=== bcd_to_bin_converter ===
### Logic cells by family, bcd_to_bin_converter

Drawn at 6 px/um.
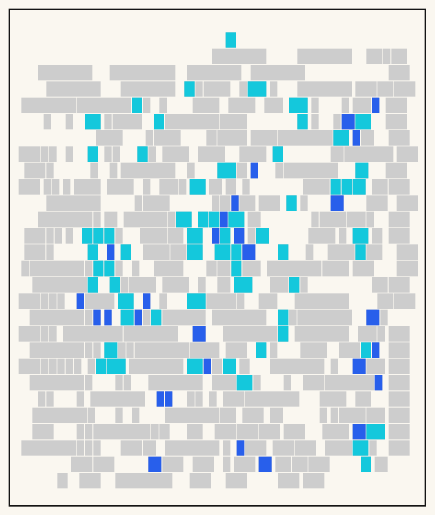
### Wires at chosen ports, followed through buffers, bcd_to_bin_converter

Drawn at 4 px/um.
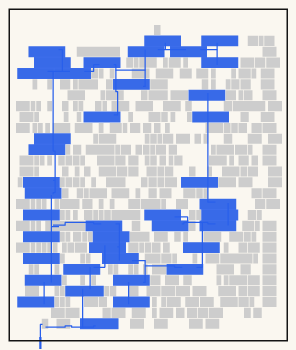
<file path="config.mk">
export PLATFORM = sky130hd
export DESIGN_NAME = bcd_to_bin_converter
export DESIGN_NICKNAME = d
export VERILOG_FILES = /design/src/rtl/bcd_to_bin_converter.sv
export SDC_FILE = /design/constraint.sdc
export NUM_CORES = 1
export LEC_CHECK = 0
export ABC_AREA = 0
export CORE_ASPECT_RATIO = 1.2
export CORE_UTILIZATION = 50
export CTS_CLUSTER_SIZE = 16
export DETAILED_ROUTE_END_ITERATION = 8
export GPL_TIMING_DRIVEN = 0
export PLACE_DENSITY = 0.79
export SLEW_MARGIN = 20
export SYNTH_ARGS = -nofsm -noshare
export SYNTH_HDL_FRONTEND = slang
export SYNTH_SLANG_ARGS = --single-unit
</file>
<file path="constraint.sdc">
create_clock -name clk -period 6.21 [get_ports clk]
set_clock_uncertainty 0.05 [all_clocks]
set_input_delay 1.863 -clock clk [delete_from_list [all_inputs] [get_ports clk]]
set_output_delay 1.863 -clock clk [all_outputs]
set_load 0.01 [all_outputs]
</file>
<file path="src/rtl/bcd_to_bin_converter.sv">
// Converts NDIG packed BCD digits to binary on a button press, by multiply-by-10 and accumulate.
// The result is driven to the LEDs and to three active-low hex 7-segment displays.
module bcd_to_bin_converter #(
  parameter int NDIG  = 3,
  parameter int BIN_W = 10
) (
  input  logic              clk,
  input  logic              reset,
  input  logic              but_1,
  input  logic [4*NDIG-1:0] data_wire,
  output logic [BIN_W-1:0]  bin_out,
  output logic              done,
  output logic              busy,
  output logic              err,
  output logic [7:0]        s_led,
  output logic [6:0]        B_2seg7,
  output logic [6:0]        B_1seg7,
  output logic [6:0]        B_0seg7
);

  localparam int IW = 2;

  typedef enum logic [1:0] {
    IDLE,
    CHECK,
    ACCUM,
    DONE
  } state_t;

  state_t            state, state_n;
  logic [4*NDIG-1:0] dig_r, dig_n;
  logic [BIN_W-1:0]  acc, acc_n, acc_next;
  logic [BIN_W-1:0]  bin_n;
  logic [IW-1:0]     idx, idx_n;
  logic              done_n, busy_n, err_n;
  logic              but_r, but_rr, push;
  logic [3:0]        cur_dig;
  logic              any_bad;
  logic [11:0]       disp;

  // Sync flops idle high, so leaving reset never looks like a press.
  always_ff @(posedge clk or negedge reset) begin
    if (!reset) begin
      but_r  <= 1'b1;
      but_rr <= 1'b1;
    end else begin
      but_r  <= but_1;
      but_rr <= but_r;
    end
  end

  assign push = but_rr & ~but_r;

  always_comb begin
    cur_dig = '0;
    any_bad = 1'b0;
    for (int i = 0; i < NDIG; i++) begin
      if (idx == IW'(i))
        cur_dig = dig_r[i*4 +: 4];
      if (dig_r[i*4 +: 4] > 4'd9)
        any_bad = 1'b1;
    end
  end

  assign acc_next = (acc << 3) + (acc << 1)
                  + BIN_W'(cur_dig);

  always_comb begin
    state_n = state;
    dig_n   = dig_r;
    acc_n   = acc;
    idx_n   = idx;
    bin_n   = bin_out;
    done_n  = done;
    busy_n  = busy;
    err_n   = err;
    if (push) begin
      dig_n   = data_wire;
      acc_n   = '0;
      idx_n   = IW'(NDIG - 1);
      done_n  = 1'b0;
      err_n   = 1'b0;
      busy_n  = 1'b1;
      state_n = CHECK;
    end else begin
      unique case (state)
        CHECK: begin
          if (any_bad) begin
            bin_n   = '0;
            err_n   = 1'b1;
            done_n  = 1'b1;
            busy_n  = 1'b0;
            state_n = DONE;
          end else begin
            state_n = ACCUM;
          end
        end
        ACCUM: begin
          acc_n = acc_next;
          idx_n = idx - 1'b1;
          if (idx == '0) begin
            bin_n   = acc_next;
            done_n  = 1'b1;
            busy_n  = 1'b0;
            state_n = DONE;
          end
        end
        IDLE, DONE: ;
        default: state_n = IDLE;
      endcase
    end
  end

  always_ff @(posedge clk or negedge reset) begin
    if (!reset) begin
      state   <= IDLE;
      dig_r   <= '0;
      acc     <= '0;
      idx     <= '0;
      bin_out <= '0;
      done    <= 1'b0;
      busy    <= 1'b0;
      err     <= 1'b0;
    end else begin
      state   <= state_n;
      dig_r   <= dig_n;
      acc     <= acc_n;
      idx     <= idx_n;
      bin_out <= bin_n;
      done    <= done_n;
      busy    <= busy_n;
      err     <= err_n;
    end
  end

  function automatic logic [6:0] hex7(input logic [3:0] h);
    logic [6:0] p;
    unique case (h)
      4'h0: p = 7'h3F;
      4'h1: p = 7'h06;
      4'h2: p = 7'h5B;
      4'h3: p = 7'h4F;
      4'h4: p = 7'h66;
      4'h5: p = 7'h6D;
      4'h6: p = 7'h7D;
      4'h7: p = 7'h07;
      4'h8: p = 7'h7F;
      4'h9: p = 7'h6F;
      4'hA: p = 7'h77;
      4'hB: p = 7'h7C;
      4'hC: p = 7'h39;
      4'hD: p = 7'h5E;
      4'hE: p = 7'h79;
      default: p = 7'h71;
    endcase
    return ~p;
  endfunction

  assign disp    = 12'(bin_out);
  assign s_led   = disp[7:0];
  assign B_2seg7 = hex7(disp[11:8]);
  assign B_1seg7 = hex7(disp[7:4]);
  assign B_0seg7 = hex7(disp[3:0]);

endmodule
</file>
==> flow_summary_export.csv <==
group,metric,value,unit
status,status,"completed",
route,drc,0,
setup_path,cp.arrival,2.33,ns
finish,lay_top_cells,"nand2_1 (73), clkdlybuf4s50_1 (54), dfrtp_1 (38), ha_1 (27), o21ai_0 (19)",
setup_path,cp.required,4.30,ns
clock_tree,htree_num_levels,2,
finish,lay_top_count,"nand2_1",
route,wl_per_cell,12.80,um
yosys,ys_chip_area,0.002701,mm2
setup_path,crit_family,"buffers and inverters",
final_timing,fin_crit_sh,0.6838,
yosys,synth.logic.top_family,"simple AND/OR/NAND/NOR gates",
route,drt-total-wl,5592,um
finish,drive_gt1_frac,0.09284,
die,rows,28,
setup_path,reg2reg_depth,14,
yosys,avgSynthCellArea,8.630,um2
yosys,ys_async_sr_fraction,1.000,
clock_tree,cts_setup_buffers,0,
pwr,p_per_area,479.8,mW/mm2
die,die_area,0.005702,mm2
clock_tree,postCtsHoldBufs,0,
global_routing,antenna_found_initial,0,
global_routing,grt_max_degree,22,
final_timing,tightest_slew,0.5075,ns
place,dp.cells,429,
route,vias,2344,
place,place_congestion,0.8987,
setup_path,start_kind,"register",
job,tool_warnings,36,
Notes on 'Logic cells by family' of bcd_to_bin_converter above:
| color | family | cells |
|---|---|---|
| blue | NOR gates | 28 |
| cyan | inverting AOI/OAI gates | 62 |

Notes on 'Wires at chosen ports, followed through buffers' of bcd_to_bin_converter above:
| color | port | bits | direction | edge | end cells | wire |
|---|---|---|---|---|---|---|
| blue | reset | 1 | input | bottom | 40 | 277 um |

power breakdown:
group | switching (mW) | total [mW] | leakage, nW | internal [mW]
registers | 0.0902 | 0.429 | 0.509 | 0.339
logic | 0.486 | 1.02 | 1.03 | 0.536
clock network | 0.0881 | 0.207 | 0.0552 | 0.119
worst min path at each step:
stage / slack (ns) / endpoint / from / depth (start not counted)
4_1_cts: 0.32 / but_rr$_DFF_PN1_ / but_r$_DFF_PN1_ / 0
2_1_floorplan: 0.31 / but_rr$_DFF_PN1_ / but_r$_DFF_PN1_ / 0
5_1_grt: 0.33 / but_rr$_DFF_PN1_ / but_r$_DFF_PN1_ / 0
3_5_place_dp: 0.31 / but_rr$_DFF_PN1_ / but_r$_DFF_PN1_ / 0
6_report: 0.32 / but_rr$_DFF_PN1_ / but_r$_DFF_PN1_ / 0
3_3_place_gp: 0.31 / but_rr$_DFF_PN1_ / but_r$_DFF_PN1_ / 0
cell type report:
type / count / area [um2]
Multi-Input combinational cell: 231 / 1490
Sequential cell: 40 / 1003
Clock inverter: 2 / 35.03
Tap cell: 60 / 75.07
Fill cell: 438 / 1623
Clock buffer: 6 / 72.57
Inverter: 17 / 63.81
Buffer: 25 / 143.9
Timing Repair Buffer: 56 / 573.1

=== mem_port_ctrl ===
### The clock network, mem_port_ctrl

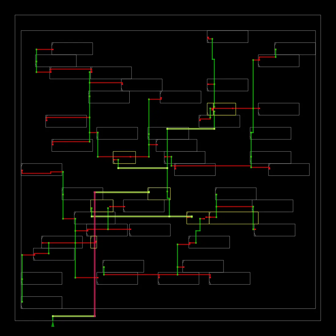
### Wires at chosen ports, followed through buffers, mem_port_ctrl

Drawn at 6 px/um.
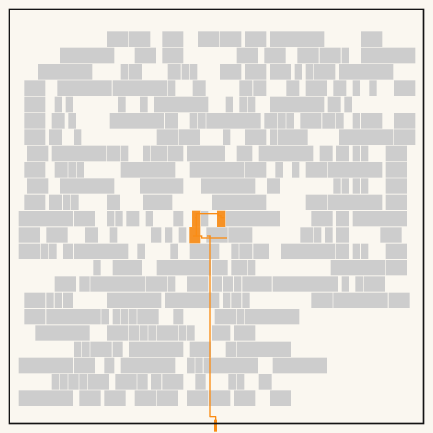
### config.mk
export PLATFORM = sky130hd
export DESIGN_NAME = mem_port_ctrl
export DESIGN_NICKNAME = d
export VERILOG_FILES = /design/src/rtl/mem_port_ctrl.sv
export SDC_FILE = /design/constraint.sdc
export NUM_CORES = 1
export LEC_CHECK = 0
export ABC_AREA = 1
export CAP_MARGIN = 20
export CORE_UTILIZATION = 40
export DETAILED_ROUTE_END_ITERATION = 7
export PLACE_DENSITY = 0.78
export SYNTH_ARGS = -nofsm -noshare
export SYNTH_HDL_FRONTEND = slang
export SYNTH_SLANG_ARGS = --single-unit
### constraint.sdc
create_clock -name clk_i -period 1.8 [get_ports clk_i]
set_clock_uncertainty 0.1 [all_clocks]
set_input_delay 0.27 -clock clk_i [delete_from_list [all_inputs] [get_ports clk_i]]
set_output_delay 0.27 -clock clk_i [all_outputs]
set_load 0.01 [all_outputs]
### src/rtl/mem_port_ctrl.sv
// Purpose : valid/ready front end for the 14-bit RAM/ROM memory block; blocks ROM writes.
// Latency : write 1 cycle accept->rsp_valid, read 2 cycles (RAM and ROM alike).
// Backpr. : rsp_valid/data held until rsp_ready; req_ready only in IDLE, no overlap.
//
// Optional feature: MEM_PORT_BURST_EN enables read bursts of req_len_i+1 beats.
//
// Ports:
//   clk_i, rst_n_i        clock, async active-low reset
//   req_*_i / req_ready_o request channel (we, addr, wdata, len)
//   rsp_*_o / rsp_ready_i response channel (rdata, err, last)
//   mem_*_o / mem_outdata_i memory side (addr, indata, write, read strobes)
module mem_port_ctrl #(
   parameter int AW = 14,
   parameter int DW = 10,
   parameter int LW = 3
) (
   input  logic          clk_i,
   input  logic          rst_n_i,
   input  logic          req_valid_i,
   output logic          req_ready_o,
   input  logic          req_we_i,
   input  logic [AW-1:0] req_addr_i,
   input  logic [DW-1:0] req_wdata_i,
   input  logic [LW-1:0] req_len_i,
   output logic          rsp_valid_o,
   input  logic          rsp_ready_i,
   output logic [DW-1:0] rsp_rdata_o,
   output logic          rsp_err_o,
   output logic          rsp_last_o,
   output logic [AW-1:0] mem_addr_o,
   output logic [DW-1:0] mem_indata_o,
   output logic          mem_write_o,
   output logic          mem_read_o,
   input  logic [DW-1:0] mem_outdata_i
);

   typedef enum logic [2:0] {S_IDLE, S_WR, S_RD, S_CAPT, S_RESP} state_t;

   state_t        state_q, state_d;
   logic [AW-1:0] mem_addr_q, mem_addr_d;
   logic [DW-1:0] mem_indata_q, mem_indata_d;
   logic          mem_write_q, mem_write_d;
   logic          mem_read_q, mem_read_d;
   logic          rsp_valid_q, rsp_valid_d;
   logic [DW-1:0] rsp_rdata_q, rsp_rdata_d;
   logic          rsp_err_q, rsp_err_d;
   logic          rsp_last_q, rsp_last_d;
   logic          more_beats;

`ifdef MEM_PORT_BURST_EN
   logic [LW-1:0] cnt_q, cnt_d;
   logic [LW-1:0] len_q, len_d;
   logic [AW-1:0] addr_inc;

   // Writes always carry rsp_last=1, so a pending burst is exactly "not last".
   assign more_beats = ~rsp_last_q;
   assign addr_inc   = mem_addr_q + 1'b1;
`else
   logic unused_len;

   assign unused_len = ^req_len_i;
   assign more_beats = 1'b0;
`endif

   // State and registered outputs; reset drops the strobes without a clock edge.
   always_ff @(posedge clk_i or negedge rst_n_i) begin
      if (!rst_n_i) begin
         state_q      <= S_IDLE;
         mem_addr_q   <= '0;
         mem_indata_q <= '0;
         mem_write_q  <= 1'b0;
         mem_read_q   <= 1'b0;
         rsp_valid_q  <= 1'b0;
         rsp_rdata_q  <= '0;
         rsp_err_q    <= 1'b0;
         rsp_last_q   <= 1'b0;
`ifdef MEM_PORT_BURST_EN
         cnt_q        <= '0;
         len_q        <= '0;
`endif
      end else begin
         state_q      <= state_d;
         mem_addr_q   <= mem_addr_d;
         mem_indata_q <= mem_indata_d;
         mem_write_q  <= mem_write_d;
         mem_read_q   <= mem_read_d;
         rsp_valid_q  <= rsp_valid_d;
         rsp_rdata_q  <= rsp_rdata_d;
         rsp_err_q    <= rsp_err_d;
         rsp_last_q   <= rsp_last_d;
`ifdef MEM_PORT_BURST_EN
         cnt_q        <= cnt_d;
         len_q        <= len_d;
`endif
      end
   end

   // Next-state logic.
   always_comb begin
      state_d = state_q;
      case (state_q)
         S_IDLE:  if (req_valid_i) state_d = req_we_i ? S_WR : S_RD;
         S_WR:    state_d = S_RESP;
         S_RD:    state_d = S_CAPT;
         S_CAPT:  state_d = S_RESP;
         S_RESP:  if (rsp_ready_i) state_d = more_beats ? S_RD : S_IDLE;
         default: state_d = S_IDLE;
      endcase
   end

   // Output logic: next values of the registered outputs, plus req_ready.
   always_comb begin
      mem_addr_d   = mem_addr_q;
      mem_indata_d = mem_indata_q;
      mem_write_d  = 1'b0;
      mem_read_d   = 1'b0;
      rsp_valid_d  = rsp_valid_q;
      rsp_rdata_d  = rsp_rdata_q;
      rsp_err_d    = rsp_err_q;
      rsp_last_d   = rsp_last_q;
`ifdef MEM_PORT_BURST_EN
      cnt_d        = cnt_q;
      len_d        = len_q;
`endif
      case (state_q)
         S_IDLE: begin
            if (req_valid_i) begin
               // Strobes are raised on the accept edge so they cover exactly the
               // WR/RD cycle; ROM addresses never get a strobe.
               mem_addr_d   = req_addr_i;
               mem_indata_d = req_wdata_i;
               mem_write_d  = req_we_i & ~req_addr_i[AW-1];
               mem_read_d   = ~req_we_i & ~req_addr_i[AW-1];
`ifdef MEM_PORT_BURST_EN
               cnt_d        = '0;
               len_d        = req_len_i;
`endif
            end
         end
         S_WR: begin
            rsp_valid_d = 1'b1;
            rsp_rdata_d = '0;
            rsp_err_d   = mem_addr_q[AW-1];
            rsp_last_d  = 1'b1;
         end
         S_CAPT: begin
            // RAM: registered output of the RD-cycle read; ROM: combinational
            // data on the held address.
            rsp_valid_d = 1'b1;
            rsp_rdata_d = mem_outdata_i;
            rsp_err_d   = 1'b0;
`ifdef MEM_PORT_BURST_EN
            rsp_last_d  = (cnt_q == len_q);
`else
            rsp_last_d  = 1'b1;
`endif
         end
         S_RESP: begin
            if (rsp_ready_i) begin
               rsp_valid_d = 1'b0;
`ifdef MEM_PORT_BURST_EN
               if (more_beats) begin
                  // Region is re-evaluated per beat, so bursts may cross into ROM.
                  mem_addr_d = addr_inc;
                  mem_read_d = ~addr_inc[AW-1];
                  cnt_d      = cnt_q + 1'b1;
               end
`endif
            end
         end
         default: ;
      endcase
   end

   assign req_ready_o  = (state_q == S_IDLE);
   assign rsp_valid_o  = rsp_valid_q;
   assign rsp_rdata_o  = rsp_rdata_q;
   assign rsp_err_o    = rsp_err_q;
   assign rsp_last_o   = rsp_last_q;
   assign mem_addr_o   = mem_addr_q;
   assign mem_indata_o = mem_indata_q;
   assign mem_write_o  = mem_write_q;
   assign mem_read_o   = mem_read_q;

endmodule
==> flow_summary_export.csv <==
group,metric,value,unit
status,status,"completed",
global_routing,grt.total_usage,0.1877,
setup_path,crit_type,"register to register",
setup_path,worstReg2RegEnd,"mem_indata_o[8]$_DFFE_PN0P_",
route,first_iter_violations,109,
setup_path,worstPathMaxFanout,24,
yosys,synth_seq_share,0.5891,
yosys,top_area_frac,0.5891,
yosys,yosysWarnings,0,
yosys,ys_async_sr_fraction,1.000,
setup_path,r2r_start,"state_q[2]$_DFFE_PN0P_",
yosys,synth-compound-area-share,0.005610,
setup_path,reg2reg_depth,5,
pwr,ir_drop,0.7734,mV
route,vias_per_cell,4.953,
final_timing,finalCriticalPeriod,1.628,ns
yosys,synth.logic.top_family,"simple AND/OR/NAND/NOR gates",
yosys,synthCells,187,
route,drc,0,
global_routing,antenna_found_initial,0,
hold_path,hp-class,"primary input to asynchronous set/reset pin",
yosys,ys_chip_area,0.001784,mm2
global_routing,overflow,0,
Notes on 'The clock network' of mem_port_ctrl above:
CLK BUF: 7
Clk. pwr: 722 uW

Notes on 'Wires at chosen ports, followed through buffers' of mem_port_ctrl above:
| color | port | bits | direction | edge | end cells | wire |
|---|---|---|---|---|---|---|
| orange | req_we_i | 1 | input | bottom | 3 | 47.2 um |

## area by class of cell
type	instances	area, um2	area share
flip-flops and latches	42	1051	0.3925
repair buffers	86	849.6	0.3173
multi-input cells	125	579.3	0.2164
clock buffers	7	76.32	0.02850
well taps	50	62.56	0.02336
clock inverters	1	30.03	0.01121
inverters	7	28.78	0.01075
## report_power, final
| part | internal, mW | switching, mW |
|---|---|---|
| Clock | 0.415 | 0.307 |
| Combinational | 0.970 | 0.975 |
| Sequential | 1.33 | 0.215 |
| Total | 2.71 | 1.50 |
## through the flow
step                      instances  hold WS (ns)  setup slack, ns  power [mW]
after floorplan                 187       -0.1256           0.5590       2.645
after global placement          309        0.1196           0.1745       3.490
after detailed placement        309        0.1250           0.1626       3.533
after CTS                       318        0.3455           0.1505       4.251
after global routing            318        0.3738          0.05969       4.506
final                           318        0.3394           0.1722       4.210
## what timing repair did
| action | CTS | global route |
|---|---|---|
| hold endpoints to repair | 16 | 0 |
| endpoints found under the setup margin | 1 | 0 |
| gates resized | 1 | 0 |
| hold buffers | 1 | 0 |
## critical path, delay by kind of cell (launching register included)
kind          cells  cell delay [ns]
simple gates      4             0.86
buf+inv           1             0.16
flops             1             0.41

=== spi_master ===
### Logic cells by family, spi_master

Drawn at 4 px/um.
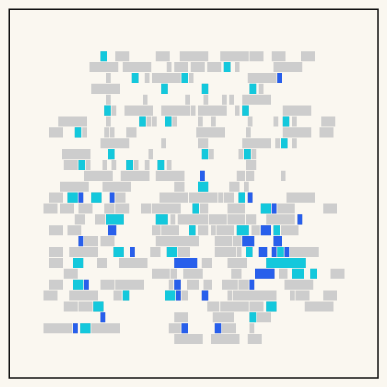
### The clock network, spi_master

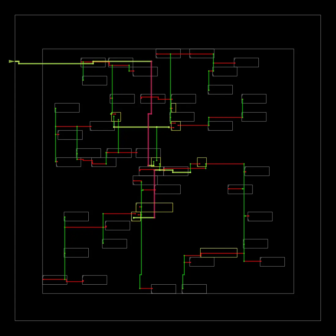
--- src/rtl/spi_master.sv ---
// -----------------------------------------------------------------------------
// spi_master
// SPI mode-0 style master: shifts WIDTH bits out on mosi (MSB first) while
// capturing WIDTH bits from miso, with sclk derived from the system clock by a
// programmable divider. All outputs come straight from registers.
//
// Parameters
//   WIDTH    bits per transaction
//   CLK_DIV  system clocks per sclk half-period (>= 1)
//
// Ports
//   clock    in   system clock, rising-edge active
//   reset    in   synchronous, active-high reset
//   start    in   transaction request, sampled only while idle
//   tx_data  in   word to transmit, latched when a transaction starts
//   rx_data  out  last complete word received, updated with done
//   busy     out  transaction in progress
//   done     out  one-cycle pulse when rx_data updates
//   sclk     out  SPI clock, idle low
//   ssel     out  slave select, active low, idle high
//   mosi     out  serial data to slave, idle high
//   miso     in   serial data from slave
// -----------------------------------------------------------------------------
module spi_master #(
    parameter int WIDTH   = 10,
    parameter int CLK_DIV = 4
) (
    input  logic             clock,
    input  logic             reset,
    input  logic             start,
    input  logic [WIDTH-1:0] tx_data,
    output logic [WIDTH-1:0] rx_data,
    output logic             busy,
    output logic             done,
    output logic             sclk,
    output logic             ssel,
    output logic             mosi,
    input  logic             miso
);

    // Counters need at least one bit even when the range collapses to 0..0.
    localparam int DIV_W = (CLK_DIV > 1) ? $clog2(CLK_DIV) : 1;
    localparam int BIT_W = (WIDTH > 1) ? $clog2(WIDTH) : 1;
    localparam logic [DIV_W-1:0] DIV_LAST = DIV_W'(CLK_DIV - 1);
    localparam logic [BIT_W-1:0] BIT_LAST = BIT_W'(WIDTH - 1);

    typedef enum logic [1:0] {
        ST_IDLE = 2'd0,
        ST_LOW  = 2'd1,
        ST_HIGH = 2'd2,
        ST_HOLD = 2'd3
    } state_t;

    state_t           r_state,    w_state_next;
    logic [DIV_W-1:0] r_div_cnt,  w_div_cnt_next;
    logic [BIT_W-1:0] r_bit_cnt,  w_bit_cnt_next;
    logic [WIDTH-1:0] r_tx_shift, w_tx_shift_next;
    logic [WIDTH-1:0] r_rx_shift, w_rx_shift_next;
    logic [WIDTH-1:0] r_rx_data,  w_rx_data_next;
    logic             r_busy,     w_busy_next;
    logic             r_done,     w_done_next;
    logic             r_sclk,     w_sclk_next;
    logic             r_ssel,     w_ssel_next;
    logic             r_mosi,     w_mosi_next;

    logic             w_div_last;
    logic [WIDTH-1:0] w_tx_shifted;
    logic [WIDTH-1:0] w_rx_shifted;

    assign w_div_last   = (r_div_cnt == DIV_LAST);
    assign w_tx_shifted = r_tx_shift << 1;
    // Keep the low WIDTH bits: oldest bit falls off the top, miso enters at LSB.
    assign w_rx_shifted = WIDTH'({r_rx_shift, miso});

    assign rx_data = r_rx_data;
    assign busy    = r_busy;
    assign done    = r_done;
    assign sclk    = r_sclk;
    assign ssel    = r_ssel;
    assign mosi    = r_mosi;

    // State and output registers; reset returns everything to the idle picture.
    always_ff @(posedge clock) begin
        if (reset) begin
            r_state    <= ST_IDLE;
            r_div_cnt  <= '0;
            r_bit_cnt  <= '0;
            r_tx_shift <= '0;
            r_rx_shift <= '0;
            r_rx_data  <= '0;
            r_busy     <= 1'b0;
            r_done     <= 1'b0;
            r_sclk     <= 1'b0;
            r_ssel     <= 1'b1;
            r_mosi     <= 1'b1;
        end else begin
            r_state    <= w_state_next;
            r_div_cnt  <= w_div_cnt_next;
            r_bit_cnt  <= w_bit_cnt_next;
            r_tx_shift <= w_tx_shift_next;
            r_rx_shift <= w_rx_shift_next;
            r_rx_data  <= w_rx_data_next;
            r_busy     <= w_busy_next;
            r_done     <= w_done_next;
            r_sclk     <= w_sclk_next;
            r_ssel     <= w_ssel_next;
            r_mosi     <= w_mosi_next;
        end
    end

    // Next-state and next-output logic; every register holds unless changed.
    always_comb begin
        w_state_next    = r_state;
        w_div_cnt_next  = r_div_cnt;
        w_bit_cnt_next  = r_bit_cnt;
        w_tx_shift_next = r_tx_shift;
        w_rx_shift_next = r_rx_shift;
        w_rx_data_next  = r_rx_data;
        w_busy_next     = r_busy;
        w_done_next     = 1'b0;
        w_sclk_next     = r_sclk;
        w_ssel_next     = r_ssel;
        w_mosi_next     = r_mosi;

        case (r_state)
            ST_IDLE: begin
                if (start) begin
                    w_tx_shift_next = tx_data;
                    w_div_cnt_next  = '0;
                    w_bit_cnt_next  = '0;
                    w_ssel_next     = 1'b0;
                    w_busy_next     = 1'b1;
                    w_mosi_next     = tx_data[WIDTH-1];
                    w_state_next    = ST_LOW;
                end else begin
                    w_state_next    = ST_IDLE;
                end
            end

            ST_LOW: begin
                if (w_div_last) begin
                    // Rising sclk edge: miso is captured on the same edge.
                    w_div_cnt_next  = '0;
                    w_sclk_next     = 1'b1;
                    w_rx_shift_next = w_rx_shifted;
                    w_state_next    = ST_HIGH;
                end else begin
                    w_div_cnt_next  = r_div_cnt + DIV_W'(1);
                end
            end

            ST_HIGH: begin
                if (w_div_last) begin
                    w_div_cnt_next = '0;
                    w_sclk_next    = 1'b0;
                    if (r_bit_cnt == BIT_LAST) begin
                        // Last bit stays on mosi through the hold phase.
                        w_state_next    = ST_HOLD;
                    end else begin
                        w_bit_cnt_next  = r_bit_cnt + BIT_W'(1);
                        w_tx_shift_next = w_tx_shifted;
                        w_mosi_next     = w_tx_shifted[WIDTH-1];
                        w_state_next    = ST_LOW;
                    end
                end else begin
                    w_div_cnt_next = r_div_cnt + DIV_W'(1);
                end
            end

            ST_HOLD: begin
                if (w_div_last) begin
                    w_div_cnt_next = '0;
                    w_ssel_next    = 1'b1;
                    w_mosi_next    = 1'b1;
                    w_busy_next    = 1'b0;
                    w_done_next    = 1'b1;
                    w_rx_data_next = r_rx_shift;
                    w_state_next   = ST_IDLE;
                end else begin
                    w_div_cnt_next = r_div_cnt + DIV_W'(1);
                end
            end

            default: begin
                w_state_next   = ST_IDLE;
                w_div_cnt_next = '0;
                w_bit_cnt_next = '0;
                w_busy_next    = 1'b0;
                w_sclk_next    = 1'b0;
                w_ssel_next    = 1'b1;
                w_mosi_next    = 1'b1;
            end
        endcase
    end

endmodule

--- config.mk ---
export PLATFORM = sky130hd
export DESIGN_NAME = spi_master
export DESIGN_NICKNAME = d
export VERILOG_FILES = /design/src/rtl/spi_master.sv
export SDC_FILE = /design/constraint.sdc
export NUM_CORES = 1
export LEC_CHECK = 0
export CAP_MARGIN = 0
export CELL_PAD_IN_SITES_DETAIL_PLACEMENT = 0
export CELL_PAD_IN_SITES_GLOBAL_PLACEMENT = 2
export CORE_MARGIN = 8
export CORE_UTILIZATION = 33
export CTS_BUF_LIST = sky130_fd_sc_hd__clkbuf_4
export CTS_CLUSTER_SIZE = 28
export DETAILED_ROUTE_END_ITERATION = 12
export HOLD_SLACK_MARGIN = 0.12
export PLACE_DENSITY = 0.81
export SLEW_MARGIN = 20
export SYNTH_ARGS = -nofsm -noshare
export SYNTH_HDL_FRONTEND = slang
export SYNTH_SLANG_ARGS = --single-unit
--- constraint.sdc ---
create_clock -name clock -period 1.95 [get_ports clock]
set_input_delay 0.195 -clock clock [delete_from_list [all_inputs] [get_ports clock]]
set_output_delay 0.195 -clock clock [all_outputs]
set_load 0.02 [all_outputs]
==> flow_summary_export.csv <==
group,metric,value,unit
setup_path,worstPathMaxFanout,9,
status,status,"completed",
clock_tree,postCtsHoldBufs,0,
yosys,yosysUniqueCellTypes,41,
yosys,edf_count,0,
clock_tree,clk_pin_slew,0.13,ns
setup_path,cp.required,2.21,ns
final_timing,fmax,547.4,MHz
yosys,synthTopCellsByArea,"dfxtp_1 (44%), nand2_1 (9.1%), ha_1 (7.3%)",
clock_tree,cts_root_buffer,"clkbuf_4",
finish,logic_area,0.001002,mm2
finish,drive_gt1_frac,0.1344,
route,wl_met1,2093,um
final_timing,hold_violations,0,
final_timing,rsz0062_at_grt,"false",
hold_path,hp-class,"primary input to register",
yosys,ys_chip_area,0.001896,mm2
yosys,most_common_cell,"nand2_1",
route,first_iter_violations,56,
pwr,p_comb_frac,0.362,
setup_path,crit_path_top_delay_cell,"dfxtp_1",
global_routing,grt_max_degree,23,
hold_path,min_from,"miso",
finish,buf_share,0.1556,
setup_path,cp-endpoint,"r_tx_shift[2]$_SDFFE_PP0P_",
finish,comb_share,0.4127,
pwr,ir_drop,0.4356,mV
About 'Logic cells by family' of spi_master:
| color | family | cells |
|---|---|---|
| blue | NOR gates | 27 |
| cyan | inverting AOI/OAI gates | 46 |

About 'The clock network' of spi_master:
CLK BUF: 5
Final Skew: 0.009223 ns
Flops: 42
Clk. pwr: 680 uW

## metrics by stage
| step | cells | area, um2 | setup slack, ns | power, mW |
|---|---|---|---|---|
| after global placement | 316 | 2295 | 0.1276 | 1.991 |
| after global routing | 325 | 2429 | 0.008460 | 2.908 |
| after detailed placement | 316 | 2295 | 0.07225 | 1.993 |
| after CTS | 324 | 2396 | 0.03969 | 2.689 |
| after floorplan | 216 | 1896 | 0.1811 | 1.719 |
| final | 325 | 2429 | 0.1231 | 2.720 |
## cell usage in the layout, fill, tap and decap left out, types with 2 or more instances in the layout
cell,instances
nand2b_1,3
clkbuf_4,5
mux2i_1,8
dfxtp_1,41
a21oi_1,26
or2_2,2
nand3_1,2
ha_1,9
ha_2,2
a211oi_1,9
buf_4,13
bufinv_16,2
clkdlybuf4s50_1,28
o21ai_0,3
nor3_1,4
nor2_1,16
and2_1,2
nand2_1,46
inv_1,4
## kinds of logic after synthesis
group | count (synthesis) | synth area share
xor+xnor | 2 | 0.009243
fa+ha+maj | 11 | 0.07261
simple gates | 87 | 0.2178
flops | 42 | 0.4436
buf+inv | 16 | 0.04026
mux | 10 | 0.05347
compound gates | 48 | 0.1630

=== terminal_input_conditioner ===
## src/rtl/terminal_input_conditioner.sv

```systemverilog
// Input stage for two terminals: synchronise and debounce switches/buttons, then
// turn each debounced button press into one held {hh,b} command with a valid/ack handshake.
module terminal_input_conditioner #(
    parameter int   DEB_CYCLES     = 250000,
    parameter int   CNT_W          = 18,
    parameter logic BTN_ACTIVE_LOW = 1'b1
) (
    input  logic       clk,
    input  logic       rst_n,
    input  logic [3:0] hh0_raw,
    input  logic [1:0] b0_raw,
    input  logic [3:0] hh1_raw,
    input  logic [1:0] b1_raw,
    input  logic       cmd_ack0,
    input  logic       cmd_ack1,
    output logic [3:0] hh0,
    output logic [1:0] b0,
    output logic       cmd_valid0,
    output logic [3:0] hh1,
    output logic [1:0] b1,
    output logic       cmd_valid1
);
    localparam int               NB      = 12;
    localparam logic [CNT_W-1:0] DEB_MAX = CNT_W'(DEB_CYCLES - 1);
    localparam logic [CNT_W-1:0] CNT_ONE = CNT_W'(1);

    typedef enum logic [1:0] {ST_IDLE, ST_VALID, ST_RELEASE} state_e;

    // Bit layout of the conditioned vector: [3:0] hh0, [5:4] b0, [9:6] hh1, [11:10] b1.
    logic [1:0]       btn0_norm, btn1_norm;
    logic [NB-1:0]    raw_norm;
    logic [NB-1:0]    sync1_q, sync2_q;
    logic [NB-1:0]    deb_q, deb_d;
    logic [CNT_W-1:0] cnt_q [NB];
    logic [CNT_W-1:0] cnt_d [NB];
    logic [3:0]       btn_prev_q;

    assign btn0_norm = BTN_ACTIVE_LOW ? ~b0_raw : b0_raw;
    assign btn1_norm = BTN_ACTIVE_LOW ? ~b1_raw : b1_raw;
    assign raw_norm  = {btn1_norm, hh1_raw, btn0_norm, hh0_raw};

    // A bit only flips after DEB_CYCLES consecutive disagreeing samples.
    always_comb begin
        deb_d = deb_q;
        for (int i = 0; i < NB; i++) begin
            cnt_d[i] = '0;
            if (sync2_q[i] != deb_q[i]) begin
                if (cnt_q[i] == DEB_MAX) begin
                    deb_d[i] = sync2_q[i];
                end else begin
                    cnt_d[i] = cnt_q[i] + CNT_ONE;
                end
            end
        end
    end

    always_ff @(posedge clk or negedge rst_n) begin
        if (!rst_n) begin
            sync1_q    <= '0;
            sync2_q    <= '0;
            deb_q      <= '0;
            btn_prev_q <= '0;
            for (int i = 0; i < NB; i++) begin
                cnt_q[i] <= '0;
            end
        end else begin
            sync1_q    <= raw_norm;
            sync2_q    <= sync1_q;
            deb_q      <= deb_d;
            btn_prev_q <= {deb_q[11:10], deb_q[5:4]};
            for (int i = 0; i < NB; i++) begin
                cnt_q[i] <= cnt_d[i];
            end
        end
    end

    logic [1:0][3:0] d_hh;
    logic [1:0][1:0] d_btn, press;
    logic [1:0]      ack;

    assign d_hh[0]  = deb_q[3:0];
    assign d_hh[1]  = deb_q[9:6];
    assign d_btn[0] = deb_q[5:4];
    assign d_btn[1] = deb_q[11:10];
    assign press[0] = d_btn[0] & ~btn_prev_q[1:0];
    assign press[1] = d_btn[1] & ~btn_prev_q[3:2];
    assign ack      = {cmd_ack1, cmd_ack0};

    // Handshake: cmd_valid stays high with hh/b frozen until cmd_ack is seen high on a
    // clock edge; that edge clears the command. ack outside VALID has no effect.
    state_e          state_q [2];
    state_e          state_d [2];
    logic [1:0][3:0] hh_q, hh_d;
    logic [1:0][1:0] b_q, b_d;
    logic [1:0]      valid_q, valid_d;

    always_comb begin
        for (int t = 0; t < 2; t++) begin
            state_d[t] = state_q[t];
            hh_d[t]    = hh_q[t];
            b_d[t]     = b_q[t];
            valid_d[t] = valid_q[t];
            case (state_q[t])
                ST_IDLE: begin
                    hh_d[t]    = '0;
                    b_d[t]     = '0;
                    valid_d[t] = 1'b0;
                    if (|press[t]) begin
                        hh_d[t]    = d_hh[t];
                        b_d[t]     = d_btn[t];
                        valid_d[t] = 1'b1;
                        state_d[t] = ST_VALID;
                    end
                end
                ST_VALID: begin
                    if (ack[t]) begin
                        hh_d[t]    = '0;
                        b_d[t]     = '0;
                        valid_d[t] = 1'b0;
                        state_d[t] = ST_RELEASE;
                    end
                end
                ST_RELEASE: begin
                    // Wait for all buttons up so a held button cannot re-issue.
                    hh_d[t]    = '0;
                    b_d[t]     = '0;
                    valid_d[t] = 1'b0;
                    if (d_btn[t] == 2'b00) begin
                        state_d[t] = ST_IDLE;
                    end
                end
                default: begin
                    hh_d[t]    = '0;
                    b_d[t]     = '0;
                    valid_d[t] = 1'b0;
                    state_d[t] = ST_IDLE;
                end
            endcase
        end
    end

    always_ff @(posedge clk or negedge rst_n) begin
        if (!rst_n) begin
            hh_q    <= '0;
            b_q     <= '0;
            valid_q <= '0;
            for (int t = 0; t < 2; t++) begin
                state_q[t] <= ST_IDLE;
            end
        end else begin
            hh_q    <= hh_d;
            b_q     <= b_d;
            valid_q <= valid_d;
            for (int t = 0; t < 2; t++) begin
                state_q[t] <= state_d[t];
            end
        end
    end

    assign hh0        = hh_q[0];
    assign b0         = b_q[0];
    assign cmd_valid0 = valid_q[0];
    assign hh1        = hh_q[1];
    assign b1         = b_q[1];
    assign cmd_valid1 = valid_q[1];

endmodule

```

## config.mk

```make
export PLATFORM = sky130hd
export DESIGN_NAME = terminal_input_conditioner
export DESIGN_NICKNAME = d
export VERILOG_FILES = /design/src/rtl/terminal_input_conditioner.sv
export SDC_FILE = /design/constraint.sdc
export NUM_CORES = 1
export LEC_CHECK = 0
export CAP_MARGIN = 20
export CELL_PAD_IN_SITES_DETAIL_PLACEMENT = 0
export CELL_PAD_IN_SITES_GLOBAL_PLACEMENT = 1
export CORE_MARGIN = 2
export CORE_UTILIZATION = 54
export CTS_BUF_LIST = sky130_fd_sc_hd__clkbuf_16
export DETAILED_ROUTE_END_ITERATION = 7
export GPL_ROUTABILITY_DRIVEN = 0
export MAX_ROUTING_LAYER = met4
export PLACE_DENSITY = 0.82
export RECOVER_POWER = 25
export SYNTH_ARGS = -nofsm -noshare
export SYNTH_HDL_FRONTEND = slang
export SYNTH_SLANG_ARGS = --single-unit
```

## constraint.sdc

```tcl
create_clock -name clk -period 3.2 [get_ports clk]
set_input_delay 0.96 -clock clk [delete_from_list [all_inputs] [get_ports clk]]
set_output_delay 0.96 -clock clk [all_outputs]
set_load 0.05 [all_outputs]
```

==> flow_summary_export.csv <==
group,metric,value,unit
final_timing,slew_violations,81,
finish,stdcell_area,0.01461,mm2
status,violations,"capacitance limit, slew limit",
final_timing,finalCriticalPeriod,2.676,ns
status,status,"complete, but fails checks",
finish,diodes,0,
global_routing,grt_max_degree,85,
finish,syn2layout_area_growth,13.04,%
place,dp.cells,1589,
setup_path,crit_family,"buffers and inverters",
die,core_area,0.02347,mm2
clock_tree,clockBufferDepth,3,
setup_path,endpoint_kind,"output port",
hold_path,min_from,"sync1_q[4]$_DFF_PN0_",
finish,nets,1330,
finish,fill_cells,1961,
yosys,mux_area_frac,0.01123,
job,drv_cap,1,
finish,largest_reg_flops,216,
yosys,synthTopCellsByArea,"dfrtp_1 (53%), xnor2_1 (8.9%), nor2_1 (6.8%)",
pwr,p_sw_frac,0.2184,
setup_path,worst-path-buf-inv,1,
finish,drive_gt1_frac,0.07315,
yosys,syn-cell-area,0.01292,mm2
global_routing,grtUsageMet1,0.2790,
[layout by cell type (no fill, tap or decap), drive strengths merged, types with 13 or more instances in the layout]
master,synthesis,final
xnor2,132,132
or4,13,13
nand2,67,67
inv,47,57
nand3,76,76
dlygate4sd3,0,13
xor2,50,50
clkbuf,5,32
nand4,63,63
nor3,38,38
nor2,234,234
buf,11,17
clkdlybuf4s50,0,15
a21oi,21,21
o21ai,14,14
nor4,73,73
dfrtp,274,274
[routing by layer]
layer / routed length [um] / vias to the layer above / share of wire
met2: 11160 / 87 / 0.46
li1: - / 4508 / -
met4: 782 / 0 / 0.032
met5: 0 / - / 0
met3: 648 / 56 / 0.027
met1: 11490 / 4394 / 0.48
[layout make-up]
cell class | count | share of cell area
flip-flops and latches | 274 | 0.4694
multi-input cells | 903 | 0.3959
inverters | 47 | 0.01208
clock buffers | 31 | 0.05310
well taps | 319 | 0.02732
repair buffers | 46 | 0.03169
clock inverters | 25 | 0.01054
[worst register-to-register path: stages, from the launching register on]
cell and delay [ns]:
dfrtp_1 0.43, nor4_1 0.30, nand4_1 0.21, o41ai_4 0.96
nor2_1 0.13
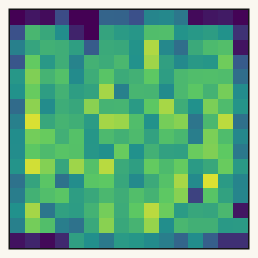
*Local utilization, terminal_input_conditioner*
Drawn at 1.5 px/um. The die is cut into 16 by 16 equal tiles; dark purple is low, yellow is high, 0 to 100% covered.
fullest tile: 95%
mean over tiles: 56%
nearly empty tiles: 2.0%
tiles over 75% full: 16%

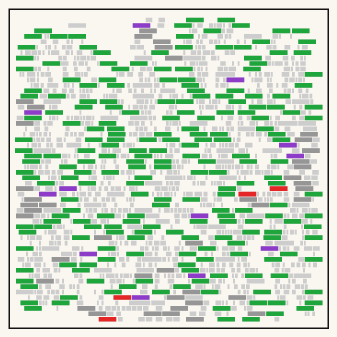
*Register map, names as in the netlist, terminal_input_conditioner*
Drawn at 2 px/um.
| color | signal | sequential cells |
|---|---|---|
| red | state_q | 4 |
| green | cnt_q | 216 |
| purple | deb_q | 12 |


=== alu_share_arbiter ===
### Local utilization, alu_share_arbiter

Drawn at 4 px/um. The die is cut into 11 by 11 equal tiles; dark purple is low, yellow is high, 0 to 100% covered.
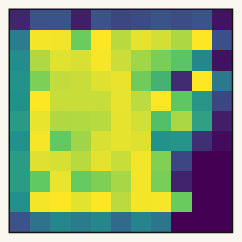
<file path="src/rtl/alu_share_arbiter.sv">
// Round-robin arbiter and sequencer that shares one registered two-operand
// datapath between two requesters and returns each result with a done pulse.
module alu_share_arbiter #(
  parameter int W      = 4,
  parameter int DP_LAT = 1   // datapath latency in edges, legal range 1..7
) (
  input  logic         clk,
  input  logic         reset,
  input  logic         req0,
  input  logic         req1,
  input  logic [W-1:0] a0,
  input  logic [W-1:0] b0,
  input  logic [W-1:0] a1,
  input  logic [W-1:0] b1,
  output logic         gnt0,
  output logic         gnt1,
  output logic         done0,
  output logic         done1,
  output logic [W-1:0] res0,
  output logic [W-1:0] res1,
  output logic [W-1:0] dp_a,
  output logic [W-1:0] dp_b,
  input  logic [W-1:0] dp_out,
  output logic         busy
);

  typedef enum logic {IDLE, BUSY} state_t;

  localparam logic [2:0] LAT = 3'(DP_LAT);

  state_t       state, state_d;
  logic         owner, owner_d;
  logic         last, last_d;
  logic [2:0]   cnt, cnt_d;
  logic [W-1:0] dp_a_d, dp_b_d, res0_d, res1_d;
  logic         gnt0_d, gnt1_d, done0_d, done1_d;
  logic         sel;

  assign busy = (state == BUSY);

  // NOTE: every variable gets a default before any branch so no latch is inferred.
  always_comb begin
    state_d = state;
    owner_d = owner;
    last_d  = last;
    cnt_d   = cnt;
    dp_a_d  = dp_a;
    dp_b_d  = dp_b;
    res0_d  = res0;
    res1_d  = res1;
    gnt0_d  = 1'b0;
    gnt1_d  = 1'b0;
    done0_d = 1'b0;
    done1_d = 1'b0;
    sel     = 1'b0;

    case (state)
      IDLE: begin
        if (req0 || req1) begin
          // On a tie the requester not served last wins.
          sel     = (req0 && req1) ? ~last : req1;
          owner_d = sel;
          dp_a_d  = sel ? a1 : a0;
          dp_b_d  = sel ? b1 : b0;
          gnt0_d  = ~sel;
          gnt1_d  = sel;
          cnt_d   = LAT;
          state_d = BUSY;
        end
      end
      BUSY: begin
        cnt_d = cnt - 3'd1;
        if (cnt == 3'd1) begin
          if (owner) res1_d = dp_out;
          else       res0_d = dp_out;
          done0_d = ~owner;
          done1_d = owner;
          last_d  = owner;
          state_d = IDLE;
        end
      end
      default: state_d = IDLE;
    endcase
  end

  // NOTE: sequential state uses non-blocking assignments so all registers update together.
  always_ff @(posedge clk or posedge reset) begin
    if (reset) begin
      state <= IDLE;
      owner <= 1'b0;
      last  <= 1'b1;
      cnt   <= 3'd0;
      dp_a  <= '0;
      dp_b  <= '0;
      res0  <= '0;
      res1  <= '0;
      gnt0  <= 1'b0;
      gnt1  <= 1'b0;
      done0 <= 1'b0;
      done1 <= 1'b0;
    end else begin
      state <= state_d;
      owner <= owner_d;
      last  <= last_d;
      cnt   <= cnt_d;
      dp_a  <= dp_a_d;
      dp_b  <= dp_b_d;
      res0  <= res0_d;
      res1  <= res1_d;
      gnt0  <= gnt0_d;
      gnt1  <= gnt1_d;
      done0 <= done0_d;
      done1 <= done1_d;
    end
  end

endmodule

</file>
<file path="config.mk">
export PLATFORM = sky130hd
export DESIGN_NAME = alu_share_arbiter
export DESIGN_NICKNAME = d
export VERILOG_FILES = /design/src/rtl/alu_share_arbiter.sv
export SDC_FILE = /design/constraint.sdc
export NUM_CORES = 1
export LEC_CHECK = 0
export ABC_AREA = 1
export CAP_MARGIN = 10
export CORE_MARGIN = 2
export CORE_UTILIZATION = 47
export DETAILED_ROUTE_END_ITERATION = 12
export GPL_ROUTABILITY_DRIVEN = 0
export PLACE_DENSITY = 0.93
export SLEW_MARGIN = 20
export SYNTH_ARGS = -nofsm -noshare
export SYNTH_HDL_FRONTEND = slang
export SYNTH_SLANG_ARGS = --single-unit
</file>
<file path="constraint.sdc">
create_clock -name clk -period 1.7 [get_ports clk]
set_input_delay 0.34 -clock clk [delete_from_list [all_inputs] [get_ports clk]]
set_output_delay 0.34 -clock clk [all_outputs]
set_load 0.1 [all_outputs]
</file>
==> flow_summary_export.csv <==
group,metric,value,unit
final_timing,skew,0.004801,ns
die,die_area,0.003074,mm2
setup_path,endpoint_kind,"output port",
global_routing,grt.total_usage,0.2134,
place,place_ws,0.1305,ns
status,status,"completed",
yosys,synth-compound-area-share,0.02515,
clock_tree,postCtsHoldBufs,0,
finish,stdcell_area,0.001977,mm2
yosys,yosys_cells,144,
setup_path,cp-endpoint,"busy",
route,drt-total-wl,2972,um
final_timing,fmax,622.6,MHz
finish,clkbuf_count,3,
finish,lay_top_cells,"nand2_1 (55), dfrtp_1 (25), clkdlybuf4s50_1 (23), inv_1 (21), buf_12 (21)",
finish,inv_count,23,
Notes on 'Local utilization' of alu_share_arbiter above:
fullest tile: 100%
densest ninth of the die: middle
tiles over 75% full: 54%
nearly empty tiles: 7.4%
mean over tiles: 63%
emptiest ninth of the die: bottom right

==> logic make-up after synthesis <==
| group | count (synthesis) |
|---|---|
| flip-flops | 26 |
| AND/OR/NAND/NOR | 85 |
| AND-OR/OR-AND | 6 |
| buffers and inverters | 25 |
| adder cells (fa/ha/maj) | 2 |
==> metal layers <==
layer  track usage  vias to the layer above  wire length, um
li1              -                      532                -
met4        0.1115                        0              117
met2        0.3503                       66             1494
met3       0.03279                       15              195
met1        0.2715                      519             1164
met5             0                        -                0
==> registers in the layout, summed over array words and instances, names as in the netlist <==
| register | flops |
|---|---|
| gnt0 | 1 |
| last | 1 |
| dp_a | 4 |
| res0 | 4 |
| cnt | 3 |
| dp_b | 4 |
| gnt1 | 1 |
| owner | 1 |
| busy | 1 |
| done0 | 1 |
| done1 | 1 |
| res1 | 4 |
==> Yosys cell counts <==
cell and instances:
a21oi_1 2, buf_6 2, dfrtp_1 25, dfstp_2 1, ha_1 2, inv_1 21, inv_2 2, nand2_1 55
nand2_2 2, nand2_4 4, nand3_1 17, nand3_4 1, nor2_1 1, nor2_4 5, o21ai_0 2, o21ai_1 1
o22ai_1 1

=== gerador_de_imediato_flat ===
### Register map, names as in the netlist, gerador_de_imediato_flat

Drawn at 4 px/um.
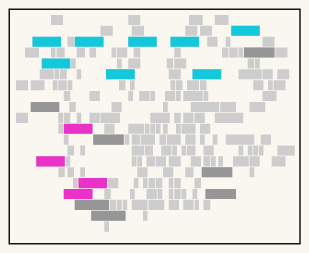
### Local utilization, gerador_de_imediato_flat

Drawn at 4 px/um. The die is cut into 7 by 6 equal tiles; dark purple is low, yellow is high, 0 to 100% covered.
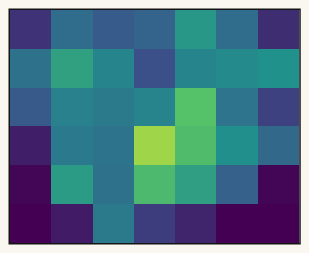
**config.mk**
```make
export PLATFORM = sky130hd
export DESIGN_NAME = gerador_de_imediato_flat
export DESIGN_NICKNAME = d
export VERILOG_FILES = /design/src/rtl/gerador_de_imediato_pkg.sv /design/src/rtl/gerador_de_imediato_if.sv /design/src/rtl/gerador_de_imediato_extensor_param.sv /design/src/rtl/gerador_de_imediato.sv /design/src/flat_wrapper.sv
export SDC_FILE = /design/constraint.sdc
export NUM_CORES = 1
export LEC_CHECK = 0
export ABC_AREA = 1
export CELL_PAD_IN_SITES_DETAIL_PLACEMENT = 0
export CELL_PAD_IN_SITES_GLOBAL_PLACEMENT = 2
export CORE_ASPECT_RATIO = 0.8
export CORE_UTILIZATION = 25
export CTS_CLUSTER_DIAMETER = 60
export DETAILED_ROUTE_END_ITERATION = 6
export PLACE_DENSITY_LB_ADDON = 0.1
export SYNTH_ARGS = -nofsm -noshare
export SYNTH_HDL_FRONTEND = slang
export SYNTH_SLANG_ARGS = --single-unit
```
**constraint.sdc**
```tcl
create_clock -name clock -period 1.34 [get_ports clock]
set_input_delay 0.268 -clock clock [delete_from_list [all_inputs] [get_ports clock]]
set_output_delay 0.268 -clock clock [all_outputs]
set_load 0.03 [all_outputs]
```
**src/rtl/gerador_de_imediato_pkg.sv**
```systemverilog
// Shared definitions for the immediate generator.
//   MODE_*   : encodings of the 2-bit extension mode field
//   state_t  : prefix FSM states (IDLE = nothing pending, PFX = prefix pending)
//   sat_len  : saturating width accumulator for the prefix length
package gerador_de_imediato_pkg;

  localparam logic [1:0] MODE_SEXT = 2'b00;
  localparam logic [1:0] MODE_ZEXT = 2'b01;
  localparam logic [1:0] MODE_BR   = 2'b10;
  localparam logic [1:0] MODE_PFX  = 2'b11;

  typedef enum logic {
    ST_IDLE = 1'b0,
    ST_PFX  = 1'b1
  } state_t;

  // Length of the accumulated constant never exceeds the operand width;
  // anything beyond that has already been shifted out.
  function automatic int unsigned sat_len(input int unsigned len,
                                          input int unsigned add,
                                          input int unsigned cap);
    return (len + add > cap) ? cap : len + add;
  endfunction

endpackage

```
**src/rtl/gerador_de_imediato_if.sv**
```systemverilog
// Handshake bundle of the immediate generator.
//   in_valid/in_ready/instr/mode : instruction side (valid/ready)
//   flush                        : discard pending prefix and output (branch taken)
//   out_valid/out_ready          : operand side (valid/ready)
//   immediate/prefixed           : extended operand, and whether it consumed a prefix
// slave = generator view, master = producer/consumer view.
interface gerador_de_imediato_if #(
  parameter int unsigned INSTR_W = 8,
  parameter int unsigned DATA_W  = 8
);
  logic               in_valid;
  logic               in_ready;
  logic [INSTR_W-1:0] instr;
  logic [1:0]         mode;
  logic               flush;
  logic               out_valid;
  logic               out_ready;
  logic [DATA_W-1:0]  immediate;
  logic               prefixed;

  modport master (
    output in_valid, instr, mode, flush, out_ready,
    input  in_ready, out_valid, immediate, prefixed
  );

  modport slave (
    input  in_valid, instr, mode, flush, out_ready,
    output in_ready, out_valid, immediate, prefixed
  );
endinterface

```
**src/rtl/gerador_de_imediato_extensor_param.sv**
```systemverilog
// extensor_param: combinational sign/zero extender with a run-time width.
//   value     : right-aligned source bits (bits at and above width are ignored)
//   width     : number of meaningful bits in value, 1..DATA_W
//   sign_ext  : 1 = replicate bit width-1 upwards, 0 = fill with zeros
//   result    : DATA_W-bit extended value
module extensor_param #(
  parameter int unsigned DATA_W = 8,
  parameter int unsigned WW     = 4
) (
  input  logic [DATA_W-1:0] value,
  input  logic [WW-1:0]     width,
  input  logic              sign_ext,
  output logic [DATA_W-1:0] result
);

  logic msb;
  logic fill;

  always_comb begin
    msb    = 1'b0;
    result = '0;
    // Select bit width-1 without a variable part-select.
    for (int unsigned i = 0; i < DATA_W; i++) begin
      if (i + 1 == 32'(width)) msb = value[i];
    end
    fill = sign_ext & msb;
    for (int unsigned i = 0; i < DATA_W; i++) begin
      result[i] = (i < 32'(width)) ? value[i] : fill;
    end
  end

endmodule

```
**src/rtl/gerador_de_imediato.sv**
```systemverilog
// gerador_de_imediato: pipelined immediate generator.
// Extends instr[IMM_W-1:0] to a DATA_W operand in one of four modes:
// sign, zero, branch offset (sign then <<1) and prefix (accumulates wide
// constants across several instructions). One registered output stage
// behind a valid/ready handshake.
//   clock    : rising-edge clock
//   reset_n  : synchronous reset, active low
//   bus      : slave side of gerador_de_imediato_if (input and output handshakes,
//              flush, immediate, prefixed)
module gerador_de_imediato
  import gerador_de_imediato_pkg::*;
#(
  parameter int unsigned INSTR_W = 8,
  parameter int unsigned IMM_W   = 4,
  parameter int unsigned DATA_W  = 8
) (
  input  logic                  clock,
  input  logic                  reset_n,
  gerador_de_imediato_if.slave  bus
);

  localparam int unsigned LW = $clog2(DATA_W + 1);

  state_t            state_q, state_d;
  logic [DATA_W-1:0] pfx_q, pfx_d;
  logic [LW-1:0]     len_q, len_d;
  logic              out_valid_q, out_valid_d;
  logic [DATA_W-1:0] imm_q, imm_d;
  logic              prefixed_q, prefixed_d;

  logic [IMM_W-1:0]  imm;
  logic              in_ready;
  logic              accept;
  logic              out_fire;
  logic [DATA_W-1:0] ext_value;
  logic [LW-1:0]     ext_width;
  logic              ext_sign;
  logic [DATA_W-1:0] ext_result;
  logic [DATA_W-1:0] operand;

  // Opcode bits above the immediate field belong to the decoder, not here.
  if (INSTR_W > IMM_W) begin : g_opcode
    logic unused_opcode;
    assign unused_opcode = ^bus.instr[INSTR_W-1:IMM_W];
  end

  // Operand preparation: with a prefix pending the value is {pfx, imm}
  // truncated to DATA_W, and the sign position moves up with the prefix length.
  always_comb begin
    imm      = bus.instr[IMM_W-1:0];
    in_ready = !bus.flush && (!out_valid_q || bus.out_ready);
    accept   = bus.in_valid && in_ready;
    out_fire = out_valid_q && bus.out_ready;
    ext_sign = (bus.mode != MODE_ZEXT);
    if (state_q == ST_PFX) begin
      ext_value = (pfx_q << IMM_W) | DATA_W'(imm);
      ext_width = LW'(sat_len(32'(len_q), IMM_W, DATA_W));
    end else begin
      ext_value = DATA_W'(imm);
      ext_width = LW'(IMM_W);
    end
  end

  extensor_param #(
    .DATA_W (DATA_W),
    .WW     (LW)
  ) u_extensor (
    .value    (ext_value),
    .width    (ext_width),
    .sign_ext (ext_sign),
    .result   (ext_result)
  );

  always_comb begin
    operand = (bus.mode == MODE_BR) ? (ext_result << 1) : ext_result;
  end

  // Next-state: flush beats everything; otherwise retire the output on a
  // consumer handshake, then let an accepted input overwrite it. A prefix
  // never loads the output register, so out_valid falls if it retired.
  always_comb begin
    state_d     = state_q;
    pfx_d       = pfx_q;
    len_d       = len_q;
    out_valid_d = out_valid_q;
    imm_d       = imm_q;
    prefixed_d  = prefixed_q;

    if (bus.flush) begin
      out_valid_d = 1'b0;
      state_d     = ST_IDLE;
      pfx_d       = '0;
      len_d       = '0;
    end else begin
      if (out_fire) out_valid_d = 1'b0;
      if (accept) begin
        if (bus.mode == MODE_PFX) begin
          state_d = ST_PFX;
          if (state_q == ST_PFX) begin
            pfx_d = (pfx_q << IMM_W) | DATA_W'(imm);
            len_d = LW'(sat_len(32'(len_q), IMM_W, DATA_W));
          end else begin
            pfx_d = DATA_W'(imm);
            len_d = LW'(IMM_W);
          end
        end else begin
          out_valid_d = 1'b1;
          imm_d       = operand;
          prefixed_d  = (state_q == ST_PFX);
          state_d     = ST_IDLE;
          pfx_d       = '0;
          len_d       = '0;
        end
      end
    end
  end

  always_ff @(posedge clock) begin
    if (!reset_n) begin
      state_q     <= ST_IDLE;
      pfx_q       <= '0;
      len_q       <= '0;
      out_valid_q <= 1'b0;
      imm_q       <= '0;
      prefixed_q  <= 1'b0;
    end else begin
      state_q     <= state_d;
      pfx_q       <= pfx_d;
      len_q       <= len_d;
      out_valid_q <= out_valid_d;
      imm_q       <= imm_d;
      prefixed_q  <= prefixed_d;
    end
  end

  assign bus.in_ready  = in_ready;
  assign bus.out_valid = out_valid_q;
  assign bus.immediate = imm_q;
  assign bus.prefixed  = prefixed_q;

endmodule
```
**src/flat_wrapper.sv**
```systemverilog
// flat-port wrapper written by rule: the top's interface ports become plain ports
module gerador_de_imediato_flat import gerador_de_imediato_pkg::*;
#(
  parameter int unsigned INSTR_W = 8,
  parameter int unsigned IMM_W   = 4,
  parameter int unsigned DATA_W  = 8
)
  (clock, reset_n, bus_in_valid, bus_instr, bus_mode, bus_flush, bus_out_ready, bus_in_ready, bus_out_valid, bus_immediate, bus_prefixed);
  gerador_de_imediato_if #(.INSTR_W(INSTR_W), .DATA_W(DATA_W)) bus_i ();
  input  logic clock;
  input  logic reset_n;
  input wire logic [$bits(bus_i.in_valid)-1:0] bus_in_valid;
  input wire logic [$bits(bus_i.instr)-1:0] bus_instr;
  input wire logic [$bits(bus_i.mode)-1:0] bus_mode;
  input wire logic [$bits(bus_i.flush)-1:0] bus_flush;
  input wire logic [$bits(bus_i.out_ready)-1:0] bus_out_ready;
  output wire logic [$bits(bus_i.in_ready)-1:0] bus_in_ready;
  output wire logic [$bits(bus_i.out_valid)-1:0] bus_out_valid;
  output wire logic [$bits(bus_i.immediate)-1:0] bus_immediate;
  output wire logic [$bits(bus_i.prefixed)-1:0] bus_prefixed;
  assign bus_i.in_valid = bus_in_valid;
  assign bus_i.instr = bus_instr;
  assign bus_i.mode = bus_mode;
  assign bus_i.flush = bus_flush;
  assign bus_i.out_ready = bus_out_ready;
  assign bus_in_ready = bus_i.in_ready;
  assign bus_out_valid = bus_i.out_valid;
  assign bus_immediate = bus_i.immediate;
  assign bus_prefixed = bus_i.prefixed;
  gerador_de_imediato #(.INSTR_W(INSTR_W), .IMM_W(IMM_W), .DATA_W(DATA_W)) u_core (.clock(clock), .reset_n(reset_n), .bus(bus_i));
endmodule
```
==> flow_summary_export.csv <==
group,metric,value,unit
status,status,"completed",
yosys,avgSynthCellArea,7.111,um2
die,die_x,72.30,um
pwr,power_leakage,0.6844,nW
place,port_buffers,21,
yosys,ys_sh_xor,0,
route,wl_per_cell,11.62,um
yosys,ys_chip_area,988.4,um2
finish,diodes,0,
setup_path,slowest_delay,0.40,ns
clock_tree,clkLatencyLatePin,0.26,ns
yosys,yosysUniqueCellTypes,26,
clock_tree,clockBufferDepth,2,
route,drtPass1Iterations,4,
pwr,power.total,1.273,mW
yosys,mux_area_frac,0,
## Picture notes: 'Register map, names as in the netlist' of gerador_de_imediato_flat
| color | signal | sequential cells |
|---|---|---|
| magenta | u_core.pfx_q | 4 |
| cyan | u_core.bus.immediate | 8 |

## Picture notes: 'Local utilization' of gerador_de_imediato_flat
fullest tile: 85%
emptiest ninth of the die: bottom right
mean over tiles: 35%
nearly empty tiles: 12%

[repair_timing]
item | CTS | global route
hold buffers | 0 | 0
setup endpoints to repair | 23 | 4
buffers inserted | 0 | 1
gates resized | 14 | 17
endpoints found under the hold margin | 0 | 0
pin swaps | 5 | 4
[report_power, final]
| group | total [mW] | switching [mW] | internal [mW] |
|---|---|---|---|
| clock | 0.415 | 0.205 | 0.210 |
| sequential | 0.592 | 0.0117 | 0.581 |
| combinational | 0.266 | 0.149 | 0.117 |
| total | 1.27 | 0.366 | 0.907 |
[final cells by class]
cell class	instances	area, um2	area share
clock buffers	3	41.29	0.02698
inverters	15	56.30	0.03679
repair buffers	43	385.4	0.2518
flip-flops and latches	19	392.9	0.2567
multi-input cells	102	578.1	0.3778
clock inverters	1	7.507	0.004906
well taps	55	68.82	0.04497
[state kept, by name, indices dropped and copies added, names as in the netlist]
signal	count
u_core.bus.immediate	8
u_core.bus.out_valid	1
u_core.bus.prefixed	1
u_core.len_q	4
u_core.pfx_q	4
u_core.state_q	1

=== scalar_mult_ctrl ===
--- config.mk ---
export PLATFORM = sky130hd
export DESIGN_NAME = scalar_mult_ctrl
export DESIGN_NICKNAME = d
export VERILOG_FILES = /design/src/rtl/scalar_mult_ctrl.sv
export SDC_FILE = /design/constraint.sdc
export NUM_CORES = 1
export LEC_CHECK = 0
export CORE_ASPECT_RATIO = 0.8
export CORE_MARGIN = 2
export CORE_UTILIZATION = 45
export CTS_CLUSTER_SIZE = 12
export DETAILED_ROUTE_END_ITERATION = 10
export PLACE_DENSITY = 0.73
export SLEW_MARGIN = 5
export SYNTH_ARGS = -nofsm -noshare
export SYNTH_HDL_FRONTEND = slang
export SYNTH_SLANG_ARGS = --single-unit
--- constraint.sdc ---
create_clock -name clk -period 3.1 [get_ports clk]
set_input_delay 0.62 -clock clk [delete_from_list [all_inputs] [get_ports clk]]
set_output_delay 0.62 -clock clk [all_outputs]
set_load 0.02 [all_outputs]
--- src/rtl/scalar_mult_ctrl.sv ---
// rtl/scalar_mult_ctrl.sv - double-and-add scalar multiplication sequencer driving an external point adder
// Optional adder watchdog: define SCALAR_MULT_TIMEOUT_EN.
module scalar_mult_ctrl #(
  parameter int n = 10
) (
  input  logic         clk,
  input  logic         reset,
  input  logic         start,
  input  logic [n-1:0] p,
  input  logic [n-1:0] k,
  input  logic [n-1:0] xp,
  input  logic [n-1:0] yp,
  output logic         busy,
  output logic         done,
  output logic [n-1:0] xq,
  output logic [n-1:0] yq,
  output logic         q_inf,
  output logic         err,
  output logic         pa_reset,
  output logic [n-1:0] pa_p,
  output logic [n-1:0] pa_x1,
  output logic [n-1:0] pa_y1,
  output logic [n-1:0] pa_x2,
  output logic [n-1:0] pa_y2,
  input  logic [n-1:0] pa_x3,
  input  logic [n-1:0] pa_y3,
  input  logic         pa_ready,
  input  logic         pa_inf
);

  localparam int IW = (n > 1) ? $clog2(n) : 1;

  typedef enum logic [2:0] {IDLE, SCAN, LAUNCH, WAIT, CAPTURE, FINISH} state_t;
  typedef enum logic {DBL, ADD} op_t;

  state_t        state_q, state_d;
  op_t           op_q, op_d;
  logic [IW-1:0] i_q, i_d;
  logic [n-1:0]  p_q, p_d, k_q, k_d, xp_q, xp_d, yp_q, yp_d;
  logic [n-1:0]  qx_q, qx_d, qy_q, qy_d;
  logic          qinf_q, qinf_d;
  logic [n-1:0]  rx_q, rx_d, ry_q, ry_d;
  logic          rinf_q, rinf_d;
  logic [n-1:0]  x1_q, x1_d, y1_q, y1_d, x2_q, x2_d, y2_q, y2_d;
  logic [n-1:0]  xq_q, xq_d, yq_q, yq_d;
  logic          qinfo_q, qinfo_d;
  logic          advance;
`ifdef SCALAR_MULT_TIMEOUT_EN
  logic [15:0]   cnt_q, cnt_d;
  logic          err_q, err_d;
`endif

  always_ff @(posedge clk or negedge reset) begin
    if (!reset) begin
      state_q <= IDLE;
      op_q    <= DBL;
      i_q     <= '0;
      p_q     <= '0;
      k_q     <= '0;
      xp_q    <= '0;
      yp_q    <= '0;
      qx_q    <= '0;
      qy_q    <= '0;
      qinf_q  <= 1'b1;
      rx_q    <= '0;
      ry_q    <= '0;
      rinf_q  <= 1'b0;
      x1_q    <= '0;
      y1_q    <= '0;
      x2_q    <= '0;
      y2_q    <= '0;
      xq_q    <= '0;
      yq_q    <= '0;
      qinfo_q <= 1'b1;
`ifdef SCALAR_MULT_TIMEOUT_EN
      cnt_q   <= '0;
      err_q   <= 1'b0;
`endif
    end else begin
      state_q <= state_d;
      op_q    <= op_d;
      i_q     <= i_d;
      p_q     <= p_d;
      k_q     <= k_d;
      xp_q    <= xp_d;
      yp_q    <= yp_d;
      qx_q    <= qx_d;
      qy_q    <= qy_d;
      qinf_q  <= qinf_d;
      rx_q    <= rx_d;
      ry_q    <= ry_d;
      rinf_q  <= rinf_d;
      x1_q    <= x1_d;
      y1_q    <= y1_d;
      x2_q    <= x2_d;
      y2_q    <= y2_d;
      xq_q    <= xq_d;
      yq_q    <= yq_d;
      qinfo_q <= qinfo_d;
`ifdef SCALAR_MULT_TIMEOUT_EN
      cnt_q   <= cnt_d;
      err_q   <= err_d;
`endif
    end
  end

  always_comb begin
    state_d = state_q;
    op_d    = op_q;
    i_d     = i_q;
    p_d     = p_q;
    k_d     = k_q;
    xp_d    = xp_q;
    yp_d    = yp_q;
    qx_d    = qx_q;
    qy_d    = qy_q;
    qinf_d  = qinf_q;
    rx_d    = rx_q;
    ry_d    = ry_q;
    rinf_d  = rinf_q;
    x1_d    = x1_q;
    y1_d    = y1_q;
    x2_d    = x2_q;
    y2_d    = y2_q;
    xq_d    = xq_q;
    yq_d    = yq_q;
    qinfo_d = qinfo_q;
    advance = 1'b0;
`ifdef SCALAR_MULT_TIMEOUT_EN
    cnt_d   = cnt_q;
    err_d   = err_q;
`endif

    case (state_q)
      IDLE: begin
        if (start) begin
          p_d     = p;
          k_d     = k;
          xp_d    = xp;
          yp_d    = yp;
          qx_d    = '0;
          qy_d    = '0;
          qinf_d  = 1'b1;
          i_d     = IW'(n - 1);
          op_d    = DBL;
          state_d = SCAN;
`ifdef SCALAR_MULT_TIMEOUT_EN
          err_d   = 1'b0;
`endif
        end
      end
      SCAN: begin
        if (op_q == DBL) begin
          // Doubling infinity is still infinity, so no adder round trip is needed.
          if (qinf_q) begin
            op_d = ADD;
          end else begin
            x1_d    = qx_q;
            y1_d    = qy_q;
            x2_d    = qx_q;
            y2_d    = qy_q;
            state_d = LAUNCH;
          end
        end else if (!k_q[i_q]) begin
          advance = 1'b1;
        end else if (qinf_q) begin
          qx_d    = xp_q;
          qy_d    = yp_q;
          qinf_d  = 1'b0;
          advance = 1'b1;
        end else begin
          x1_d    = qx_q;
          y1_d    = qy_q;
          x2_d    = xp_q;
          y2_d    = yp_q;
          state_d = LAUNCH;
        end
      end
      LAUNCH: begin
        state_d = WAIT;
`ifdef SCALAR_MULT_TIMEOUT_EN
        cnt_d   = '0;
`endif
      end
      WAIT: begin
        if (pa_ready || pa_inf) begin
          rx_d    = pa_x3;
          ry_d    = pa_y3;
          rinf_d  = pa_inf;
          state_d = CAPTURE;
        end
`ifdef SCALAR_MULT_TIMEOUT_EN
        else if (cnt_q == 16'hFFFF) begin
          qx_d    = '0;
          qy_d    = '0;
          qinf_d  = 1'b1;
          err_d   = 1'b1;
          state_d = FINISH;
        end else begin
          cnt_d = cnt_q + 16'd1;
        end
`endif
      end
      CAPTURE: begin
        if (rinf_q) begin
          qx_d   = '0;
          qy_d   = '0;
          qinf_d = 1'b1;
        end else begin
          qx_d   = rx_q;
          qy_d   = ry_q;
          qinf_d = 1'b0;
        end
        if (op_q == DBL) begin
          op_d    = ADD;
          state_d = SCAN;
        end else begin
          advance = 1'b1;
        end
      end
      FINISH: state_d = IDLE;
      default: state_d = IDLE;
    endcase

    if (advance) begin
      if (i_q == '0) begin
        state_d = FINISH;
      end else begin
        i_d     = i_q - IW'(1);
        op_d    = DBL;
        state_d = SCAN;
      end
    end

    // Result registers update as FINISH is entered so they are valid alongside done.
    if (state_d == FINISH && state_q != FINISH) begin
      xq_d    = qx_d;
      yq_d    = qy_d;
      qinfo_d = qinf_d;
    end
  end

  assign busy     = (state_q != IDLE);
  assign done     = (state_q == FINISH);
  assign pa_reset = (state_q == LAUNCH);
  assign pa_p     = p_q;
  assign pa_x1    = x1_q;
  assign pa_y1    = y1_q;
  assign pa_x2    = x2_q;
  assign pa_y2    = y2_q;
  assign xq       = xq_q;
  assign yq       = yq_q;
  assign q_inf    = qinfo_q;
`ifdef SCALAR_MULT_TIMEOUT_EN
  assign err      = err_q;
`else
  assign err      = 1'b0;
`endif

endmodule

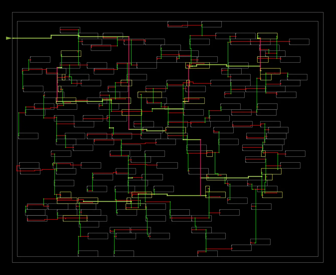
*The clock network, scalar_mult_ctrl*
Final Skew: 0.01101 ns
CLK BUF: 24
Num CTS Buffers: 17
Flops: 151
worst skew pair latency: 0.42 ns

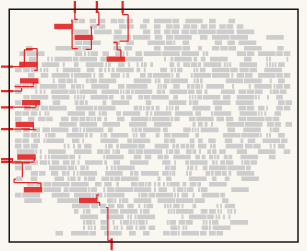
*Wires at chosen ports, followed through buffers, scalar_mult_ctrl*
Drawn at 2 px/um.
| color | port | bits | direction | edge | end cells | wire |
|---|---|---|---|---|---|---|
| red | pa_x2 | 10 | output | 6 left, 3 top, 1 bottom | 10 | 253 um |

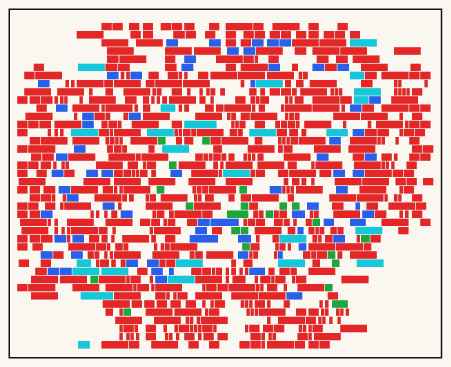
*Sizing map, scalar_mult_ctrl*
Drawn at 3 px/um.
| color | size | cells |
|---|---|---|
| red | drive 1 or less | 685 |
| blue | drive 2 | 70 |
| green | drive 3 to 4 | 22 |
| cyan | drive 6 and up | 25 |

==> flow_summary_export.csv <==
group,metric,value,unit
global_routing,grt.total_usage,0.2526,
clock_tree,cts_setup_buffers,0,
status,status,"completed",
place,port_buffers,138,
final_timing,hold_slack,0.2213,ns
finish,final_core_util,0.6084,
setup_path,crit_family,"buffers and inverters",
yosys,synth-main-ff-cell,"dfrtp_1",
final_timing,finalCriticalPeriod,2.692,ns
global_routing,grt_pass1_wl,31780,um
pwr,power_leakage,4.113,nW
finish,finalNonFillerCells,1012,
final_timing,setup_ws,0.4084,ns
yosys,ys_ff,151,
final_timing,fin_crit_sh,0.8683,
yosys,synthTopCellsByArea,"dfrtp_1 (53%), mux2_2 (8.7%), nand2_1 (6.9%)",
die,die_x,143.6,um
clock_tree,clk_pin_slew,0.06,ns
clock_tree,htree_num_levels,4,
setup_path,worst-path-buf-inv,2,
yosys,synthCells,663,
setup_path,cp-startpoint,"state_q[2]$_DFF_PN0_",
yosys,syn-cell-area,0.007015,mm2
finish,flop_area,0.003781,mm2
setup_path,crit_type,"register to output port",
-- logic make-up (layout without fill, tap and decap cells) --
logic type | count (synthesis) | in the layout | synth area share
DFF | 151 | 151 | 0.5390
other | 1 | 1 | 0.0005345
and+or+nand+nor | 241 | 241 | 0.1461
AOI/OAI and AO/OA | 125 | 125 | 0.1329
xor gates and xnor gates | 1 | 1 | 0.001249
buffers and inverters | 54 | 193 | 0.03621
muxes | 89 | 89 | 0.1423
adders and majority gates | 1 | 1 | 0.001783
-- routing by layer --
layer  up-vias  global-route usage  part of all wire
li1       2578                   -                 -
met1      2873              0.3495              0.44
met2       293              0.3867              0.46
met3        33             0.06240             0.083
met4         0             0.09935             0.018
met5         -                   0                 0
-- area by class of cell --
cell class / count / share of cell area
clock buffer: 24 / 0.05348
clock inverter: 8 / 0.01048
inverter: 5 / 0.002041
multi-input combinational: 458 / 0.3278
sequential: 151 / 0.4112
tap: 210 / 0.02858
timing repair buffer: 156 / 0.1664
-- power by group --
| part | total [mW] | internal, mW | switching [mW] |
|---|---|---|---|
| sequential | 3.67 | 2.86 | 0.811 |
| combinational | 4.77 | 2.20 | 2.57 |
| clock | 2.08 | 1.27 | 0.814 |
| total | 10.5 | 6.33 | 4.20 |

=== mul_wb_buffer_flat ===
### The clock network, mul_wb_buffer_flat

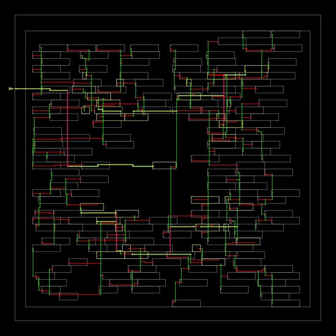
### Wires at chosen ports, followed through buffers, mul_wb_buffer_flat

Drawn at 3 px/um.
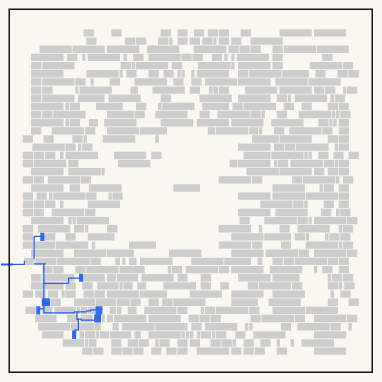
<file path="config.mk">
export PLATFORM = sky130hd
export DESIGN_NAME = mul_wb_buffer_flat
export DESIGN_NICKNAME = d
export VERILOG_FILES = /design/src/rtl/mul_wb_buffer_pkg.sv /design/src/rtl/mul_wb_buffer_if.sv /design/src/rtl/mul_wb_buffer_sync_fifo.sv /design/src/rtl/mul_wb_buffer.sv /design/src/flat_wrapper.sv
export SDC_FILE = /design/constraint.sdc
export NUM_CORES = 1
export LEC_CHECK = 0
export CAP_MARGIN = 0
export CORE_MARGIN = 4
export CORE_UTILIZATION = 45
export DETAILED_ROUTE_END_ITERATION = 16
export HOLD_SLACK_MARGIN = 0.15
export PLACE_DENSITY = 0.81
export SLEW_MARGIN = 20
export SYNTH_ARGS = -nofsm -noshare
export SYNTH_HDL_FRONTEND = slang
export SYNTH_SLANG_ARGS = --single-unit
</file>
<file path="constraint.sdc">
create_clock -name clk -period 7.47 [get_ports clk]
set_input_delay 0.747 -clock clk [delete_from_list [all_inputs] [get_ports clk]]
set_output_delay 0.747 -clock clk [all_outputs]
set_load 0.05 [all_outputs]
</file>
<file path="src/rtl/mul_wb_buffer_pkg.sv">
// Shared constants and the writeback entry type for the multiply writeback buffer.
package mul_wb_buffer_pkg;

  localparam int unsigned XLEN       = 64;
  localparam int unsigned REG_ADDR_W = 5;

  typedef struct packed {
    logic [REG_ADDR_W-1:0] rd;
    logic [XLEN-1:0]       data;
  } mul_wb_entry_t;

endpackage

</file>
<file path="src/rtl/mul_wb_buffer_if.sv">
// Multiply-result and writeback handshakes of the multiply writeback buffer.
interface mul_wb_buffer_if;
  import mul_wb_buffer_pkg::*;

  logic                  issue_fire_i;
  logic [REG_ADDR_W-1:0] issue_rd_i;
  logic                  mul_res_valid_i;
  logic [XLEN-1:0]       mul_res_i;
  logic                  mul_ready_o;
  logic                  wb_valid_o;
  logic [REG_ADDR_W-1:0] wb_rd_o;
  logic [XLEN-1:0]       wb_data_o;
  logic                  wb_ready_i;

  modport slave (
    input  issue_fire_i, issue_rd_i, mul_res_valid_i, mul_res_i, wb_ready_i,
    output mul_ready_o, wb_valid_o, wb_rd_o, wb_data_o
  );

  modport master (
    output issue_fire_i, issue_rd_i, mul_res_valid_i, mul_res_i, wb_ready_i,
    input  mul_ready_o, wb_valid_o, wb_rd_o, wb_data_o
  );

endinterface

</file>
<file path="src/rtl/mul_wb_buffer_sync_fifo.sv">
// Generic synchronous FIFO with clear; push when full and pop when empty are ignored.
module sync_fifo #(
  parameter int unsigned WIDTH = 8,
  parameter int unsigned DEPTH = 2,
  localparam int unsigned AW   = (DEPTH > 1) ? $clog2(DEPTH) : 1,
  localparam int unsigned CW   = $clog2(DEPTH + 1)
) (
  input  logic             clk,
  input  logic             reset,
  input  logic             clear,
  input  logic             push,
  input  logic             pop,
  input  logic [WIDTH-1:0] din,
  output logic [WIDTH-1:0] dout,
  output logic             full,
  output logic             empty,
  output logic [CW-1:0]    count
);

  logic [WIDTH-1:0] mem [DEPTH];
  logic [AW-1:0]    wr_ptr, rd_ptr;
  logic             do_push, do_pop;

  assign full    = (count == CW'(DEPTH));
  assign empty   = (count == '0);
  assign do_push = push & ~full;
  assign do_pop  = pop & ~empty;
  assign dout    = mem[rd_ptr];

  always_ff @(posedge clk) begin
    if (reset || clear) begin
      wr_ptr <= '0;
      rd_ptr <= '0;
      count  <= '0;
    end else begin
      // DEPTH is a power of two, so pointer overflow is the modulo wrap
      if (do_push) wr_ptr <= wr_ptr + 1'b1;
      if (do_pop)  rd_ptr <= rd_ptr + 1'b1;
      case ({do_push, do_pop})
        2'b10:   count <= count + 1'b1;
        2'b01:   count <= count - 1'b1;
        default: count <= count;
      endcase
    end
  end

  always_ff @(posedge clk) begin
    if (do_push && !reset && !clear) mem[wr_ptr] <= din;
  end

endmodule

</file>
<file path="src/rtl/mul_wb_buffer.sv">
// Pairs the multiply destination tag with its returned result and queues the pair for writeback.
module mul_wb_buffer
  import mul_wb_buffer_pkg::*;
#(
  parameter int unsigned XLEN       = mul_wb_buffer_pkg::XLEN,
  parameter int unsigned REG_ADDR_W = mul_wb_buffer_pkg::REG_ADDR_W,
  parameter int unsigned DEPTH      = 2
) (
  input  logic                         clk,
  input  logic                         reset,
  mul_wb_buffer_if.slave               bus,
  input  logic                         flush_i,
  output logic                         busy_o,
  output logic [$clog2(DEPTH+1)-1:0]   count_o,
  output logic                         err_o
);

  mul_wb_entry_t         push_entry;
  mul_wb_entry_t         head;
  logic                  full, empty;
  logic                  accept, push, pop;
  logic                  tag_vld_q;
  logic [REG_ADDR_W-1:0] tag_q;

  assign bus.mul_ready_o = ~full;
  assign accept          = bus.mul_res_valid_i & ~full & ~flush_i;
  assign push            = accept & tag_vld_q & (tag_q != '0);
  assign bus.wb_valid_o  = ~empty & ~flush_i;
  assign pop             = bus.wb_valid_o & bus.wb_ready_i & ~flush_i;
  assign push_entry      = '{rd: tag_q, data: bus.mul_res_i};
  assign bus.wb_rd_o     = bus.wb_valid_o ? head.rd   : '0;
  assign bus.wb_data_o   = bus.wb_valid_o ? head.data : XLEN'(0);
  assign busy_o          = tag_vld_q | ~empty;

  sync_fifo #(
    .WIDTH ($bits(mul_wb_entry_t)),
    .DEPTH (DEPTH)
  ) u_fifo (
    .clk   (clk),
    .reset (reset),
    .clear (flush_i),
    .push  (push),
    .pop   (pop),
    .din   (push_entry),
    .dout  (head),
    .full  (full),
    .empty (empty),
    .count (count_o)
  );

  always_ff @(posedge clk) begin
    if (reset) begin
      tag_vld_q <= 1'b0;
      tag_q     <= '0;
    end else if (flush_i) begin
      tag_vld_q <= 1'b0;
    end else if (bus.issue_fire_i) begin
      // a same-cycle push already consumed the old tag_q
      tag_vld_q <= 1'b1;
      tag_q     <= bus.issue_rd_i;
    end else if (accept && tag_vld_q) begin
      tag_vld_q <= 1'b0;
    end
  end

  always_ff @(posedge clk) begin
    if (reset)                   err_o <= 1'b0;
    else if (accept && !tag_vld_q) err_o <= 1'b1;
  end

endmodule

</file>
<file path="src/flat_wrapper.sv">
// flat-port wrapper written by rule: the top's interface ports become plain ports
module mul_wb_buffer_flat import mul_wb_buffer_pkg::*;
#(
  parameter int unsigned XLEN       = mul_wb_buffer_pkg::XLEN,
  parameter int unsigned REG_ADDR_W = mul_wb_buffer_pkg::REG_ADDR_W,
  parameter int unsigned DEPTH      = 2
)
  (clk, reset, flush_i, busy_o, count_o, err_o, bus_issue_fire_i, bus_issue_rd_i, bus_mul_res_valid_i, bus_mul_res_i, bus_wb_ready_i, bus_mul_ready_o, bus_wb_valid_o, bus_wb_rd_o, bus_wb_data_o);
  mul_wb_buffer_if bus_i ();
  input  logic clk;
  input  logic reset;
  input  logic flush_i;
  output logic busy_o;
  output logic [$clog2(DEPTH+1)-1:0] count_o;
  output logic err_o;
  input wire logic [$bits(bus_i.issue_fire_i)-1:0] bus_issue_fire_i;
  input wire logic [$bits(bus_i.issue_rd_i)-1:0] bus_issue_rd_i;
  input wire logic [$bits(bus_i.mul_res_valid_i)-1:0] bus_mul_res_valid_i;
  input wire logic [$bits(bus_i.mul_res_i)-1:0] bus_mul_res_i;
  input wire logic [$bits(bus_i.wb_ready_i)-1:0] bus_wb_ready_i;
  output wire logic [$bits(bus_i.mul_ready_o)-1:0] bus_mul_ready_o;
  output wire logic [$bits(bus_i.wb_valid_o)-1:0] bus_wb_valid_o;
  output wire logic [$bits(bus_i.wb_rd_o)-1:0] bus_wb_rd_o;
  output wire logic [$bits(bus_i.wb_data_o)-1:0] bus_wb_data_o;
  assign bus_i.issue_fire_i = bus_issue_fire_i;
  assign bus_i.issue_rd_i = bus_issue_rd_i;
  assign bus_i.mul_res_valid_i = bus_mul_res_valid_i;
  assign bus_i.mul_res_i = bus_mul_res_i;
  assign bus_i.wb_ready_i = bus_wb_ready_i;
  assign bus_mul_ready_o = bus_i.mul_ready_o;
  assign bus_wb_valid_o = bus_i.wb_valid_o;
  assign bus_wb_rd_o = bus_i.wb_rd_o;
  assign bus_wb_data_o = bus_i.wb_data_o;
  mul_wb_buffer #(.XLEN(XLEN), .REG_ADDR_W(REG_ADDR_W), .DEPTH(DEPTH)) u_core (.clk(clk), .reset(reset), .bus(bus_i), .flush_i(flush_i), .busy_o(busy_o), .count_o(count_o), .err_o(err_o));
endmodule
</file>
==> flow_summary_export.csv <==
group,metric,value,unit
global_routing,grtUsageMet1,0.1925,
setup_path,endpoint_kind,"output port",
yosys,synth-compound-area-share,0.01010,
yosys,simple_gate_area_frac,0.06588,
pwr,power_leakage,2.529,nW
status,status,"completed",
finish,diodes,0,
yosys,avgSynthCellArea,16.47,um2
clock_tree,clockBufferDepth,2,
route,wl_met3,718,um
clock_tree,cts_tree,"built",
job,tool_warnings,26,
pwr,pg_clk,885,uW
setup_path,crit_family,"buffers and inverters",
finish,fill_cells,920,
yosys,syn-cell-area,0.005698,mm2
yosys,synthTopCellsByArea,"edfxtp_1 (73%), mux2i_1 (13%), nor2_1 (5.3%)",
Notes on 'The clock network' of mul_wb_buffer_flat above:
Flops: 150
Final Skew: 0.01007 ns
CLK BUF: 20
worst skew pair latency: 0.41 ns

Notes on 'Wires at chosen ports, followed through buffers' of mul_wb_buffer_flat above:
| color | port | bits | direction | edge | end cells | wire |
|---|---|---|---|---|---|---|
| blue | reset | 1 | input | left | 8 | 90.9 um |

cell usage in the layout (no fill, tap or decap), types with 3 or more instances in the layout:
cell	netlist	routed
clkdlybuf4s50_1	0	149
edfxtp_1	138	138
nor2_1	80	79
mux2i_1	75	75
clkbuf_16	0	17
dfxtp_1	12	11
bufinv_16	0	4
clkinv_4	0	4
buf_4	2	4
inv_1	3	3
or3_1	3	3
clkbuf_1	8	3
final cells by class:
cell class              instances  area share
flip-flops and latches        150      0.5492
repair buffers                153      0.1904
multi-input cells             176      0.1555
clock buffers                  20     0.05465
well taps                     168     0.02631
clock inverters                12     0.02255
inverters                       3    0.001409
through the flow:
stage               setup slack [ns]  instances
detailed placement             3.685        650
CTS                            3.661        682
global route                   3.552        682
floorplan                     0.4779        346
finish                         3.704        682
global placement               3.708        650
worst reg2reg max path: cells and delay by family, from the launching register on:
kind | cells | cell delay [ns]
buffers and inverters | 2 | 0.64
adders and majority gates | 1 | 0.32
and+or+nand+nor | 2 | 0.60
DFF | 1 | 0.39
AOI/OAI and AO/OA | 2 | 0.85

=== out_display ===
### Local utilization, out_display

Drawn at 2 px/um. The die is cut into 12 by 12 equal tiles; dark purple is low, yellow is high, 0 to 100% covered.
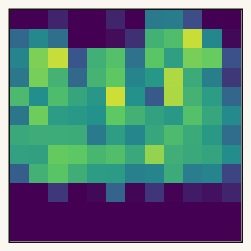
### Register map, names as in the netlist, out_display

Drawn at 3 px/um.
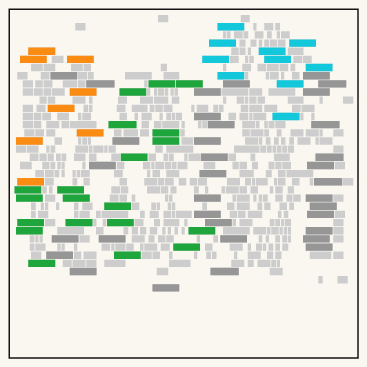
### Wires at chosen ports, followed through buffers, out_display

Drawn at 3 px/um.
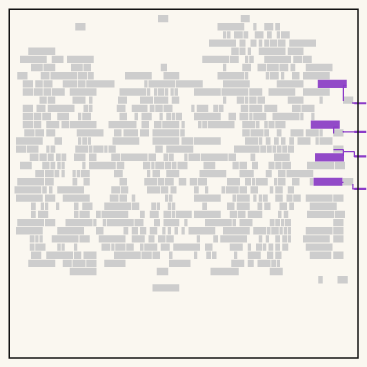
==> src/rtl/out_display_pkg.sv <==
// Shared definitions for the output display driver: segment glyphs,
// controller state encoding and small arithmetic helpers.
package out_display_pkg;

  // Number of double-dabble iterations for an 8-bit magnitude
  localparam int CONV_STEPS = 8;

  // Segment patterns {g,f,e,d,c,b,a}, active-high
  localparam logic [6:0] SEG_0     = 7'h3F;
  localparam logic [6:0] SEG_1     = 7'h06;
  localparam logic [6:0] SEG_2     = 7'h5B;
  localparam logic [6:0] SEG_3     = 7'h4F;
  localparam logic [6:0] SEG_4     = 7'h66;
  localparam logic [6:0] SEG_5     = 7'h6D;
  localparam logic [6:0] SEG_6     = 7'h7D;
  localparam logic [6:0] SEG_7     = 7'h07;
  localparam logic [6:0] SEG_8     = 7'h7F;
  localparam logic [6:0] SEG_9     = 7'h6F;
  localparam logic [6:0] SEG_MINUS = 7'h40;
  localparam logic [6:0] SEG_BLANK = 7'h00;

  // Capture/convert controller states
  typedef enum logic {
    IDLE = 1'b0,
    CONV = 1'b1
  } state_t;

  // Map one BCD digit to its segment pattern; non-decimal codes go dark
  function automatic logic [6:0] bcd_glyph(input logic [3:0] digit);
    logic [6:0] seg;
    case (digit)
      4'd0:    seg = SEG_0;
      4'd1:    seg = SEG_1;
      4'd2:    seg = SEG_2;
      4'd3:    seg = SEG_3;
      4'd4:    seg = SEG_4;
      4'd5:    seg = SEG_5;
      4'd6:    seg = SEG_6;
      4'd7:    seg = SEG_7;
      4'd8:    seg = SEG_8;
      4'd9:    seg = SEG_9;
      default: seg = SEG_BLANK;
    endcase
    return seg;
  endfunction

  // Absolute value of the byte; 0x80 maps to 128 since the result is unsigned
  function automatic logic [7:0] to_magnitude(input logic [7:0] value, input logic negative);
    return negative ? (~value + 8'd1) : value;
  endfunction

endpackage

==> src/rtl/out_display_bin_to_bcd.sv <==
// Iterative 8-bit binary to 3-digit BCD converter (double dabble).
// One iteration per clock; o_done pulses during the last iteration and the
// digit outputs carry that iteration's result so the caller can commit on
// the same edge the converter goes idle.
module out_display_bin_to_bcd
  import out_display_pkg::*;
(
  input  logic       i_clk,
  input  logic       i_rst,
  input  logic       i_start,
  input  logic [7:0] i_mag,
  output logic       o_busy,
  output logic       o_done,
  output logic [3:0] o_hundreds,
  output logic [3:0] o_tens,
  output logic [3:0] o_ones
);

  // Working register: {hundreds, tens, ones, binary}
  logic [19:0] sr_q, sr_d;
  logic [2:0]  cnt_q, cnt_d;
  logic        busy_q, busy_d;

  logic [19:0] adj;
  logic [19:0] shifted;
  logic        last_step;

  // Binary part passes through untouched; each BCD nibble gets +3 when >= 5
  assign adj[7:0] = sr_q[7:0];

  for (genvar gi = 0; gi < 3; gi++) begin : g_adjust
    localparam int LSB = 8 + 4 * gi;
    assign adj[LSB +: 4] = (sr_q[LSB +: 4] >= 4'd5) ? (sr_q[LSB +: 4] + 4'd3)
                                                     : sr_q[LSB +: 4];
  end

  assign shifted   = adj << 1;
  assign last_step = (cnt_q == 3'(CONV_STEPS - 1));

  // Load on start, otherwise iterate while busy and stop after the last step
  always_comb begin
    sr_d   = sr_q;
    cnt_d  = cnt_q;
    busy_d = busy_q;
    if (i_start) begin
      sr_d   = {12'd0, i_mag};
      cnt_d  = 3'd0;
      busy_d = 1'b1;
    end else if (busy_q) begin
      sr_d  = shifted;
      cnt_d = cnt_q + 3'd1;
      if (last_step) begin
        busy_d = 1'b0;
      end
    end
  end

  // Converter state registers
  always_ff @(posedge i_clk or negedge i_rst) begin
    if (!i_rst) begin
      sr_q   <= '0;
      cnt_q  <= '0;
      busy_q <= 1'b0;
    end else begin
      sr_q   <= sr_d;
      cnt_q  <= cnt_d;
      busy_q <= busy_d;
    end
  end

  assign o_busy     = busy_q;
  assign o_done     = busy_q && last_step;
  assign o_hundreds = shifted[19:16];
  assign o_tens     = shifted[15:12];
  assign o_ones     = shifted[11:8];

endmodule

==> src/rtl/out_display.sv <==
// Output display driver: captures the CPU output byte, converts it to
// decimal and scans a 4-digit multiplexed 7-segment display
// (digit 0 = ones ... digit 3 = sign) with leading-zero blanking.
module out_display
  import out_display_pkg::*;
#(
  parameter int SCAN_DIV = 1000
) (
  input  logic       i_clk,
  input  logic       i_rst,
  input  logic [7:0] i_value,
  input  logic       i_signed,
  output logic [6:0] o_seg,
  output logic [3:0] o_an,
  output logic       o_busy
);

  localparam int              PRE_W    = (SCAN_DIV > 1) ? $clog2(SCAN_DIV) : 1;
  localparam logic [PRE_W-1:0] PRE_LAST = PRE_W'(SCAN_DIV - 1);

  // Controller
  state_t      state_q, state_d;
  logic        start;
  logic        start_req;
  logic        pair_changed;

  // Capture of the value being shown and the post-reset "must convert" flag
  logic [7:0]  cap_value_q, cap_value_d;
  logic        cap_signed_q, cap_signed_d;
  logic        invalid_q, invalid_d;
  logic        neg_q, neg_d;

  // Magnitude of the live input
  logic        mag_neg;
  logic [7:0]  mag;

  // Converter handshake
  logic        conv_busy;
  logic        conv_done;
  logic [3:0]  conv_hundreds;
  logic [3:0]  conv_tens;
  logic [3:0]  conv_ones;

  // Display registers
  logic [3:0]  disp_h_q, disp_h_d;
  logic [3:0]  disp_t_q, disp_t_d;
  logic [3:0]  disp_o_q, disp_o_d;
  logic        disp_neg_q, disp_neg_d;

  // Scan and segment drive
  logic [PRE_W-1:0] pre_q, pre_d;
  logic [1:0]  idx_q, idx_d;
  logic [6:0]  seg_q, seg_d;
  logic [3:0]  an_q, an_d;
  logic        h_blank;
  logic        t_blank;

  assign pair_changed = {i_signed, i_value} != {cap_signed_q, cap_value_q};
  assign start_req    = pair_changed || invalid_q;
  assign mag_neg      = i_signed && i_value[7];
  assign mag          = to_magnitude(i_value, mag_neg);

  out_display_bin_to_bcd u_bin_to_bcd (
    .i_clk      (i_clk),
    .i_rst      (i_rst),
    .i_start    (start),
    .i_mag      (mag),
    .o_busy     (conv_busy),
    .o_done     (conv_done),
    .o_hundreds (conv_hundreds),
    .o_tens     (conv_tens),
    .o_ones     (conv_ones)
  );

  // Controller state register
  always_ff @(posedge i_clk or negedge i_rst) begin
    if (!i_rst) begin
      state_q <= IDLE;
    end else begin
      state_q <= state_d;
    end
  end

  // Controller next state; a converter that stops without done also returns to IDLE
  always_comb begin
    state_d = state_q;
    case (state_q)
      IDLE: begin
        if (start_req) begin
          state_d = CONV;
        end
      end
      CONV: begin
        if (conv_done || !conv_busy) begin
          state_d = IDLE;
        end
      end
      default: state_d = IDLE;
    endcase
  end

  // Controller outputs: inputs are only sampled while IDLE
  always_comb begin
    start  = 1'b0;
    o_busy = 1'b0;
    case (state_q)
      IDLE:    start  = start_req;
      CONV:    o_busy = 1'b1;
      default: begin
        start  = 1'b0;
        o_busy = 1'b0;
      end
    endcase
  end

  // Capture the input pair and its sign when a conversion starts
  always_comb begin
    cap_value_d  = cap_value_q;
    cap_signed_d = cap_signed_q;
    invalid_d    = invalid_q;
    neg_d        = neg_q;
    if (start) begin
      cap_value_d  = i_value;
      cap_signed_d = i_signed;
      invalid_d    = 1'b0;
      neg_d        = mag_neg;
    end
  end

  // Commit converted digits and the captured sign together
  always_comb begin
    disp_h_d   = disp_h_q;
    disp_t_d   = disp_t_q;
    disp_o_d   = disp_o_q;
    disp_neg_d = disp_neg_q;
    if (conv_done) begin
      disp_h_d   = conv_hundreds;
      disp_t_d   = conv_tens;
      disp_o_d   = conv_ones;
      disp_neg_d = neg_q;
    end
  end

  // Prescaler and digit index; the index steps on each prescaler wrap
  always_comb begin
    pre_d = pre_q + PRE_W'(1);
    idx_d = idx_q;
    if (pre_q == PRE_LAST) begin
      pre_d = '0;
      idx_d = idx_q + 2'd1;
    end
  end

  assign h_blank = (disp_h_q == 4'd0);
  assign t_blank = h_blank && (disp_t_q == 4'd0);

  // Glyph and anode for the current digit, from the registered display state
  always_comb begin
    seg_d = SEG_BLANK;
    an_d  = ~(4'b0001 << idx_q);
    case (idx_q)
      2'd0:    seg_d = bcd_glyph(disp_o_q);
      2'd1:    seg_d = t_blank ? SEG_BLANK : bcd_glyph(disp_t_q);
      2'd2:    seg_d = h_blank ? SEG_BLANK : bcd_glyph(disp_h_q);
      2'd3:    seg_d = disp_neg_q ? SEG_MINUS : SEG_BLANK;
      default: seg_d = SEG_BLANK;
    endcase
  end

  // Capture, display and scan registers
  always_ff @(posedge i_clk or negedge i_rst) begin
    if (!i_rst) begin
      cap_value_q  <= '0;
      cap_signed_q <= 1'b0;
      invalid_q    <= 1'b1;
      neg_q        <= 1'b0;
      disp_h_q     <= '0;
      disp_t_q     <= '0;
      disp_o_q     <= '0;
      disp_neg_q   <= 1'b0;
      pre_q        <= '0;
      idx_q        <= '0;
      seg_q        <= SEG_BLANK;
      an_q         <= 4'b1111;
    end else begin
      cap_value_q  <= cap_value_d;
      cap_signed_q <= cap_signed_d;
      invalid_q    <= invalid_d;
      neg_q        <= neg_d;
      disp_h_q     <= disp_h_d;
      disp_t_q     <= disp_t_d;
      disp_o_q     <= disp_o_d;
      disp_neg_q   <= disp_neg_d;
      pre_q        <= pre_d;
      idx_q        <= idx_d;
      seg_q        <= seg_d;
      an_q         <= an_d;
    end
  end

  assign o_seg = seg_q;
  assign o_an  = an_q;

endmodule

==> config.mk <==
export PLATFORM = sky130hd
export DESIGN_NAME = out_display
export DESIGN_NICKNAME = d
export VERILOG_FILES = /design/src/rtl/out_display_pkg.sv /design/src/rtl/out_display_bin_to_bcd.sv /design/src/rtl/out_display.sv
export SDC_FILE = /design/constraint.sdc
export NUM_CORES = 1
export LEC_CHECK = 0
export CAP_MARGIN = 25
export CORE_UTILIZATION = 33
export DETAILED_ROUTE_END_ITERATION = 12
export SYNTH_ARGS = -nofsm -noshare
export SYNTH_HDL_FRONTEND = slang
export SYNTH_HIERARCHICAL = 1
export SYNTH_SLANG_ARGS = --single-unit
export TNS_END_PERCENT = 20
==> constraint.sdc <==
create_clock -name i_clk -period 1.7 [get_ports i_clk]
set_clock_uncertainty 0.1 [all_clocks]
set_input_delay 0.17 -clock i_clk [delete_from_list [all_inputs] [get_ports i_clk]]
set_output_delay 0.17 -clock i_clk [all_outputs]
set_load 0.01 [all_outputs]
==> flow_summary_export.csv <==
group,metric,value,unit
clock_tree,htree_num_levels,3,
global_routing,grt_pass1_vias,3153,
final_timing,slew_headroom,0.6813,
final_timing,setup_violations,10,
setup_path,cp-endpoint,"u_bin_to_bcd/sr_q[13]$_DFFE_PN0P_",
clock_tree,clkLatencyLatePin,0.33,ns
finish,final_core_util,0.4197,
yosys,yosysWarnings,6,
place,hpwl,6133,um
final_timing,setup_ws,-0.1511,ns
finish,diodes,0,
clock_tree,cts_setup_buffers,1,
status,status,"complete, but fails checks",
setup_path,cp.arrival,1.98,ns
yosys,yosysUniqueCellTypes,53,
pwr,clkPwrFrac,0.201,
status,violations,"setup timing",
route,drt-total-wl,8482,um
pwr,pg_clk,1.73,mW
setup_path,crit_type,"register to register",
clock_tree,ctsResizeCount,5,
finish,syn2layout_area_growth,24.06,%
yosys,synthTopCellsByArea,"dfrtp_1 (39%), ha_1 (9.1%), mux2_2 (3.7%)",
clock_tree,cts_root_buffer,"clkbuf_16",
finish,seq_share,0.3418,
finish,finalNonFillerCells,666,
yosys,top_cells_by_count,"dfrtp_1 (67), nand2_1 (42), ha_1 (31)",
pwr,ir_drop,0.9813,mV
setup_path,cp-startpoint,"cap_value_q[3]$_DFFE_PN0P_",
About 'Local utilization' of out_display:
emptiest ninth of the die: bottom right
tiles over 75% full: 8.3%
nearly empty tiles: 26%
fullest tile: 92%
mean over tiles: 38%

About 'Register map, names as in the netlist' of out_display:
| color | signal | sequential cells |
|---|---|---|
| green | u_bin_to_bcd/sr_q | 20 |
| orange | cap_value_q | 8 |
| cyan | pre_q | 10 |
not colored: 34

About 'Wires at chosen ports, followed through buffers' of out_display:
| color | port | bits | direction | edge | end cells | wire |
|---|---|---|---|---|---|---|
| purple | o_an | 4 | output | right | 4 | 29.6 um |

[cell families after synthesis]
logic type / Yosys count / synth area share
xor+xnor: 27 / 0.05539
compound gates: 93 / 0.1372
buf+inv: 58 / 0.07004
simple gates: 124 / 0.1474
fa+ha+maj: 31 / 0.09086
mux: 30 / 0.07561
flops: 72 / 0.4235
[per-stage QoR]
stage                     hold WS, ns  power, mW  cell area [um2]
after floorplan               -0.2256      5.592             4269
after global placement        0.04509      6.576             4928
after detailed placement      0.04114      6.701             4928
after CTS                      0.2179      8.536             5231
after global routing           0.2570      9.333             5296
final                          0.2222      8.626             5296
[layer usage]
metal	GRT usage	wire length (um)	vias up	part of all wire
li1	-	-	1581	-
met1	0.1725	4019	1504	0.47
met2	0.2323	4009	58	0.47
met3	0.03661	289	16	0.034
met4	0.05299	164	0	0.019
met5	0	0	-	0
[sequential cells by signal (all words and copies together), names as in the netlist, 2 cells and up]
name,flops
cap_value_q,8
disp_h_q,4
disp_o_q,4
disp_t_q,4
idx_q,2
o_an,4
o_seg,7
pre_q,10
u_bin_to_bcd/cnt_q,3
u_bin_to_bcd/sr_q,20

=== mem_stage_sb ===
### Register map, names as in the netlist, mem_stage_sb

Drawn at 1.5 px/um.
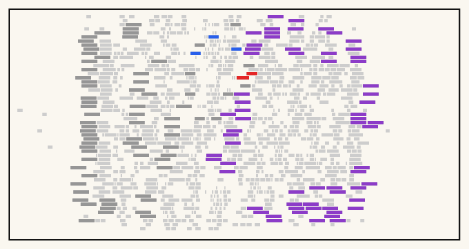
### Local utilization, mem_stage_sb

Drawn at 1 px/um. The die is cut into 30 by 15 equal tiles; dark purple is low, yellow is high, 0 to 100% covered.
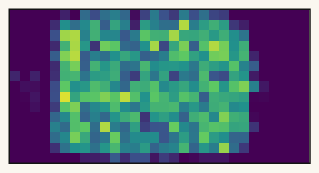
### Wires at chosen ports, followed through buffers, mem_stage_sb

Drawn at 1.5 px/um.
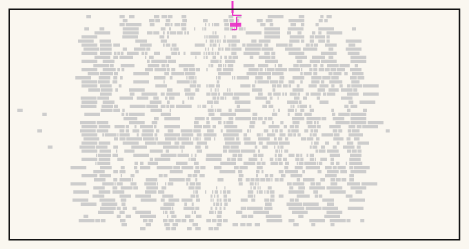
--- config.mk ---
export PLATFORM = sky130hd
export DESIGN_NAME = mem_stage_sb
export DESIGN_NICKNAME = d
export VERILOG_FILES = /design/src/rtl/mem_stage_pkg.sv /design/src/rtl/store_buffer.sv /design/src/rtl/mem_stage_sb.sv
export SDC_FILE = /design/constraint.sdc
export NUM_CORES = 1
export LEC_CHECK = 0
export CAP_MARGIN = 20
export CORE_ASPECT_RATIO = 0.5
export CORE_MARGIN = 3
export CORE_UTILIZATION = 24
export CTS_CLUSTER_SIZE = 30
export DETAILED_ROUTE_END_ITERATION = 6
export GPL_TIMING_DRIVEN = 0
export PLACE_DENSITY = 0.45
export SLEW_MARGIN = 20
export SYNTH_ARGS = -nofsm -noshare
export SYNTH_HDL_FRONTEND = slang
export SYNTH_SLANG_ARGS = --single-unit
--- constraint.sdc ---
create_clock -name clk -period 4.25 [get_ports clk]
set_input_delay 0.85 -clock clk [delete_from_list [all_inputs] [get_ports clk]]
set_output_delay 0.85 -clock clk [all_outputs]
set_load 0.03 [all_outputs]
--- src/rtl/mem_stage_pkg.sv ---
// Shared types and defaults for the memory stage and its store buffer.
package mem_stage_pkg;
  localparam int DW_DEF       = 16;
  localparam int AW_DEF       = 16;
  localparam int SB_DEPTH_DEF = 4;

  typedef enum logic [2:0] {
    IDLE,
    WR_WAIT,
    RD_WAIT,
    DUMP,
    ERR
  } state_t;
endpackage

--- src/rtl/store_buffer.sv ---
// In-order {addr,data} FIFO with a youngest-match address search; enqueue and search are
// same-cycle, and an enqueue while full is accepted only alongside a dequeue.
module store_buffer
  import mem_stage_pkg::*;
#(
  parameter int DW    = DW_DEF,
  parameter int AW    = AW_DEF,
  parameter int DEPTH = SB_DEPTH_DEF
) (
  input  logic          clk,
  input  logic          rst,
  input  logic          i_enq,
  input  logic [AW-1:0] i_enq_addr,
  input  logic [DW-1:0] i_enq_data,
  input  logic          i_deq,
  input  logic [AW-1:0] i_srch_addr,
  output logic          o_hit,
  output logic [DW-1:0] o_hit_data,
  output logic [AW-1:0] o_head_addr,
  output logic [DW-1:0] o_head_data,
  output logic          o_full,
  output logic          o_empty
);
  localparam int PW = $clog2(DEPTH);
  localparam int CW = PW + 1;
  localparam logic [PW-1:0] PTR_ONE = PW'(1);
  localparam logic [CW-1:0] CNT_ONE = CW'(1);

  logic [AW-1:0] r_addr [DEPTH];
  logic [DW-1:0] r_data [DEPTH];
  logic [PW-1:0] r_head;
  logic [PW-1:0] r_tail;
  logic [CW-1:0] r_count;
  logic          w_do_enq;
  logic          w_do_deq;
  logic [PW-1:0] w_idx;

  assign o_full      = (r_count == CW'(DEPTH));
  assign o_empty     = (r_count == '0);
  assign o_head_addr = r_addr[r_head];
  assign o_head_data = r_data[r_head];
  assign w_do_deq    = i_deq & ~o_empty;
  assign w_do_enq    = i_enq & (~o_full | w_do_deq);

  always_ff @(posedge clk) begin
    if (rst) begin
      r_head  <= '0;
      r_tail  <= '0;
      r_count <= '0;
    end else begin
      if (w_do_enq) r_tail <= r_tail + PTR_ONE;
      if (w_do_deq) r_head <= r_head + PTR_ONE;
      case ({w_do_enq, w_do_deq})
        2'b10:   r_count <= r_count + CNT_ONE;
        2'b01:   r_count <= r_count - CNT_ONE;
        default: ;
      endcase
    end
  end

  always_ff @(posedge clk) begin
    if (w_do_enq) begin
      r_addr[r_tail] <= i_enq_addr;
      r_data[r_tail] <= i_enq_data;
    end
  end

  // Walk oldest to youngest so the last valid match wins.
  always_comb begin
    o_hit      = 1'b0;
    o_hit_data = '0;
    w_idx      = r_head;
    for (int k = 0; k < DEPTH; k++) begin
      w_idx = r_head + PW'(k);
      if ((CW'(k) < r_count) && (r_addr[w_idx] == i_srch_addr)) begin
        o_hit      = 1'b1;
        o_hit_data = r_data[w_idx];
      end
    end
  end
endmodule

--- src/rtl/mem_stage_sb.sv ---
// Pipeline memory stage with a forwarding store buffer drained to memory one request at a time;
// stores and forwarded loads complete same-cycle, misses/full buffer/dump/error raise MemStall.
module mem_stage_sb
  import mem_stage_pkg::*;
#(
  parameter int DW       = DW_DEF,
  parameter int AW       = AW_DEF,
  parameter int SB_DEPTH = SB_DEPTH_DEF
) (
  input  logic          clk,
  input  logic          rst,
  input  logic          MemRead,
  input  logic          MemWrite,
  input  logic          createdump,
  input  logic          WriteDataPC,
  input  logic          WriteDataMem,
  input  logic [AW-1:0] ALUData,
  input  logic [DW-1:0] wdata,
  input  logic [DW-1:0] PCData,
  output logic [DW-1:0] out,
  output logic          MemStall,
  output logic          MemErr,
  output logic [AW-1:0] m_addr,
  output logic [DW-1:0] m_din,
  output logic          m_rd,
  output logic          m_wr,
  output logic          m_createdump,
  input  logic [DW-1:0] m_dout,
  input  logic          m_stall,
  input  logic          m_done,
  input  logic          m_err
);
  state_t        r_state;
  state_t        w_next;
  logic          r_mem_err;
  logic          r_dump_pend;

  logic          w_ld;
  logic          w_st;
  logic          w_illegal;
  logic          w_dump_req;
  logic          w_hit;
  logic [DW-1:0] w_hit_data;
  logic [AW-1:0] w_head_addr;
  logic [DW-1:0] w_head_data;
  logic          w_full;
  logic          w_empty;
  logic          w_enq;
  logic          w_deq;
  logic          w_ld_stall;
  logic          w_st_stall;
  logic          w_dump_stall;
  logic          w_stall;
  logic [DW-1:0] w_ld_data;

  assign w_ld       = MemRead & ~MemWrite;
  assign w_st       = MemWrite & ~MemRead;
  assign w_illegal  = MemRead & MemWrite;
  assign w_dump_req = createdump | r_dump_pend;
  assign MemErr     = r_mem_err;

  store_buffer #(
    .DW    (DW),
    .AW    (AW),
    .DEPTH (SB_DEPTH)
  ) u_sb (
    .clk         (clk),
    .rst         (rst),
    .i_enq       (w_enq),
    .i_enq_addr  (ALUData),
    .i_enq_data  (wdata),
    .i_deq       (w_deq),
    .i_srch_addr (ALUData),
    .o_hit       (w_hit),
    .o_hit_data  (w_hit_data),
    .o_head_addr (w_head_addr),
    .o_head_data (w_head_data),
    .o_full      (w_full),
    .o_empty     (w_empty)
  );

  // A store completing this cycle frees its slot for a store arriving on a full buffer.
  always_comb begin
    w_deq        = (r_state == WR_WAIT) & m_done & ~rst;
    w_ld_stall   = w_ld & ((r_state == RD_WAIT) ? ~m_done : ~w_hit);
    w_st_stall   = w_st & w_full & ~w_deq;
    w_dump_stall = w_dump_req & ~((r_state == DUMP) & m_done);
    w_stall      = (r_state == ERR) | m_err | w_ld_stall | w_st_stall | w_dump_stall;
    MemStall     = ~rst & w_stall;
    w_enq        = w_st & ~w_stall & ~rst;
    w_ld_data    = ((r_state != RD_WAIT) && w_hit) ? w_hit_data : m_dout;
    if (WriteDataPC)       out = PCData;
    else if (WriteDataMem) out = w_ld_data;
    else                   out = DW'(ALUData);
  end

  always_comb begin
    w_next       = r_state;
    m_rd         = 1'b0;
    m_wr         = 1'b0;
    m_createdump = 1'b0;
    m_addr       = '0;
    m_din        = '0;
    if (m_err) begin
      w_next = ERR;
    end else begin
      case (r_state)
        IDLE: begin
          if (!m_stall) begin
            if (w_ld && !w_hit) begin
              m_rd   = 1'b1;
              m_addr = ALUData;
              w_next = RD_WAIT;
            end else if (!w_empty) begin
              m_wr   = 1'b1;
              m_addr = w_head_addr;
              m_din  = w_head_data;
              w_next = WR_WAIT;
            end else if (w_dump_req) begin
              m_createdump = 1'b1;
              w_next       = DUMP;
            end
          end
        end
        WR_WAIT, RD_WAIT, DUMP: if (m_done) w_next = IDLE;
        ERR:     w_next = ERR;
        default: w_next = IDLE;
      endcase
    end
    if (rst) begin
      w_next       = IDLE;
      m_rd         = 1'b0;
      m_wr         = 1'b0;
      m_createdump = 1'b0;
      m_addr       = '0;
      m_din        = '0;
    end
  end

  always_ff @(posedge clk) begin
    if (rst) begin
      r_state     <= IDLE;
      r_mem_err   <= 1'b0;
      r_dump_pend <= 1'b0;
    end else begin
      r_state <= w_next;
      if (m_err || w_illegal) r_mem_err <= 1'b1;
      if ((r_state == DUMP) && m_done)          r_dump_pend <= 1'b0;
      else if (createdump && (r_state != ERR))  r_dump_pend <= 1'b1;
    end
  end
endmodule

==> flow_summary_export.csv <==
group,metric,value,unit
clock_tree,cts_setup_buffers,70,
route,drt-total-wl,39710,um
pwr,p_per_area,229.9,mW/mm2
finish,drive_gt1_frac,0.4493,
yosys,simple_gate_area_frac,0.1135,
status,status,"complete, but fails checks",
route,topRoutingLayerUsed,"met5",
clock_tree,ctsResizeCount,638,
yosys,top_area_frac,0.3725,
final_timing,setup_violations,52,
setup_path,cp.required,3.40,ns
final_timing,setup_ws,-0.5319,ns
yosys,synth_seq_share,0.3997,
global_routing,met2_usage,0.3044,
finish,finalNonFillerCells,1633,
yosys,ys_sh_xor,0.05688,
route,drtPass1Iterations,5,
setup_path,start_kind,"register",
pwr,clkPwrFrac,0.443,
clock_tree,htree_num_levels,4,
place,placed_cell_area,0.01245,mm2
finish,lay_top_count,"edfxtp_1",
status,violations,"setup timing",
## Picture notes: 'Register map, names as in the netlist' of mem_stage_sb
| color | signal | sequential cells |
|---|---|---|
| red | u_sb.r_head | 2 |
| blue | r_state | 3 |
| purple | u_sb.r_addr | 64 |

## Picture notes: 'Local utilization' of mem_stage_sb
tiles over 75% full: 6.0%
nearly empty tiles: 33%
densest ninth of the die: middle
mean over tiles: 32%
fullest tile: 95%

## Picture notes: 'Wires at chosen ports, followed through buffers' of mem_stage_sb
| color | port | bits | direction | edge | end cells | wire |
|---|---|---|---|---|---|---|
| magenta | MemErr | 1 | output | top | 1 | 23.9 um |

[final timing paths]
| path | startpoint | slack (ns) | depth (start not counted) | end |
|---|---|---|---|---|
| worst max-delay path | u_sb.r_head[1]$_SDFFE_PP0P_ | -0.53 | 15 | out[7] |
| worst min-delay path | MemErr$_SDFFE_PP0P_ | 0.49 | 2 | MemErr$_SDFFE_PP0P_ |
| worst max register to register | u_sb.r_head[1]$_SDFFE_PP0P_ | 0.95 | 17 | r_state[0]$_SDFFE_PP0P_ |
| worst min register to register | MemErr$_SDFFE_PP0P_ | 0.49 | 2 | MemErr$_SDFFE_PP0P_ |
[stage by stage]
stage | hold WS (ns) | setup WS (ns) | utilization
3_5_place_dp | 0.4805 | -2.967 | 0.2951
3_3_place_gp | 0.4739 | -2.989 | 0.2949
5_1_grt | 0.5097 | -0.6415 | 0.3608
2_1_floorplan | 0.4939 | 0.008004 | -
6_report | 0.4892 | -0.5319 | 0.3608
4_1_cts | 0.4949 | -0.5449 | 0.3535
[cells by family after synthesis]
group,Yosys count
AOI/OAI and AO/OA,135
xor gates and xnor gates,67
adders and majority gates,9
buffers and inverters,82
DFF,142
muxes,176
and+or+nand+nor,210

=== m_unit_arbiter_flat ===
File: config.mk
export PLATFORM = sky130hd
export DESIGN_NAME = m_unit_arbiter_flat
export DESIGN_NICKNAME = d
export VERILOG_FILES = /design/src/rtl/m_unit_arbiter_if.sv /design/src/rtl/m_unit_arbiter.sv /design/src/flat_wrapper.sv
export SDC_FILE = /design/constraint.sdc
export NUM_CORES = 1
export LEC_CHECK = 0
export CORE_AREA = 2 2 154 156
export CTS_CLUSTER_DIAMETER = 150
export DETAILED_ROUTE_END_ITERATION = 16
export DIE_AREA = 0 0 156 158
export GPL_TIMING_DRIVEN = 0
export PLACE_DENSITY = 0.69
export SYNTH_ARGS = -nofsm -noshare
export SYNTH_HDL_FRONTEND = slang
export SYNTH_SLANG_ARGS = --single-unit
File: constraint.sdc
create_clock -name clk -period 2.4 [get_ports clk]
set_input_delay 0.48 -clock clk [delete_from_list [all_inputs] [get_ports clk]]
set_output_delay 0.48 -clock clk [all_outputs]
set_load 0.02 [all_outputs]
File: src/rtl/m_unit_arbiter_if.sv
// Bundle of the two PCPI-style requester ports and the shared M-unit port.
// The arbiter connects through the slave modport; the requesters and the
// M unit together (a testbench, or the surrounding core) use the master modport.
interface m_unit_arbiter_if;
  // Requester 0 / 1
  logic        valid0;
  logic        valid1;
  logic [31:0] instruction0;
  logic [31:0] instruction1;
  logic [31:0] rs1_0;
  logic [31:0] rs1_1;
  logic [31:0] rs2_0;
  logic [31:0] rs2_1;
  logic        wr0;
  logic        wr1;
  logic [31:0] rd0;
  logic [31:0] rd1;
  logic        busy0;
  logic        busy1;
  logic        ready0;
  logic        ready1;
  // Shared M unit
  logic        m_valid;
  logic [31:0] m_instruction;
  logic [31:0] m_rs1;
  logic [31:0] m_rs2;
  logic        m_wr;
  logic [31:0] m_rd;
  logic        m_busy;
  logic        m_ready;
  logic        timeout;

  modport slave (
    input  valid0, valid1, instruction0, instruction1,
    input  rs1_0, rs1_1, rs2_0, rs2_1,
    output wr0, wr1, rd0, rd1, busy0, busy1, ready0, ready1,
    output m_valid, m_instruction, m_rs1, m_rs2,
    input  m_wr, m_rd, m_busy, m_ready,
    output timeout
  );

  modport master (
    output valid0, valid1, instruction0, instruction1,
    output rs1_0, rs1_1, rs2_0, rs2_1,
    input  wr0, wr1, rd0, rd1, busy0, busy1, ready0, ready1,
    input  m_valid, m_instruction, m_rs1, m_rs2,
    output m_wr, m_rd, m_busy, m_ready,
    input  timeout
  );
endinterface

File: src/rtl/m_unit_arbiter.sv
// m_unit_arbiter: shares one RISC-V M-extension multiply/divide unit between
// two PCPI-style requesters. Round-robin grant, latched operands, one-cycle
// RESP state that returns the result to the winner.
// Optional feature: define M_ARB_TIMEOUT_EN to enable the ISSUE watchdog that
// aborts after TIMEOUT_CYCLES cycles without m_ready and pulses timeout.
module m_unit_arbiter #(
  parameter int TIMEOUT_CYCLES = 64,
  parameter int CW             = 7
) (
  input logic          clk,
  input logic          reset,
  m_unit_arbiter_if.slave bus
);

  typedef enum logic [1:0] {
    IDLE  = 2'd0,
    ISSUE = 2'd1,
    RESP  = 2'd2
  } state_t;

  state_t      state;
  logic        rr_ptr;
  logic        gnt;
  logic        mask_vld;
  logic        mask_id;

  logic        m_valid_r;
  logic [31:0] m_instr_r;
  logic [31:0] m_rs1_r;
  logic [31:0] m_rs2_r;
  logic        ready0_r;
  logic        ready1_r;
  logic        wr0_r;
  logic        wr1_r;
  logic [31:0] rd0_r;
  logic [31:0] rd1_r;
  logic        busy0_r;
  logic        busy1_r;

  logic        is_m0;
  logic        is_m1;
  logic        cand0;
  logic        cand1;
  logic        grant_sel;

`ifdef M_ARB_TIMEOUT_EN
  localparam logic [CW-1:0] TMO_LIMIT = CW'(TIMEOUT_CYCLES);
  logic [CW-1:0] tmo_cnt;
  logic          timeout_r;
`else
  logic [CW-1:0] unused_tmo_limit;
  assign unused_tmo_limit = CW'(TIMEOUT_CYCLES);
`endif

  // m_busy is informational only; the handshake is driven by m_ready.
  logic unused_m_busy;
  assign unused_m_busy = bus.m_busy;

  // Decode M-extension requests and pick the winner among unmasked candidates.
  always_comb begin
    is_m0     = bus.valid0 & (bus.instruction0[6:0] == 7'b0110011) &
                (bus.instruction0[31:25] == 7'b0000001);
    is_m1     = bus.valid1 & (bus.instruction1[6:0] == 7'b0110011) &
                (bus.instruction1[31:25] == 7'b0000001);
    cand0     = is_m0 & ~(mask_vld & ~mask_id);
    cand1     = is_m1 & ~(mask_vld &  mask_id);
    grant_sel = (cand0 & cand1) ? rr_ptr : cand1;
  end

  // Arbitration FSM: grant in IDLE, hold request in ISSUE, answer in RESP.
  always_ff @(posedge clk) begin
    if (reset) begin
      state     <= IDLE;
      rr_ptr    <= 1'b0;
      gnt       <= 1'b0;
      mask_vld  <= 1'b0;
      mask_id   <= 1'b0;
      m_valid_r <= 1'b0;
      m_instr_r <= '0;
      m_rs1_r   <= '0;
      m_rs2_r   <= '0;
      ready0_r  <= 1'b0;
      ready1_r  <= 1'b0;
      wr0_r     <= 1'b0;
      wr1_r     <= 1'b0;
      rd0_r     <= '0;
      rd1_r     <= '0;
`ifdef M_ARB_TIMEOUT_EN
      tmo_cnt   <= '0;
      timeout_r <= 1'b0;
`endif
    end else begin
      // Response outputs are single-cycle; they are zero unless set below.
      ready0_r <= 1'b0;
      ready1_r <= 1'b0;
      wr0_r    <= 1'b0;
      wr1_r    <= 1'b0;
      rd0_r    <= '0;
      rd1_r    <= '0;
`ifdef M_ARB_TIMEOUT_EN
      timeout_r <= 1'b0;
`endif
      case (state)
        IDLE: begin
          // The mask only protects the first IDLE cycle after a response.
          mask_vld <= 1'b0;
          if (cand0 | cand1) begin
            m_instr_r <= grant_sel ? bus.instruction1 : bus.instruction0;
            m_rs1_r   <= grant_sel ? bus.rs1_1 : bus.rs1_0;
            m_rs2_r   <= grant_sel ? bus.rs2_1 : bus.rs2_0;
            gnt       <= grant_sel;
            rr_ptr    <= ~grant_sel;
            m_valid_r <= 1'b1;
            state     <= ISSUE;
`ifdef M_ARB_TIMEOUT_EN
            tmo_cnt   <= '0;
`endif
          end
        end
        ISSUE: begin
          if (bus.m_ready) begin
            m_valid_r <= 1'b0;
            state     <= RESP;
            if (gnt) begin
              ready1_r <= 1'b1;
              wr1_r    <= bus.m_wr;
              rd1_r    <= bus.m_rd;
            end else begin
              ready0_r <= 1'b1;
              wr0_r    <= bus.m_wr;
              rd0_r    <= bus.m_rd;
            end
          end
`ifdef M_ARB_TIMEOUT_EN
          // Watchdog abort: the requester still gets ready, with zero result.
          else if (tmo_cnt == TMO_LIMIT) begin
            m_valid_r <= 1'b0;
            state     <= RESP;
            timeout_r <= 1'b1;
            if (gnt) ready1_r <= 1'b1;
            else     ready0_r <= 1'b1;
          end else begin
            tmo_cnt <= tmo_cnt + 1'b1;
          end
`endif
        end
        RESP: begin
          // Keep the just-served requester out of the next grant decision.
          mask_vld <= 1'b1;
          mask_id  <= gnt;
          state    <= IDLE;
        end
        default: state <= IDLE;
      endcase
    end
  end

  // Busy tracking: set once an M request is seen, cleared after its ready;
  // a requester that withdraws before being granted drops busy as well.
  always_ff @(posedge clk) begin
    if (reset) begin
      busy0_r <= 1'b0;
      busy1_r <= 1'b0;
    end else begin
      if (ready0_r)                          busy0_r <= 1'b0;
      else if (is_m0)                        busy0_r <= 1'b1;
      else if (!((state != IDLE) && !gnt))   busy0_r <= 1'b0;

      if (ready1_r)                          busy1_r <= 1'b0;
      else if (is_m1)                        busy1_r <= 1'b1;
      else if (!((state != IDLE) && gnt))    busy1_r <= 1'b0;
    end
  end

  assign bus.m_valid       = m_valid_r;
  assign bus.m_instruction = m_instr_r;
  assign bus.m_rs1         = m_rs1_r;
  assign bus.m_rs2         = m_rs2_r;
  assign bus.ready0        = ready0_r;
  assign bus.ready1        = ready1_r;
  assign bus.wr0           = wr0_r;
  assign bus.wr1           = wr1_r;
  assign bus.rd0           = rd0_r;
  assign bus.rd1           = rd1_r;
  assign bus.busy0         = busy0_r;
  assign bus.busy1         = busy1_r;
`ifdef M_ARB_TIMEOUT_EN
  assign bus.timeout       = timeout_r;
`else
  assign bus.timeout       = 1'b0;
`endif

endmodule
File: src/flat_wrapper.sv
// flat-port wrapper written by rule: the top's interface ports become plain ports
module m_unit_arbiter_flat 
#(
  parameter int TIMEOUT_CYCLES = 64,
  parameter int CW             = 7
)
  (clk, reset, bus_valid0, bus_valid1, bus_instruction0, bus_instruction1, bus_rs1_0, bus_rs1_1, bus_rs2_0, bus_rs2_1, bus_wr0, bus_wr1, bus_rd0, bus_rd1, bus_busy0, bus_busy1, bus_ready0, bus_ready1, bus_m_valid, bus_m_instruction, bus_m_rs1, bus_m_rs2, bus_m_wr, bus_m_rd, bus_m_busy, bus_m_ready, bus_timeout);
  m_unit_arbiter_if bus_i ();
  input logic clk;
  input logic reset;
  input wire logic [$bits(bus_i.valid0)-1:0] bus_valid0;
  input wire logic [$bits(bus_i.valid1)-1:0] bus_valid1;
  input wire logic [$bits(bus_i.instruction0)-1:0] bus_instruction0;
  input wire logic [$bits(bus_i.instruction1)-1:0] bus_instruction1;
  input wire logic [$bits(bus_i.rs1_0)-1:0] bus_rs1_0;
  input wire logic [$bits(bus_i.rs1_1)-1:0] bus_rs1_1;
  input wire logic [$bits(bus_i.rs2_0)-1:0] bus_rs2_0;
  input wire logic [$bits(bus_i.rs2_1)-1:0] bus_rs2_1;
  output wire logic [$bits(bus_i.wr0)-1:0] bus_wr0;
  output wire logic [$bits(bus_i.wr1)-1:0] bus_wr1;
  output wire logic [$bits(bus_i.rd0)-1:0] bus_rd0;
  output wire logic [$bits(bus_i.rd1)-1:0] bus_rd1;
  output wire logic [$bits(bus_i.busy0)-1:0] bus_busy0;
  output wire logic [$bits(bus_i.busy1)-1:0] bus_busy1;
  output wire logic [$bits(bus_i.ready0)-1:0] bus_ready0;
  output wire logic [$bits(bus_i.ready1)-1:0] bus_ready1;
  output wire logic [$bits(bus_i.m_valid)-1:0] bus_m_valid;
  output wire logic [$bits(bus_i.m_instruction)-1:0] bus_m_instruction;
  output wire logic [$bits(bus_i.m_rs1)-1:0] bus_m_rs1;
  output wire logic [$bits(bus_i.m_rs2)-1:0] bus_m_rs2;
  input wire logic [$bits(bus_i.m_wr)-1:0] bus_m_wr;
  input wire logic [$bits(bus_i.m_rd)-1:0] bus_m_rd;
  input wire logic [$bits(bus_i.m_busy)-1:0] bus_m_busy;
  input wire logic [$bits(bus_i.m_ready)-1:0] bus_m_ready;
  output wire logic [$bits(bus_i.timeout)-1:0] bus_timeout;
  assign bus_i.valid0 = bus_valid0;
  assign bus_i.valid1 = bus_valid1;
  assign bus_i.instruction0 = bus_instruction0;
  assign bus_i.instruction1 = bus_instruction1;
  assign bus_i.rs1_0 = bus_rs1_0;
  assign bus_i.rs1_1 = bus_rs1_1;
  assign bus_i.rs2_0 = bus_rs2_0;
  assign bus_i.rs2_1 = bus_rs2_1;
  assign bus_wr0 = bus_i.wr0;
  assign bus_wr1 = bus_i.wr1;
  assign bus_rd0 = bus_i.rd0;
  assign bus_rd1 = bus_i.rd1;
  assign bus_busy0 = bus_i.busy0;
  assign bus_busy1 = bus_i.busy1;
  assign bus_ready0 = bus_i.ready0;
  assign bus_ready1 = bus_i.ready1;
  assign bus_m_valid = bus_i.m_valid;
  assign bus_m_instruction = bus_i.m_instruction;
  assign bus_m_rs1 = bus_i.m_rs1;
  assign bus_m_rs2 = bus_i.m_rs2;
  assign bus_i.m_wr = bus_m_wr;
  assign bus_i.m_rd = bus_m_rd;
  assign bus_i.m_busy = bus_m_busy;
  assign bus_i.m_ready = bus_m_ready;
  assign bus_timeout = bus_i.timeout;
  m_unit_arbiter #(.TIMEOUT_CYCLES(TIMEOUT_CYCLES), .CW(CW)) u_core (.clk(clk), .reset(reset), .bus(bus_i));
endmodule
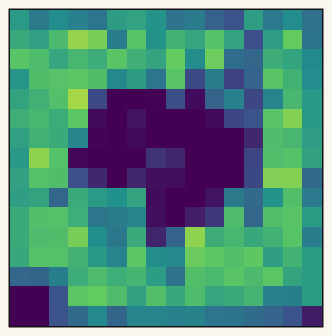
*Local utilization, m_unit_arbiter_flat*
Drawn at 2 px/um. The die is cut into 16 by 16 equal tiles; dark purple is low, yellow is high, 0 to 100% covered.
tiles over 75% full: 5.5%
nearly empty tiles: 13%
mean over tiles: 45%
densest ninth of the die: top left
fullest tile: 86%

==> flow_summary_export.csv <==
group,metric,value,unit
pwr,p_comb_frac,0.079,
setup_path,crit_family,"buffers and inverters",
setup_path,cp-startpoint,"bus_instruction1[27]",
place,dp.cells,1370,
die,die_y,158,um
place,port_buffers,395,
route,vias,6479,
yosys,yosysWarnings,0,
pwr,p_seq_frac,0.463,
global_routing,grt-busiest-layer,"met2",
pwr,clkPwrFrac,0.458,
status,status,"completed",
place,place_ws,-1.134,ns
job,drv_cap,0,
route,drt-total-wl,24920,um
yosys,fp_nets,916,
yosys,synth-main-ff-cell,"dfxtp_1",
die,rows,56,
finish,diodes,0,
clock_tree,cts_root_buffer,"clkbuf_16",
setup_path,crit_path_top_delay_cell,"clkdlybuf4s50_1",
final_timing,finalCriticalPeriod,2.301,ns
final_timing,fmax,434.6,MHz
yosys,simple_gate_area_frac,0.2140,
setup_path,worstPathMaxFanout,10,
clock_tree,cts_tree,"built",
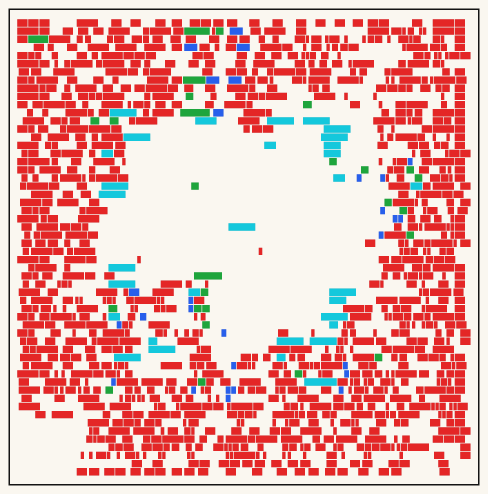
*Sizing map, m_unit_arbiter_flat*
Drawn at 3 px/um.
| color | size | cells |
|---|---|---|
| blue | drive 2 | 28 |
| cyan | drive 6 and up | 31 |
| red | drive 1 or less | 1031 |
| green | drive 3 to 4 | 27 |

[area by class of cell]
type	count	area, um2	area share
Inverter	1	3.754	0.0003299
Sequential cell	173	3463	0.3044
Clock buffer	17	425.4	0.03739
Multi-Input combinational cell	457	2638	0.2318
Tap cell	290	362.8	0.03189
Clock inverter	15	178.9	0.01573
Timing Repair Buffer	400	4004	0.3519
Buffer	54	301.5	0.02650
[routing by layer]
metal	vias to the layer above	routed length, um
met4	0	606
met1	3005	9620
met3	33	2582
met5	-	0
met2	265	12110
li1	3176	-
[flip-flops by register name (all words and copies together), names as in the netlist, 2 cells and up]
register                  cells
u_core.bus.m_instruction     32
u_core.bus.m_rs1             32
u_core.bus.m_rs2             32
u_core.bus.rd0               32
u_core.bus.rd1               32
u_core.state                  2
[power groups by stage]
stage | Combinational, mW | Clock, mW | Sequential [mW]
floorplan | 0.0801 | 0 | 2.94
global placement | 0.482 | 0 | 2.94
detailed placement | 0.484 | 0 | 2.94
CTS | 0.492 | 2.91 | 2.87
global route | 0.522 | 3.02 | 2.87
finish | 0.489 | 2.84 | 2.87

=== ca_row_mem_sched ===
### config.mk
export PLATFORM = sky130hd
export DESIGN_NAME = ca_row_mem_sched
export DESIGN_NICKNAME = d
export VERILOG_FILES = /design/src/rtl/ca_pkg.sv /design/src/rtl/ca_edge_det.sv /design/src/rtl/ca_row_mem_sched.sv
export SDC_FILE = /design/constraint.sdc
export NUM_CORES = 1
export LEC_CHECK = 0
export CAP_MARGIN = 25
export CORE_AREA = 2 2 169 171
export CTS_CLUSTER_SIZE = 12
export DETAILED_ROUTE_END_ITERATION = 6
export DIE_AREA = 0 0 171 173
export PLACE_DENSITY = 0.6
export SYNTH_ARGS = -nofsm -noshare
export SYNTH_HDL_FRONTEND = slang
export SYNTH_SLANG_ARGS = --single-unit
### constraint.sdc
create_clock -name clk -period 4.3 [get_ports clk]
set_input_delay 1.29 -clock clk [delete_from_list [all_inputs] [get_ports clk]]
set_output_delay 1.29 -clock clk [all_outputs]
set_load 0.005 [all_outputs]
### src/rtl/ca_pkg.sv
`default_nettype none
// ============================================================================
// Package  : ca_pkg
// Purpose  : Shared state encoding and default geometry for the CA row scheduler.
// Revision : 1.0  initial release
// ============================================================================
package ca_pkg;

    typedef enum logic [1:0] {
        S_IDLE = 2'd0,
        S_DISP = 2'd1,
        S_ENG  = 2'd2
    } state_t;

    localparam int c_WIDTH      = 80;
    localparam int c_ROWS       = 60;
    localparam int c_AW         = 6;
    localparam int c_CELL_SHIFT = 3;
    localparam int c_V_ACTIVE   = 480;

endpackage
`default_nettype wire

### src/rtl/ca_edge_det.sv
`default_nettype none
// ============================================================================
// Module   : ca_edge_det
// Purpose  : Rise/fall detector on a registered copy of the input; RST_VAL sets
//            the assumed previous level so nothing fires right after reset.
// Revision : 1.0  initial release
// ============================================================================
module ca_edge_det #(
    parameter logic RST_VAL = 1'b0
) (
    input  logic clk,
    input  logic rst_n,
    input  logic din,
    output logic rise,
    output logic fall
);

    logic r_prev;

    always_ff @(posedge clk or negedge rst_n) begin
        if (!rst_n) begin
            r_prev <= RST_VAL;
        end else begin
            r_prev <= din;
        end
    end

    assign rise = din & ~r_prev;
    assign fall = ~din & r_prev;

endmodule
`default_nettype wire

### src/rtl/ca_row_mem_sched.sv
`default_nettype none
// ============================================================================
// Module   : ca_row_mem_sched
// Purpose  : Single-port row-RAM scheduler; display row prefetch beats the
//            engine. Macro TEARFREE_EN limits engine writes to vertical blank.
// Revision : 1.0  initial release
// ============================================================================
module ca_row_mem_sched
    import ca_pkg::*;
#(
    parameter int WIDTH      = c_WIDTH,
    parameter int ROWS       = c_ROWS,
    parameter int AW         = c_AW,
    parameter int CELL_SHIFT = c_CELL_SHIFT,
    parameter int V_ACTIVE   = c_V_ACTIVE
) (
    input  logic             clk,
    input  logic             rst_n,
    input  logic             activevideo,
    input  logic             vsync,
    input  logic [9:0]       y_px,
    output logic [WIDTH-1:0] row_data,
    output logic             frame_tick,
    input  logic             eng_req,
    input  logic             eng_we,
    input  logic [AW-1:0]    eng_addr,
    input  logic [WIDTH-1:0] eng_wdata,
    output logic             eng_gnt,
    output logic             eng_rvalid,
    output logic [WIDTH-1:0] eng_rdata,
    output logic             mem_en,
    output logic             mem_we,
    output logic [AW-1:0]    mem_addr,
    output logic [WIDTH-1:0] mem_wdata,
    input  logic [WIDTH-1:0] mem_rdata
);

    state_t          r_state;
    logic            r_disp_pend;
    logic [AW-1:0]   r_disp_row;
    logic            r_eng_oor;

    logic            w_vs_rise;
    logic            w_vs_fall;
    logic            w_av_rise;
    logic            w_av_fall;
    logic [10:0]     w_next_row;
    logic            w_line_evt;
    logic            w_evt;
    logic            w_addr_ok;
    logic            w_wr_ok;
    logic            w_unused;

    ca_edge_det #(.RST_VAL(1'b1)) u_vsync_det (
        .clk  (clk),
        .rst_n(rst_n),
        .din  (vsync),
        .rise (w_vs_rise),
        .fall (w_vs_fall)
    );

    ca_edge_det #(.RST_VAL(1'b0)) u_active_det (
        .clk  (clk),
        .rst_n(rst_n),
        .din  (activevideo),
        .rise (w_av_rise),
        .fall (w_av_fall)
    );

    // Prefetch the next cell row on the last pixel line of the current one.
    assign w_next_row = {1'b0, y_px >> CELL_SHIFT} + 11'd1;
    assign w_line_evt = w_av_fall && (&y_px[CELL_SHIFT-1:0]) && (w_next_row < 11'(ROWS));
    assign w_evt      = w_vs_fall || w_line_evt;
    assign w_addr_ok  = ({1'b0, eng_addr} < (AW+1)'(ROWS));

`ifdef TEARFREE_EN
    logic r_in_vblank;

    always_ff @(posedge clk or negedge rst_n) begin
        if (!rst_n) begin
            r_in_vblank <= 1'b1;
        end else if (w_av_fall && (y_px == 10'(V_ACTIVE - 1))) begin
            r_in_vblank <= 1'b1;
        end else if (w_av_rise) begin
            r_in_vblank <= 1'b0;
        end
    end

    assign w_wr_ok  = r_in_vblank;
    assign w_unused = w_vs_rise;
`else
    assign w_wr_ok  = 1'b1;
    assign w_unused = w_vs_rise ^ w_av_rise;
`endif

    // The port is free whenever no access is issued this cycle, so the same
    // issue rules apply in every state; the state only tags returning data.
    always_comb begin
        eng_gnt   = 1'b0;
        mem_en    = 1'b0;
        mem_we    = 1'b0;
        mem_addr  = '0;
        mem_wdata = '0;
        if (r_disp_pend) begin
            mem_en   = 1'b1;
            mem_addr = r_disp_row;
        end else if (eng_req && !w_evt && (!eng_we || w_wr_ok)) begin
            eng_gnt   = 1'b1;
            mem_en    = w_addr_ok;
            mem_we    = eng_we && w_addr_ok;
            mem_addr  = eng_addr;
            mem_wdata = eng_wdata;
        end
    end

    always_ff @(posedge clk or negedge rst_n) begin
        if (!rst_n) begin
            r_state     <= S_IDLE;
            r_disp_pend <= 1'b0;
            r_disp_row  <= '0;
            r_eng_oor   <= 1'b0;
            row_data    <= '0;
            frame_tick  <= 1'b0;
        end else begin
            frame_tick <= w_vs_fall;

            if (w_vs_fall) begin
                r_disp_pend <= 1'b1;
                r_disp_row  <= '0;
            end else if (w_line_evt) begin
                r_disp_pend <= 1'b1;
                r_disp_row  <= w_next_row[AW-1:0];
            end else if (r_disp_pend) begin
                r_disp_pend <= 1'b0;
            end

            if (r_state == S_DISP) begin
                row_data <= mem_rdata;
            end

            if (r_disp_pend) begin
                r_state <= S_DISP;
            end else if (eng_gnt && !eng_we) begin
                r_state   <= S_ENG;
                r_eng_oor <= !w_addr_ok;
            end else begin
                r_state <= S_IDLE;
            end
        end
    end

    assign eng_rvalid = (r_state == S_ENG);
    assign eng_rdata  = ((r_state == S_ENG) && !r_eng_oor) ? mem_rdata : '0;

endmodule
`default_nettype wire

==> flow_summary_export.csv <==
group,metric,value,unit
status,status,"complete, but fails checks",
die,die_area,0.02958,mm2
setup_path,cp-endpoint,"mem_wdata[2]",
route,vias_per_cell,4.025,
final_timing,setup_ws,-0.03948,ns
setup_path,crit_family,"buffers and inverters",
setup_path,worst-path-buf-inv,7,
final_timing,fin_crit_sh,1.009,
finish,logic_gates,301,
clock_tree,cts_tree,"built",
status,violations,"setup timing",
pwr,p_comb,1.00,mW
place,place_ws,-0.8538,ns
finish,nets,1062,
final_timing,slew_violations,0,
global_routing,grt_use_met3,0.04326,
route,drtPass1Iterations,4,
finish,clk_share,0.02969,
final_timing,setup_violations,16,
worst register-to-register path, delay by kind of cell, from the launching register on:
family,cells,cell delay [ns]
buffers and inverters,1,0.56
flip-flops,1,0.43
multiplexers,1,0.39
AND/OR/NAND/NOR,1,0.57
how the worst min path moves through the flow:
| stage | startpoint | end | cells after the start |
|---|---|---|---|
| after floorplan | r_disp_pend$_DFF_PN0_ | r_state[0]$_DFF_PN0_ | 0 |
| after global placement | row_data[21]$_DFFE_PN0N_ | row_data[21]$_DFFE_PN0N_ | 1 |
| after detailed placement | row_data[21]$_DFFE_PN0N_ | row_data[21]$_DFFE_PN0N_ | 1 |
| after CTS | row_data[12]$_DFFE_PN0N_ | row_data[12]$_DFFE_PN0N_ | 1 |
| after global routing | row_data[12]$_DFFE_PN0N_ | row_data[12]$_DFFE_PN0N_ | 1 |
| final | row_data[21]$_DFFE_PN0N_ | row_data[21]$_DFFE_PN0N_ | 1 |
state kept, by name, summed over array words and instances (netlist names):
name,flops
u_active_det.r_prev,1
r_state,2
r_disp_pend,1
r_disp_row,6
r_eng_oor,1
u_vsync_det.r_prev,1
frame_tick,1
row_data,80
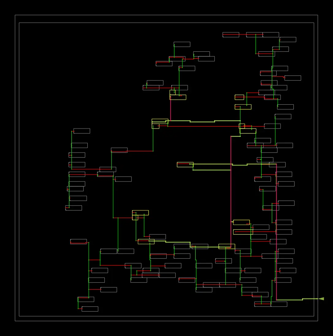
*The clock network, ca_row_mem_sched*
worst skew pair latency: 0.35 ns
Final Skew: 0.009881 ns

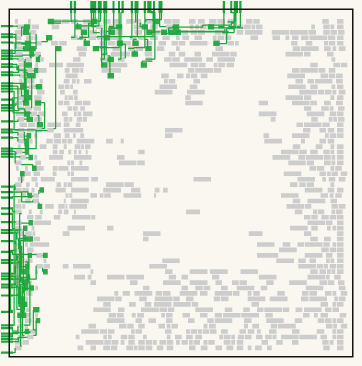
*Wires at chosen ports, followed through buffers, ca_row_mem_sched*
Drawn at 2 px/um.
| color | port | bits | direction | edge | end cells | wire |
|---|---|---|---|---|---|---|
| green | eng_wdata | 80 | input | 54 left, 26 top | 80 | 1820 um |


=== alu_exec_stage ===
### Wires at chosen ports, followed through buffers, alu_exec_stage

Drawn at 2 px/um.
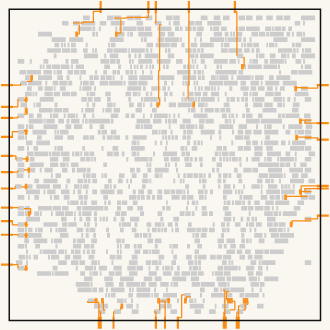
### Logic cells by family, alu_exec_stage

Drawn at 3 px/um.
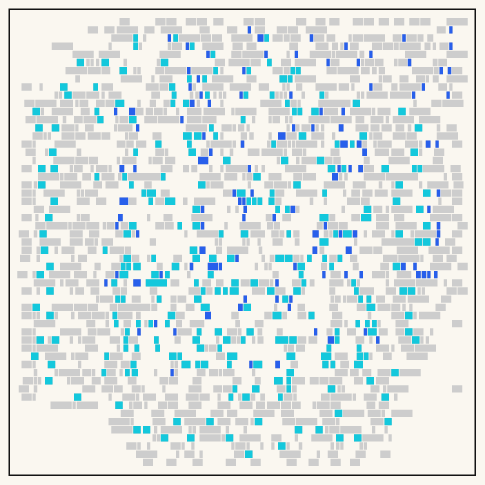
### Local utilization, alu_exec_stage

Drawn at 2 px/um. The die is cut into 15 by 15 equal tiles; dark purple is low, yellow is high, 0 to 100% covered.
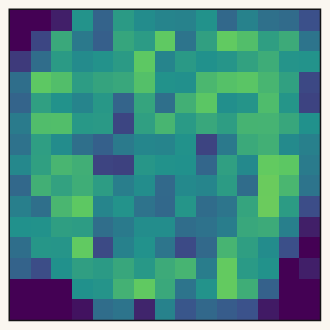
## config.mk

```make
export PLATFORM = sky130hd
export DESIGN_NAME = alu_exec_stage
export DESIGN_NICKNAME = d
export VERILOG_FILES = /design/src/rtl/alu_pkg.sv /design/src/rtl/alu_exec_stage_alu.sv /design/src/rtl/alu_exec_stage.sv
export SDC_FILE = /design/constraint.sdc
export NUM_CORES = 1
export LEC_CHECK = 0
export ABC_AREA = 0
export CORE_MARGIN = 2
export CORE_UTILIZATION = 40
export CTS_BUF_LIST = sky130_fd_sc_hd__clkbuf_4 sky130_fd_sc_hd__clkbuf_8
export CTS_CLUSTER_DIAMETER = 80
export DETAILED_ROUTE_END_ITERATION = 8
export GPL_TIMING_DRIVEN = 0
export MAX_ROUTING_LAYER = met4
export SLEW_MARGIN = 20
export SYNTH_ARGS = -nofsm -noshare
export SYNTH_HDL_FRONTEND = slang
export SYNTH_SLANG_ARGS = --single-unit
```

## constraint.sdc

```tcl
create_clock -name clk -period 10.6 [get_ports clk]
set_input_delay 2.65 -clock clk [delete_from_list [all_inputs] [get_ports clk]]
set_output_delay 2.65 -clock clk [all_outputs]
set_load 0.03 [all_outputs]
```

## src/rtl/alu_pkg.sv

```systemverilog
// Shared definitions for the ALU execute stage: ALU command encoding,
// stage FSM states, and a helper that identifies arithmetic commands.
package alu_pkg;

    typedef enum logic [2:0] {
        ALU_ADD  = 3'b000,
        ALU_SUB  = 3'b001,
        ALU_XOR  = 3'b010,
        ALU_SLT  = 3'b011,
        ALU_AND  = 3'b100,
        ALU_NAND = 3'b101,
        ALU_NOR  = 3'b110,
        ALU_OR   = 3'b111
    } alu_cmd_e;

    typedef enum logic [1:0] {
        IDLE = 2'd0,
        EXEC = 2'd1,
        DONE = 2'd2
    } stage_state_e;

    // Carry and overflow only carry meaning for ADD and SUB.
    function automatic logic isArith(input logic [2:0] cmd);
        return (cmd == ALU_ADD) || (cmd == ALU_SUB);
    endfunction

endpackage

```

## src/rtl/alu_exec_stage_alu.sv

```systemverilog
// 32-bit ALU. A single adder serves ADD directly and computes A-B for every
// other command, so SLT reuses the subtractor and the raw carry/overflow
// outputs reflect A-B for the non-arithmetic commands.
module alu
    import alu_pkg::*;
(
    output logic [31:0] result,
    output logic        carryout,
    output logic        zero,
    output logic        overflow,
    input  logic [31:0] operandA,
    input  logic [31:0] operandB,
    input  logic [2:0]  command
);

    logic        isAdd;
    logic [31:0] bOperand;
    logic [32:0] sum;
    logic        sumOvf;
    logic        lessThan;

    // Shared add/subtract path, signed-less-than from the subtractor, and the
    // command-selected result with its flags.
    always_comb begin
        isAdd    = (command == ALU_ADD);
        bOperand = isAdd ? operandB : ~operandB;
        sum      = {1'b0, operandA} + {1'b0, bOperand} + {32'd0, ~isAdd};
        sumOvf   = (operandA[31] == bOperand[31]) && (sum[31] != operandA[31]);
        lessThan = sum[31] ^ sumOvf;
        result   = '0;
        case (command)
            ALU_ADD,
            ALU_SUB:  result = sum[31:0];
            ALU_XOR:  result = operandA ^ operandB;
            ALU_SLT:  result = {31'd0, lessThan};
            ALU_AND:  result = operandA & operandB;
            ALU_NAND: result = ~(operandA & operandB);
            ALU_NOR:  result = ~(operandA | operandB);
            ALU_OR:   result = operandA | operandB;
            default:  result = '0;
        endcase
        carryout = sum[32];
        overflow = sumOvf;
        zero     = (result == '0);
    end

endmodule

```

## src/rtl/alu_exec_stage.sv

```systemverilog
// Execute stage around the ALU: accepts one op per handshake, holds the
// operands for SETTLE_CYCLES clocks, captures the ALU outputs and presents
// them downstream. Keeps a sticky overflow flag and a handshake counter.
module alu_exec_stage
    import alu_pkg::*;
#(
    parameter int SETTLE_CYCLES = 4,
    parameter int CNT_W         = 16
) (
    input  logic             clk,
    input  logic             reset,
    input  logic             in_valid,
    output logic             in_ready,
    input  logic [31:0]      operandA,
    input  logic [31:0]      operandB,
    input  logic [2:0]       command,
    output logic             out_valid,
    input  logic             out_ready,
    output logic [31:0]      result,
    output logic             carryout,
    output logic             zero,
    output logic             overflow,
    output logic             sticky_ovf,
    input  logic             clr_sticky,
    output logic [CNT_W-1:0] op_count
);

    localparam int            CW       = (SETTLE_CYCLES > 1) ? $clog2(SETTLE_CYCLES) : 1;
    localparam logic [CW-1:0] CNT_INIT = CW'(SETTLE_CYCLES - 1);

    stage_state_e     state_q,    state_d;
    logic [CW-1:0]    cnt_q,      cnt_d;
    logic [31:0]      opA_q,      opA_d;
    logic [31:0]      opB_q,      opB_d;
    logic [2:0]       cmd_q,      cmd_d;
    logic [31:0]      result_q,   result_d;
    logic             carry_q,    carry_d;
    logic             zero_q,     zero_d;
    logic             ovf_q,      ovf_d;
    logic             outValid_q, outValid_d;
    logic             sticky_q,   sticky_d;
    logic [CNT_W-1:0] count_q,    count_d;

    logic [31:0] aluResult;
    logic        aluCarry;
    logic        aluZero;
    logic        aluOvf;
    logic        accept;
    logic        outHs;

    alu u_alu (
        .result   (aluResult),
        .carryout (aluCarry),
        .zero     (aluZero),
        .overflow (aluOvf),
        .operandA (opA_q),
        .operandB (opB_q),
        .command  (cmd_q)
    );

    // Ready is suppressed during reset; in DONE a new op may enter only on the
    // same edge the current result leaves.
    always_comb begin
        in_ready = 1'b0;
        if (!reset) begin
            case (state_q)
                IDLE:    in_ready = 1'b1;
                DONE:    in_ready = out_ready;
                default: in_ready = 1'b0;
            endcase
        end
        accept = in_valid && in_ready;
        outHs  = outValid_q && out_ready;
    end

    // Next-state logic: operand latch on accept, settle countdown, capture of
    // the ALU outputs with carry/overflow masked, plus sticky flag and counter.
    always_comb begin
        state_d    = state_q;
        cnt_d      = cnt_q;
        opA_d      = opA_q;
        opB_d      = opB_q;
        cmd_d      = cmd_q;
        result_d   = result_q;
        carry_d    = carry_q;
        zero_d     = zero_q;
        ovf_d      = ovf_q;
        outValid_d = outValid_q;
        sticky_d   = sticky_q;
        count_d    = count_q;

        case (state_q)
            IDLE: begin
                if (accept) begin
                    opA_d   = operandA;
                    opB_d   = operandB;
                    cmd_d   = command;
                    cnt_d   = CNT_INIT;
                    state_d = EXEC;
                end
            end
            EXEC: begin
                if (cnt_q == '0) begin
                    result_d   = aluResult;
                    carry_d    = aluCarry & isArith(cmd_q);
                    zero_d     = aluZero;
                    ovf_d      = aluOvf & isArith(cmd_q);
                    outValid_d = 1'b1;
                    state_d    = DONE;
                end else begin
                    cnt_d = cnt_q - CW'(1);
                end
            end
            DONE: begin
                if (out_ready) begin
                    outValid_d = 1'b0;
                    if (accept) begin
                        opA_d   = operandA;
                        opB_d   = operandB;
                        cmd_d   = command;
                        cnt_d   = CNT_INIT;
                        state_d = EXEC;
                    end else begin
                        state_d = IDLE;
                    end
                end
            end
            default: state_d = IDLE;
        endcase

        if (outHs && ovf_q) begin
            sticky_d = 1'b1;
        end else if (clr_sticky) begin
            sticky_d = 1'b0;
        end

        if (outHs) begin
            count_d = count_q + CNT_W'(1);
        end
    end

    // State register; reset discards any in-flight op and clears all outputs.
    always_ff @(posedge clk) begin
        if (reset) begin
            state_q    <= IDLE;
            cnt_q      <= '0;
            opA_q      <= '0;
            opB_q      <= '0;
            cmd_q      <= '0;
            result_q   <= '0;
            carry_q    <= 1'b0;
            zero_q     <= 1'b0;
            ovf_q      <= 1'b0;
            outValid_q <= 1'b0;
            sticky_q   <= 1'b0;
            count_q    <= '0;
        end else begin
            state_q    <= state_d;
            cnt_q      <= cnt_d;
            opA_q      <= opA_d;
            opB_q      <= opB_d;
            cmd_q      <= cmd_d;
            result_q   <= result_d;
            carry_q    <= carry_d;
            zero_q     <= zero_d;
            ovf_q      <= ovf_d;
            outValid_q <= outValid_d;
            sticky_q   <= sticky_d;
            count_q    <= count_d;
        end
    end

    assign out_valid  = outValid_q;
    assign result     = result_q;
    assign carryout   = carry_q;
    assign zero       = zero_q;
    assign overflow   = ovf_q;
    assign sticky_ovf = sticky_q;
    assign op_count   = count_q;

endmodule

```

==> flow_summary_export.csv <==
group,metric,value,unit
status,status,"completed",
final_timing,slew_violations,0,
global_routing,overflow,0,
final_timing,tns,0,ns
yosys,synthTopCellsByArea,"dfxtp_1 (27%), ha_1 (13%), xnor2_1 (8.4%)",
global_routing,grtUsageMet1,0.3531,
setup_path,rrSetupSlack,3.45,ns
yosys,yosys_cells,1149,
place,dp.cells,1559,
setup_path,worstReg2RegEnd,"zero$_SDFFE_PP0P_",
global_routing,grt_use_met3,0.04039,
route,vias_per_cell,5.603,
setup_path,cp.required,11.01,ns
setup_path,cp-endpoint,"zero$_SDFFE_PP0P_",
finish,seq_share,0.2217,
hold_path,hp-class,"register to register",
yosys,ys_ff,124,
finish,inv_count,78,
finish,flop_area,0.002482,mm2
clock_tree,cts_setup_buffers,0,
finish,finalNonFillerCells,1591,
clock_tree,clockBufferDepth,2,
route,vias,8915,
final_timing,skew,0.01594,ns
hold_path,whs_path_depth,2,
## Picture notes: 'Wires at chosen ports, followed through buffers' of alu_exec_stage
| color | port | bits | direction | edge | end cells | wire |
|---|---|---|---|---|---|---|
| orange | operandB | 32 | input | 11 left, 10 bottom, 6 right, 5 top | 32 | 499 um |

## Picture notes: 'Logic cells by family' of alu_exec_stage
| color | family | cells |
|---|---|---|
| blue | NOR gates | 118 |
| cyan | inverting AOI/OAI gates | 263 |

## Picture notes: 'Local utilization' of alu_exec_stage
mean over tiles: 45%
fullest tile: 77%
tiles over 75% full: 4.0%
nearly empty tiles: 6.7%

## report_power, final
| group | switching, mW | total [mW] | internal [mW] |
|---|---|---|---|
| Sequential | 0.0345 | 0.542 | 0.507 |
| Combinational | 0.507 | 0.814 | 0.306 |
| Clock | 0.229 | 0.521 | 0.292 |
| Total | 0.771 | 1.88 | 1.11 |
## per-stage QoR
stage          area, um2  worst slack (ns)
2_1_floorplan       9105             4.451
3_3_place_gp       10710             3.508
3_5_place_dp       10720             3.571
4_1_cts            11200             3.519
5_1_grt            11200             3.169
6_report           11200             3.454
## per-layer routing
| layer | vias up | routed length, um |
|---|---|---|
| met3 | 63 | 1620 |
| met4 | 0 | 969 |
| met1 | 4232 | 15080 |
| met5 | - | 0 |
| met2 | 282 | 15340 |
| li1 | 4338 | - |
## cells in the final DEF, fill, tap and decap left out, types with 25 or more instances in the layout
master,instances
nor2_1,88
dfxtp_1,124
nand2_1,133
a21oi_1,81
clkbuf_1,67
a211oi_1,25
ha_1,97
xnor2_1,87
o31ai_1,71
o21ai_0,26
inv_1,77
clkdlybuf4s50_1,125
## cell families after synthesis
group | Yosys count
fa+ha+maj | 98
mux | 23
simple gates | 325
xor+xnor | 110
flops | 124
buf+inv | 164
compound gates | 305

=== uart_rx ===
### src/rtl/uart_rx.sv
// UART receiver: 2-flop rxd synchronizer, clk16x-derived tick, start/data/stop FSM
// and a single-byte holding register with ack, overrun and frame-error reporting.
module uart_rx #(
   parameter int unsigned DATA_BITS  = 8,
   parameter int unsigned OVERSAMPLE = 16
) (
   input  logic                 clk_input,
   input  logic                 rst,
   input  logic                 clk16x,
   input  logic                 rxd,
   input  logic                 rx_ack,
   output logic [DATA_BITS-1:0] rx_data,
   output logic                 rx_valid,
   output logic                 frame_err,
   output logic                 overrun,
   output logic                 busy
);

   localparam int unsigned CNT_W = 4;
   localparam int unsigned IDX_W = (DATA_BITS > 1) ? $clog2(DATA_BITS) : 1;
   localparam logic [CNT_W-1:0] CNT_MID  = CNT_W'(OVERSAMPLE / 2 - 1);
   localparam logic [CNT_W-1:0] CNT_LAST = CNT_W'(OVERSAMPLE - 1);
   localparam logic [IDX_W-1:0] IDX_LAST = IDX_W'(DATA_BITS - 1);

   typedef enum logic [1:0] {IDLE, START, DATA, STOP} state_t;

   state_t               state_q;
   logic [CNT_W-1:0]     cnt_q;
   logic [IDX_W-1:0]     idx_q;
   logic [DATA_BITS-1:0] shift_q;
   logic                 rxd_meta_q, rxd_sync_q;
   logic                 c16_q, c16_prev_q;
   logic [DATA_BITS-1:0] rx_data_q;
   logic                 rx_valid_q, frame_err_q, overrun_q, busy_q;
   logic                 tick;
   logic                 byte_done;

   // Synchronize rxd and sample clk16x as a plain level
   always_ff @(posedge clk_input or posedge rst) begin
      if (rst) begin
         rxd_meta_q <= 1'b1;
         rxd_sync_q <= 1'b1;
         c16_q      <= 1'b0;
         c16_prev_q <= 1'b0;
      end else begin
         rxd_meta_q <= rxd;
         rxd_sync_q <= rxd_meta_q;
         c16_q      <= clk16x;
         c16_prev_q <= c16_q;
      end
   end

   assign tick      = c16_q & ~c16_prev_q;
   assign byte_done = tick && (state_q == STOP) && (cnt_q == CNT_LAST) && rxd_sync_q;

   // Frame FSM; busy tracks every non-IDLE transition
   always_ff @(posedge clk_input or posedge rst) begin
      if (rst) begin
         state_q     <= IDLE;
         cnt_q       <= '0;
         idx_q       <= '0;
         shift_q     <= '0;
         frame_err_q <= 1'b0;
         busy_q      <= 1'b0;
      end else begin
         frame_err_q <= 1'b0;
         if (tick) begin
            case (state_q)
               IDLE: begin
                  if (!rxd_sync_q) begin
                     state_q <= START;
                     cnt_q   <= '0;
                     busy_q  <= 1'b1;
                  end
               end
               START: begin
                  if (cnt_q == CNT_MID) begin
                     cnt_q <= '0;
                     if (!rxd_sync_q) begin
                        state_q <= DATA;
                        idx_q   <= '0;
                     end else begin
                        state_q <= IDLE;
                        busy_q  <= 1'b0;
                     end
                  end else begin
                     cnt_q <= cnt_q + CNT_W'(1);
                  end
               end
               DATA: begin
                  if (cnt_q == CNT_LAST) begin
                     shift_q <= {rxd_sync_q, shift_q[DATA_BITS-1:1]};
                     cnt_q   <= '0;
                     if (idx_q == IDX_LAST) begin
                        state_q <= STOP;
                        idx_q   <= '0;
                     end else begin
                        idx_q <= idx_q + IDX_W'(1);
                     end
                  end else begin
                     cnt_q <= cnt_q + CNT_W'(1);
                  end
               end
               STOP: begin
                  if (cnt_q == CNT_LAST) begin
                     state_q     <= IDLE;
                     cnt_q       <= '0;
                     busy_q      <= 1'b0;
                     frame_err_q <= ~rxd_sync_q;
                  end else begin
                     cnt_q <= cnt_q + CNT_W'(1);
                  end
               end
               default: begin
                  state_q <= IDLE;
                  cnt_q   <= '0;
                  busy_q  <= 1'b0;
               end
            endcase
         end
      end
   end

   // Holding register: a completion only lands when the slot is free or being acked
   always_ff @(posedge clk_input or posedge rst) begin
      if (rst) begin
         rx_data_q  <= '0;
         rx_valid_q <= 1'b0;
         overrun_q  <= 1'b0;
      end else if (byte_done && (!rx_valid_q || rx_ack)) begin
         rx_data_q  <= shift_q;
         rx_valid_q <= 1'b1;
         overrun_q  <= 1'b0;
      end else if (byte_done) begin
         overrun_q <= 1'b1;
      end else if (rx_ack && rx_valid_q) begin
         rx_valid_q <= 1'b0;
         overrun_q  <= 1'b0;
      end
   end

   assign rx_data   = rx_data_q;
   assign rx_valid  = rx_valid_q;
   assign frame_err = frame_err_q;
   assign overrun   = overrun_q;
   assign busy      = busy_q;

endmodule

### config.mk
export PLATFORM = sky130hd
export DESIGN_NAME = uart_rx
export DESIGN_NICKNAME = d
export VERILOG_FILES = /design/src/rtl/uart_rx.sv
export SDC_FILE = /design/constraint.sdc
export NUM_CORES = 1
export LEC_CHECK = 0
export CAP_MARGIN = 0
export CORE_ASPECT_RATIO = 1.1
export CORE_MARGIN = 5
export CORE_UTILIZATION = 40
export CTS_CLUSTER_DIAMETER = 30
export CTS_CLUSTER_SIZE = 20
export DETAILED_ROUTE_END_ITERATION = 7
export GPL_TIMING_DRIVEN = 1
export SLEW_MARGIN = 20
export SYNTH_ARGS = -nofsm -noshare
export SYNTH_HDL_FRONTEND = slang
export SYNTH_SLANG_ARGS = --single-unit
export TNS_END_PERCENT = 30
### constraint.sdc
create_clock -name clk_input -period 1.9 [get_ports clk_input]
set_clock_uncertainty 0.05 [all_clocks]
set_input_delay 0.38 -clock clk_input [delete_from_list [all_inputs] [get_ports clk_input]]
set_output_delay 0.38 -clock clk_input [all_outputs]
set_load 0.03 [all_outputs]
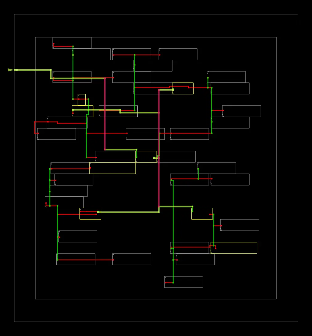
*The clock network, uart_rx*
Flops: 33
worst skew pair latency: 0.28 ns

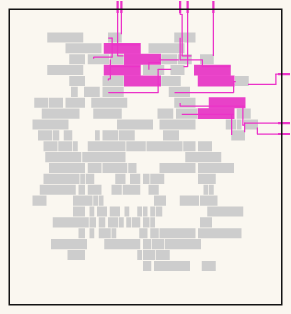
*Wires at chosen ports, followed through buffers, uart_rx*
Drawn at 4 px/um.
| color | port | bits | direction | edge | end cells | wire |
|---|---|---|---|---|---|---|
| magenta | rx_data | 8 | output | 5 top, 3 right | 8 | 225 um |

==> flow_summary_export.csv <==
group,metric,value,unit
status,status,"completed",
clock_tree,clk_pin_slew,0.07,ns
yosys,synthTopCellsByArea,"dfrtp_1 (53%), mux2_4 (8.2%), mux2_2 (6.1%)",
global_routing,grt-busiest-layer,"met2",
finish,syn2layout_area_growth,23.81,%
global_routing,overflow,0,
final_timing,fmax,561.9,MHz
yosys,fp_nets,120,
place,placed_cell_area,0.001682,mm2
pwr,power.total,1.963,mW
route,first_iter_violations,33,
pwr,p_comb_frac,0.174,
job,drv_cap,0,
die,die_x,67.73,um
finish,inv_count,4,
final_timing,hold_violations,0,
## worst max-delay path by stage
stage | startpoint | endpoint | slack (ns) | depth (start not counted)
floorplan | cnt_q[0]$_DFFE_PP0P_ | rx_data[0]$_DFFE_PP0P_ | 0.27 | 6
global placement | rx_ack | rx_data[1]$_DFFE_PP0P_ | 0.07 | 5
detailed placement | rx_ack | rx_data[4]$_DFFE_PP0P_ | 0.05 | 5
CTS | rx_valid$_DFFE_PP0P_ | rx_valid | 0.1 | 1
global route | cnt_q[0]$_DFFE_PP0P_ | shift_q[5]$_DFFE_PP0P_ | 0.05 | 5
finish | rx_valid$_DFFE_PP0P_ | rx_valid | 0.12 | 1
## kinds of logic (layout without fill, tap and decap cells)
| group | Yosys count | count (layout) | synth area share |
|---|---|---|---|
| DFF | 33 | 33 | 0.5648 |
| AOI/OAI and AO/OA | 21 | 21 | 0.1024 |
| buffers and inverters | 10 | 32 | 0.03583 |
| adders and majority gates | 3 | 3 | 0.02560 |
| muxes | 18 | 18 | 0.1570 |
| and+or+nand+nor | 27 | 27 | 0.1143 |

=== enkoder64_flat ===
### Logic cells by family, enkoder64_flat

Drawn at 2 px/um.
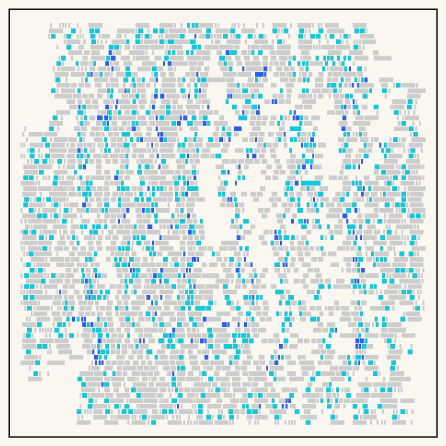
**src/rtl/enkoder64_if.sv**
```systemverilog
// enkoder64 host-side bundle: control, plaintext/key in, ciphertext and status out.
// The master modport is the host; the slave modport is the encryptor.
interface enkoder64_if #(
    parameter int N = 64,
    parameter int K = 128
);
    logic         ena;
    logic         start;
    logic [N-1:0] data;
    logic [K-1:0] key;
    logic [N-1:0] res;
    logic         rdy;
    logic         busy;

    modport master (
        output ena, start, data, key,
        input  res, rdy, busy
    );

    modport slave (
        input  ena, start, data, key,
        output res, rdy, busy
    );
endinterface

```
**src/rtl/enkoder64.sv**
```systemverilog
// enkoder64: TEA block encryptor, one Feistel half-round per cycle.
// Optional macro ENKODER64_B2B_EN: accept a new block in the STORE cycle.
module enkoder64 #(
    parameter int          N      = 64,
    parameter int          K      = 128,
    parameter logic [31:0] DELTA  = 32'h9E3779B9,
    parameter int          ROUNDS = 32
) (
    input  logic        clk,
    input  logic        rst,
    enkoder64_if.slave  bus
);

    typedef enum logic [1:0] {
        IDLE,
        HALF_L,
        HALF_R,
        STORE
    } state_t;

    state_t       state, state_n;
    logic [31:0]  l_q, l_n;
    logic [31:0]  r_q, r_n;
    logic [31:0]  sum_q, sum_n;
    logic [4:0]   rnd_q, rnd_n;
    logic [31:0]  k0_q, k0_n;
    logic [31:0]  k1_q, k1_n;
    logic [31:0]  k2_q, k2_n;
    logic [31:0]  k3_q, k3_n;
    logic [N-1:0] res_q, res_n;
    logic         rdy_q, rdy_n;
    logic         accept;
    logic [31:0]  f_l;
    logic [31:0]  f_r;

    function automatic logic [31:0] f_mix(
        input logic [31:0] x,
        input logic [31:0] s,
        input logic [31:0] a,
        input logic [31:0] b
    );
        f_mix = ((x << 4) + a) ^ (x + s) ^ ((x >> 5) + b);
    endfunction

    // HALF_R mixes the L written by the preceding HALF_L
    assign f_l = f_mix(r_q, sum_q, k0_q, k1_q);
    assign f_r = f_mix(l_q, sum_q, k2_q, k3_q);

    always_comb begin
        accept = 1'b0;
        unique case (state)
            IDLE:    accept = bus.start;
`ifdef ENKODER64_B2B_EN
            STORE:   accept = bus.start;
`endif
            default: accept = 1'b0;
        endcase
    end

    always_comb begin
        state_n = state;
        l_n     = l_q;
        r_n     = r_q;
        sum_n   = sum_q;
        rnd_n   = rnd_q;
        k0_n    = k0_q;
        k1_n    = k1_q;
        k2_n    = k2_q;
        k3_n    = k3_q;
        res_n   = res_q;
        rdy_n   = 1'b0;
        unique case (state)
            IDLE: begin
            end
            HALF_L: begin
                l_n     = l_q + f_l;
                state_n = HALF_R;
            end
            HALF_R: begin
                r_n     = r_q + f_r;
                sum_n   = sum_q + DELTA;
                rnd_n   = rnd_q + 5'd1;
                if (rnd_q == 5'(ROUNDS - 1))
                    state_n = STORE;
                else
                    state_n = HALF_L;
            end
            STORE: begin
                res_n   = {l_q, r_q};
                rdy_n   = 1'b1;
                state_n = IDLE;
            end
            default: state_n = IDLE;
        endcase
        if (accept) begin
            l_n     = bus.data[N-1:32];
            r_n     = bus.data[31:0];
            k0_n    = bus.key[K-1:96];
            k1_n    = bus.key[95:64];
            k2_n    = bus.key[63:32];
            k3_n    = bus.key[31:0];
            sum_n   = DELTA;
            rnd_n   = 5'd0;
            state_n = HALF_L;
        end
    end

    always_ff @(posedge clk) begin
        if (!rst) begin
            state <= IDLE;
            l_q   <= '0;
            r_q   <= '0;
            sum_q <= '0;
            rnd_q <= '0;
            k0_q  <= '0;
            k1_q  <= '0;
            k2_q  <= '0;
            k3_q  <= '0;
            res_q <= '0;
            rdy_q <= 1'b0;
        end else if (bus.ena) begin
            state <= state_n;
            l_q   <= l_n;
            r_q   <= r_n;
            sum_q <= sum_n;
            rnd_q <= rnd_n;
            k0_q  <= k0_n;
            k1_q  <= k1_n;
            k2_q  <= k2_n;
            k3_q  <= k3_n;
            res_q <= res_n;
            rdy_q <= rdy_n;
        end
    end

    assign bus.res  = res_q;
    assign bus.rdy  = rdy_q;
    assign bus.busy = (state != IDLE);

endmodule

```
**src/flat_wrapper.sv**
```systemverilog
// flat-port wrapper written by rule: the top's interface ports become plain ports
module enkoder64_flat 
#(
    parameter int          N      = 64,
    parameter int          K      = 128,
    parameter logic [31:0] DELTA  = 32'h9E3779B9,
    parameter int          ROUNDS = 32
)
  (clk, rst, bus_ena, bus_start, bus_data, bus_key, bus_res, bus_rdy, bus_busy);
  enkoder64_if #(.N(N), .K(K)) bus_i ();
  input  logic clk;
  input  logic rst;
  input wire logic [$bits(bus_i.ena)-1:0] bus_ena;
  input wire logic [$bits(bus_i.start)-1:0] bus_start;
  input wire logic [$bits(bus_i.data)-1:0] bus_data;
  input wire logic [$bits(bus_i.key)-1:0] bus_key;
  output wire logic [$bits(bus_i.res)-1:0] bus_res;
  output wire logic [$bits(bus_i.rdy)-1:0] bus_rdy;
  output wire logic [$bits(bus_i.busy)-1:0] bus_busy;
  assign bus_i.ena = bus_ena;
  assign bus_i.start = bus_start;
  assign bus_i.data = bus_data;
  assign bus_i.key = bus_key;
  assign bus_res = bus_i.res;
  assign bus_rdy = bus_i.rdy;
  assign bus_busy = bus_i.busy;
  enkoder64 #(.N(N), .K(K), .DELTA(DELTA), .ROUNDS(ROUNDS)) u_core (.clk(clk), .rst(rst), .bus(bus_i));
endmodule
```
**config.mk**
```make
export PLATFORM = sky130hd
export DESIGN_NAME = enkoder64_flat
export DESIGN_NICKNAME = d
export VERILOG_FILES = /design/src/rtl/enkoder64_if.sv /design/src/rtl/enkoder64.sv /design/src/flat_wrapper.sv
export SDC_FILE = /design/constraint.sdc
export NUM_CORES = 1
export LEC_CHECK = 0
export CAP_MARGIN = 20
export CORE_MARGIN = 5
export CORE_UTILIZATION = 57
export DETAILED_ROUTE_END_ITERATION = 7
export DONT_BUFFER_PORTS = 1
export PLACE_DENSITY = 0.84
export SYNTH_ARGS = -nofsm -noshare
export SYNTH_HDL_FRONTEND = slang
export SYNTH_SLANG_ARGS = --single-unit
```
**constraint.sdc**
```tcl
create_clock -name clk -period 5.9 [get_ports clk]
set_input_delay 1.77 -clock clk [delete_from_list [all_inputs] [get_ports clk]]
set_output_delay 1.77 -clock clk [all_outputs]
set_load 0.05 [all_outputs]
```
==> flow_summary_export.csv <==
group,metric,value,unit
status,status,"completed",
global_routing,grt_pass1_wl,116300,um
die,pin_count,262,
global_routing,grtUsageMet1,0.4529,
route,met2_length,32500,um
setup_path,crit_type,"register to register",
route,wl_met3,7583,um
finish,flop_area,0.005929,mm2
yosys,synthTopCellsByArea,"dfxtp_1 (25%), ha_1 (13%), xnor2_1 (11%)",
pwr,pg_clk,2.31,mW
finish,clkbuf_count,46,
yosys,ys_chip_area,0.02351,mm2
setup_path,start_kind,"register",
final_timing,setup_ws,0.1907,ns
pwr,p_sw,3.407,mW
place,port_buffers,0,
final_timing,skew,0.02768,ns
pwr,intPower,5.172,mW
final_timing,slew_headroom,0.2873,
pwr,power.group.top,"combinational logic",
Notes on 'Logic cells by family' of enkoder64_flat above:
| color | family | cells |
|---|---|---|
| blue | NOR gates | 196 |
| cyan | inverting AOI/OAI gates | 744 |

==> stage by stage <==
stage	cell area (um2)	hold slack (ns)	setup TNS (ns)
after floorplan	23510	0.4435	0
after global placement	24130	0.4560	0
after detailed placement	24130	0.4637	0
after CTS	25350	0.4717	0
after global routing	25440	0.4884	-0.0002771
final	25440	0.4718	0
==> flip-flops by register name (all words and copies together), names as in the netlist <==
signal,flops
u_core.bus.rdy,1
u_core.bus.res,64
u_core.k0_q,32
u_core.k1_q,32
u_core.k2_q,32
u_core.k3_q,32
u_core.l_q,32
u_core.r_q,32
u_core.rnd_q,5
u_core.state,2
u_core.sum_q,32
==> final timing paths <==
check | start | endpoint | slack (ns) | cells past startpoint
hold / removal | u_core.k3_q[14]$_SDFFE_PN0P_ | u_core.k3_q[14]$_SDFFE_PN0P_ | 0.47 | 2
setup / recovery | u_core.l_q[1]$_SDFFE_PN0P_ | u_core.r_q[31]$_SDFFE_PN0P_ | 0.19 | 24
setup reg to reg | u_core.l_q[1]$_SDFFE_PN0P_ | u_core.r_q[31]$_SDFFE_PN0P_ | 0.19 | 24
hold reg to reg | u_core.k3_q[14]$_SDFFE_PN0P_ | u_core.k3_q[14]$_SDFFE_PN0P_ | 0.47 | 2

=== byte_striping_ctrl ===
### Register map, names as in the netlist, byte_striping_ctrl

Drawn at 6 px/um.
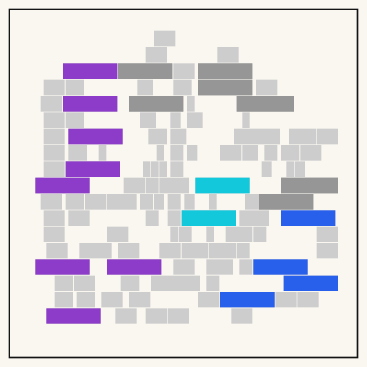
### The clock network, byte_striping_ctrl

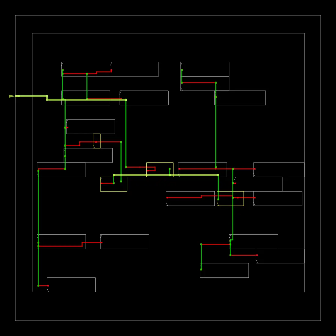
<file path="src/rtl/byte_striping_ctrl.sv">
// Round-robin byte striping controller: spreads a packetized byte stream over
// 1, 2 or 4 lanes with one-hot strobes and pads the final stripe group.
module byte_striping_ctrl #(
  parameter logic [7:0]  PAD_BYTE  = 8'hBC,
  parameter int unsigned NUM_LANES = 4
) (
  input  logic                 clk1Mhz,
  input  logic                 reset,
  input  logic [1:0]           cfg_lanes,
  input  logic                 in_valid,
  input  logic [7:0]           in_data,
  input  logic                 in_last,
  output logic                 in_ready,
  input  logic [NUM_LANES-1:0] lane_full,
  output logic [7:0]           lane_data,
  output logic [NUM_LANES-1:0] lane_wr,
  output logic [1:0]           counter,
  output logic                 group_done,
  output logic                 pad_active,
  output logic                 busy
);

  localparam int unsigned LANE_W = 2;

  typedef enum logic [1:0] {IDLE, STRIPE, PAD} state_t;

  state_t               state, state_nxt;
  logic [LANE_W-1:0]    last_idx, last_idx_nxt;
  logic [LANE_W-1:0]    cfg_idx, eff_last, cnt_nxt;
  logic [7:0]           data_nxt;
  logic [NUM_LANES-1:0] wr_nxt;
  logic                 gd_nxt, at_end, in_ready_c;

  // Lane count is stored as the index of the last active lane (0, 1 or 3).
  assign cfg_idx = (cfg_lanes == 2'b00) ? LANE_W'(0) :
                   (cfg_lanes == 2'b01) ? LANE_W'(1) : LANE_W'(3);

  // The first byte of a packet already sees the lane count being latched.
  assign eff_last   = (state == IDLE) ? cfg_idx : last_idx;
  assign at_end     = (counter == eff_last);
  assign in_ready_c = (state != PAD) && !lane_full[counter];
  assign in_ready   = in_ready_c;

  always_ff @(posedge clk1Mhz or negedge reset) begin
    if (!reset) state <= IDLE;
    else        state <= state_nxt;
  end

  always_comb begin
    state_nxt    = state;
    cnt_nxt      = counter;
    last_idx_nxt = (state == IDLE) ? cfg_idx : last_idx;
    data_nxt     = lane_data;
    wr_nxt       = '0;
    gd_nxt       = 1'b0;
    unique case (state)
      IDLE, STRIPE: begin
        if (in_valid && in_ready_c) begin
          wr_nxt    = NUM_LANES'(1) << counter;
          data_nxt  = in_data;
          gd_nxt    = at_end;
          cnt_nxt   = at_end ? LANE_W'(0) : LANE_W'(counter + LANE_W'(1));
          if (in_last) state_nxt = at_end ? IDLE : PAD;
          else         state_nxt = STRIPE;
        end
      end
      PAD: begin
        if (!lane_full[counter]) begin
          wr_nxt   = NUM_LANES'(1) << counter;
          data_nxt = PAD_BYTE;
          gd_nxt   = at_end;
          cnt_nxt  = at_end ? LANE_W'(0) : LANE_W'(counter + LANE_W'(1));
          if (at_end) state_nxt = IDLE;
        end
      end
      default: state_nxt = IDLE;
    endcase
  end

  // Registered lane interface and status flags.
  always_ff @(posedge clk1Mhz or negedge reset) begin
    if (!reset) begin
      counter    <= '0;
      last_idx   <= LANE_W'(3);
      lane_data  <= 8'h00;
      lane_wr    <= '0;
      group_done <= 1'b0;
      pad_active <= 1'b0;
      busy       <= 1'b0;
    end else begin
      counter    <= cnt_nxt;
      last_idx   <= last_idx_nxt;
      lane_data  <= data_nxt;
      lane_wr    <= wr_nxt;
      group_done <= gd_nxt;
      pad_active <= (state_nxt == PAD);
      busy       <= (state_nxt != IDLE);
    end
  end

endmodule

</file>
<file path="config.mk">
export PLATFORM = sky130hd
export DESIGN_NAME = byte_striping_ctrl
export DESIGN_NICKNAME = d
export VERILOG_FILES = /design/src/rtl/byte_striping_ctrl.sv
export SDC_FILE = /design/constraint.sdc
export NUM_CORES = 1
export LEC_CHECK = 0
export CAP_MARGIN = 40
export CORE_MARGIN = 3
export CORE_UTILIZATION = 36
export CTS_BUF_LIST = sky130_fd_sc_hd__clkbuf_8
export CTS_CLUSTER_SIZE = 12
export DETAILED_ROUTE_END_ITERATION = 10
export PLACE_DENSITY = 0.67
export SLEW_MARGIN = 0
export SYNTH_ARGS = -nofsm -noshare
export SYNTH_HDL_FRONTEND = slang
export SYNTH_SLANG_ARGS = --single-unit
</file>
<file path="constraint.sdc">
create_clock -name clk1Mhz -period 5.4 [get_ports clk1Mhz]
set_clock_uncertainty 0.05 [all_clocks]
set_input_delay 1.35 -clock clk1Mhz [delete_from_list [all_inputs] [get_ports clk1Mhz]]
set_output_delay 1.35 -clock clk1Mhz [all_outputs]
set_load 0.01 [all_outputs]
</file>
==> flow_summary_export.csv <==
group,metric,value,unit
status,status,"completed",
clock_tree,clockBufferDepth,2,
finish,logic_gates,52,
pwr,power.group.top,"combinational logic",
setup_path,cp.required,4.00,ns
yosys,yosysWarnings,0,
die,fp_util,0.3829,
finish,logic_area,404.1,um2
job,drv_cap,0,
yosys,ys_sh_xor,0,
clock_tree,cts_setup_buffers,0,
finish,nets,139,
finish,comb_share,0.2905,
place,port_buffers,35,
yosys,ys_async_sr_fraction,1.000,
final_timing,tightest_slew,0.8841,ns
final_timing,slew_headroom,0.4106,
finish,drive_gt1_frac,0.1121,
finish,stdcell_area,0.001391,mm2
Notes on 'Register map, names as in the netlist' of byte_striping_ctrl above:
| color | signal | sequential cells |
|---|---|---|
| purple | lane_data | 8 |
| blue | lane_wr | 4 |
| cyan | counter | 2 |
not colored: 7

Notes on 'The clock network' of byte_striping_ctrl above:
CLK BUF: 3
clock sink count: 21
worst skew pair latency: 0.26 ns
Flops: 21
Clk. pwr: 98.0 uW

## cell usage in the layout, fill, tap and decap left out, types with 2 or more instances in the layout
| cell | count |
|---|---|
| nand2_1 | 4 |
| dfrtp_1 | 19 |
| a21o_1 | 3 |
| a21oi_1 | 3 |
| dfstp_2 | 2 |
| clkdlybuf4s50_1 | 35 |
| nor2_1 | 3 |
| o21ai_0 | 2 |
| clkbuf_8 | 3 |
| nor2b_1 | 2 |
| o22a_1 | 5 |
| and2_1 | 5 |
| inv_1 | 4 |
| a22o_1 | 3 |
| ha_1 | 4 |
| nand2b_1 | 2 |
## final timing paths
check / depth (start not counted) / startpoint / end
setup / recovery: 4 / lane_full[2] / in_ready
hold / removal: 1 / lane_data[4]$_DFFE_PN0P_ / lane_data[4]$_DFFE_PN0P_
setup reg to reg: 4 / counter[0]$_DFFE_PN0P_ / counter[1]$_DFFE_PN0P_
hold reg to reg: 1 / lane_data[4]$_DFFE_PN0P_ / lane_data[4]$_DFFE_PN0P_
max in group asynchronous: 2 / reset / last_idx[1]$_DFF_PN1_
min in group asynchronous: 1 / reset / lane_data[4]$_DFFE_PN0P_

=== vram_port_arbiter_flat ===
<file path="src/rtl/vram_port_arbiter_pkg.sv">
`default_nettype none
// ============================================================================
// Package   : capman_mem_pkg
// Purpose   : Shared defaults and the read-return tag type for the VRAM
//             port-B arbiter and its read-tag pipeline.
// Contents  : DEF_ADDR_WIDTH, DEF_DATA_WIDTH, DEF_MAX_WAIT, rd_tag_e
// Revision  : 1.0 - initial release
// ============================================================================
package capman_mem_pkg;

  localparam int DEF_ADDR_WIDTH = 16;
  localparam int DEF_DATA_WIDTH = 16;
  localparam int DEF_MAX_WAIT   = 8;

  // Identifies which requester owns a read that is in flight.
  typedef enum logic [1:0] {
    TAG_NONE = 2'd0,
    TAG_VGA  = 2'd1,
    TAG_AUX  = 2'd2
  } rd_tag_e;

endpackage
`default_nettype wire

</file>
<file path="src/rtl/vram_port_arbiter_if.sv">
`default_nettype none
// ============================================================================
// Interface : vram_port_arbiter_if
// Purpose   : Bundles the VGA requester, aux requester and CPU port-B signals
//             that pass through the VRAM port arbiter.
// Modports  : slave  - arbiter side (takes requests, drives port B)
//             master - environment side (requesters + memory)
// Revision  : 1.0 - initial release
// ============================================================================
interface vram_port_arbiter_if
  import capman_mem_pkg::*;
#(
  parameter int ADDR_WIDTH = DEF_ADDR_WIDTH,
  parameter int DATA_WIDTH = DEF_DATA_WIDTH
) ();

  // VGA display fetch path
  logic                  vga_req;
  logic [ADDR_WIDTH-1:0] vga_addr;
  logic                  vga_urgent;
  logic                  vga_gnt;
  logic [DATA_WIDTH-1:0] vga_rdata;
  logic                  vga_rvalid;

  // Auxiliary requester
  logic                  aux_req;
  logic                  aux_we;
  logic [ADDR_WIDTH-1:0] aux_addr;
  logic [DATA_WIDTH-1:0] aux_wdata;
  logic                  aux_gnt;
  logic [DATA_WIDTH-1:0] aux_rdata;
  logic                  aux_rvalid;
  logic                  aux_forced;

  // CPU data memory port B
  logic [ADDR_WIDTH-1:0] mem_addr;
  logic                  mem_we;
  logic [DATA_WIDTH-1:0] mem_wdata;
  logic [DATA_WIDTH-1:0] mem_rdata;

  modport slave (
    input  vga_req, vga_addr, vga_urgent,
    output vga_gnt, vga_rdata, vga_rvalid,
    input  aux_req, aux_we, aux_addr, aux_wdata,
    output aux_gnt, aux_rdata, aux_rvalid, aux_forced,
    output mem_addr, mem_we, mem_wdata,
    input  mem_rdata
  );

  modport master (
    output vga_req, vga_addr, vga_urgent,
    input  vga_gnt, vga_rdata, vga_rvalid,
    output aux_req, aux_we, aux_addr, aux_wdata,
    input  aux_gnt, aux_rdata, aux_rvalid, aux_forced,
    input  mem_addr, mem_we, mem_wdata,
    output mem_rdata
  );

endinterface
`default_nettype wire

</file>
<file path="src/rtl/vram_port_arbiter_rd_tag_pipe.sv">
`default_nettype none
// ============================================================================
// Module    : rd_tag_pipe
// Purpose   : Fixed-depth shift register of read-owner tags. The tail tells
//             the arbiter which requester owns mem_rdata in this cycle.
// Ports     : clk     - system clock
//             reset   - asynchronous active-low clear (all stages TAG_NONE)
//             tag_in  - tag for the access issued at this edge
//             tag_out - tag of the access whose data is on mem_rdata now
// Revision  : 1.0 - initial release
// ============================================================================
module rd_tag_pipe
  import capman_mem_pkg::*;
#(
  parameter int DEPTH = 2
) (
  input  logic    clk,
  input  logic    reset,
  input  rd_tag_e tag_in,
  output rd_tag_e tag_out
);

  rd_tag_e stage [DEPTH];

  always_ff @(posedge clk or negedge reset) begin
    if (!reset) begin
      for (int i = 0; i < DEPTH; i++) begin
        stage[i] <= TAG_NONE;
      end
    end else begin
      stage[0] <= tag_in;
      for (int i = 1; i < DEPTH; i++) begin
        stage[i] <= stage[i-1];
      end
    end
  end

  assign tag_out = stage[DEPTH-1];

endmodule
`default_nettype wire

</file>
<file path="src/rtl/vram_port_arbiter.sv">
`default_nettype none
// ============================================================================
// Module    : vram_port_arbiter
// Purpose   : Shares CPU data-memory port B between the VGA fetch path (high
//             priority) and an auxiliary requester. One access per cycle;
//             read data is steered back to whichever requester issued it.
//             Aux starvation is bounded by a wait counter, which the VGA
//             urgent hint can hold off.
// Ports     : clk   - 50 MHz system clock
//             reset - asynchronous active-low reset
//             bus   - vram_port_arbiter_if.slave (VGA, aux and port-B signals)
// Revision  : 1.0 - initial release
// ============================================================================
module vram_port_arbiter
  import capman_mem_pkg::*;
#(
  parameter int ADDR_WIDTH = DEF_ADDR_WIDTH,
  parameter int DATA_WIDTH = DEF_DATA_WIDTH,
  parameter int RD_LATENCY = 1,
  parameter int MAX_WAIT   = DEF_MAX_WAIT
) (
  input  logic                  clk,
  input  logic                  reset,
  vram_port_arbiter_if.slave    bus
);

  localparam int                WAIT_W   = $clog2(MAX_WAIT + 1);
  localparam logic [WAIT_W-1:0] WAIT_SAT = WAIT_W'(MAX_WAIT);

  logic [WAIT_W-1:0]     wait_cnt;
  logic                  force_aux;
  logic                  vga_gnt;
  logic                  aux_gnt;
  logic                  aux_forced;
  logic [ADDR_WIDTH-1:0] mem_addr;
  logic                  mem_we;
  logic [DATA_WIDTH-1:0] mem_wdata;
  rd_tag_e               tag_in;
  rd_tag_e               tag_tail;

  // ---------------- Grant logic (combinational) ----------------
  // Grants are qualified with reset so nothing is accepted while the
  // block is held in reset.
  assign force_aux = bus.aux_req && (wait_cnt == WAIT_SAT) && !bus.vga_urgent;
  assign vga_gnt   = reset && bus.vga_req && !force_aux;
  assign aux_gnt   = reset && bus.aux_req && (!bus.vga_req || force_aux);

  // ---------------- Starvation counter ----------------
  always_ff @(posedge clk or negedge reset) begin
    if (!reset) begin
      wait_cnt   <= '0;
      aux_forced <= 1'b0;
    end else begin
      if (bus.aux_req && !aux_gnt) begin
        if (wait_cnt != WAIT_SAT) begin
          wait_cnt <= wait_cnt + 1'b1;
        end
      end else begin
        wait_cnt <= '0;
      end
      // force_aux implies aux_req, hence aux_gnt.
      aux_forced <= force_aux;
    end
  end

  // ---------------- Port-B command register ----------------
  always_ff @(posedge clk or negedge reset) begin
    if (!reset) begin
      mem_addr  <= '0;
      mem_we    <= 1'b0;
      mem_wdata <= '0;
    end else if (vga_gnt) begin
      mem_addr  <= bus.vga_addr;
      mem_we    <= 1'b0;
    end else if (aux_gnt) begin
      mem_addr  <= bus.aux_addr;
      mem_we    <= bus.aux_we;
      mem_wdata <= bus.aux_wdata;
    end else begin
      mem_we    <= 1'b0;
    end
  end

  // ---------------- Read-return tagging ----------------
  // Writes and idle cycles push TAG_NONE so the pipe advances every edge
  // and the tail always lines up with mem_rdata.
  always_comb begin
    tag_in = TAG_NONE;
    if (vga_gnt) begin
      tag_in = TAG_VGA;
    end else if (aux_gnt && !bus.aux_we) begin
      tag_in = TAG_AUX;
    end
  end

  rd_tag_pipe #(
    .DEPTH   (RD_LATENCY + 1)
  ) u_rd_tag_pipe (
    .clk     (clk),
    .reset   (reset),
    .tag_in  (tag_in),
    .tag_out (tag_tail)
  );

  // ---------------- Outputs ----------------
  assign bus.vga_gnt    = vga_gnt;
  assign bus.aux_gnt    = aux_gnt;
  assign bus.aux_forced = aux_forced;
  assign bus.mem_addr   = mem_addr;
  assign bus.mem_we     = mem_we;
  assign bus.mem_wdata  = mem_wdata;
  assign bus.vga_rdata  = bus.mem_rdata;
  assign bus.aux_rdata  = bus.mem_rdata;
  assign bus.vga_rvalid = (tag_tail == TAG_VGA);
  assign bus.aux_rvalid = (tag_tail == TAG_AUX);

endmodule
`default_nettype wire

</file>
<file path="src/flat_wrapper.sv">
// flat-port wrapper written by rule: the top's interface ports become plain ports
module vram_port_arbiter_flat import capman_mem_pkg::*;
#(
  parameter int ADDR_WIDTH = DEF_ADDR_WIDTH,
  parameter int DATA_WIDTH = DEF_DATA_WIDTH,
  parameter int RD_LATENCY = 1,
  parameter int MAX_WAIT   = DEF_MAX_WAIT
)
  (clk, reset, bus_vga_req, bus_vga_addr, bus_vga_urgent, bus_vga_gnt, bus_vga_rdata, bus_vga_rvalid, bus_aux_req, bus_aux_we, bus_aux_addr, bus_aux_wdata, bus_aux_gnt, bus_aux_rdata, bus_aux_rvalid, bus_aux_forced, bus_mem_addr, bus_mem_we, bus_mem_wdata, bus_mem_rdata);
  vram_port_arbiter_if #(.ADDR_WIDTH(ADDR_WIDTH), .DATA_WIDTH(DATA_WIDTH)) bus_i ();
  input  logic clk;
  input  logic reset;
  input wire logic [$bits(bus_i.vga_req)-1:0] bus_vga_req;
  input wire logic [$bits(bus_i.vga_addr)-1:0] bus_vga_addr;
  input wire logic [$bits(bus_i.vga_urgent)-1:0] bus_vga_urgent;
  output wire logic [$bits(bus_i.vga_gnt)-1:0] bus_vga_gnt;
  output wire logic [$bits(bus_i.vga_rdata)-1:0] bus_vga_rdata;
  output wire logic [$bits(bus_i.vga_rvalid)-1:0] bus_vga_rvalid;
  input wire logic [$bits(bus_i.aux_req)-1:0] bus_aux_req;
  input wire logic [$bits(bus_i.aux_we)-1:0] bus_aux_we;
  input wire logic [$bits(bus_i.aux_addr)-1:0] bus_aux_addr;
  input wire logic [$bits(bus_i.aux_wdata)-1:0] bus_aux_wdata;
  output wire logic [$bits(bus_i.aux_gnt)-1:0] bus_aux_gnt;
  output wire logic [$bits(bus_i.aux_rdata)-1:0] bus_aux_rdata;
  output wire logic [$bits(bus_i.aux_rvalid)-1:0] bus_aux_rvalid;
  output wire logic [$bits(bus_i.aux_forced)-1:0] bus_aux_forced;
  output wire logic [$bits(bus_i.mem_addr)-1:0] bus_mem_addr;
  output wire logic [$bits(bus_i.mem_we)-1:0] bus_mem_we;
  output wire logic [$bits(bus_i.mem_wdata)-1:0] bus_mem_wdata;
  input wire logic [$bits(bus_i.mem_rdata)-1:0] bus_mem_rdata;
  assign bus_i.vga_req = bus_vga_req;
  assign bus_i.vga_addr = bus_vga_addr;
  assign bus_i.vga_urgent = bus_vga_urgent;
  assign bus_vga_gnt = bus_i.vga_gnt;
  assign bus_vga_rdata = bus_i.vga_rdata;
  assign bus_vga_rvalid = bus_i.vga_rvalid;
  assign bus_i.aux_req = bus_aux_req;
  assign bus_i.aux_we = bus_aux_we;
  assign bus_i.aux_addr = bus_aux_addr;
  assign bus_i.aux_wdata = bus_aux_wdata;
  assign bus_aux_gnt = bus_i.aux_gnt;
  assign bus_aux_rdata = bus_i.aux_rdata;
  assign bus_aux_rvalid = bus_i.aux_rvalid;
  assign bus_aux_forced = bus_i.aux_forced;
  assign bus_mem_addr = bus_i.mem_addr;
  assign bus_mem_we = bus_i.mem_we;
  assign bus_mem_wdata = bus_i.mem_wdata;
  assign bus_i.mem_rdata = bus_mem_rdata;
  vram_port_arbiter #(.ADDR_WIDTH(ADDR_WIDTH), .DATA_WIDTH(DATA_WIDTH), .RD_LATENCY(RD_LATENCY), .MAX_WAIT(MAX_WAIT)) u_core (.clk(clk), .reset(reset), .bus(bus_i));
endmodule
</file>
<file path="config.mk">
export PLATFORM = sky130hd
export DESIGN_NAME = vram_port_arbiter_flat
export DESIGN_NICKNAME = d
export VERILOG_FILES = /design/src/rtl/vram_port_arbiter_pkg.sv /design/src/rtl/vram_port_arbiter_if.sv /design/src/rtl/vram_port_arbiter_rd_tag_pipe.sv /design/src/rtl/vram_port_arbiter.sv /design/src/flat_wrapper.sv
export SDC_FILE = /design/constraint.sdc
export NUM_CORES = 1
export LEC_CHECK = 0
export ABC_CLOCK_PERIOD_IN_PS = 1600
export CAP_MARGIN = 10
export CORE_MARGIN = 1.5
export CORE_UTILIZATION = 32
export DETAILED_ROUTE_END_ITERATION = 16
export PLACE_DENSITY = 0.87
export SLEW_MARGIN = 10
export SYNTH_ARGS = -nofsm -noshare
export SYNTH_HDL_FRONTEND = slang
export SYNTH_SLANG_ARGS = --single-unit
</file>
<file path="constraint.sdc">
create_clock -name clk -period 1.6 [get_ports clk]
set_input_delay 0.16 -clock clk [delete_from_list [all_inputs] [get_ports clk]]
set_output_delay 0.16 -clock clk [all_outputs]
set_load 0.01 [all_outputs]
</file>
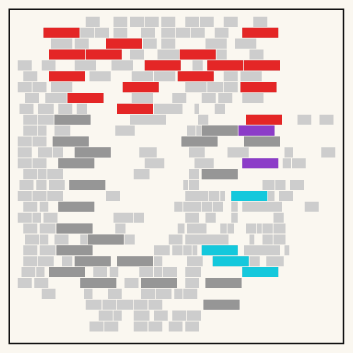
*Register map, names as in the netlist, vram_port_arbiter_flat*
Drawn at 4 px/um.
| color | signal | sequential cells |
|---|---|---|
| purple | u_core.u_rd_tag_pipe.tag_out | 2 |
| red | u_core.bus.mem_wdata | 16 |
| cyan | u_core.wait_cnt | 4 |
not colored: 20

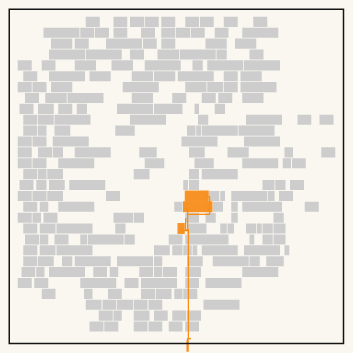
*Wires at chosen ports, followed through buffers, vram_port_arbiter_flat*
Drawn at 4 px/um.
| color | port | bits | direction | edge | end cells | wire |
|---|---|---|---|---|---|---|
| orange | bus_vga_req | 1 | input | bottom | 4 | 51.2 um |

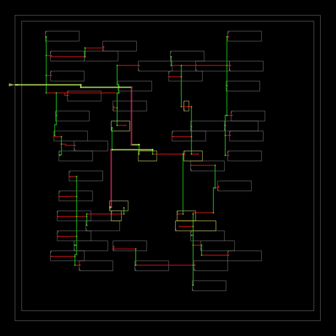
*The clock network, vram_port_arbiter_flat*
clock sink count: 42
CLK BUF: 6
Clk. pwr: 810 uW

routing by layer:
metal  up-vias  wire [um]
met5         -          0
met4         0         65
met3         8        315
met2        53       2383
met1       701       1815
li1        675          -
cell usage after synthesis (all sizes together), types with 2 or more instances:
cell and n:
mux2 16, nor2b 2, buf 36, nand2b 13
inv 5, nor3 4, and2 2, nor2 2
or2b 3, o221a 16, xor2 2, dfrtp 42
ha 2
flip-flops by register name, summed over array words and instances (netlist names):
signal,count
u_core.bus.mem_wdata,16
u_core.bus.aux_forced,1
u_core.bus.mem_we,1
u_core.bus.mem_addr,16
u_core.wait_cnt,4
u_core.u_rd_tag_pipe.stage,2
u_core.u_rd_tag_pipe.tag_out,2
power groups by stage:
stage	clock, mW	combinational [mW]	sequential (mW)
5_1_grt	0.876	0.900	1.30
4_1_cts	0.842	0.833	1.28
3_5_place_dp	0	0.808	1.29
3_3_place_gp	0	0.783	1.30
2_1_floorplan	0	0.328	1.35
6_report	0.810	0.843	1.28
cell families (layout without fill, tap and decap cells):
group,Yosys count,count (layout)
buf+inv,42,126
simple gates,30,30
fa+ha+maj,2,2
compound gates,20,20
mux,17,17
flops,42,42
xor+xnor,3,3
==> flow_summary_export.csv <==
group,metric,value,unit
job,drv_cap,0,
final_timing,setup_violations,12,
setup_path,crit_cells,7,
yosys,yosysTopAreaCell,"dfrtp_1",
yosys,edf_count,0,
global_routing,grt_use_met3,0.03877,
yosys,fp_nets,228,
yosys,ys_sh_xor,0.01277,
setup_path,crit_chain,"inv_2, ha_4, nand4bb_4, a21bo_4, inv_8, clkbuf_16, mux2_4",
setup_path,start_kind,"register",
route,vias,1437,
setup_path,cp-endpoint,"u_core.bus.mem_wdata[0]$_DFFE_PN0P_",
die,num_tap_cells,77,
yosys,simple_gate_area_frac,0.09726,
global_routing,met2_usage,0.2365,
final_timing,finalCriticalPeriod,1.628,ns
yosys,ys_async_sr_fraction,1.000,
final_timing,slew_headroom,0.3195,
final_timing,rsz0062_at_grt,"true",
status,status,"complete, but fails checks",
yosys,avgSynthCellArea,13.19,um2
final_timing,tns,-0.1991,ns
final_timing,setup_ws,-0.02753,ns
status,violations,"setup timing",
yosys,synth_seq_share,0.5106,
yosys,synthCells,156,
route,first_iter_violations,21,
finish,nets,311,
yosys,ys_chip_area,0.002058,mm2
route,drtPass1Iterations,5,

=== vending_machine_multi ===
File: src/rtl/vending_machine_multi.sv
// rtl/vending_machine_multi.sv - multi-item vending FSM with stock counters and greedy change return
module vending_machine_multi #(
    parameter int NUM_ITEMS = 4,
    parameter int SEL_W = 2,
    parameter int PRICE_W = 8,
    parameter logic [NUM_ITEMS*PRICE_W-1:0] PRICES = {8'd40, 8'd30, 8'd20, 8'd15},
    parameter int STOCK_W = 4,
    parameter int STOCK_INIT = 3,
    parameter int MAX_CREDIT = 60
) (
    input  logic               clk,
    input  logic               rst,
    input  logic [1:0]         in,
    input  logic [SEL_W-1:0]   sel,
    input  logic               buy,
    input  logic               cancel,
    input  logic               restock,
    output logic               out,
    output logic [SEL_W-1:0]   item,
    output logic [1:0]         change,
    output logic [PRICE_W-1:0] credit,
    output logic               busy,
    output logic               sold_out
);

    typedef enum logic [1:0] {IDLE, COLLECT, VEND, CHANGE} state_t;

    localparam logic [PRICE_W:0] MAXC = (PRICE_W+1)'(MAX_CREDIT);

    state_t               state, state_nxt;
    logic [PRICE_W-1:0]   credit_nxt;
    logic                 out_nxt, busy_nxt, sold_out_nxt, dec_en, accept;
    logic [SEL_W-1:0]     item_nxt;
    logic [1:0]           change_nxt, coin_out;
    logic [PRICE_W:0]     coin_v, sum;
    logic [PRICE_W-1:0]   eff, price, coin_sub;
    logic [STOCK_W-1:0]   sel_stock;
    logic [STOCK_W-1:0]   stock [NUM_ITEMS];

    // Unselectable indices leave sel_stock at zero, so such a buy reports sold_out.
    always_comb begin
        price = '0;
        sel_stock = '0;
        for (int i = 0; i < NUM_ITEMS; i++) begin
            if (SEL_W'(i) == sel) begin
                price = PRICES[i*PRICE_W +: PRICE_W];
                sel_stock = stock[i];
            end
        end
    end

    always_comb begin
        coin_v = '0;
        case (in)
            2'd1:    coin_v = (PRICE_W+1)'(5);
            2'd2:    coin_v = (PRICE_W+1)'(10);
            2'd3:    coin_v = (PRICE_W+1)'(20);
            default: coin_v = '0;
        endcase
        sum = {1'b0, credit} + coin_v;
        accept = (in != 2'd0) && (sum <= MAXC);
        eff = accept ? sum[PRICE_W-1:0] : credit;
    end

    // Greedy change: largest coin not exceeding the remaining credit.
    always_comb begin
        coin_out = 2'd0;
        coin_sub = '0;
        if (credit >= PRICE_W'(20)) begin
            coin_out = 2'd3;
            coin_sub = PRICE_W'(20);
        end else if (credit >= PRICE_W'(10)) begin
            coin_out = 2'd2;
            coin_sub = PRICE_W'(10);
        end else if (credit >= PRICE_W'(5)) begin
            coin_out = 2'd1;
            coin_sub = PRICE_W'(5);
        end
    end

    always_comb begin
        state_nxt = state;
        credit_nxt = credit;
        out_nxt = 1'b0;
        item_nxt = item;
        change_nxt = 2'd0;
        sold_out_nxt = 1'b0;
        dec_en = 1'b0;
        case (state)
            IDLE, COLLECT: begin
                if (in != 2'd0 && !accept)
                    change_nxt = in;
                credit_nxt = eff;
                state_nxt = (eff != '0) ? COLLECT : IDLE;
                if (cancel) begin
                    if (eff != '0)
                        state_nxt = CHANGE;
                end else if (buy) begin
                    if (sel_stock == '0) begin
                        sold_out_nxt = 1'b1;
                    end else if (eff >= price) begin
                        out_nxt = 1'b1;
                        item_nxt = sel;
                        credit_nxt = eff - price;
                        dec_en = 1'b1;
                        state_nxt = VEND;
                    end
                end
            end
            VEND, CHANGE: begin
                if (credit != '0) begin
                    change_nxt = coin_out;
                    credit_nxt = credit - coin_sub;
                    state_nxt = CHANGE;
                end else begin
                    state_nxt = IDLE;
                end
            end
            default: state_nxt = IDLE;
        endcase
        busy_nxt = (state_nxt == VEND) || (state_nxt == CHANGE);
    end

    always_ff @(posedge clk or negedge rst) begin
        if (!rst) begin
            state <= IDLE;
            credit <= '0;
            out <= 1'b0;
            item <= '0;
            change <= 2'd0;
            busy <= 1'b0;
            sold_out <= 1'b0;
        end else begin
            state <= state_nxt;
            credit <= credit_nxt;
            out <= out_nxt;
            item <= item_nxt;
            change <= change_nxt;
            busy <= busy_nxt;
            sold_out <= sold_out_nxt;
        end
    end

    // Restock overrides a coincident vend decrement.
    always_ff @(posedge clk or negedge rst) begin
        if (!rst) begin
            for (int i = 0; i < NUM_ITEMS; i++)
                stock[i] <= STOCK_W'(STOCK_INIT);
        end else begin
            for (int i = 0; i < NUM_ITEMS; i++) begin
                if (restock)
                    stock[i] <= STOCK_W'(STOCK_INIT);
                else if (dec_en && SEL_W'(i) == sel && stock[i] != '0)
                    stock[i] <= stock[i] - 1'b1;
            end
        end
    end

endmodule
File: config.mk
export PLATFORM = sky130hd
export DESIGN_NAME = vending_machine_multi
export DESIGN_NICKNAME = d
export VERILOG_FILES = /design/src/rtl/vending_machine_multi.sv
export SDC_FILE = /design/constraint.sdc
export NUM_CORES = 1
export LEC_CHECK = 0
export CORE_ASPECT_RATIO = 1.2
export CORE_MARGIN = 2
export CORE_UTILIZATION = 50
export DETAILED_ROUTE_END_ITERATION = 10
export PLACE_DENSITY = 0.78
export REMOVE_ABC_BUFFERS = 1
export SLEW_MARGIN = 20
export SYNTH_ARGS = -nofsm -noshare
export SYNTH_HDL_FRONTEND = slang
export SYNTH_SLANG_ARGS = --single-unit
File: constraint.sdc
create_clock -name clk -period 5.4 [get_ports clk]
set_input_delay 1.08 -clock clk [delete_from_list [all_inputs] [get_ports clk]]
set_output_delay 1.08 -clock clk [all_outputs]
set_load 0.02 [all_outputs]
==> flow_summary_export.csv <==
group,metric,value,unit
clock_tree,cts_buffers,5,
pwr,power.total,2.095,mW
final_timing,skew,0.007121,ns
setup_path,reg2reg_depth,18,
yosys,syn-cell-area,0.002984,mm2
place,port_buffers,23,
final_timing,finalCriticalPeriod,5.309,ns
clock_tree,clockBufferDepth,2,
finish,stdcell_area,0.003847,mm2
die,pin_count,24,
finish,diodes,0,
final_timing,fin_crit_sh,0.9832,
hold_path,hp-class,"register to register",
pwr,ir_drop,0.2332,mV
status,status,"completed",
final_timing,tns,0,ns
finish,final_core_util,0.6743,
clock_tree,cts_setup_buffers,10,
yosys,synth-main-ff-cell,"dfrtp_1",
setup_path,path_common_cell,"o21ai_2",
yosys,ys_ff,32,
-- worst max-delay path by stage --
stage	start	endpoint	cells after the start
final	in[1]	stock[10]$_DFFE_PN0P_	20
after CTS	in[0]	stock[10]$_DFFE_PN0P_	21
after detailed placement	in[0]	item[0]$_DFFE_PN0P_	20
after global routing	in[1]	credit[3]$_DFFE_PN0P_	21
after floorplan	in[0]	stock[10]$_DFFE_PN0P_	19
after global placement	in[0]	item[0]$_DFFE_PN0P_	20
-- cell usage in the layout (no fill, tap or decap), types with 13 or more instances in the layout --
master / count
nand2_1: 19
nor2_1: 29
inv_1: 27
clkdlybuf4s50_1: 21
o21ai_0: 15
ha_1: 25
nor2b_1: 16
buf_4: 49
dfrtp_1: 24
mux2i_1: 13
-- cells by family after synthesis --
logic type / synth area share
adders and majority gates: 0.1350
muxes: 0.08805
xor gates and xnor gates: 0.03774
buffers and inverters: 0.06373
AOI/OAI and AO/OA: 0.1845
DFF: 0.2717
and+or+nand+nor: 0.2193
-- flip-flops by register name, indices dropped and copies added (netlist names) --
name      flops
out           1
busy          1
credit        8
change        2
state         1
item          2
stock        16
sold_out      1
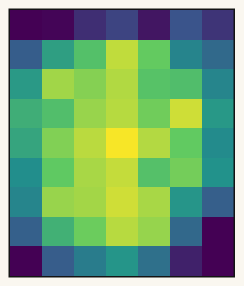
*Local utilization, vending_machine_multi*
Drawn at 3 px/um. The die is cut into 7 by 9 equal tiles; dark purple is low, yellow is high, 0 to 100% covered.
fullest tile: 99%
emptiest ninth of the die: bottom right
nearly empty tiles: 7.9%


=== range_alarm ===
### Logic cells by family, range_alarm

Drawn at 4 px/um.
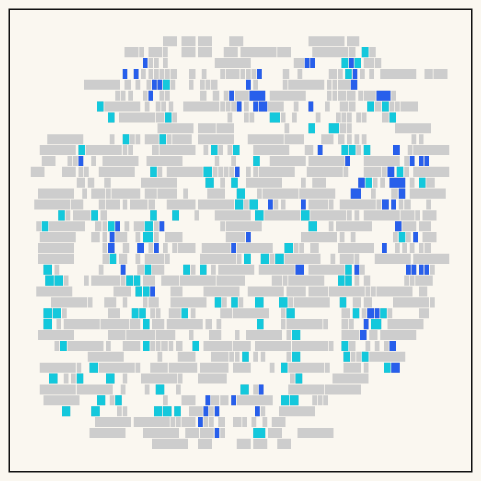
[src/rtl/range_alarm_pkg.sv]
// range_alarm_pkg: shared radar types and defaults (zone encoding, distance width, clamp limit)
package range_alarm_pkg;

    typedef enum logic [1:0] {
        ZONE_IDLE = 2'd0,
        ZONE_FAR  = 2'd1,
        ZONE_MID  = 2'd2,
        ZONE_NEAR = 2'd3
    } zone_t;

    localparam int DIST_W_DEF = 11;
    localparam int MAX_CM_DEF = 400;

endpackage

[src/rtl/range_alarm_ms_tick_gen.sv]
// ms_tick_gen: free-running prescaler, tick pulses for one cycle at terminal count
//   clk, rst (async, active-high) -> tick (1 cycle every TICK_DIV cycles)
module ms_tick_gen #(
    parameter int TICK_DIV = 1000
) (
    input  logic clk,
    input  logic rst,
    output logic tick
);
    localparam int CW = TICK_DIV > 1 ? $clog2(TICK_DIV) : 1;

    logic [CW-1:0] cnt;

    assign tick = cnt == CW'(TICK_DIV - 1);

    always_ff @(posedge clk or posedge rst)
        if (rst) cnt <= '0;
        else     cnt <= tick ? '0 : cnt + 1'b1;
endmodule

[src/rtl/range_alarm.sv]
// range_alarm: 4-sample moving average, hysteretic FAR/MID/NEAR zoning, buzzer pattern, stale-sensor flag
//   in : clk, rst (async, active-high), dist_valid, dist_cm
//   out: avg_cm, avg_valid, zone (0 IDLE,1 FAR,2 MID,3 NEAR), buzzer, stale
module range_alarm
    import range_alarm_pkg::*;
#(
    parameter int DIST_W      = DIST_W_DEF,
    parameter int MAX_CM      = MAX_CM_DEF,
    parameter int FAR_CM      = 150,
    parameter int NEAR_CM     = 50,
    parameter int HYST_CM     = 10,
    parameter int TICK_DIV    = 1000,
    parameter int TIMEOUT_MS  = 100,
    parameter int BEEP_ON_MS  = 100,
    parameter int BEEP_OFF_MS = 400
) (
    input  logic              clk,
    input  logic              rst,
    input  logic              dist_valid,
    input  logic [DIST_W-1:0] dist_cm,
    output logic [DIST_W-1:0] avg_cm,
    output logic              avg_valid,
    output logic [1:0]        zone,
    output logic              buzzer,
    output logic              stale
);
    localparam int SW  = DIST_W + 2;
    localparam int MW  = $clog2(TIMEOUT_MS + 1);
    localparam int PER = BEEP_ON_MS + BEEP_OFF_MS;
    localparam int BW  = $clog2(PER);

    logic              tick;
    logic              timeout;
    logic [DIST_W-1:0] s;
    logic [DIST_W-1:0] hist [4];
    logic [SW-1:0]     sum;
    logic [SW-1:0]     sum_nxt;
    logic [2:0]        fill;
    logic [MW-1:0]     ms;
    logic [BW-1:0]     beep;
    logic [BW-1:0]     beep_nxt;
    logic              lt_near;
    logic              lt_far;
    logic              ge_near_h;
    logic              ge_far_h;
    zone_t             zone_q;
    zone_t             zone_cls;
    zone_t             zone_nxt;

    ms_tick_gen #(.TICK_DIV(TICK_DIV)) u_tick (
        .clk  (clk),
        .rst  (rst),
        .tick (tick)
    );

    assign zone = zone_q;

    always_comb begin
        s         = dist_cm > DIST_W'(MAX_CM) ? DIST_W'(MAX_CM) : dist_cm;
        // the oldest entry drops out as the new one enters
        sum_nxt   = sum + SW'(s) - SW'(hist[3]);
        // a sample in the same cycle pre-empts the timeout
        timeout   = tick && !dist_valid && ms == MW'(TIMEOUT_MS - 1);
        lt_near   = avg_cm < DIST_W'(NEAR_CM);
        lt_far    = avg_cm < DIST_W'(FAR_CM);
        ge_near_h = avg_cm >= DIST_W'(NEAR_CM + HYST_CM);
        ge_far_h  = avg_cm >= DIST_W'(FAR_CM + HYST_CM);
        // IDLE and FAR share the plain entry thresholds
        zone_cls  = zone_q == ZONE_MID  ? (lt_near ? ZONE_NEAR : ge_far_h ? ZONE_FAR : ZONE_MID) :
                    zone_q == ZONE_NEAR ? (ge_far_h ? ZONE_FAR : ge_near_h ? ZONE_MID : ZONE_NEAR) :
                    (lt_near ? ZONE_NEAR : lt_far ? ZONE_MID : ZONE_FAR);
        zone_nxt  = timeout ? ZONE_IDLE : avg_valid ? zone_cls : zone_q;
        // beep phase counts ms through one on+off period, restarting on MID entry
        beep_nxt  = (zone_nxt == ZONE_MID && zone_q != ZONE_MID) ? '0 :
                    (tick && zone_q == ZONE_MID) ? (beep == BW'(PER - 1) ? '0 : beep + 1'b1) :
                    beep;
    end

    always_ff @(posedge clk or posedge rst) begin
        if (rst) begin
            hist      <= '{default: '0};
            sum       <= '0;
            fill      <= '0;
            avg_cm    <= '0;
            avg_valid <= 1'b0;
            zone_q    <= ZONE_IDLE;
            beep      <= '0;
            buzzer    <= 1'b0;
            ms        <= '0;
            stale     <= 1'b0;
        end else begin
            if (dist_valid) begin
                hist <= '{s, hist[0], hist[1], hist[2]};
                sum  <= sum_nxt;
                fill <= fill == 3'd4 ? fill : fill + 3'd1;
            end else if (timeout) begin
                hist <= '{default: '0};
                sum  <= '0;
                fill <= '0;
            end
            avg_valid <= dist_valid && fill >= 3'd3;
            avg_cm    <= (dist_valid && fill >= 3'd3) ? DIST_W'(sum_nxt >> 2) : avg_cm;
            zone_q    <= zone_nxt;
            beep      <= beep_nxt;
            buzzer    <= zone_nxt == ZONE_NEAR || (zone_nxt == ZONE_MID && beep_nxt < BW'(BEEP_ON_MS));
            ms        <= dist_valid ? '0 : (tick && ms != MW'(TIMEOUT_MS)) ? ms + 1'b1 : ms;
            stale     <= dist_valid ? 1'b0 : timeout ? 1'b1 : stale;
        end
    end
endmodule

[config.mk]
export PLATFORM = sky130hd
export DESIGN_NAME = range_alarm
export DESIGN_NICKNAME = d
export VERILOG_FILES = /design/src/rtl/range_alarm_pkg.sv /design/src/rtl/range_alarm_ms_tick_gen.sv /design/src/rtl/range_alarm.sv
export SDC_FILE = /design/constraint.sdc
export NUM_CORES = 1
export LEC_CHECK = 0
export ABC_AREA = 1
export ABC_CLOCK_PERIOD_IN_PS = 9300
export CORE_MARGIN = 5
export CORE_UTILIZATION = 49
export DETAILED_ROUTE_END_ITERATION = 7
export HOLD_SLACK_MARGIN = 0.1
export PLACE_DENSITY = 0.67
export SLEW_MARGIN = 20
export SYNTH_ARGS = -nofsm -noshare
export SYNTH_HDL_FRONTEND = slang
export SYNTH_SLANG_ARGS = --single-unit
[constraint.sdc]
create_clock -name clk -period 9.3 [get_ports clk]
set_input_delay 1.86 -clock clk [delete_from_list [all_inputs] [get_ports clk]]
set_output_delay 1.86 -clock clk [all_outputs]
set_load 0.03 [all_outputs]
==> flow_summary_export.csv <==
group,metric,value,unit
status,status,"completed",
clock_tree,cts_sinks,102,
final_timing,setup_ws,3.741,ns
yosys,adder_share,0.08666,
global_routing,grt_pass1_vias,4223,
finish,logic_area,0.002345,mm2
clock_tree,cts_tree,"built",
yosys,simple_gate_area_frac,0.1968,
final_timing,hold_slack,0.5010,ns
yosys,ys_chip_area,0.005429,mm2
finish,largest_cell_class,"flip-flops and latches",
final_timing,setup_violations,0,
finish,drive_gt1_frac,0.06231,
yosys,syn-cell-area,0.005429,mm2
global_routing,grt_use_met3,0.02842,
finish,nets,714,
setup_path,endpoint_kind,"register",
yosys,ys_async_sr_fraction,1.000,
yosys,synth.logic.top_family,"simple AND/OR/NAND/NOR gates",
finish,stdcell_area,0.006006,mm2
clock_tree,cts_buffers,9,
Notes on 'Logic cells by family' of range_alarm above:
| color | family | cells |
|---|---|---|
| blue | NOR gates | 70 |
| cyan | inverting AOI/OAI gates | 108 |

## how the worst max path moves through the flow
| stage | startpoint | to | slack, ns |
|---|---|---|---|
| after floorplan | dist_cm[0] | sum[12]$_DFFE_PP0P_ | 4.73 |
| after global placement | dist_valid | hist[39]$_DFFE_PP0P_ | 3.55 |
| after detailed placement | dist_valid | hist[36]$_DFFE_PP0P_ | 3.42 |
| after CTS | dist_valid | hist[36]$_DFFE_PP0P_ | 3.77 |
| after global routing | dist_valid | hist[35]$_DFFE_PP0P_ | 3.35 |
| final | dist_valid | hist[35]$_DFFE_PP0P_ | 3.74 |
## critical path, stage by stage
cell and delay, ns:
clkdlybuf4s50_1 1.07, inv_1 0.64, buf_4 0.41, nand4_1 0.14, nor2_2 0.06, nor2_1 0.73, inv_2 0.55, o21ai_0 0.32
## sequential cells by signal, summed over array words and instances (netlist names)
name and count:
avg_cm 11, avg_valid 1, beep 9, buzzer 1
fill 3, hist 44, ms 7, stale 1
sum 13, u_tick.cnt 10, zone 2
## where the power goes
part / leakage (nW) / internal (mW) / switching (mW)
Clock: 0.0776 / 0.0982 / 0.149
Sequential: 1.32 / 0.528 / 0.0711
Combinational: 1.54 / 0.304 / 0.509

=== mem_wb_stage_flat ===
<file path="src/rtl/mem_wb_stage_if.sv">
// mem_wb_stage_if -- MEM -> WB stage bundle.
//   master : upstream/MEM side (drives *_in, mem_rdy, flush; observes WB,
//            forwarding, stall and timeout outputs)
//   slave  : the mem_wb_stage itself
// Signal names follow the pipeline's existing naming so the stage drops in
// unchanged.
interface mem_wb_stage_if;
  // MEM -> stage
  logic        RegWrite_in;
  logic        MemToReg_in;
  logic        ret_in;
  logic        MemRead_in;
  logic [4:0]  DestReg_in;
  logic [31:0] ALU_result_in;
  logic [31:0] MemRead_data_in;
  logic        mem_rdy;
  logic        flush;
  // stage -> WB / EX / hazard unit
  logic        RegWrite_out;
  logic        MemToReg_out;
  logic        ret_out;
  logic [4:0]  DestReg_out;
  logic [31:0] ALU_result_out;
  logic [31:0] MemRead_data_out;
  logic [31:0] WB_data;
  logic        mem_stall;
  logic        fwd_valid;
  logic [4:0]  fwd_reg;
  logic [31:0] fwd_data;
  logic        mem_timeout;

  modport master (
    output RegWrite_in, MemToReg_in, ret_in, MemRead_in, DestReg_in,
           ALU_result_in, MemRead_data_in, mem_rdy, flush,
    input  RegWrite_out, MemToReg_out, ret_out, DestReg_out, ALU_result_out,
           MemRead_data_out, WB_data, mem_stall, fwd_valid, fwd_reg,
           fwd_data, mem_timeout
  );

  modport slave (
    input  RegWrite_in, MemToReg_in, ret_in, MemRead_in, DestReg_in,
           ALU_result_in, MemRead_data_in, mem_rdy, flush,
    output RegWrite_out, MemToReg_out, ret_out, DestReg_out, ALU_result_out,
           MemRead_data_out, WB_data, mem_stall, fwd_valid, fwd_reg,
           fwd_data, mem_timeout
  );
endinterface

</file>
<file path="src/rtl/mem_wb_stage.sv">
// mem_wb_stage -- MEM/WB pipeline register with read-wait handling.
// Registers MEM-stage results for write-back. A read whose data is not ready
// (mem_rdy=0) parks its control fields in a hold buffer, stalls the upstream
// pipe and emits bubbles until the data arrives. An 8-bit saturating wait
// counter flags a sticky timeout after 255 wait cycles.
// Ports:
//   clk    : pipeline clock, rising edge
//   rst_n  : asynchronous active-low reset
//   bus    : mem_wb_stage_if.slave (MEM inputs, WB/forward outputs,
//            mem_stall, mem_timeout)
module mem_wb_stage (
  input  logic           clk,
  input  logic           rst_n,
  mem_wb_stage_if.slave  bus
);

  typedef enum logic {S_IDLE = 1'b0, S_WAIT = 1'b1} state_t;

  typedef struct packed {
    logic        rw;
    logic        m2r;
    logic        ret;
    logic [4:0]  rd;
    logic [31:0] alu;
  } ctl_t;

  state_t      r_state;
  ctl_t        r_hold;
  ctl_t        r_out;
  logic [31:0] r_mdata;
  logic [7:0]  r_wcnt;
  logic        r_timeout;

  ctl_t        w_in;
  logic        w_stall;

  // Writes to r0 are architecturally dropped, so never let them reach WB.
  function automatic ctl_t wb_mask(input ctl_t c);
    ctl_t m;
    m = c;
    if (c.rd == 5'd0) m.rw = 1'b0;
    return m;
  endfunction

  assign w_in = {bus.RegWrite_in, bus.MemToReg_in, bus.ret_in,
                 bus.DestReg_in, bus.ALU_result_in};

  // Flush always releases the pipe; reset gating keeps the stall low while
  // rst_n is held even though MEM inputs may still show a pending read.
  assign w_stall = rst_n && !bus.flush && !bus.mem_rdy &&
                   ((r_state == S_WAIT) || bus.MemRead_in);

  always_ff @(posedge clk or negedge rst_n) begin
    if (!rst_n) begin
      r_state   <= S_IDLE;
      r_hold    <= '0;
      r_out     <= '0;
      r_mdata   <= '0;
      r_wcnt    <= 8'd0;
      r_timeout <= 1'b0;
    end else begin
      // Every cycle spent in WAIT counts, including the one the data lands.
      if (r_state == S_WAIT) begin
        if (r_wcnt != 8'hFF) r_wcnt <= r_wcnt + 8'd1;
        if (r_wcnt == 8'hFE) r_timeout <= 1'b1;
      end

      if (bus.flush) begin
        r_state <= S_IDLE;
        r_hold  <= '0;
        r_out   <= '0;
        r_mdata <= '0;
      end else begin
        case (r_state)
          S_IDLE: begin
            if (bus.MemRead_in && !bus.mem_rdy) begin
              r_hold  <= w_in;
              r_state <= S_WAIT;
              r_wcnt  <= 8'd0;
              r_out   <= '0;
              r_mdata <= '0;
            end else begin
              r_out   <= wb_mask(w_in);
              r_mdata <= bus.MemRead_data_in;
            end
          end
          S_WAIT: begin
            if (bus.mem_rdy) begin
              r_out   <= wb_mask(r_hold);
              r_mdata <= bus.MemRead_data_in;
              r_state <= S_IDLE;
            end else begin
              r_out   <= '0;
              r_mdata <= '0;
            end
          end
          default: r_state <= S_IDLE;
        endcase
      end
    end
  end

  assign bus.RegWrite_out     = r_out.rw;
  assign bus.MemToReg_out     = r_out.m2r;
  assign bus.ret_out          = r_out.ret;
  assign bus.DestReg_out      = r_out.rd;
  assign bus.ALU_result_out   = r_out.alu;
  assign bus.MemRead_data_out = r_mdata;
  assign bus.WB_data          = r_out.m2r ? r_mdata : r_out.alu;
  assign bus.mem_stall        = w_stall;
  assign bus.fwd_valid        = r_out.rw;
  assign bus.fwd_reg          = r_out.rd;
  assign bus.fwd_data         = bus.WB_data;
  assign bus.mem_timeout      = r_timeout;

endmodule
</file>
<file path="src/flat_wrapper.sv">
// flat-port wrapper written by rule: the top's interface ports become plain ports
module mem_wb_stage_flat 
  (clk, rst_n, bus_RegWrite_in, bus_MemToReg_in, bus_ret_in, bus_MemRead_in, bus_DestReg_in, bus_ALU_result_in, bus_MemRead_data_in, bus_mem_rdy, bus_flush, bus_RegWrite_out, bus_MemToReg_out, bus_ret_out, bus_DestReg_out, bus_ALU_result_out, bus_MemRead_data_out, bus_WB_data, bus_mem_stall, bus_fwd_valid, bus_fwd_reg, bus_fwd_data, bus_mem_timeout);
  mem_wb_stage_if bus_i ();
  input  logic clk;
  input  logic rst_n;
  input wire logic [$bits(bus_i.RegWrite_in)-1:0] bus_RegWrite_in;
  input wire logic [$bits(bus_i.MemToReg_in)-1:0] bus_MemToReg_in;
  input wire logic [$bits(bus_i.ret_in)-1:0] bus_ret_in;
  input wire logic [$bits(bus_i.MemRead_in)-1:0] bus_MemRead_in;
  input wire logic [$bits(bus_i.DestReg_in)-1:0] bus_DestReg_in;
  input wire logic [$bits(bus_i.ALU_result_in)-1:0] bus_ALU_result_in;
  input wire logic [$bits(bus_i.MemRead_data_in)-1:0] bus_MemRead_data_in;
  input wire logic [$bits(bus_i.mem_rdy)-1:0] bus_mem_rdy;
  input wire logic [$bits(bus_i.flush)-1:0] bus_flush;
  output wire logic [$bits(bus_i.RegWrite_out)-1:0] bus_RegWrite_out;
  output wire logic [$bits(bus_i.MemToReg_out)-1:0] bus_MemToReg_out;
  output wire logic [$bits(bus_i.ret_out)-1:0] bus_ret_out;
  output wire logic [$bits(bus_i.DestReg_out)-1:0] bus_DestReg_out;
  output wire logic [$bits(bus_i.ALU_result_out)-1:0] bus_ALU_result_out;
  output wire logic [$bits(bus_i.MemRead_data_out)-1:0] bus_MemRead_data_out;
  output wire logic [$bits(bus_i.WB_data)-1:0] bus_WB_data;
  output wire logic [$bits(bus_i.mem_stall)-1:0] bus_mem_stall;
  output wire logic [$bits(bus_i.fwd_valid)-1:0] bus_fwd_valid;
  output wire logic [$bits(bus_i.fwd_reg)-1:0] bus_fwd_reg;
  output wire logic [$bits(bus_i.fwd_data)-1:0] bus_fwd_data;
  output wire logic [$bits(bus_i.mem_timeout)-1:0] bus_mem_timeout;
  assign bus_i.RegWrite_in = bus_RegWrite_in;
  assign bus_i.MemToReg_in = bus_MemToReg_in;
  assign bus_i.ret_in = bus_ret_in;
  assign bus_i.MemRead_in = bus_MemRead_in;
  assign bus_i.DestReg_in = bus_DestReg_in;
  assign bus_i.ALU_result_in = bus_ALU_result_in;
  assign bus_i.MemRead_data_in = bus_MemRead_data_in;
  assign bus_i.mem_rdy = bus_mem_rdy;
  assign bus_i.flush = bus_flush;
  assign bus_RegWrite_out = bus_i.RegWrite_out;
  assign bus_MemToReg_out = bus_i.MemToReg_out;
  assign bus_ret_out = bus_i.ret_out;
  assign bus_DestReg_out = bus_i.DestReg_out;
  assign bus_ALU_result_out = bus_i.ALU_result_out;
  assign bus_MemRead_data_out = bus_i.MemRead_data_out;
  assign bus_WB_data = bus_i.WB_data;
  assign bus_mem_stall = bus_i.mem_stall;
  assign bus_fwd_valid = bus_i.fwd_valid;
  assign bus_fwd_reg = bus_i.fwd_reg;
  assign bus_fwd_data = bus_i.fwd_data;
  assign bus_mem_timeout = bus_i.mem_timeout;
  mem_wb_stage u_core (.clk(clk), .rst_n(rst_n), .bus(bus_i));
endmodule
</file>
<file path="config.mk">
export PLATFORM = sky130hd
export DESIGN_NAME = mem_wb_stage_flat
export DESIGN_NICKNAME = d
export VERILOG_FILES = /design/src/rtl/mem_wb_stage_if.sv /design/src/rtl/mem_wb_stage.sv /design/src/flat_wrapper.sv
export SDC_FILE = /design/constraint.sdc
export NUM_CORES = 1
export LEC_CHECK = 0
export CORE_MARGIN = 10
export CORE_UTILIZATION = 46
export DETAILED_ROUTE_END_ITERATION = 6
export PLACE_DENSITY = 0.86
export REMOVE_ABC_BUFFERS = 1
export SKIP_LAST_GASP = 1
export SYNTH_ARGS = -nofsm -noshare
export SYNTH_HDL_FRONTEND = slang
export SYNTH_SLANG_ARGS = --single-unit
</file>
<file path="constraint.sdc">
create_clock -name clk -period 4.3 [get_ports clk]
set_input_delay 0.645 -clock clk [delete_from_list [all_inputs] [get_ports clk]]
set_output_delay 0.645 -clock clk [all_outputs]
set_load 0.03 [all_outputs]
</file>
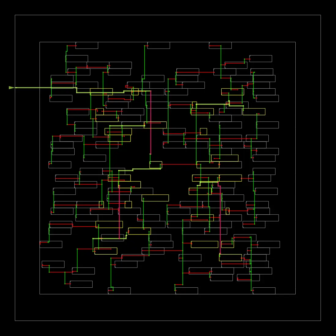
*The clock network, mem_wb_stage_flat*
clock sink count: 122
Num CTS Buffers: 17
CLK BUF: 19

==> flow_summary_export.csv <==
group,metric,value,unit
setup_path,crit_chain,"buf_4, mux2_2, clkdlybuf4s50_1",
place,place_congestion,0.7985,
place,port_buffers,220,
yosys,synth.logic.top_family,"AND-OR/OR-AND gates",
finish,final_core_util,0.7157,
global_routing,grt_pass1_vias,4112,
final_timing,setup_ws,0.8337,ns
route,drt-total-wl,15200,um
job,drv_cap,0,
final_timing,fin_crit_sh,0.8061,
clock_tree,cts_tree,"built",
yosys,ys_async_sr_fraction,1.000,
yosys,synth_seq_share,0.5982,
die,fp_util,0.4708,
yosys,avgSynthCellArea,13.19,um2
status,status,"completed",
yosys,top_cells_by_count,"dfrtp_1 (122), a22o_1 (79), buf_4 (43)",
final_timing,fmax,288.5,MHz
finish,stdcell_area,0.007759,mm2
setup_path,worstReg2RegEnd,"u_core.bus.ALU_result_out[24]$_DFF_PN0_",
pwr,power.total,3.421,mW
global_routing,antenna_found_initial,0,
die,die_x,125.3,um
setup_path,crit_path_top_delay_cell,"dfrtp_1",
route,drc,0,
setup_path,cp.required,3.65,ns
die,pin_count,221,
global_routing,grt_max_degree,65,
==> final cells by class <==
type / instances / area [um2] / area share
Timing Repair Buffer: 226 / 2245 / 0.2893
Inverter: 3 / 11.26 / 0.001451
Sequential cell: 122 / 3053 / 0.3935
Tap cell: 140 / 175.2 / 0.02258
Clock buffer: 19 / 431.7 / 0.05564
Clock inverter: 12 / 221.5 / 0.02854
Multi-Input combinational cell: 198 / 1622 / 0.2090
==> worst max-delay path, delay by kind of cell, from the launching register on <==
kind	cells	cell delay, ns
flip-flops	1	0.90
buffers and inverters	2	1.01
multiplexers	1	0.41
==> power by group <==
part / switching (mW) / internal (mW) / leakage, nW
logic: 0.325 / 0.273 / 1.49
clock network: 0.494 / 1.07 / 0.310
registers: 0.0486 / 1.21 / 1.63
==> routing by layer <==
layer | GRT usage | wire length [um] | up-vias
li1 | - | - | 1723
met1 | 0.2047 | 5620 | 1902
met2 | 0.3335 | 8092 | 165
met3 | 0.07605 | 1280 | 14
met4 | 0.06369 | 211 | 0
met5 | 0 | 0 | -

=== outport_uart_tx_flat ===
### Register map, names as in the netlist, outport_uart_tx_flat

Drawn at 3 px/um.
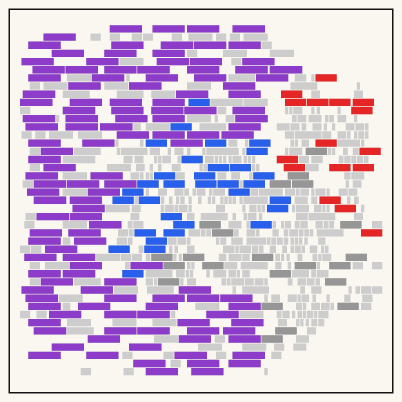
### Wires at chosen ports, followed through buffers, outport_uart_tx_flat

Drawn at 3 px/um.
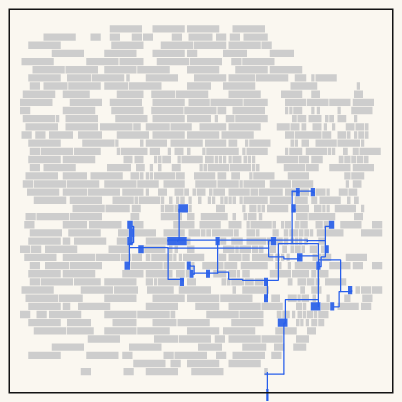
### Logic cells by family, outport_uart_tx_flat

Drawn at 4 px/um.
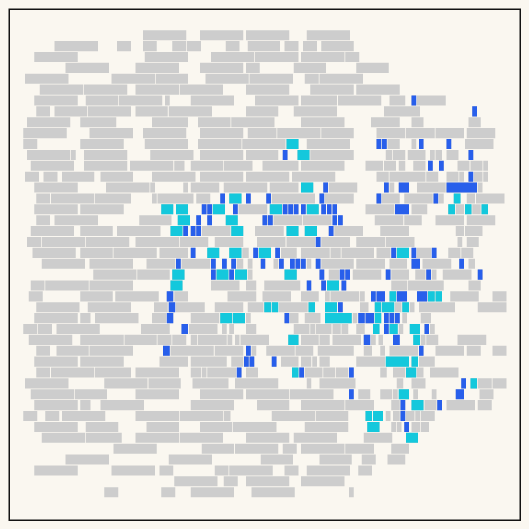
## src/rtl/outport_uart_tx_if.sv

```systemverilog
// Write channel and status/line signals of the output-port UART transmitter.
// The datapath side uses the master modport and the transmitter uses the slave modport.
interface outport_uart_tx_if #(
   parameter int FIFO_DEPTH = 4
);
   localparam int CW = $clog2(FIFO_DEPTH) + 1;

   logic [31:0]   wr_data;
   logic          wr;
   logic          full;
   logic          empty;
   logic [CW-1:0] fifo_count;
   logic          busy;
   logic          overflow;
   logic          txd;

   modport master (
      output wr_data, wr,
      input  full, empty, fifo_count, busy, overflow, txd
   );

   modport slave (
      input  wr_data, wr,
      output full, empty, fifo_count, busy, overflow, txd
   );
endinterface

```

## src/rtl/outport_uart_tx.sv

```systemverilog
// Buffers output-port words in a small FIFO and sends each one as four UART bytes, LSB first.
// Define OUTPORT_UART_TX_PARITY_EN to get 8E1 framing; otherwise the framing is 8N1.
module outport_uart_tx #(
   parameter int CLK_DIV    = 434,
   parameter int FIFO_DEPTH = 4
) (
   input  logic             clk,
   input  logic             reset,
   outport_uart_tx_if.slave bus
);
   localparam int PW = $clog2(FIFO_DEPTH);
   localparam int CW = PW + 1;
   localparam logic [15:0]   BAUD_LAST  = 16'(CLK_DIV - 1);
   localparam logic [CW-1:0] COUNT_FULL = CW'(FIFO_DEPTH);

`ifdef OUTPORT_UART_TX_PARITY_EN
   typedef enum logic [2:0] {IDLE = 3'd0, START = 3'd1, DATA = 3'd2, PARITY = 3'd3, STOP = 3'd4} state_t;
`else
   typedef enum logic [2:0] {IDLE = 3'd0, START = 3'd1, DATA = 3'd2, STOP = 3'd4} state_t;
`endif

   function automatic logic evenParity(input logic [7:0] b);
      return ^b;
   endfunction

   state_t        state_r, stateNext_s;
   logic          txd_r, txdNext_s;
   logic          busy_r;
   logic [15:0]   baudCnt_r, baudNext_s;
   logic [2:0]    bitIdx_r, bitNext_s;
   logic [1:0]    byteIdx_r, byteNext_s;
   logic [31:0]   shift_r, shiftNext_s;
   logic [31:0]   mem_r [FIFO_DEPTH];
   logic [PW-1:0] wrPtr_r, rdPtr_r;
   logic [CW-1:0] count_r, countNext_s;
   logic          full_r, empty_r, overflow_r;
   logic          push_s, pop_s, baudDone_s;
   logic [7:0]    curByte_s;

   // Eligibility uses the registered full flag, so a same-edge pop never rescues a push.
   assign push_s     = bus.wr & ~full_r;
   assign baudDone_s = (baudCnt_r == BAUD_LAST);
   assign curByte_s  = shift_r[7:0];

   // Next-state, line level and pop decision for the framing FSM.
   always_comb begin
      stateNext_s = state_r;
      txdNext_s   = txd_r;
      baudNext_s  = baudCnt_r;
      bitNext_s   = bitIdx_r;
      byteNext_s  = byteIdx_r;
      shiftNext_s = shift_r;
      pop_s       = 1'b0;
      case (state_r)
         IDLE: begin
            baudNext_s = 16'd0;
            if (!empty_r) begin
               pop_s       = 1'b1;
               shiftNext_s = mem_r[rdPtr_r];
               byteNext_s  = 2'd0;
               stateNext_s = START;
               txdNext_s   = 1'b0;
            end else begin
               txdNext_s = 1'b1;
            end
         end
         START: begin
            if (baudDone_s) begin
               baudNext_s  = 16'd0;
               bitNext_s   = 3'd0;
               stateNext_s = DATA;
               txdNext_s   = curByte_s[0];
            end else begin
               baudNext_s = baudCnt_r + 16'd1;
            end
         end
         DATA: begin
            if (baudDone_s) begin
               baudNext_s = 16'd0;
               if (bitIdx_r == 3'd7) begin
`ifdef OUTPORT_UART_TX_PARITY_EN
                  stateNext_s = PARITY;
                  txdNext_s   = evenParity(curByte_s);
`else
                  stateNext_s = STOP;
                  txdNext_s   = 1'b1;
`endif
               end else begin
                  bitNext_s = bitIdx_r + 3'd1;
                  txdNext_s = curByte_s[bitIdx_r + 3'd1];
               end
            end else begin
               baudNext_s = baudCnt_r + 16'd1;
            end
         end
`ifdef OUTPORT_UART_TX_PARITY_EN
         PARITY: begin
            if (baudDone_s) begin
               baudNext_s  = 16'd0;
               stateNext_s = STOP;
               txdNext_s   = 1'b1;
            end else begin
               baudNext_s = baudCnt_r + 16'd1;
            end
         end
`endif
         STOP: begin
            if (baudDone_s) begin
               baudNext_s = 16'd0;
               if (byteIdx_r != 2'd3) begin
                  byteNext_s  = byteIdx_r + 2'd1;
                  shiftNext_s = {8'h00, shift_r[31:8]};
                  stateNext_s = START;
                  txdNext_s   = 1'b0;
               end else if (!empty_r) begin
                  // Chain straight into the next word with no idle gap.
                  pop_s       = 1'b1;
                  shiftNext_s = mem_r[rdPtr_r];
                  byteNext_s  = 2'd0;
                  stateNext_s = START;
                  txdNext_s   = 1'b0;
               end else begin
                  stateNext_s = IDLE;
                  txdNext_s   = 1'b1;
               end
            end else begin
               baudNext_s = baudCnt_r + 16'd1;
            end
         end
         default: begin
            stateNext_s = IDLE;
            txdNext_s   = 1'b1;
            baudNext_s  = 16'd0;
         end
      endcase
   end

   // Occupancy after this edge's push and pop.
   always_comb begin
      countNext_s = count_r;
      if (push_s && !pop_s) begin
         countNext_s = count_r + CW'(1);
      end else if (pop_s && !push_s) begin
         countNext_s = count_r - CW'(1);
      end else begin
         countNext_s = count_r;
      end
   end

   // FSM, shifter and line output registers.
   always_ff @(posedge clk) begin
      if (reset) begin
         state_r   <= IDLE;
         txd_r     <= 1'b1;
         busy_r    <= 1'b0;
         baudCnt_r <= 16'd0;
         bitIdx_r  <= 3'd0;
         byteIdx_r <= 2'd0;
         shift_r   <= 32'd0;
      end else begin
         state_r   <= stateNext_s;
         txd_r     <= txdNext_s;
         busy_r    <= (stateNext_s != IDLE);
         baudCnt_r <= baudNext_s;
         bitIdx_r  <= bitNext_s;
         byteIdx_r <= byteNext_s;
         shift_r   <= shiftNext_s;
      end
   end

   // FIFO pointers and status flags.
   always_ff @(posedge clk) begin
      if (reset) begin
         wrPtr_r    <= {PW{1'b0}};
         rdPtr_r    <= {PW{1'b0}};
         count_r    <= {CW{1'b0}};
         full_r     <= 1'b0;
         empty_r    <= 1'b1;
         overflow_r <= 1'b0;
      end else begin
         if (push_s) wrPtr_r <= wrPtr_r + PW'(1);
         if (pop_s)  rdPtr_r <= rdPtr_r + PW'(1);
         count_r    <= countNext_s;
         full_r     <= (countNext_s == COUNT_FULL);
         empty_r    <= (countNext_s == {CW{1'b0}});
         overflow_r <= overflow_r | (bus.wr & full_r);
      end
   end

   // Word storage; contents need no reset since the pointers define validity.
   always_ff @(posedge clk) begin
      if (!reset && push_s) mem_r[wrPtr_r] <= bus.wr_data;
   end

   assign bus.txd        = txd_r;
   assign bus.busy       = busy_r;
   assign bus.full       = full_r;
   assign bus.empty      = empty_r;
   assign bus.fifo_count = count_r;
   assign bus.overflow   = overflow_r;
endmodule

```

## src/flat_wrapper.sv

```systemverilog
// flat-port wrapper written by rule: the top's interface ports become plain ports
module outport_uart_tx_flat 
#(
   parameter int CLK_DIV    = 434,
   parameter int FIFO_DEPTH = 4
)
  (clk, reset, bus_wr_data, bus_wr, bus_full, bus_empty, bus_fifo_count, bus_busy, bus_overflow, bus_txd);
  outport_uart_tx_if #(.FIFO_DEPTH(FIFO_DEPTH)) bus_i ();
  input  logic clk;
  input  logic reset;
  input wire logic [$bits(bus_i.wr_data)-1:0] bus_wr_data;
  input wire logic [$bits(bus_i.wr)-1:0] bus_wr;
  output wire logic [$bits(bus_i.full)-1:0] bus_full;
  output wire logic [$bits(bus_i.empty)-1:0] bus_empty;
  output wire logic [$bits(bus_i.fifo_count)-1:0] bus_fifo_count;
  output wire logic [$bits(bus_i.busy)-1:0] bus_busy;
  output wire logic [$bits(bus_i.overflow)-1:0] bus_overflow;
  output wire logic [$bits(bus_i.txd)-1:0] bus_txd;
  assign bus_i.wr_data = bus_wr_data;
  assign bus_i.wr = bus_wr;
  assign bus_full = bus_i.full;
  assign bus_empty = bus_i.empty;
  assign bus_fifo_count = bus_i.fifo_count;
  assign bus_busy = bus_i.busy;
  assign bus_overflow = bus_i.overflow;
  assign bus_txd = bus_i.txd;
  outport_uart_tx #(.CLK_DIV(CLK_DIV), .FIFO_DEPTH(FIFO_DEPTH)) u_core (.clk(clk), .reset(reset), .bus(bus_i));
endmodule
```

## config.mk

```make
export PLATFORM = sky130hd
export DESIGN_NAME = outport_uart_tx_flat
export DESIGN_NICKNAME = d
export VERILOG_FILES = /design/src/rtl/outport_uart_tx_if.sv /design/src/rtl/outport_uart_tx.sv /design/src/flat_wrapper.sv
export SDC_FILE = /design/constraint.sdc
export NUM_CORES = 1
export LEC_CHECK = 0
export ABC_AREA = 0
export CAP_MARGIN = 0
export CORE_MARGIN = 3
export CORE_UTILIZATION = 53
export CTS_CLUSTER_DIAMETER = 100
export DETAILED_ROUTE_END_ITERATION = 16
export GPL_TIMING_DRIVEN = 0
export HOLD_SLACK_MARGIN = 0.15
export PLACE_DENSITY = 0.73
export SYNTH_ARGS = -nofsm -noshare
export SYNTH_HDL_FRONTEND = slang
export SYNTH_SLANG_ARGS = --single-unit
```

## constraint.sdc

```tcl
create_clock -name clk -period 2.4 [get_ports clk]
set_input_delay 0.24 -clock clk [delete_from_list [all_inputs] [get_ports clk]]
set_output_delay 0.24 -clock clk [all_outputs]
set_load 0.03 [all_outputs]
```

==> flow_summary_export.csv <==
group,metric,value,unit
setup_path,slowest_delay,0.86,ns
die,die_area,0.01622,mm2
route,drtPass1Iterations,5,
yosys,synth.logic.top_family,"multiplexers",
global_routing,grt_max_degree,33,
yosys,syn-cell-area,0.007805,mm2
finish,seq_share,0.5761,
die,core_area,0.01415,mm2
global_routing,antenna_found_initial,0,
yosys,ys_sh_xor,0.02244,
die,num_tap_cells,180,
route,vias,4556,
pwr,p_comb_frac,0.227,
finish,comb_share,0.2628,
yosys,yosysWarnings,0,
finish,clk_share,0.06762,
setup_path,worstReg2RegEnd,"u_core.mem_r[3][16]$_DFFE_PP_",
finish,drive_gt1_frac,0.1419,
yosys,synth_seq_share,0.6720,
route,wl_per_cell,18.55,um
status,status,"completed",
setup_path,crit_chain,"nor2b_1, clkbuf_1, clkbuf_1, and3_2",
pwr,pg_clk,2.93,mW
finish,lay_top_cells,"edfxtp_1 (128), nor2_1 (90), dfxtp_1 (70), clkdlybuf4s50_1 (41), mux4_2 (34)",
final_timing,slew_headroom,0.3981,
yosys,synth-compound-area-share,0.06044,
finish,fill_cells,1010,
job,tool_warnings,32,
Notes on 'Register map, names as in the netlist' of outport_uart_tx_flat above:
| color | signal | sequential cells |
|---|---|---|
| blue | u_core.shift_r | 32 |
| red | u_core.baudCnt_r | 16 |
| purple | u_core.mem_r | 128 |
not colored: 22

Notes on 'Wires at chosen ports, followed through buffers' of outport_uart_tx_flat above:
| color | port | bits | direction | edge | end cells | wire |
|---|---|---|---|---|---|---|
| blue | reset | 1 | input | bottom | 27 | 392 um |

Notes on 'Logic cells by family' of outport_uart_tx_flat above:
| color | family | cells |
|---|---|---|
| blue | NOR gates | 107 |
| cyan | inverting AOI/OAI gates | 59 |

==> routing by layer <==
layer,global-route usage,routed length (um),up-vias
met2,0.3162,7430,110
met1,0.2542,6258,2273
met4,0.07066,263,0
met5,0,0,-
li1,-,-,2153
met3,0.04557,628,20
==> synth_stat cells, types with 9 or more instances <==
cell type  number  area share
dfxtp_1        70        0.18
o221ai_1       24       0.027
o21ai_0         9      0.0058
nor2_1         90       0.043
nand3_1         9      0.0058
mux4_2         34       0.098
edfxtp_1      128        0.49
inv_1          12      0.0058
clkbuf_1       18      0.0087
ha_1           11       0.018
xnor2_1        10       0.011
xor2_1         10       0.011
a21oi_1        10      0.0064
nand2_1        17      0.0082
==> worst max-delay path, delay by kind of cell (launching register included) <==
| kind | cells | cell delay [ns] |
|---|---|---|
| buf+inv | 2 | 0.66 |
| flops | 1 | 0.32 |
| simple gates | 2 | 0.97 |
==> flip-flops by register name, summed over array words and instances, names as in the netlist, 3 cells and up, named ones only <==
| signal | count |
|---|---|
| u_core.bus.fifo_count | 3 |
| u_core.mem_r | 128 |
| u_core.baudCnt_r | 16 |
| u_core.state_r | 3 |
| u_core.shift_r | 32 |
| u_core.bitIdx_r | 3 |

=== led_cmd_sequencer ===
### Wires at chosen ports, followed through buffers, led_cmd_sequencer

Drawn at 2 px/um.
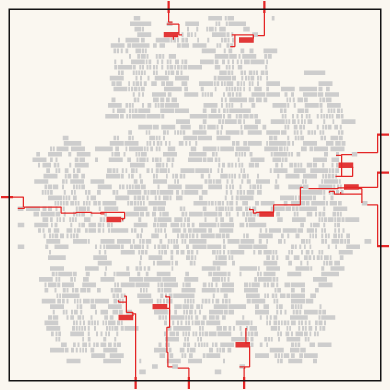
### config.mk
export PLATFORM = sky130hd
export DESIGN_NAME = led_cmd_sequencer
export DESIGN_NICKNAME = d
export VERILOG_FILES = /design/src/rtl/led_cmd_sequencer_pkg.sv /design/src/rtl/led_cmd_sequencer_debounce.sv /design/src/rtl/led_cmd_sequencer.sv
export SDC_FILE = /design/constraint.sdc
export NUM_CORES = 1
export LEC_CHECK = 0
export ABC_AREA = 1
export CORE_MARGIN = 1.5
export CORE_UTILIZATION = 35
export DETAILED_ROUTE_END_ITERATION = 6
export SLEW_MARGIN = 20
export SYNTH_ARGS = -nofsm -noshare
export SYNTH_HDL_FRONTEND = slang
export SYNTH_HIERARCHICAL = 1
export SYNTH_SLANG_ARGS = --single-unit
### constraint.sdc
create_clock -name hwclk -period 1.9 [get_ports hwclk]
set_input_delay 0.475 -clock hwclk [delete_from_list [all_inputs] [get_ports hwclk]]
set_output_delay 0.475 -clock hwclk [all_outputs]
set_load 0.02 [all_outputs]
### src/rtl/led_cmd_sequencer_pkg.sv
// led_cmd_sequencer_pkg: shared LED command encodings, FSM states and pattern defaults
package led_cmd_sequencer_pkg;
    localparam int NUM_BTNS = 9;
    localparam int TICK_W = 6;
    localparam int MAX_TICKS = (1 << TICK_W) - 1;
    localparam int DEF_PAT_A_TICKS = 45;
    localparam int DEF_PAT_B_TICKS = 20;
    localparam logic [1:0] CMD_OFF = 2'b00;
    localparam logic [1:0] CMD_ON = 2'b01;
    localparam logic [1:0] CMD_PAT_A = 2'b10;
    localparam logic [1:0] CMD_PAT_B = 2'b11;
    typedef enum logic [1:0] {IDLE, PAT_A, PAT_B} state_t;
    function automatic logic [1:0] press_cmd(input logic [3:0] p);
        return p[0] ? CMD_OFF : p[1] ? CMD_ON : p[2] ? CMD_PAT_A : CMD_PAT_B;
    endfunction
endpackage

### src/rtl/led_cmd_sequencer_debounce.sv
// button_debounce: 2-FF synchroniser, stability counter and registered rise pulse for one button
module button_debounce #(
    parameter int DEBOUNCE_CYCLES = 240_000
) (
    input  logic hwclk,
    input  logic rst,
    input  logic raw,
    output logic level,
    output logic press
);
    localparam int CW = (DEBOUNCE_CYCLES > 1) ? $clog2(DEBOUNCE_CYCLES) : 1;
    localparam logic [CW-1:0] LAST = CW'(DEBOUNCE_CYCLES - 1);
    logic s1, s2, level_q;
    logic [CW-1:0] cnt;
    // Accept the synced level once it has differed for DEBOUNCE_CYCLES cycles; pulse a cycle after a rise
    always_ff @(posedge hwclk) begin
        if (rst) begin
            s1 <= 1'b0;
            s2 <= 1'b0;
            level <= 1'b0;
            level_q <= 1'b0;
            press <= 1'b0;
            cnt <= '0;
        end else begin
            s1 <= raw;
            s2 <= s1;
            level_q <= level;
            press <= level & ~level_q;
            if (s2 == level) cnt <= '0;
            else if (cnt == LAST) begin
                level <= s2;
                cnt <= '0;
            end else cnt <= cnt + CW'(1);
        end
    end
endmodule

### src/rtl/led_cmd_sequencer.sv
// led_cmd_sequencer: debounces buttons and issues LED commands, holding timed patterns with busy
module led_cmd_sequencer
    import led_cmd_sequencer_pkg::*;
#(
    parameter int CLK_HZ = 12_000_000,
    parameter int DEBOUNCE_CYCLES = 240_000,
    parameter int TICK_CYCLES = 1_200_000,
    parameter int PAT_A_TICKS = DEF_PAT_A_TICKS,
    parameter int PAT_B_TICKS = DEF_PAT_B_TICKS
) (
    input  logic                hwclk,
    input  logic                rst,
    input  logic [NUM_BTNS-1:0] btns_raw,
    output logic [NUM_BTNS-1:0] btns_db,
    output logic [1:0]          cmd,
    output logic                busy
);
    localparam int PW = (TICK_CYCLES > 1) ? $clog2(TICK_CYCLES) : 1;
    localparam logic [PW-1:0] PRE_LAST = PW'(TICK_CYCLES - 1);

    if (CLK_HZ < 1 || DEBOUNCE_CYCLES < 1 || TICK_CYCLES < 1 ||
        PAT_A_TICKS < 1 || PAT_A_TICKS > MAX_TICKS ||
        PAT_B_TICKS < 1 || PAT_B_TICKS > MAX_TICKS) begin : g_bad_params
        $error("led_cmd_sequencer: pattern tick counts must be 1..63 and timing parameters positive");
    end

    logic [NUM_BTNS-1:0] press;
    logic unused_press;
    state_t state;
    logic [PW-1:0] pre;
    logic [TICK_W-1:0] remaining;
    logic wrap;

    assign unused_press = ^press[NUM_BTNS-1:4];
    assign wrap = pre == PRE_LAST;

    for (genvar i = 0; i < NUM_BTNS; i++) begin : g_btn
        button_debounce #(.DEBOUNCE_CYCLES(DEBOUNCE_CYCLES)) u_db (
            .hwclk(hwclk),
            .rst(rst),
            .raw(btns_raw[i]),
            .level(btns_db[i]),
            .press(press[i])
        );
    end

    // Dispatch presses from IDLE; hold patterns until their tick budget runs out or button 0 aborts
    always_ff @(posedge hwclk) begin
        if (rst) begin
            state <= IDLE;
            cmd <= CMD_OFF;
            busy <= 1'b0;
            pre <= '0;
            remaining <= '0;
        end else if (state == IDLE) begin
            pre <= '0;
            if (|press[3:0]) cmd <= press_cmd(press[3:0]);
            if (press[1:0] == 2'b00 && press[2]) begin
                state <= PAT_A;
                busy <= 1'b1;
                remaining <= TICK_W'(PAT_A_TICKS);
            end else if (press[2:0] == 3'b000 && press[3]) begin
                state <= PAT_B;
                busy <= 1'b1;
                remaining <= TICK_W'(PAT_B_TICKS);
            end
        end else if (press[0] || (wrap && remaining == TICK_W'(1))) begin
            state <= IDLE;
            cmd <= CMD_OFF;
            busy <= 1'b0;
            pre <= '0;
        end else if (wrap) begin
            pre <= '0;
            remaining <= remaining - TICK_W'(1);
        end else pre <= pre + PW'(1);
    end
endmodule
==> flow_summary_export.csv <==
group,metric,value,unit
status,status,"completed",
job,drv_cap,0,
hold_path,hp-class,"primary input to register",
final_timing,hold_slack,0.3860,ns
setup_path,start_kind,"register",
clock_tree,clkLatencyLatePin,0.52,ns
route,wl_per_cell,10.36,um
die,fp_util,0.3564,
finish,largest_cell_class,"multi-input combinational cells",
finish,fill_cells,3376,
die,core_area,0.03254,mm2
setup_path,cp-startpoint,"g_btn[2].u_db/level$_SDFFE_PP0P_",
setup_path,rrSetupSlack,0.17,ns
yosys,syn-cell-area,0.01160,mm2
place,port_buffers,22,
finish,logic_area,0.006167,mm2
setup_path,worstPathMaxFanout,3,
setup_path,crit_family,"flip-flops",
place,hpwl,15580,um
global_routing,grt.total_usage,0.1316,
pwr,p_sw_frac,0.2108,
final_timing,hold_violations,0,
yosys,avgSynthCellArea,7.335,um2
setup_path,r2r_start,"pre[0]$_SDFF_PP0_",
pwr,p_comb_frac,0.029,
pwr,p_seq_frac,0.464,
clock_tree,clockBufferDepth,3,
final_timing,setup_violations,0,
About 'Wires at chosen ports, followed through buffers' of led_cmd_sequencer:
| color | port | bits | direction | edge | end cells | wire |
|---|---|---|---|---|---|---|
| red | btns_db | 9 | output | 3 bottom, 3 right, 2 top, 1 left | 9 | 467 um |

[power by group through the flow]
stage / clock network, mW / registers (mW) / logic, mW
2_1_floorplan: 0 / 4.98 / 0.231
3_3_place_gp: 0 / 4.99 / 0.305
3_5_place_dp: 0 / 4.99 / 0.311
4_1_cts: 5.54 / 4.88 / 0.310
5_1_grt: 5.77 / 4.89 / 0.353
6_report: 5.33 / 4.88 / 0.310
[metal layers]
layer	routed length (um)	GRT usage	share of wire
met4	393	0.03610	0.018
met1	10500	0.1672	0.49
met2	10090	0.2304	0.47
met5	0	0	0
met3	659	0.02006	0.030
[repair_timing]
| item | CTS | global route |
|---|---|---|
| gates resized | 12 | 8 |
| pin swaps | 0 | 1 |
| setup buffers | 0 | 0 |
| hold buffers | 0 | 0 |
| endpoints found under the setup margin | 12 | 25 |
[sequential cells by signal (all words and copies together) (netlist names)]
register / cells
pre: 21
g_btn.u_db/level: 9
g_btn.u_db/s2: 9
g_btn.u_db/press: 4
cmd: 2
busy: 1
g_btn.u_db/s1: 9
g_btn.u_db/level_q: 4
remaining: 6
state: 2
g_btn.u_db/cnt: 162
[worst min-delay path, delay by kind of cell]
kind                   cells  cell delay [ns]
and+or+nand+nor            2             0.13
buffers and inverters      2             0.27

=== tl_rr_arbiter ===
### Local utilization, tl_rr_arbiter

Drawn at 2 px/um. The die is cut into 11 by 9 equal tiles; dark purple is low, yellow is high, 0 to 100% covered.
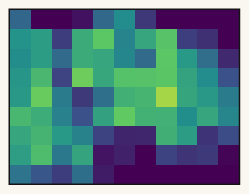
### Wires at chosen ports, followed through buffers, tl_rr_arbiter

Drawn at 3 px/um.
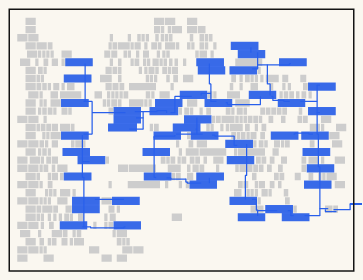
[src/rtl/tl_rr_arbiter.sv]
// Egress arbiter: drains four TL class FIFOs round-robin into one registered stream and
// keeps per-class delivered-word counters. Define TL_ARB_PRIORITY_EN for strict class-0 priority.
module tl_rr_cnt #(
    parameter int CW = 5
) (
    input  logic          clk,
    input  logic          reset,
    input  logic          clr,
    input  logic          inc,
    output logic [CW-1:0] cnt
);
    logic [CW-1:0] cnt_q, cnt_d;

    // Clear beats increment; saturate instead of wrapping.
    always_comb begin
        cnt_d = cnt_q;
        if (clr)
            cnt_d = '0;
        else if (inc && cnt_q != {CW{1'b1}})
            cnt_d = cnt_q + 1'b1;
    end

    always_ff @(posedge clk or negedge reset) begin
        if (!reset) cnt_q <= '0;
        else        cnt_q <= cnt_d;
    end

    assign cnt = cnt_q;
endmodule

module tl_rr_arbiter #(
    parameter int DW = 12,
    parameter int CW = 5
) (
    input  logic          clk,
    input  logic          reset,
    input  logic          init,
    input  logic [DW-1:0] data_in0,
    input  logic [DW-1:0] data_in1,
    input  logic [DW-1:0] data_in2,
    input  logic [DW-1:0] data_in3,
    input  logic          empty0,
    input  logic          empty1,
    input  logic          empty2,
    input  logic          empty3,
    output logic          pop_out0,
    output logic          pop_out1,
    output logic          pop_out2,
    output logic          pop_out3,
    input  logic          stall,
    output logic [DW-1:0] data_out,
    output logic          valid_out,
    output logic [1:0]    class_out,
    input  logic          req,
    input  logic [1:0]    idx,
    output logic [CW-1:0] contador,
    output logic          valid,
    output logic          idle
);
    localparam int NCLS = 4;

    typedef enum logic [1:0] {ST_INIT, ST_IDLE, ST_ACTIVE} state_e;

    state_e                   state_q, state_d;
    logic [1:0]               last_q, last_d, sel_q, sel_d, class_out_q, class_out_d;
    logic                     inflight_q, inflight_d, valid_out_q, valid_out_d;
    logic                     valid_q, valid_d;
    logic [DW-1:0]            data_out_q, data_out_d;
    logic [CW-1:0]            contador_q, contador_d;
    logic [NCLS-1:0][DW-1:0]  din;
    logic [NCLS-1:0][CW-1:0]  cnt;
    logic [NCLS-1:0]          empty, pop, inc;
    logic                     all_empty, grant_vld, go;
    logic [1:0]               grant;

    assign din       = {data_in3, data_in2, data_in1, data_in0};
    assign empty     = {empty3, empty2, empty1, empty0};
    assign all_empty = &empty;

`ifdef TL_ARB_PRIORITY_EN
    // Rotation covers classes 1..3 only; class 0 bypasses it.
    function automatic logic [1:0] rr_cand(input logic [1:0] last, input int step);
        return 2'((int'(last) + step - 1) % 3 + 1);
    endfunction
`else
    function automatic logic [1:0] rr_cand(input logic [1:0] last, input int step);
        return 2'(int'(last) + step);
    endfunction
`endif

    always_comb begin
        grant_vld = 1'b0;
        grant     = 2'd0;
`ifdef TL_ARB_PRIORITY_EN
        if (!empty[0]) begin
            grant_vld = 1'b1;
            grant     = 2'd0;
        end
        for (int s = 1; s <= 3; s++) begin
`else
        for (int s = 1; s <= NCLS; s++) begin
`endif
            if (!grant_vld && !empty[rr_cand(last_q, s)]) begin
                grant_vld = 1'b1;
                grant     = rr_cand(last_q, s);
            end
        end
    end

    assign go = (state_q == ST_ACTIVE) && !stall && !init && grant_vld;

    always_comb begin
        pop        = '0;
        last_d     = last_q;
        sel_d      = sel_q;
        inflight_d = go;
        if (go) begin
            pop[grant] = 1'b1;
            sel_d      = grant;
`ifdef TL_ARB_PRIORITY_EN
            if (grant != 2'd0) last_d = grant;
`else
            last_d = grant;
`endif
        end
        if (init) last_d = 2'd3;
    end

    always_comb begin
        state_d = state_q;
        case (state_q)
            ST_INIT:   if (!init) state_d = ST_IDLE;
            ST_IDLE:   if (!all_empty) state_d = ST_ACTIVE;
            ST_ACTIVE: if (all_empty && !inflight_q) state_d = ST_IDLE;
            default:   state_d = ST_INIT;
        endcase
        if (init) state_d = ST_INIT;
    end

    // Popped words are delivered regardless of init/stall; only reset drops them.
    always_comb begin
        valid_out_d = inflight_q;
        data_out_d  = data_out_q;
        class_out_d = class_out_q;
        if (inflight_q) begin
            data_out_d  = din[sel_q];
            class_out_d = sel_q;
        end
        valid_d    = req;
        contador_d = contador_q;
        if (req) contador_d = init ? '0 : cnt[idx];
    end

    always_ff @(posedge clk or negedge reset) begin
        if (!reset) begin
            state_q     <= ST_INIT;
            last_q      <= 2'd3;
            sel_q       <= 2'd0;
            inflight_q  <= 1'b0;
            valid_out_q <= 1'b0;
            data_out_q  <= '0;
            class_out_q <= 2'd0;
            valid_q     <= 1'b0;
            contador_q  <= '0;
        end else begin
            state_q     <= state_d;
            last_q      <= last_d;
            sel_q       <= sel_d;
            inflight_q  <= inflight_d;
            valid_out_q <= valid_out_d;
            data_out_q  <= data_out_d;
            class_out_q <= class_out_d;
            valid_q     <= valid_d;
            contador_q  <= contador_d;
        end
    end

    for (genvar k = 0; k < NCLS; k++) begin : g_cnt
        assign inc[k] = valid_out_q && (class_out_q == 2'(k));
        tl_rr_cnt #(.CW(CW)) u_cnt (
            .clk   (clk),
            .reset (reset),
            .clr   (init),
            .inc   (inc[k]),
            .cnt   (cnt[k])
        );
    end

    assign {pop_out3, pop_out2, pop_out1, pop_out0} = pop;
    assign data_out  = data_out_q;
    assign valid_out = valid_out_q;
    assign class_out = class_out_q;
    assign contador  = contador_q;
    assign valid     = valid_q;
    assign idle      = (state_q == ST_IDLE) && all_empty && !inflight_q;
endmodule

[config.mk]
export PLATFORM = sky130hd
export DESIGN_NAME = tl_rr_arbiter
export DESIGN_NICKNAME = d
export VERILOG_FILES = /design/src/rtl/tl_rr_arbiter.sv
export SDC_FILE = /design/constraint.sdc
export NUM_CORES = 1
export LEC_CHECK = 0
export ABC_AREA = 1
export CAP_MARGIN = 10
export CORE_ASPECT_RATIO = 0.75
export CORE_MARGIN = 2
export CORE_UTILIZATION = 31
export DETAILED_ROUTE_END_ITERATION = 6
export GPL_ROUTABILITY_DRIVEN = 0
export PLACE_DENSITY = 0.67
export SYNTH_ARGS = -nofsm -noshare
export SYNTH_HDL_FRONTEND = slang
export SYNTH_SLANG_ARGS = --single-unit
[constraint.sdc]
create_clock -name clk -period 4.4 [get_ports clk]
set_clock_uncertainty 0.2 [all_clocks]
set_input_delay 0.88 -clock clk [delete_from_list [all_inputs] [get_ports clk]]
set_output_delay 0.88 -clock clk [all_outputs]
set_load 0.05 [all_outputs]
==> flow_summary_export.csv <==
group,metric,value,unit
route,wl_per_cell,12.36,um
pwr,power_leakage,1.756,nW
pwr,power.total,1.769,mW
finish,comb_share,0.3504,
pwr,p_per_area,449.5,mW/mm2
final_timing,tns,0,ns
status,status,"completed",
route,wl_met1,3335,um
job,tool_warnings,26,
route,wl_met3,763,um
die,rows,30,
yosys,synthCells,394,
setup_path,cp.arrival,2.72,ns
clock_tree,clockBufferDepth,2,
hold_path,hp-class,"register to register",
yosys,ys_sh_xor,0,
Notes on 'Local utilization' of tl_rr_arbiter above:
emptiest ninth of the die: bottom middle
fullest tile: 86%
densest ninth of the die: middle
nearly empty tiles: 15%
mean over tiles: 38%

Notes on 'Wires at chosen ports, followed through buffers' of tl_rr_arbiter above:
| color | port | bits | direction | edge | end cells | wire |
|---|---|---|---|---|---|---|
| blue | reset | 1 | input | right | 48 | 385 um |

==> Yosys cell counts <==
cell       n  area [um2]
nand2_2   10       62.56
o21a_1     1       7.510
a21oi_1   20       100.1
clkbuf_1  11       41.29
o21ai_1    3       15.01
buf_6      1       11.26
nor2_1    89       334.1
o22ai_1    2       12.51
nor3_1     7       35.03
o21ai_0   51       255.2
buf_2      4       20.02
inv_1     42       157.7
nand3_1   11       55.05
dfstp_2    2       52.55
inv_2      4       15.01
a211oi_1   2       15.01
nand4_1    7       43.79
clkinv_1   1       3.750
dfrtp_1   46        1151
ha_1       8       100.1
a31oi_1   16       100.1
nor3_2     2       20.02
nor2_2     2       12.51
nand2_1   50       187.7
nand2_4    2       22.52
==> report_power, final <==
part           internal [mW]  switching, mW  leakage (nW)
clock network          0.299          0.160        0.0901
registers              0.517         0.0900         0.611
logic                  0.253          0.450          1.05
total                   1.07          0.700          1.76
==> critical path: cells and delay by family <==
kind                   cells  cell delay, ns
buffers and inverters      3            1.44
and+or+nand+nor            3            0.41
==> routing by layer <==
layer	vias to the layer above	GRT usage
li1	1444	-
met1	1236	0.2011
met2	97	0.2381
met3	4	0.06503
met4	0	0.04767
met5	-	0

=== avalon_pio_gen ===
### The clock network, avalon_pio_gen

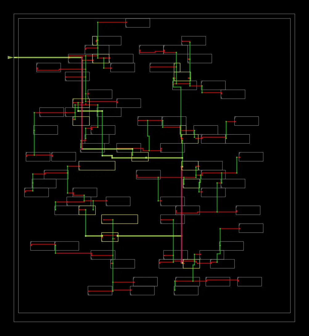
### Logic cells by family, avalon_pio_gen

Drawn at 4 px/um.
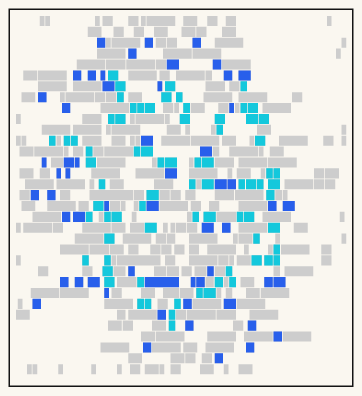
[src/rtl/avalon_pio_gen.sv]
// avalon_pio_gen: parametrised Avalon-MM PIO with per-bit direction, set/clear
// aliases, input synchroniser, edge capture and a maskable level interrupt.

// Per-bit input path: synchroniser chain, one history flop, edge detector.
module avalon_pio_gen_bit #(
  parameter int SYNC_STAGES = 2,
  parameter int EDGE_TYPE   = 0
) (
  input  logic clk,
  input  logic reset,
  input  logic pin,
  output logic sync,
  output logic edge_det
);
  logic [SYNC_STAGES-1:0] chain;
  logic                   prev;

  // shift pin through the synchroniser; prev holds the last synced value
  always_ff @(posedge clk) begin
    if (reset) begin
      chain <= '0;
      prev  <= 1'b0;
    end else begin
      chain <= {chain[SYNC_STAGES-2:0], pin};
      prev  <= chain[SYNC_STAGES-1];
    end
  end

  assign sync = chain[SYNC_STAGES-1];

  generate
    if (EDGE_TYPE == 0) begin : g_rise
      assign edge_det = sync & ~prev;
    end else if (EDGE_TYPE == 1) begin : g_fall
      assign edge_det = ~sync & prev;
    end else begin : g_any
      assign edge_det = sync ^ prev;
    end
  endgenerate
endmodule

module avalon_pio_gen #(
  parameter int               WIDTH       = 8,
  parameter int               SYNC_STAGES = 2,
  parameter int               EDGE_TYPE   = 0,
  parameter logic [WIDTH-1:0] RESET_VALUE = '0
) (
  input  logic             clk,
  input  logic             reset,
  input  logic [2:0]       address,
  input  logic             chipselect,
  input  logic             write_n,
  input  logic [31:0]      writedata,
  output logic [31:0]      readdata,
  input  logic [WIDTH-1:0] in_port,
  output logic [WIDTH-1:0] out_port,
  output logic [WIDTH-1:0] oe_port,
  output logic             irq
);
  typedef enum logic {ARMING, ARMED} arm_t;

  // last ARMING cycle index: SYNC_STAGES+1 cycles in total
  localparam logic [2:0] ARM_LAST = 3'(SYNC_STAGES);

  arm_t             state, state_nxt;
  logic [2:0]       cnt, cnt_nxt;
  logic             armed;

  logic [WIDTH-1:0] data_out, dir, mask, edgecap;
  logic [WIDTH-1:0] sync_vec, edge_vec, clr, wd;
  logic [31:0]      rd_mux;
  logic             wr;

  assign wr       = chipselect & ~write_n;
  assign wd       = writedata[WIDTH-1:0];
  assign out_port = data_out;
  assign oe_port  = dir;

  genvar i;
  generate
    for (i = 0; i < WIDTH; i++) begin : g_bit
      avalon_pio_gen_bit #(
        .SYNC_STAGES(SYNC_STAGES),
        .EDGE_TYPE  (EDGE_TYPE)
      ) u_bit (
        .clk     (clk),
        .reset   (reset),
        .pin     (in_port[i]),
        .sync    (sync_vec[i]),
        .edge_det(edge_vec[i])
      );
    end
  endgenerate

  // arm FSM state and fill counter
  always_ff @(posedge clk) begin
    if (reset) begin
      state <= ARMING;
      cnt   <= '0;
    end else begin
      state <= state_nxt;
      cnt   <= cnt_nxt;
    end
  end

  // hold edge detection off until the synchroniser and prev flop have filled
  always_comb begin
    state_nxt = state;
    cnt_nxt   = cnt;
    armed     = 1'b0;
    case (state)
      ARMING: begin
        if (cnt == ARM_LAST) begin
          state_nxt = ARMED;
          cnt_nxt   = '0;
        end else begin
          cnt_nxt = cnt + 3'd1;
        end
      end
      ARMED:   armed = 1'b1;
      default: state_nxt = ARMING;
    endcase
  end

  // bus-writable control registers; set/clear aliases modify data_out in place
  always_ff @(posedge clk) begin
    if (reset) begin
      data_out <= RESET_VALUE;
      dir      <= '0;
      mask     <= '0;
    end else if (wr) begin
      case (address)
        3'd0:    data_out <= wd;
        3'd1:    dir      <= wd;
        3'd2:    mask     <= wd;
        3'd4:    data_out <= data_out | wd;
        3'd5:    data_out <= data_out & ~wd;
        default: ;
      endcase
    end
  end

  assign clr = (wr && address == 3'd3) ? wd : '0;

  // edge capture with write-1-to-clear; a new edge overrides a same-cycle clear
  always_ff @(posedge clk) begin
    if (reset) begin
      edgecap <= '0;
      irq     <= 1'b0;
    end else begin
      edgecap <= (edgecap & ~clr) | (edge_vec & ~dir & {WIDTH{armed}});
      irq     <= |(edgecap & mask);
    end
  end

  // read mux; unused upper bits and write-only/reserved addresses read 0
  always_comb begin
    rd_mux = '0;
    case (address)
      3'd0:    rd_mux[WIDTH-1:0] = (dir & data_out) | (~dir & sync_vec);
      3'd1:    rd_mux[WIDTH-1:0] = dir;
      3'd2:    rd_mux[WIDTH-1:0] = mask;
      3'd3:    rd_mux[WIDTH-1:0] = edgecap;
      default: rd_mux = '0;
    endcase
  end

  // registered read data, unqualified by chipselect
  always_ff @(posedge clk) begin
    if (reset) readdata <= '0;
    else       readdata <= rd_mux;
  end
endmodule

[config.mk]
export PLATFORM = sky130hd
export DESIGN_NAME = avalon_pio_gen
export DESIGN_NICKNAME = d
export VERILOG_FILES = /design/src/rtl/avalon_pio_gen.sv
export SDC_FILE = /design/constraint.sdc
export NUM_CORES = 1
export LEC_CHECK = 0
export CORE_ASPECT_RATIO = 1.1
export CORE_UTILIZATION = 39
export CTS_CLUSTER_DIAMETER = 30
export DETAILED_ROUTE_END_ITERATION = 8
export PLACE_DENSITY = 0.73
export SKIP_LAST_GASP = 1
export SLEW_MARGIN = 0
export SYNTH_ARGS = -nofsm -noshare
export SYNTH_HDL_FRONTEND = slang
export SYNTH_HIERARCHICAL = 1
export SYNTH_SLANG_ARGS = --single-unit
[constraint.sdc]
create_clock -name clk -period 1.83 [get_ports clk]
set_input_delay 0.366 -clock clk [delete_from_list [all_inputs] [get_ports clk]]
set_output_delay 0.366 -clock clk [all_outputs]
set_load 0.05 [all_outputs]
==> flow_summary_export.csv <==
group,metric,value,unit
status,status,"completed",
die,die_area,0.008029,mm2
route,vias,2432,
hold_path,min_to,"g_bit[3].u_bit/chain[1]$_SDFF_PP0_",
global_routing,grt_pass1_wl,10850,um
finish,lay_top_count,"dfxtp_1",
route,vias_per_cell,5.088,
setup_path,r2r_start,"out_port[4]$_SDFFE_PP0P_",
finish,fill_cells,681,
die,die_y,93.88,um
yosys,ys_async_sr_fraction,0,
pwr,power_leakage,1.521,nW
hold_path,whs_path_depth,1,
final_timing,fmax,647.9,MHz
clock_tree,htree_num_levels,3,
finish,finalNonFillerCells,478,
yosys,yosysWarnings,6,
job,drv_cap,0,
pwr,p_sw_frac,0.2569,
yosys,synthTopCellsByArea,"dfxtp_1 (46%), buf_4 (6.3%), nor2b_1 (6.1%)",
place,place_ws,-0.07738,ns
route,drc,0,
yosys,yosysUniqueCellTypes,38,
pwr,intPower,2.551,mW
yosys,yosys_cells,322,
yosys,ys_chip_area,0.002993,mm2
yosys,top_cells_by_count,"dfxtp_1 (69), nand2_1 (30), nor2b_1 (29), o21ai_0 (29), buf_4 (25)",
About 'The clock network' of avalon_pio_gen:
worst skew pair latency: 0.34 ns
Num CTS Buffers: 9
Flops: 69
CLK BUF: 12

About 'Logic cells by family' of avalon_pio_gen:
| color | family | cells |
|---|---|---|
| cyan | inverting AOI/OAI gates | 75 |
| blue | NOR gates | 57 |

==> worst max-delay path, cell delays in order <==
cell and delay [ns]:
clkdlybuf4s50_1 0.50, or3b_2 0.50, a21oi_2 0.25, o21ai_0 0.14
==> power groups by stage <==
stage               logic [mW]  registers [mW]  clock network, mW
floorplan                0.298            1.66                  0
global placement         0.451            1.62                  0
CTS                      0.458            1.59               1.41
finish                   0.456            1.59               1.39
global route             0.490            1.60               1.48
detailed placement       0.456            1.62                  0
==> routing by layer <==
metal  track usage  share of wire  wire, um
met1        0.2021           0.43      2836
met2        0.3060           0.51      3376
met3       0.03427          0.044       287
met4       0.09028          0.013        83
met5             0              0         0
==> sequential cells by signal, summed over array words and instances, names as in the netlist <==
register           flops
cnt                    3
edgecap                8
g_bit.u_bit/chain     16
g_bit.u_bit/prev       8
irq                    1
mask                   8
oe_port                8
out_port               8
readdata               8
state                  1
==> cell type report <==
class	count	area, um2	area share
clock buffer	12	155.1	0.04111
clock inverter	4	70.07	0.01857
inverter	6	22.52	0.005968
multi-input combinational	228	1415	0.3750
sequential	69	1381	0.3660
tap	87	108.9	0.02885
timing repair buffer	72	620.6	0.1645


## Gallery

Logic cells by family.
image #1
Drawn at 2 px/um.
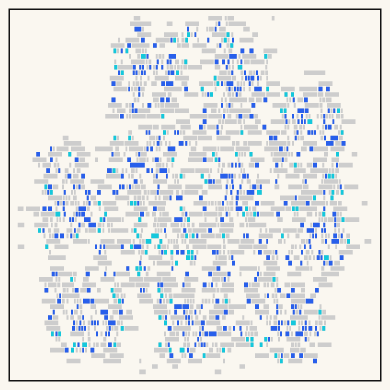
image #2
Drawn at 4 px/um.
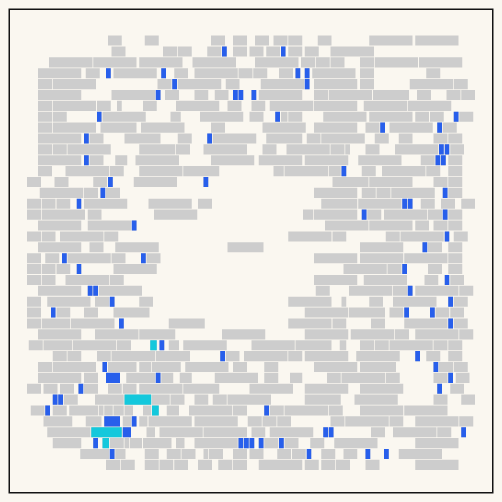
image #3
Drawn at 4 px/um.
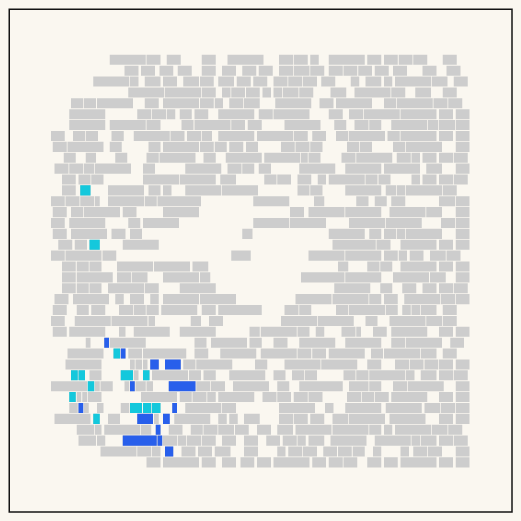
image #4
Drawn at 2 px/um.
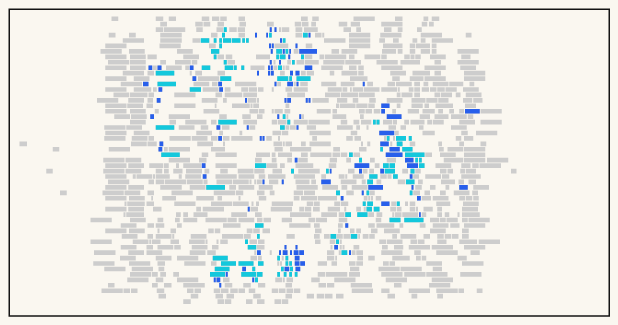
image #5
Drawn at 6 px/um.
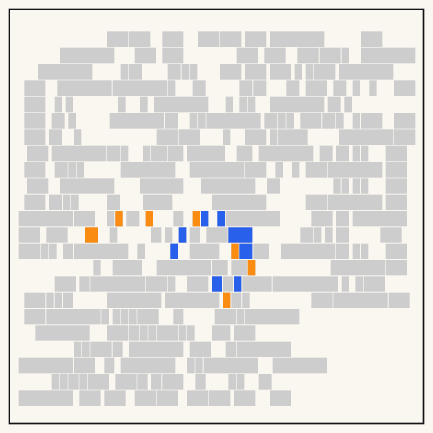
image #6
Drawn at 6 px/um.
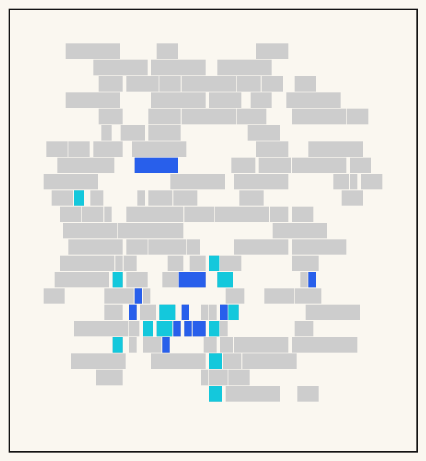
mem_port_ctrl: image #5
mem_wb_stage_flat: image #3
uart_rx: image #6
mul_wb_buffer_flat: image #2
mem_stage_sb: image #4
led_cmd_sequencer: image #1

Key to image #1:
| color | family | cells | where |
|---|---|---|---|
| blue | NOR gates | 426 | spread over the die |
| cyan | inverting AOI/OAI gates | 130 | spread over the die |


==> layout pictures side by side <==
Local utilization.
Plate I
Drawn at 3 px/um. The die is cut into 9 by 9 equal tiles; dark purple is low, yellow is high, 0 to 100% covered.
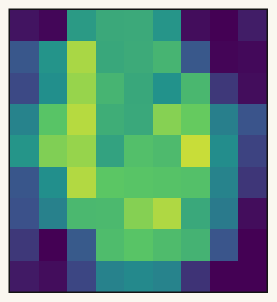
Plate II
Drawn at 2 px/um. The die is cut into 13 by 13 equal tiles; dark purple is low, yellow is high, 0 to 100% covered.
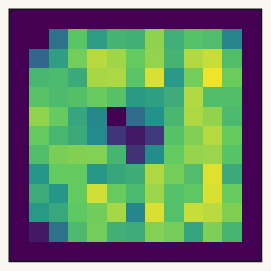
Plate III
Drawn at 3 px/um. The die is cut into 8 by 8 equal tiles; dark purple is low, yellow is high, 0 to 100% covered.
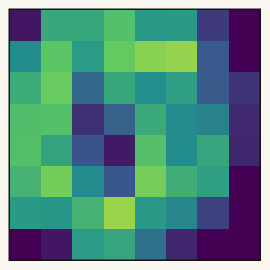
Plate IV
Drawn at 3 px/um. The die is cut into 7 by 8 equal tiles; dark purple is low, yellow is high, 0 to 100% covered.
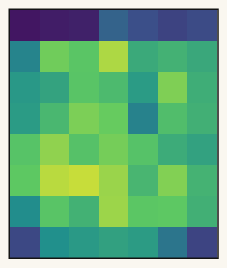
Plate V
Drawn at 4 px/um. The die is cut into 7 by 7 equal tiles; dark purple is low, yellow is high, 0 to 100% covered.
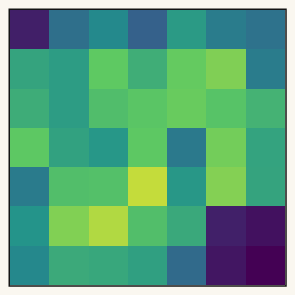
Plate VI
Drawn at 4 px/um. The die is cut into 7 by 7 equal tiles; dark purple is low, yellow is high, 0 to 100% covered.
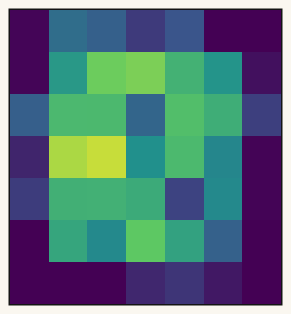
The one with the largest die is Plate II.
| picture | from |
|---|---|
| Plate III | vram_port_arbiter_flat |
| Plate I | avalon_pio_gen |
| Plate VI | uart_rx |
| Plate II | mem_wb_stage_flat |
| Plate V | mem_port_ctrl |
| Plate IV | bcd_to_bin_converter |

Key to Plate IV:
tiles over 75% full: 21%
fullest tile: 92%
mean over tiles: 59%
emptiest ninth of the die: top left

No activity file was given, so power comes from the tool's default toggle rates.
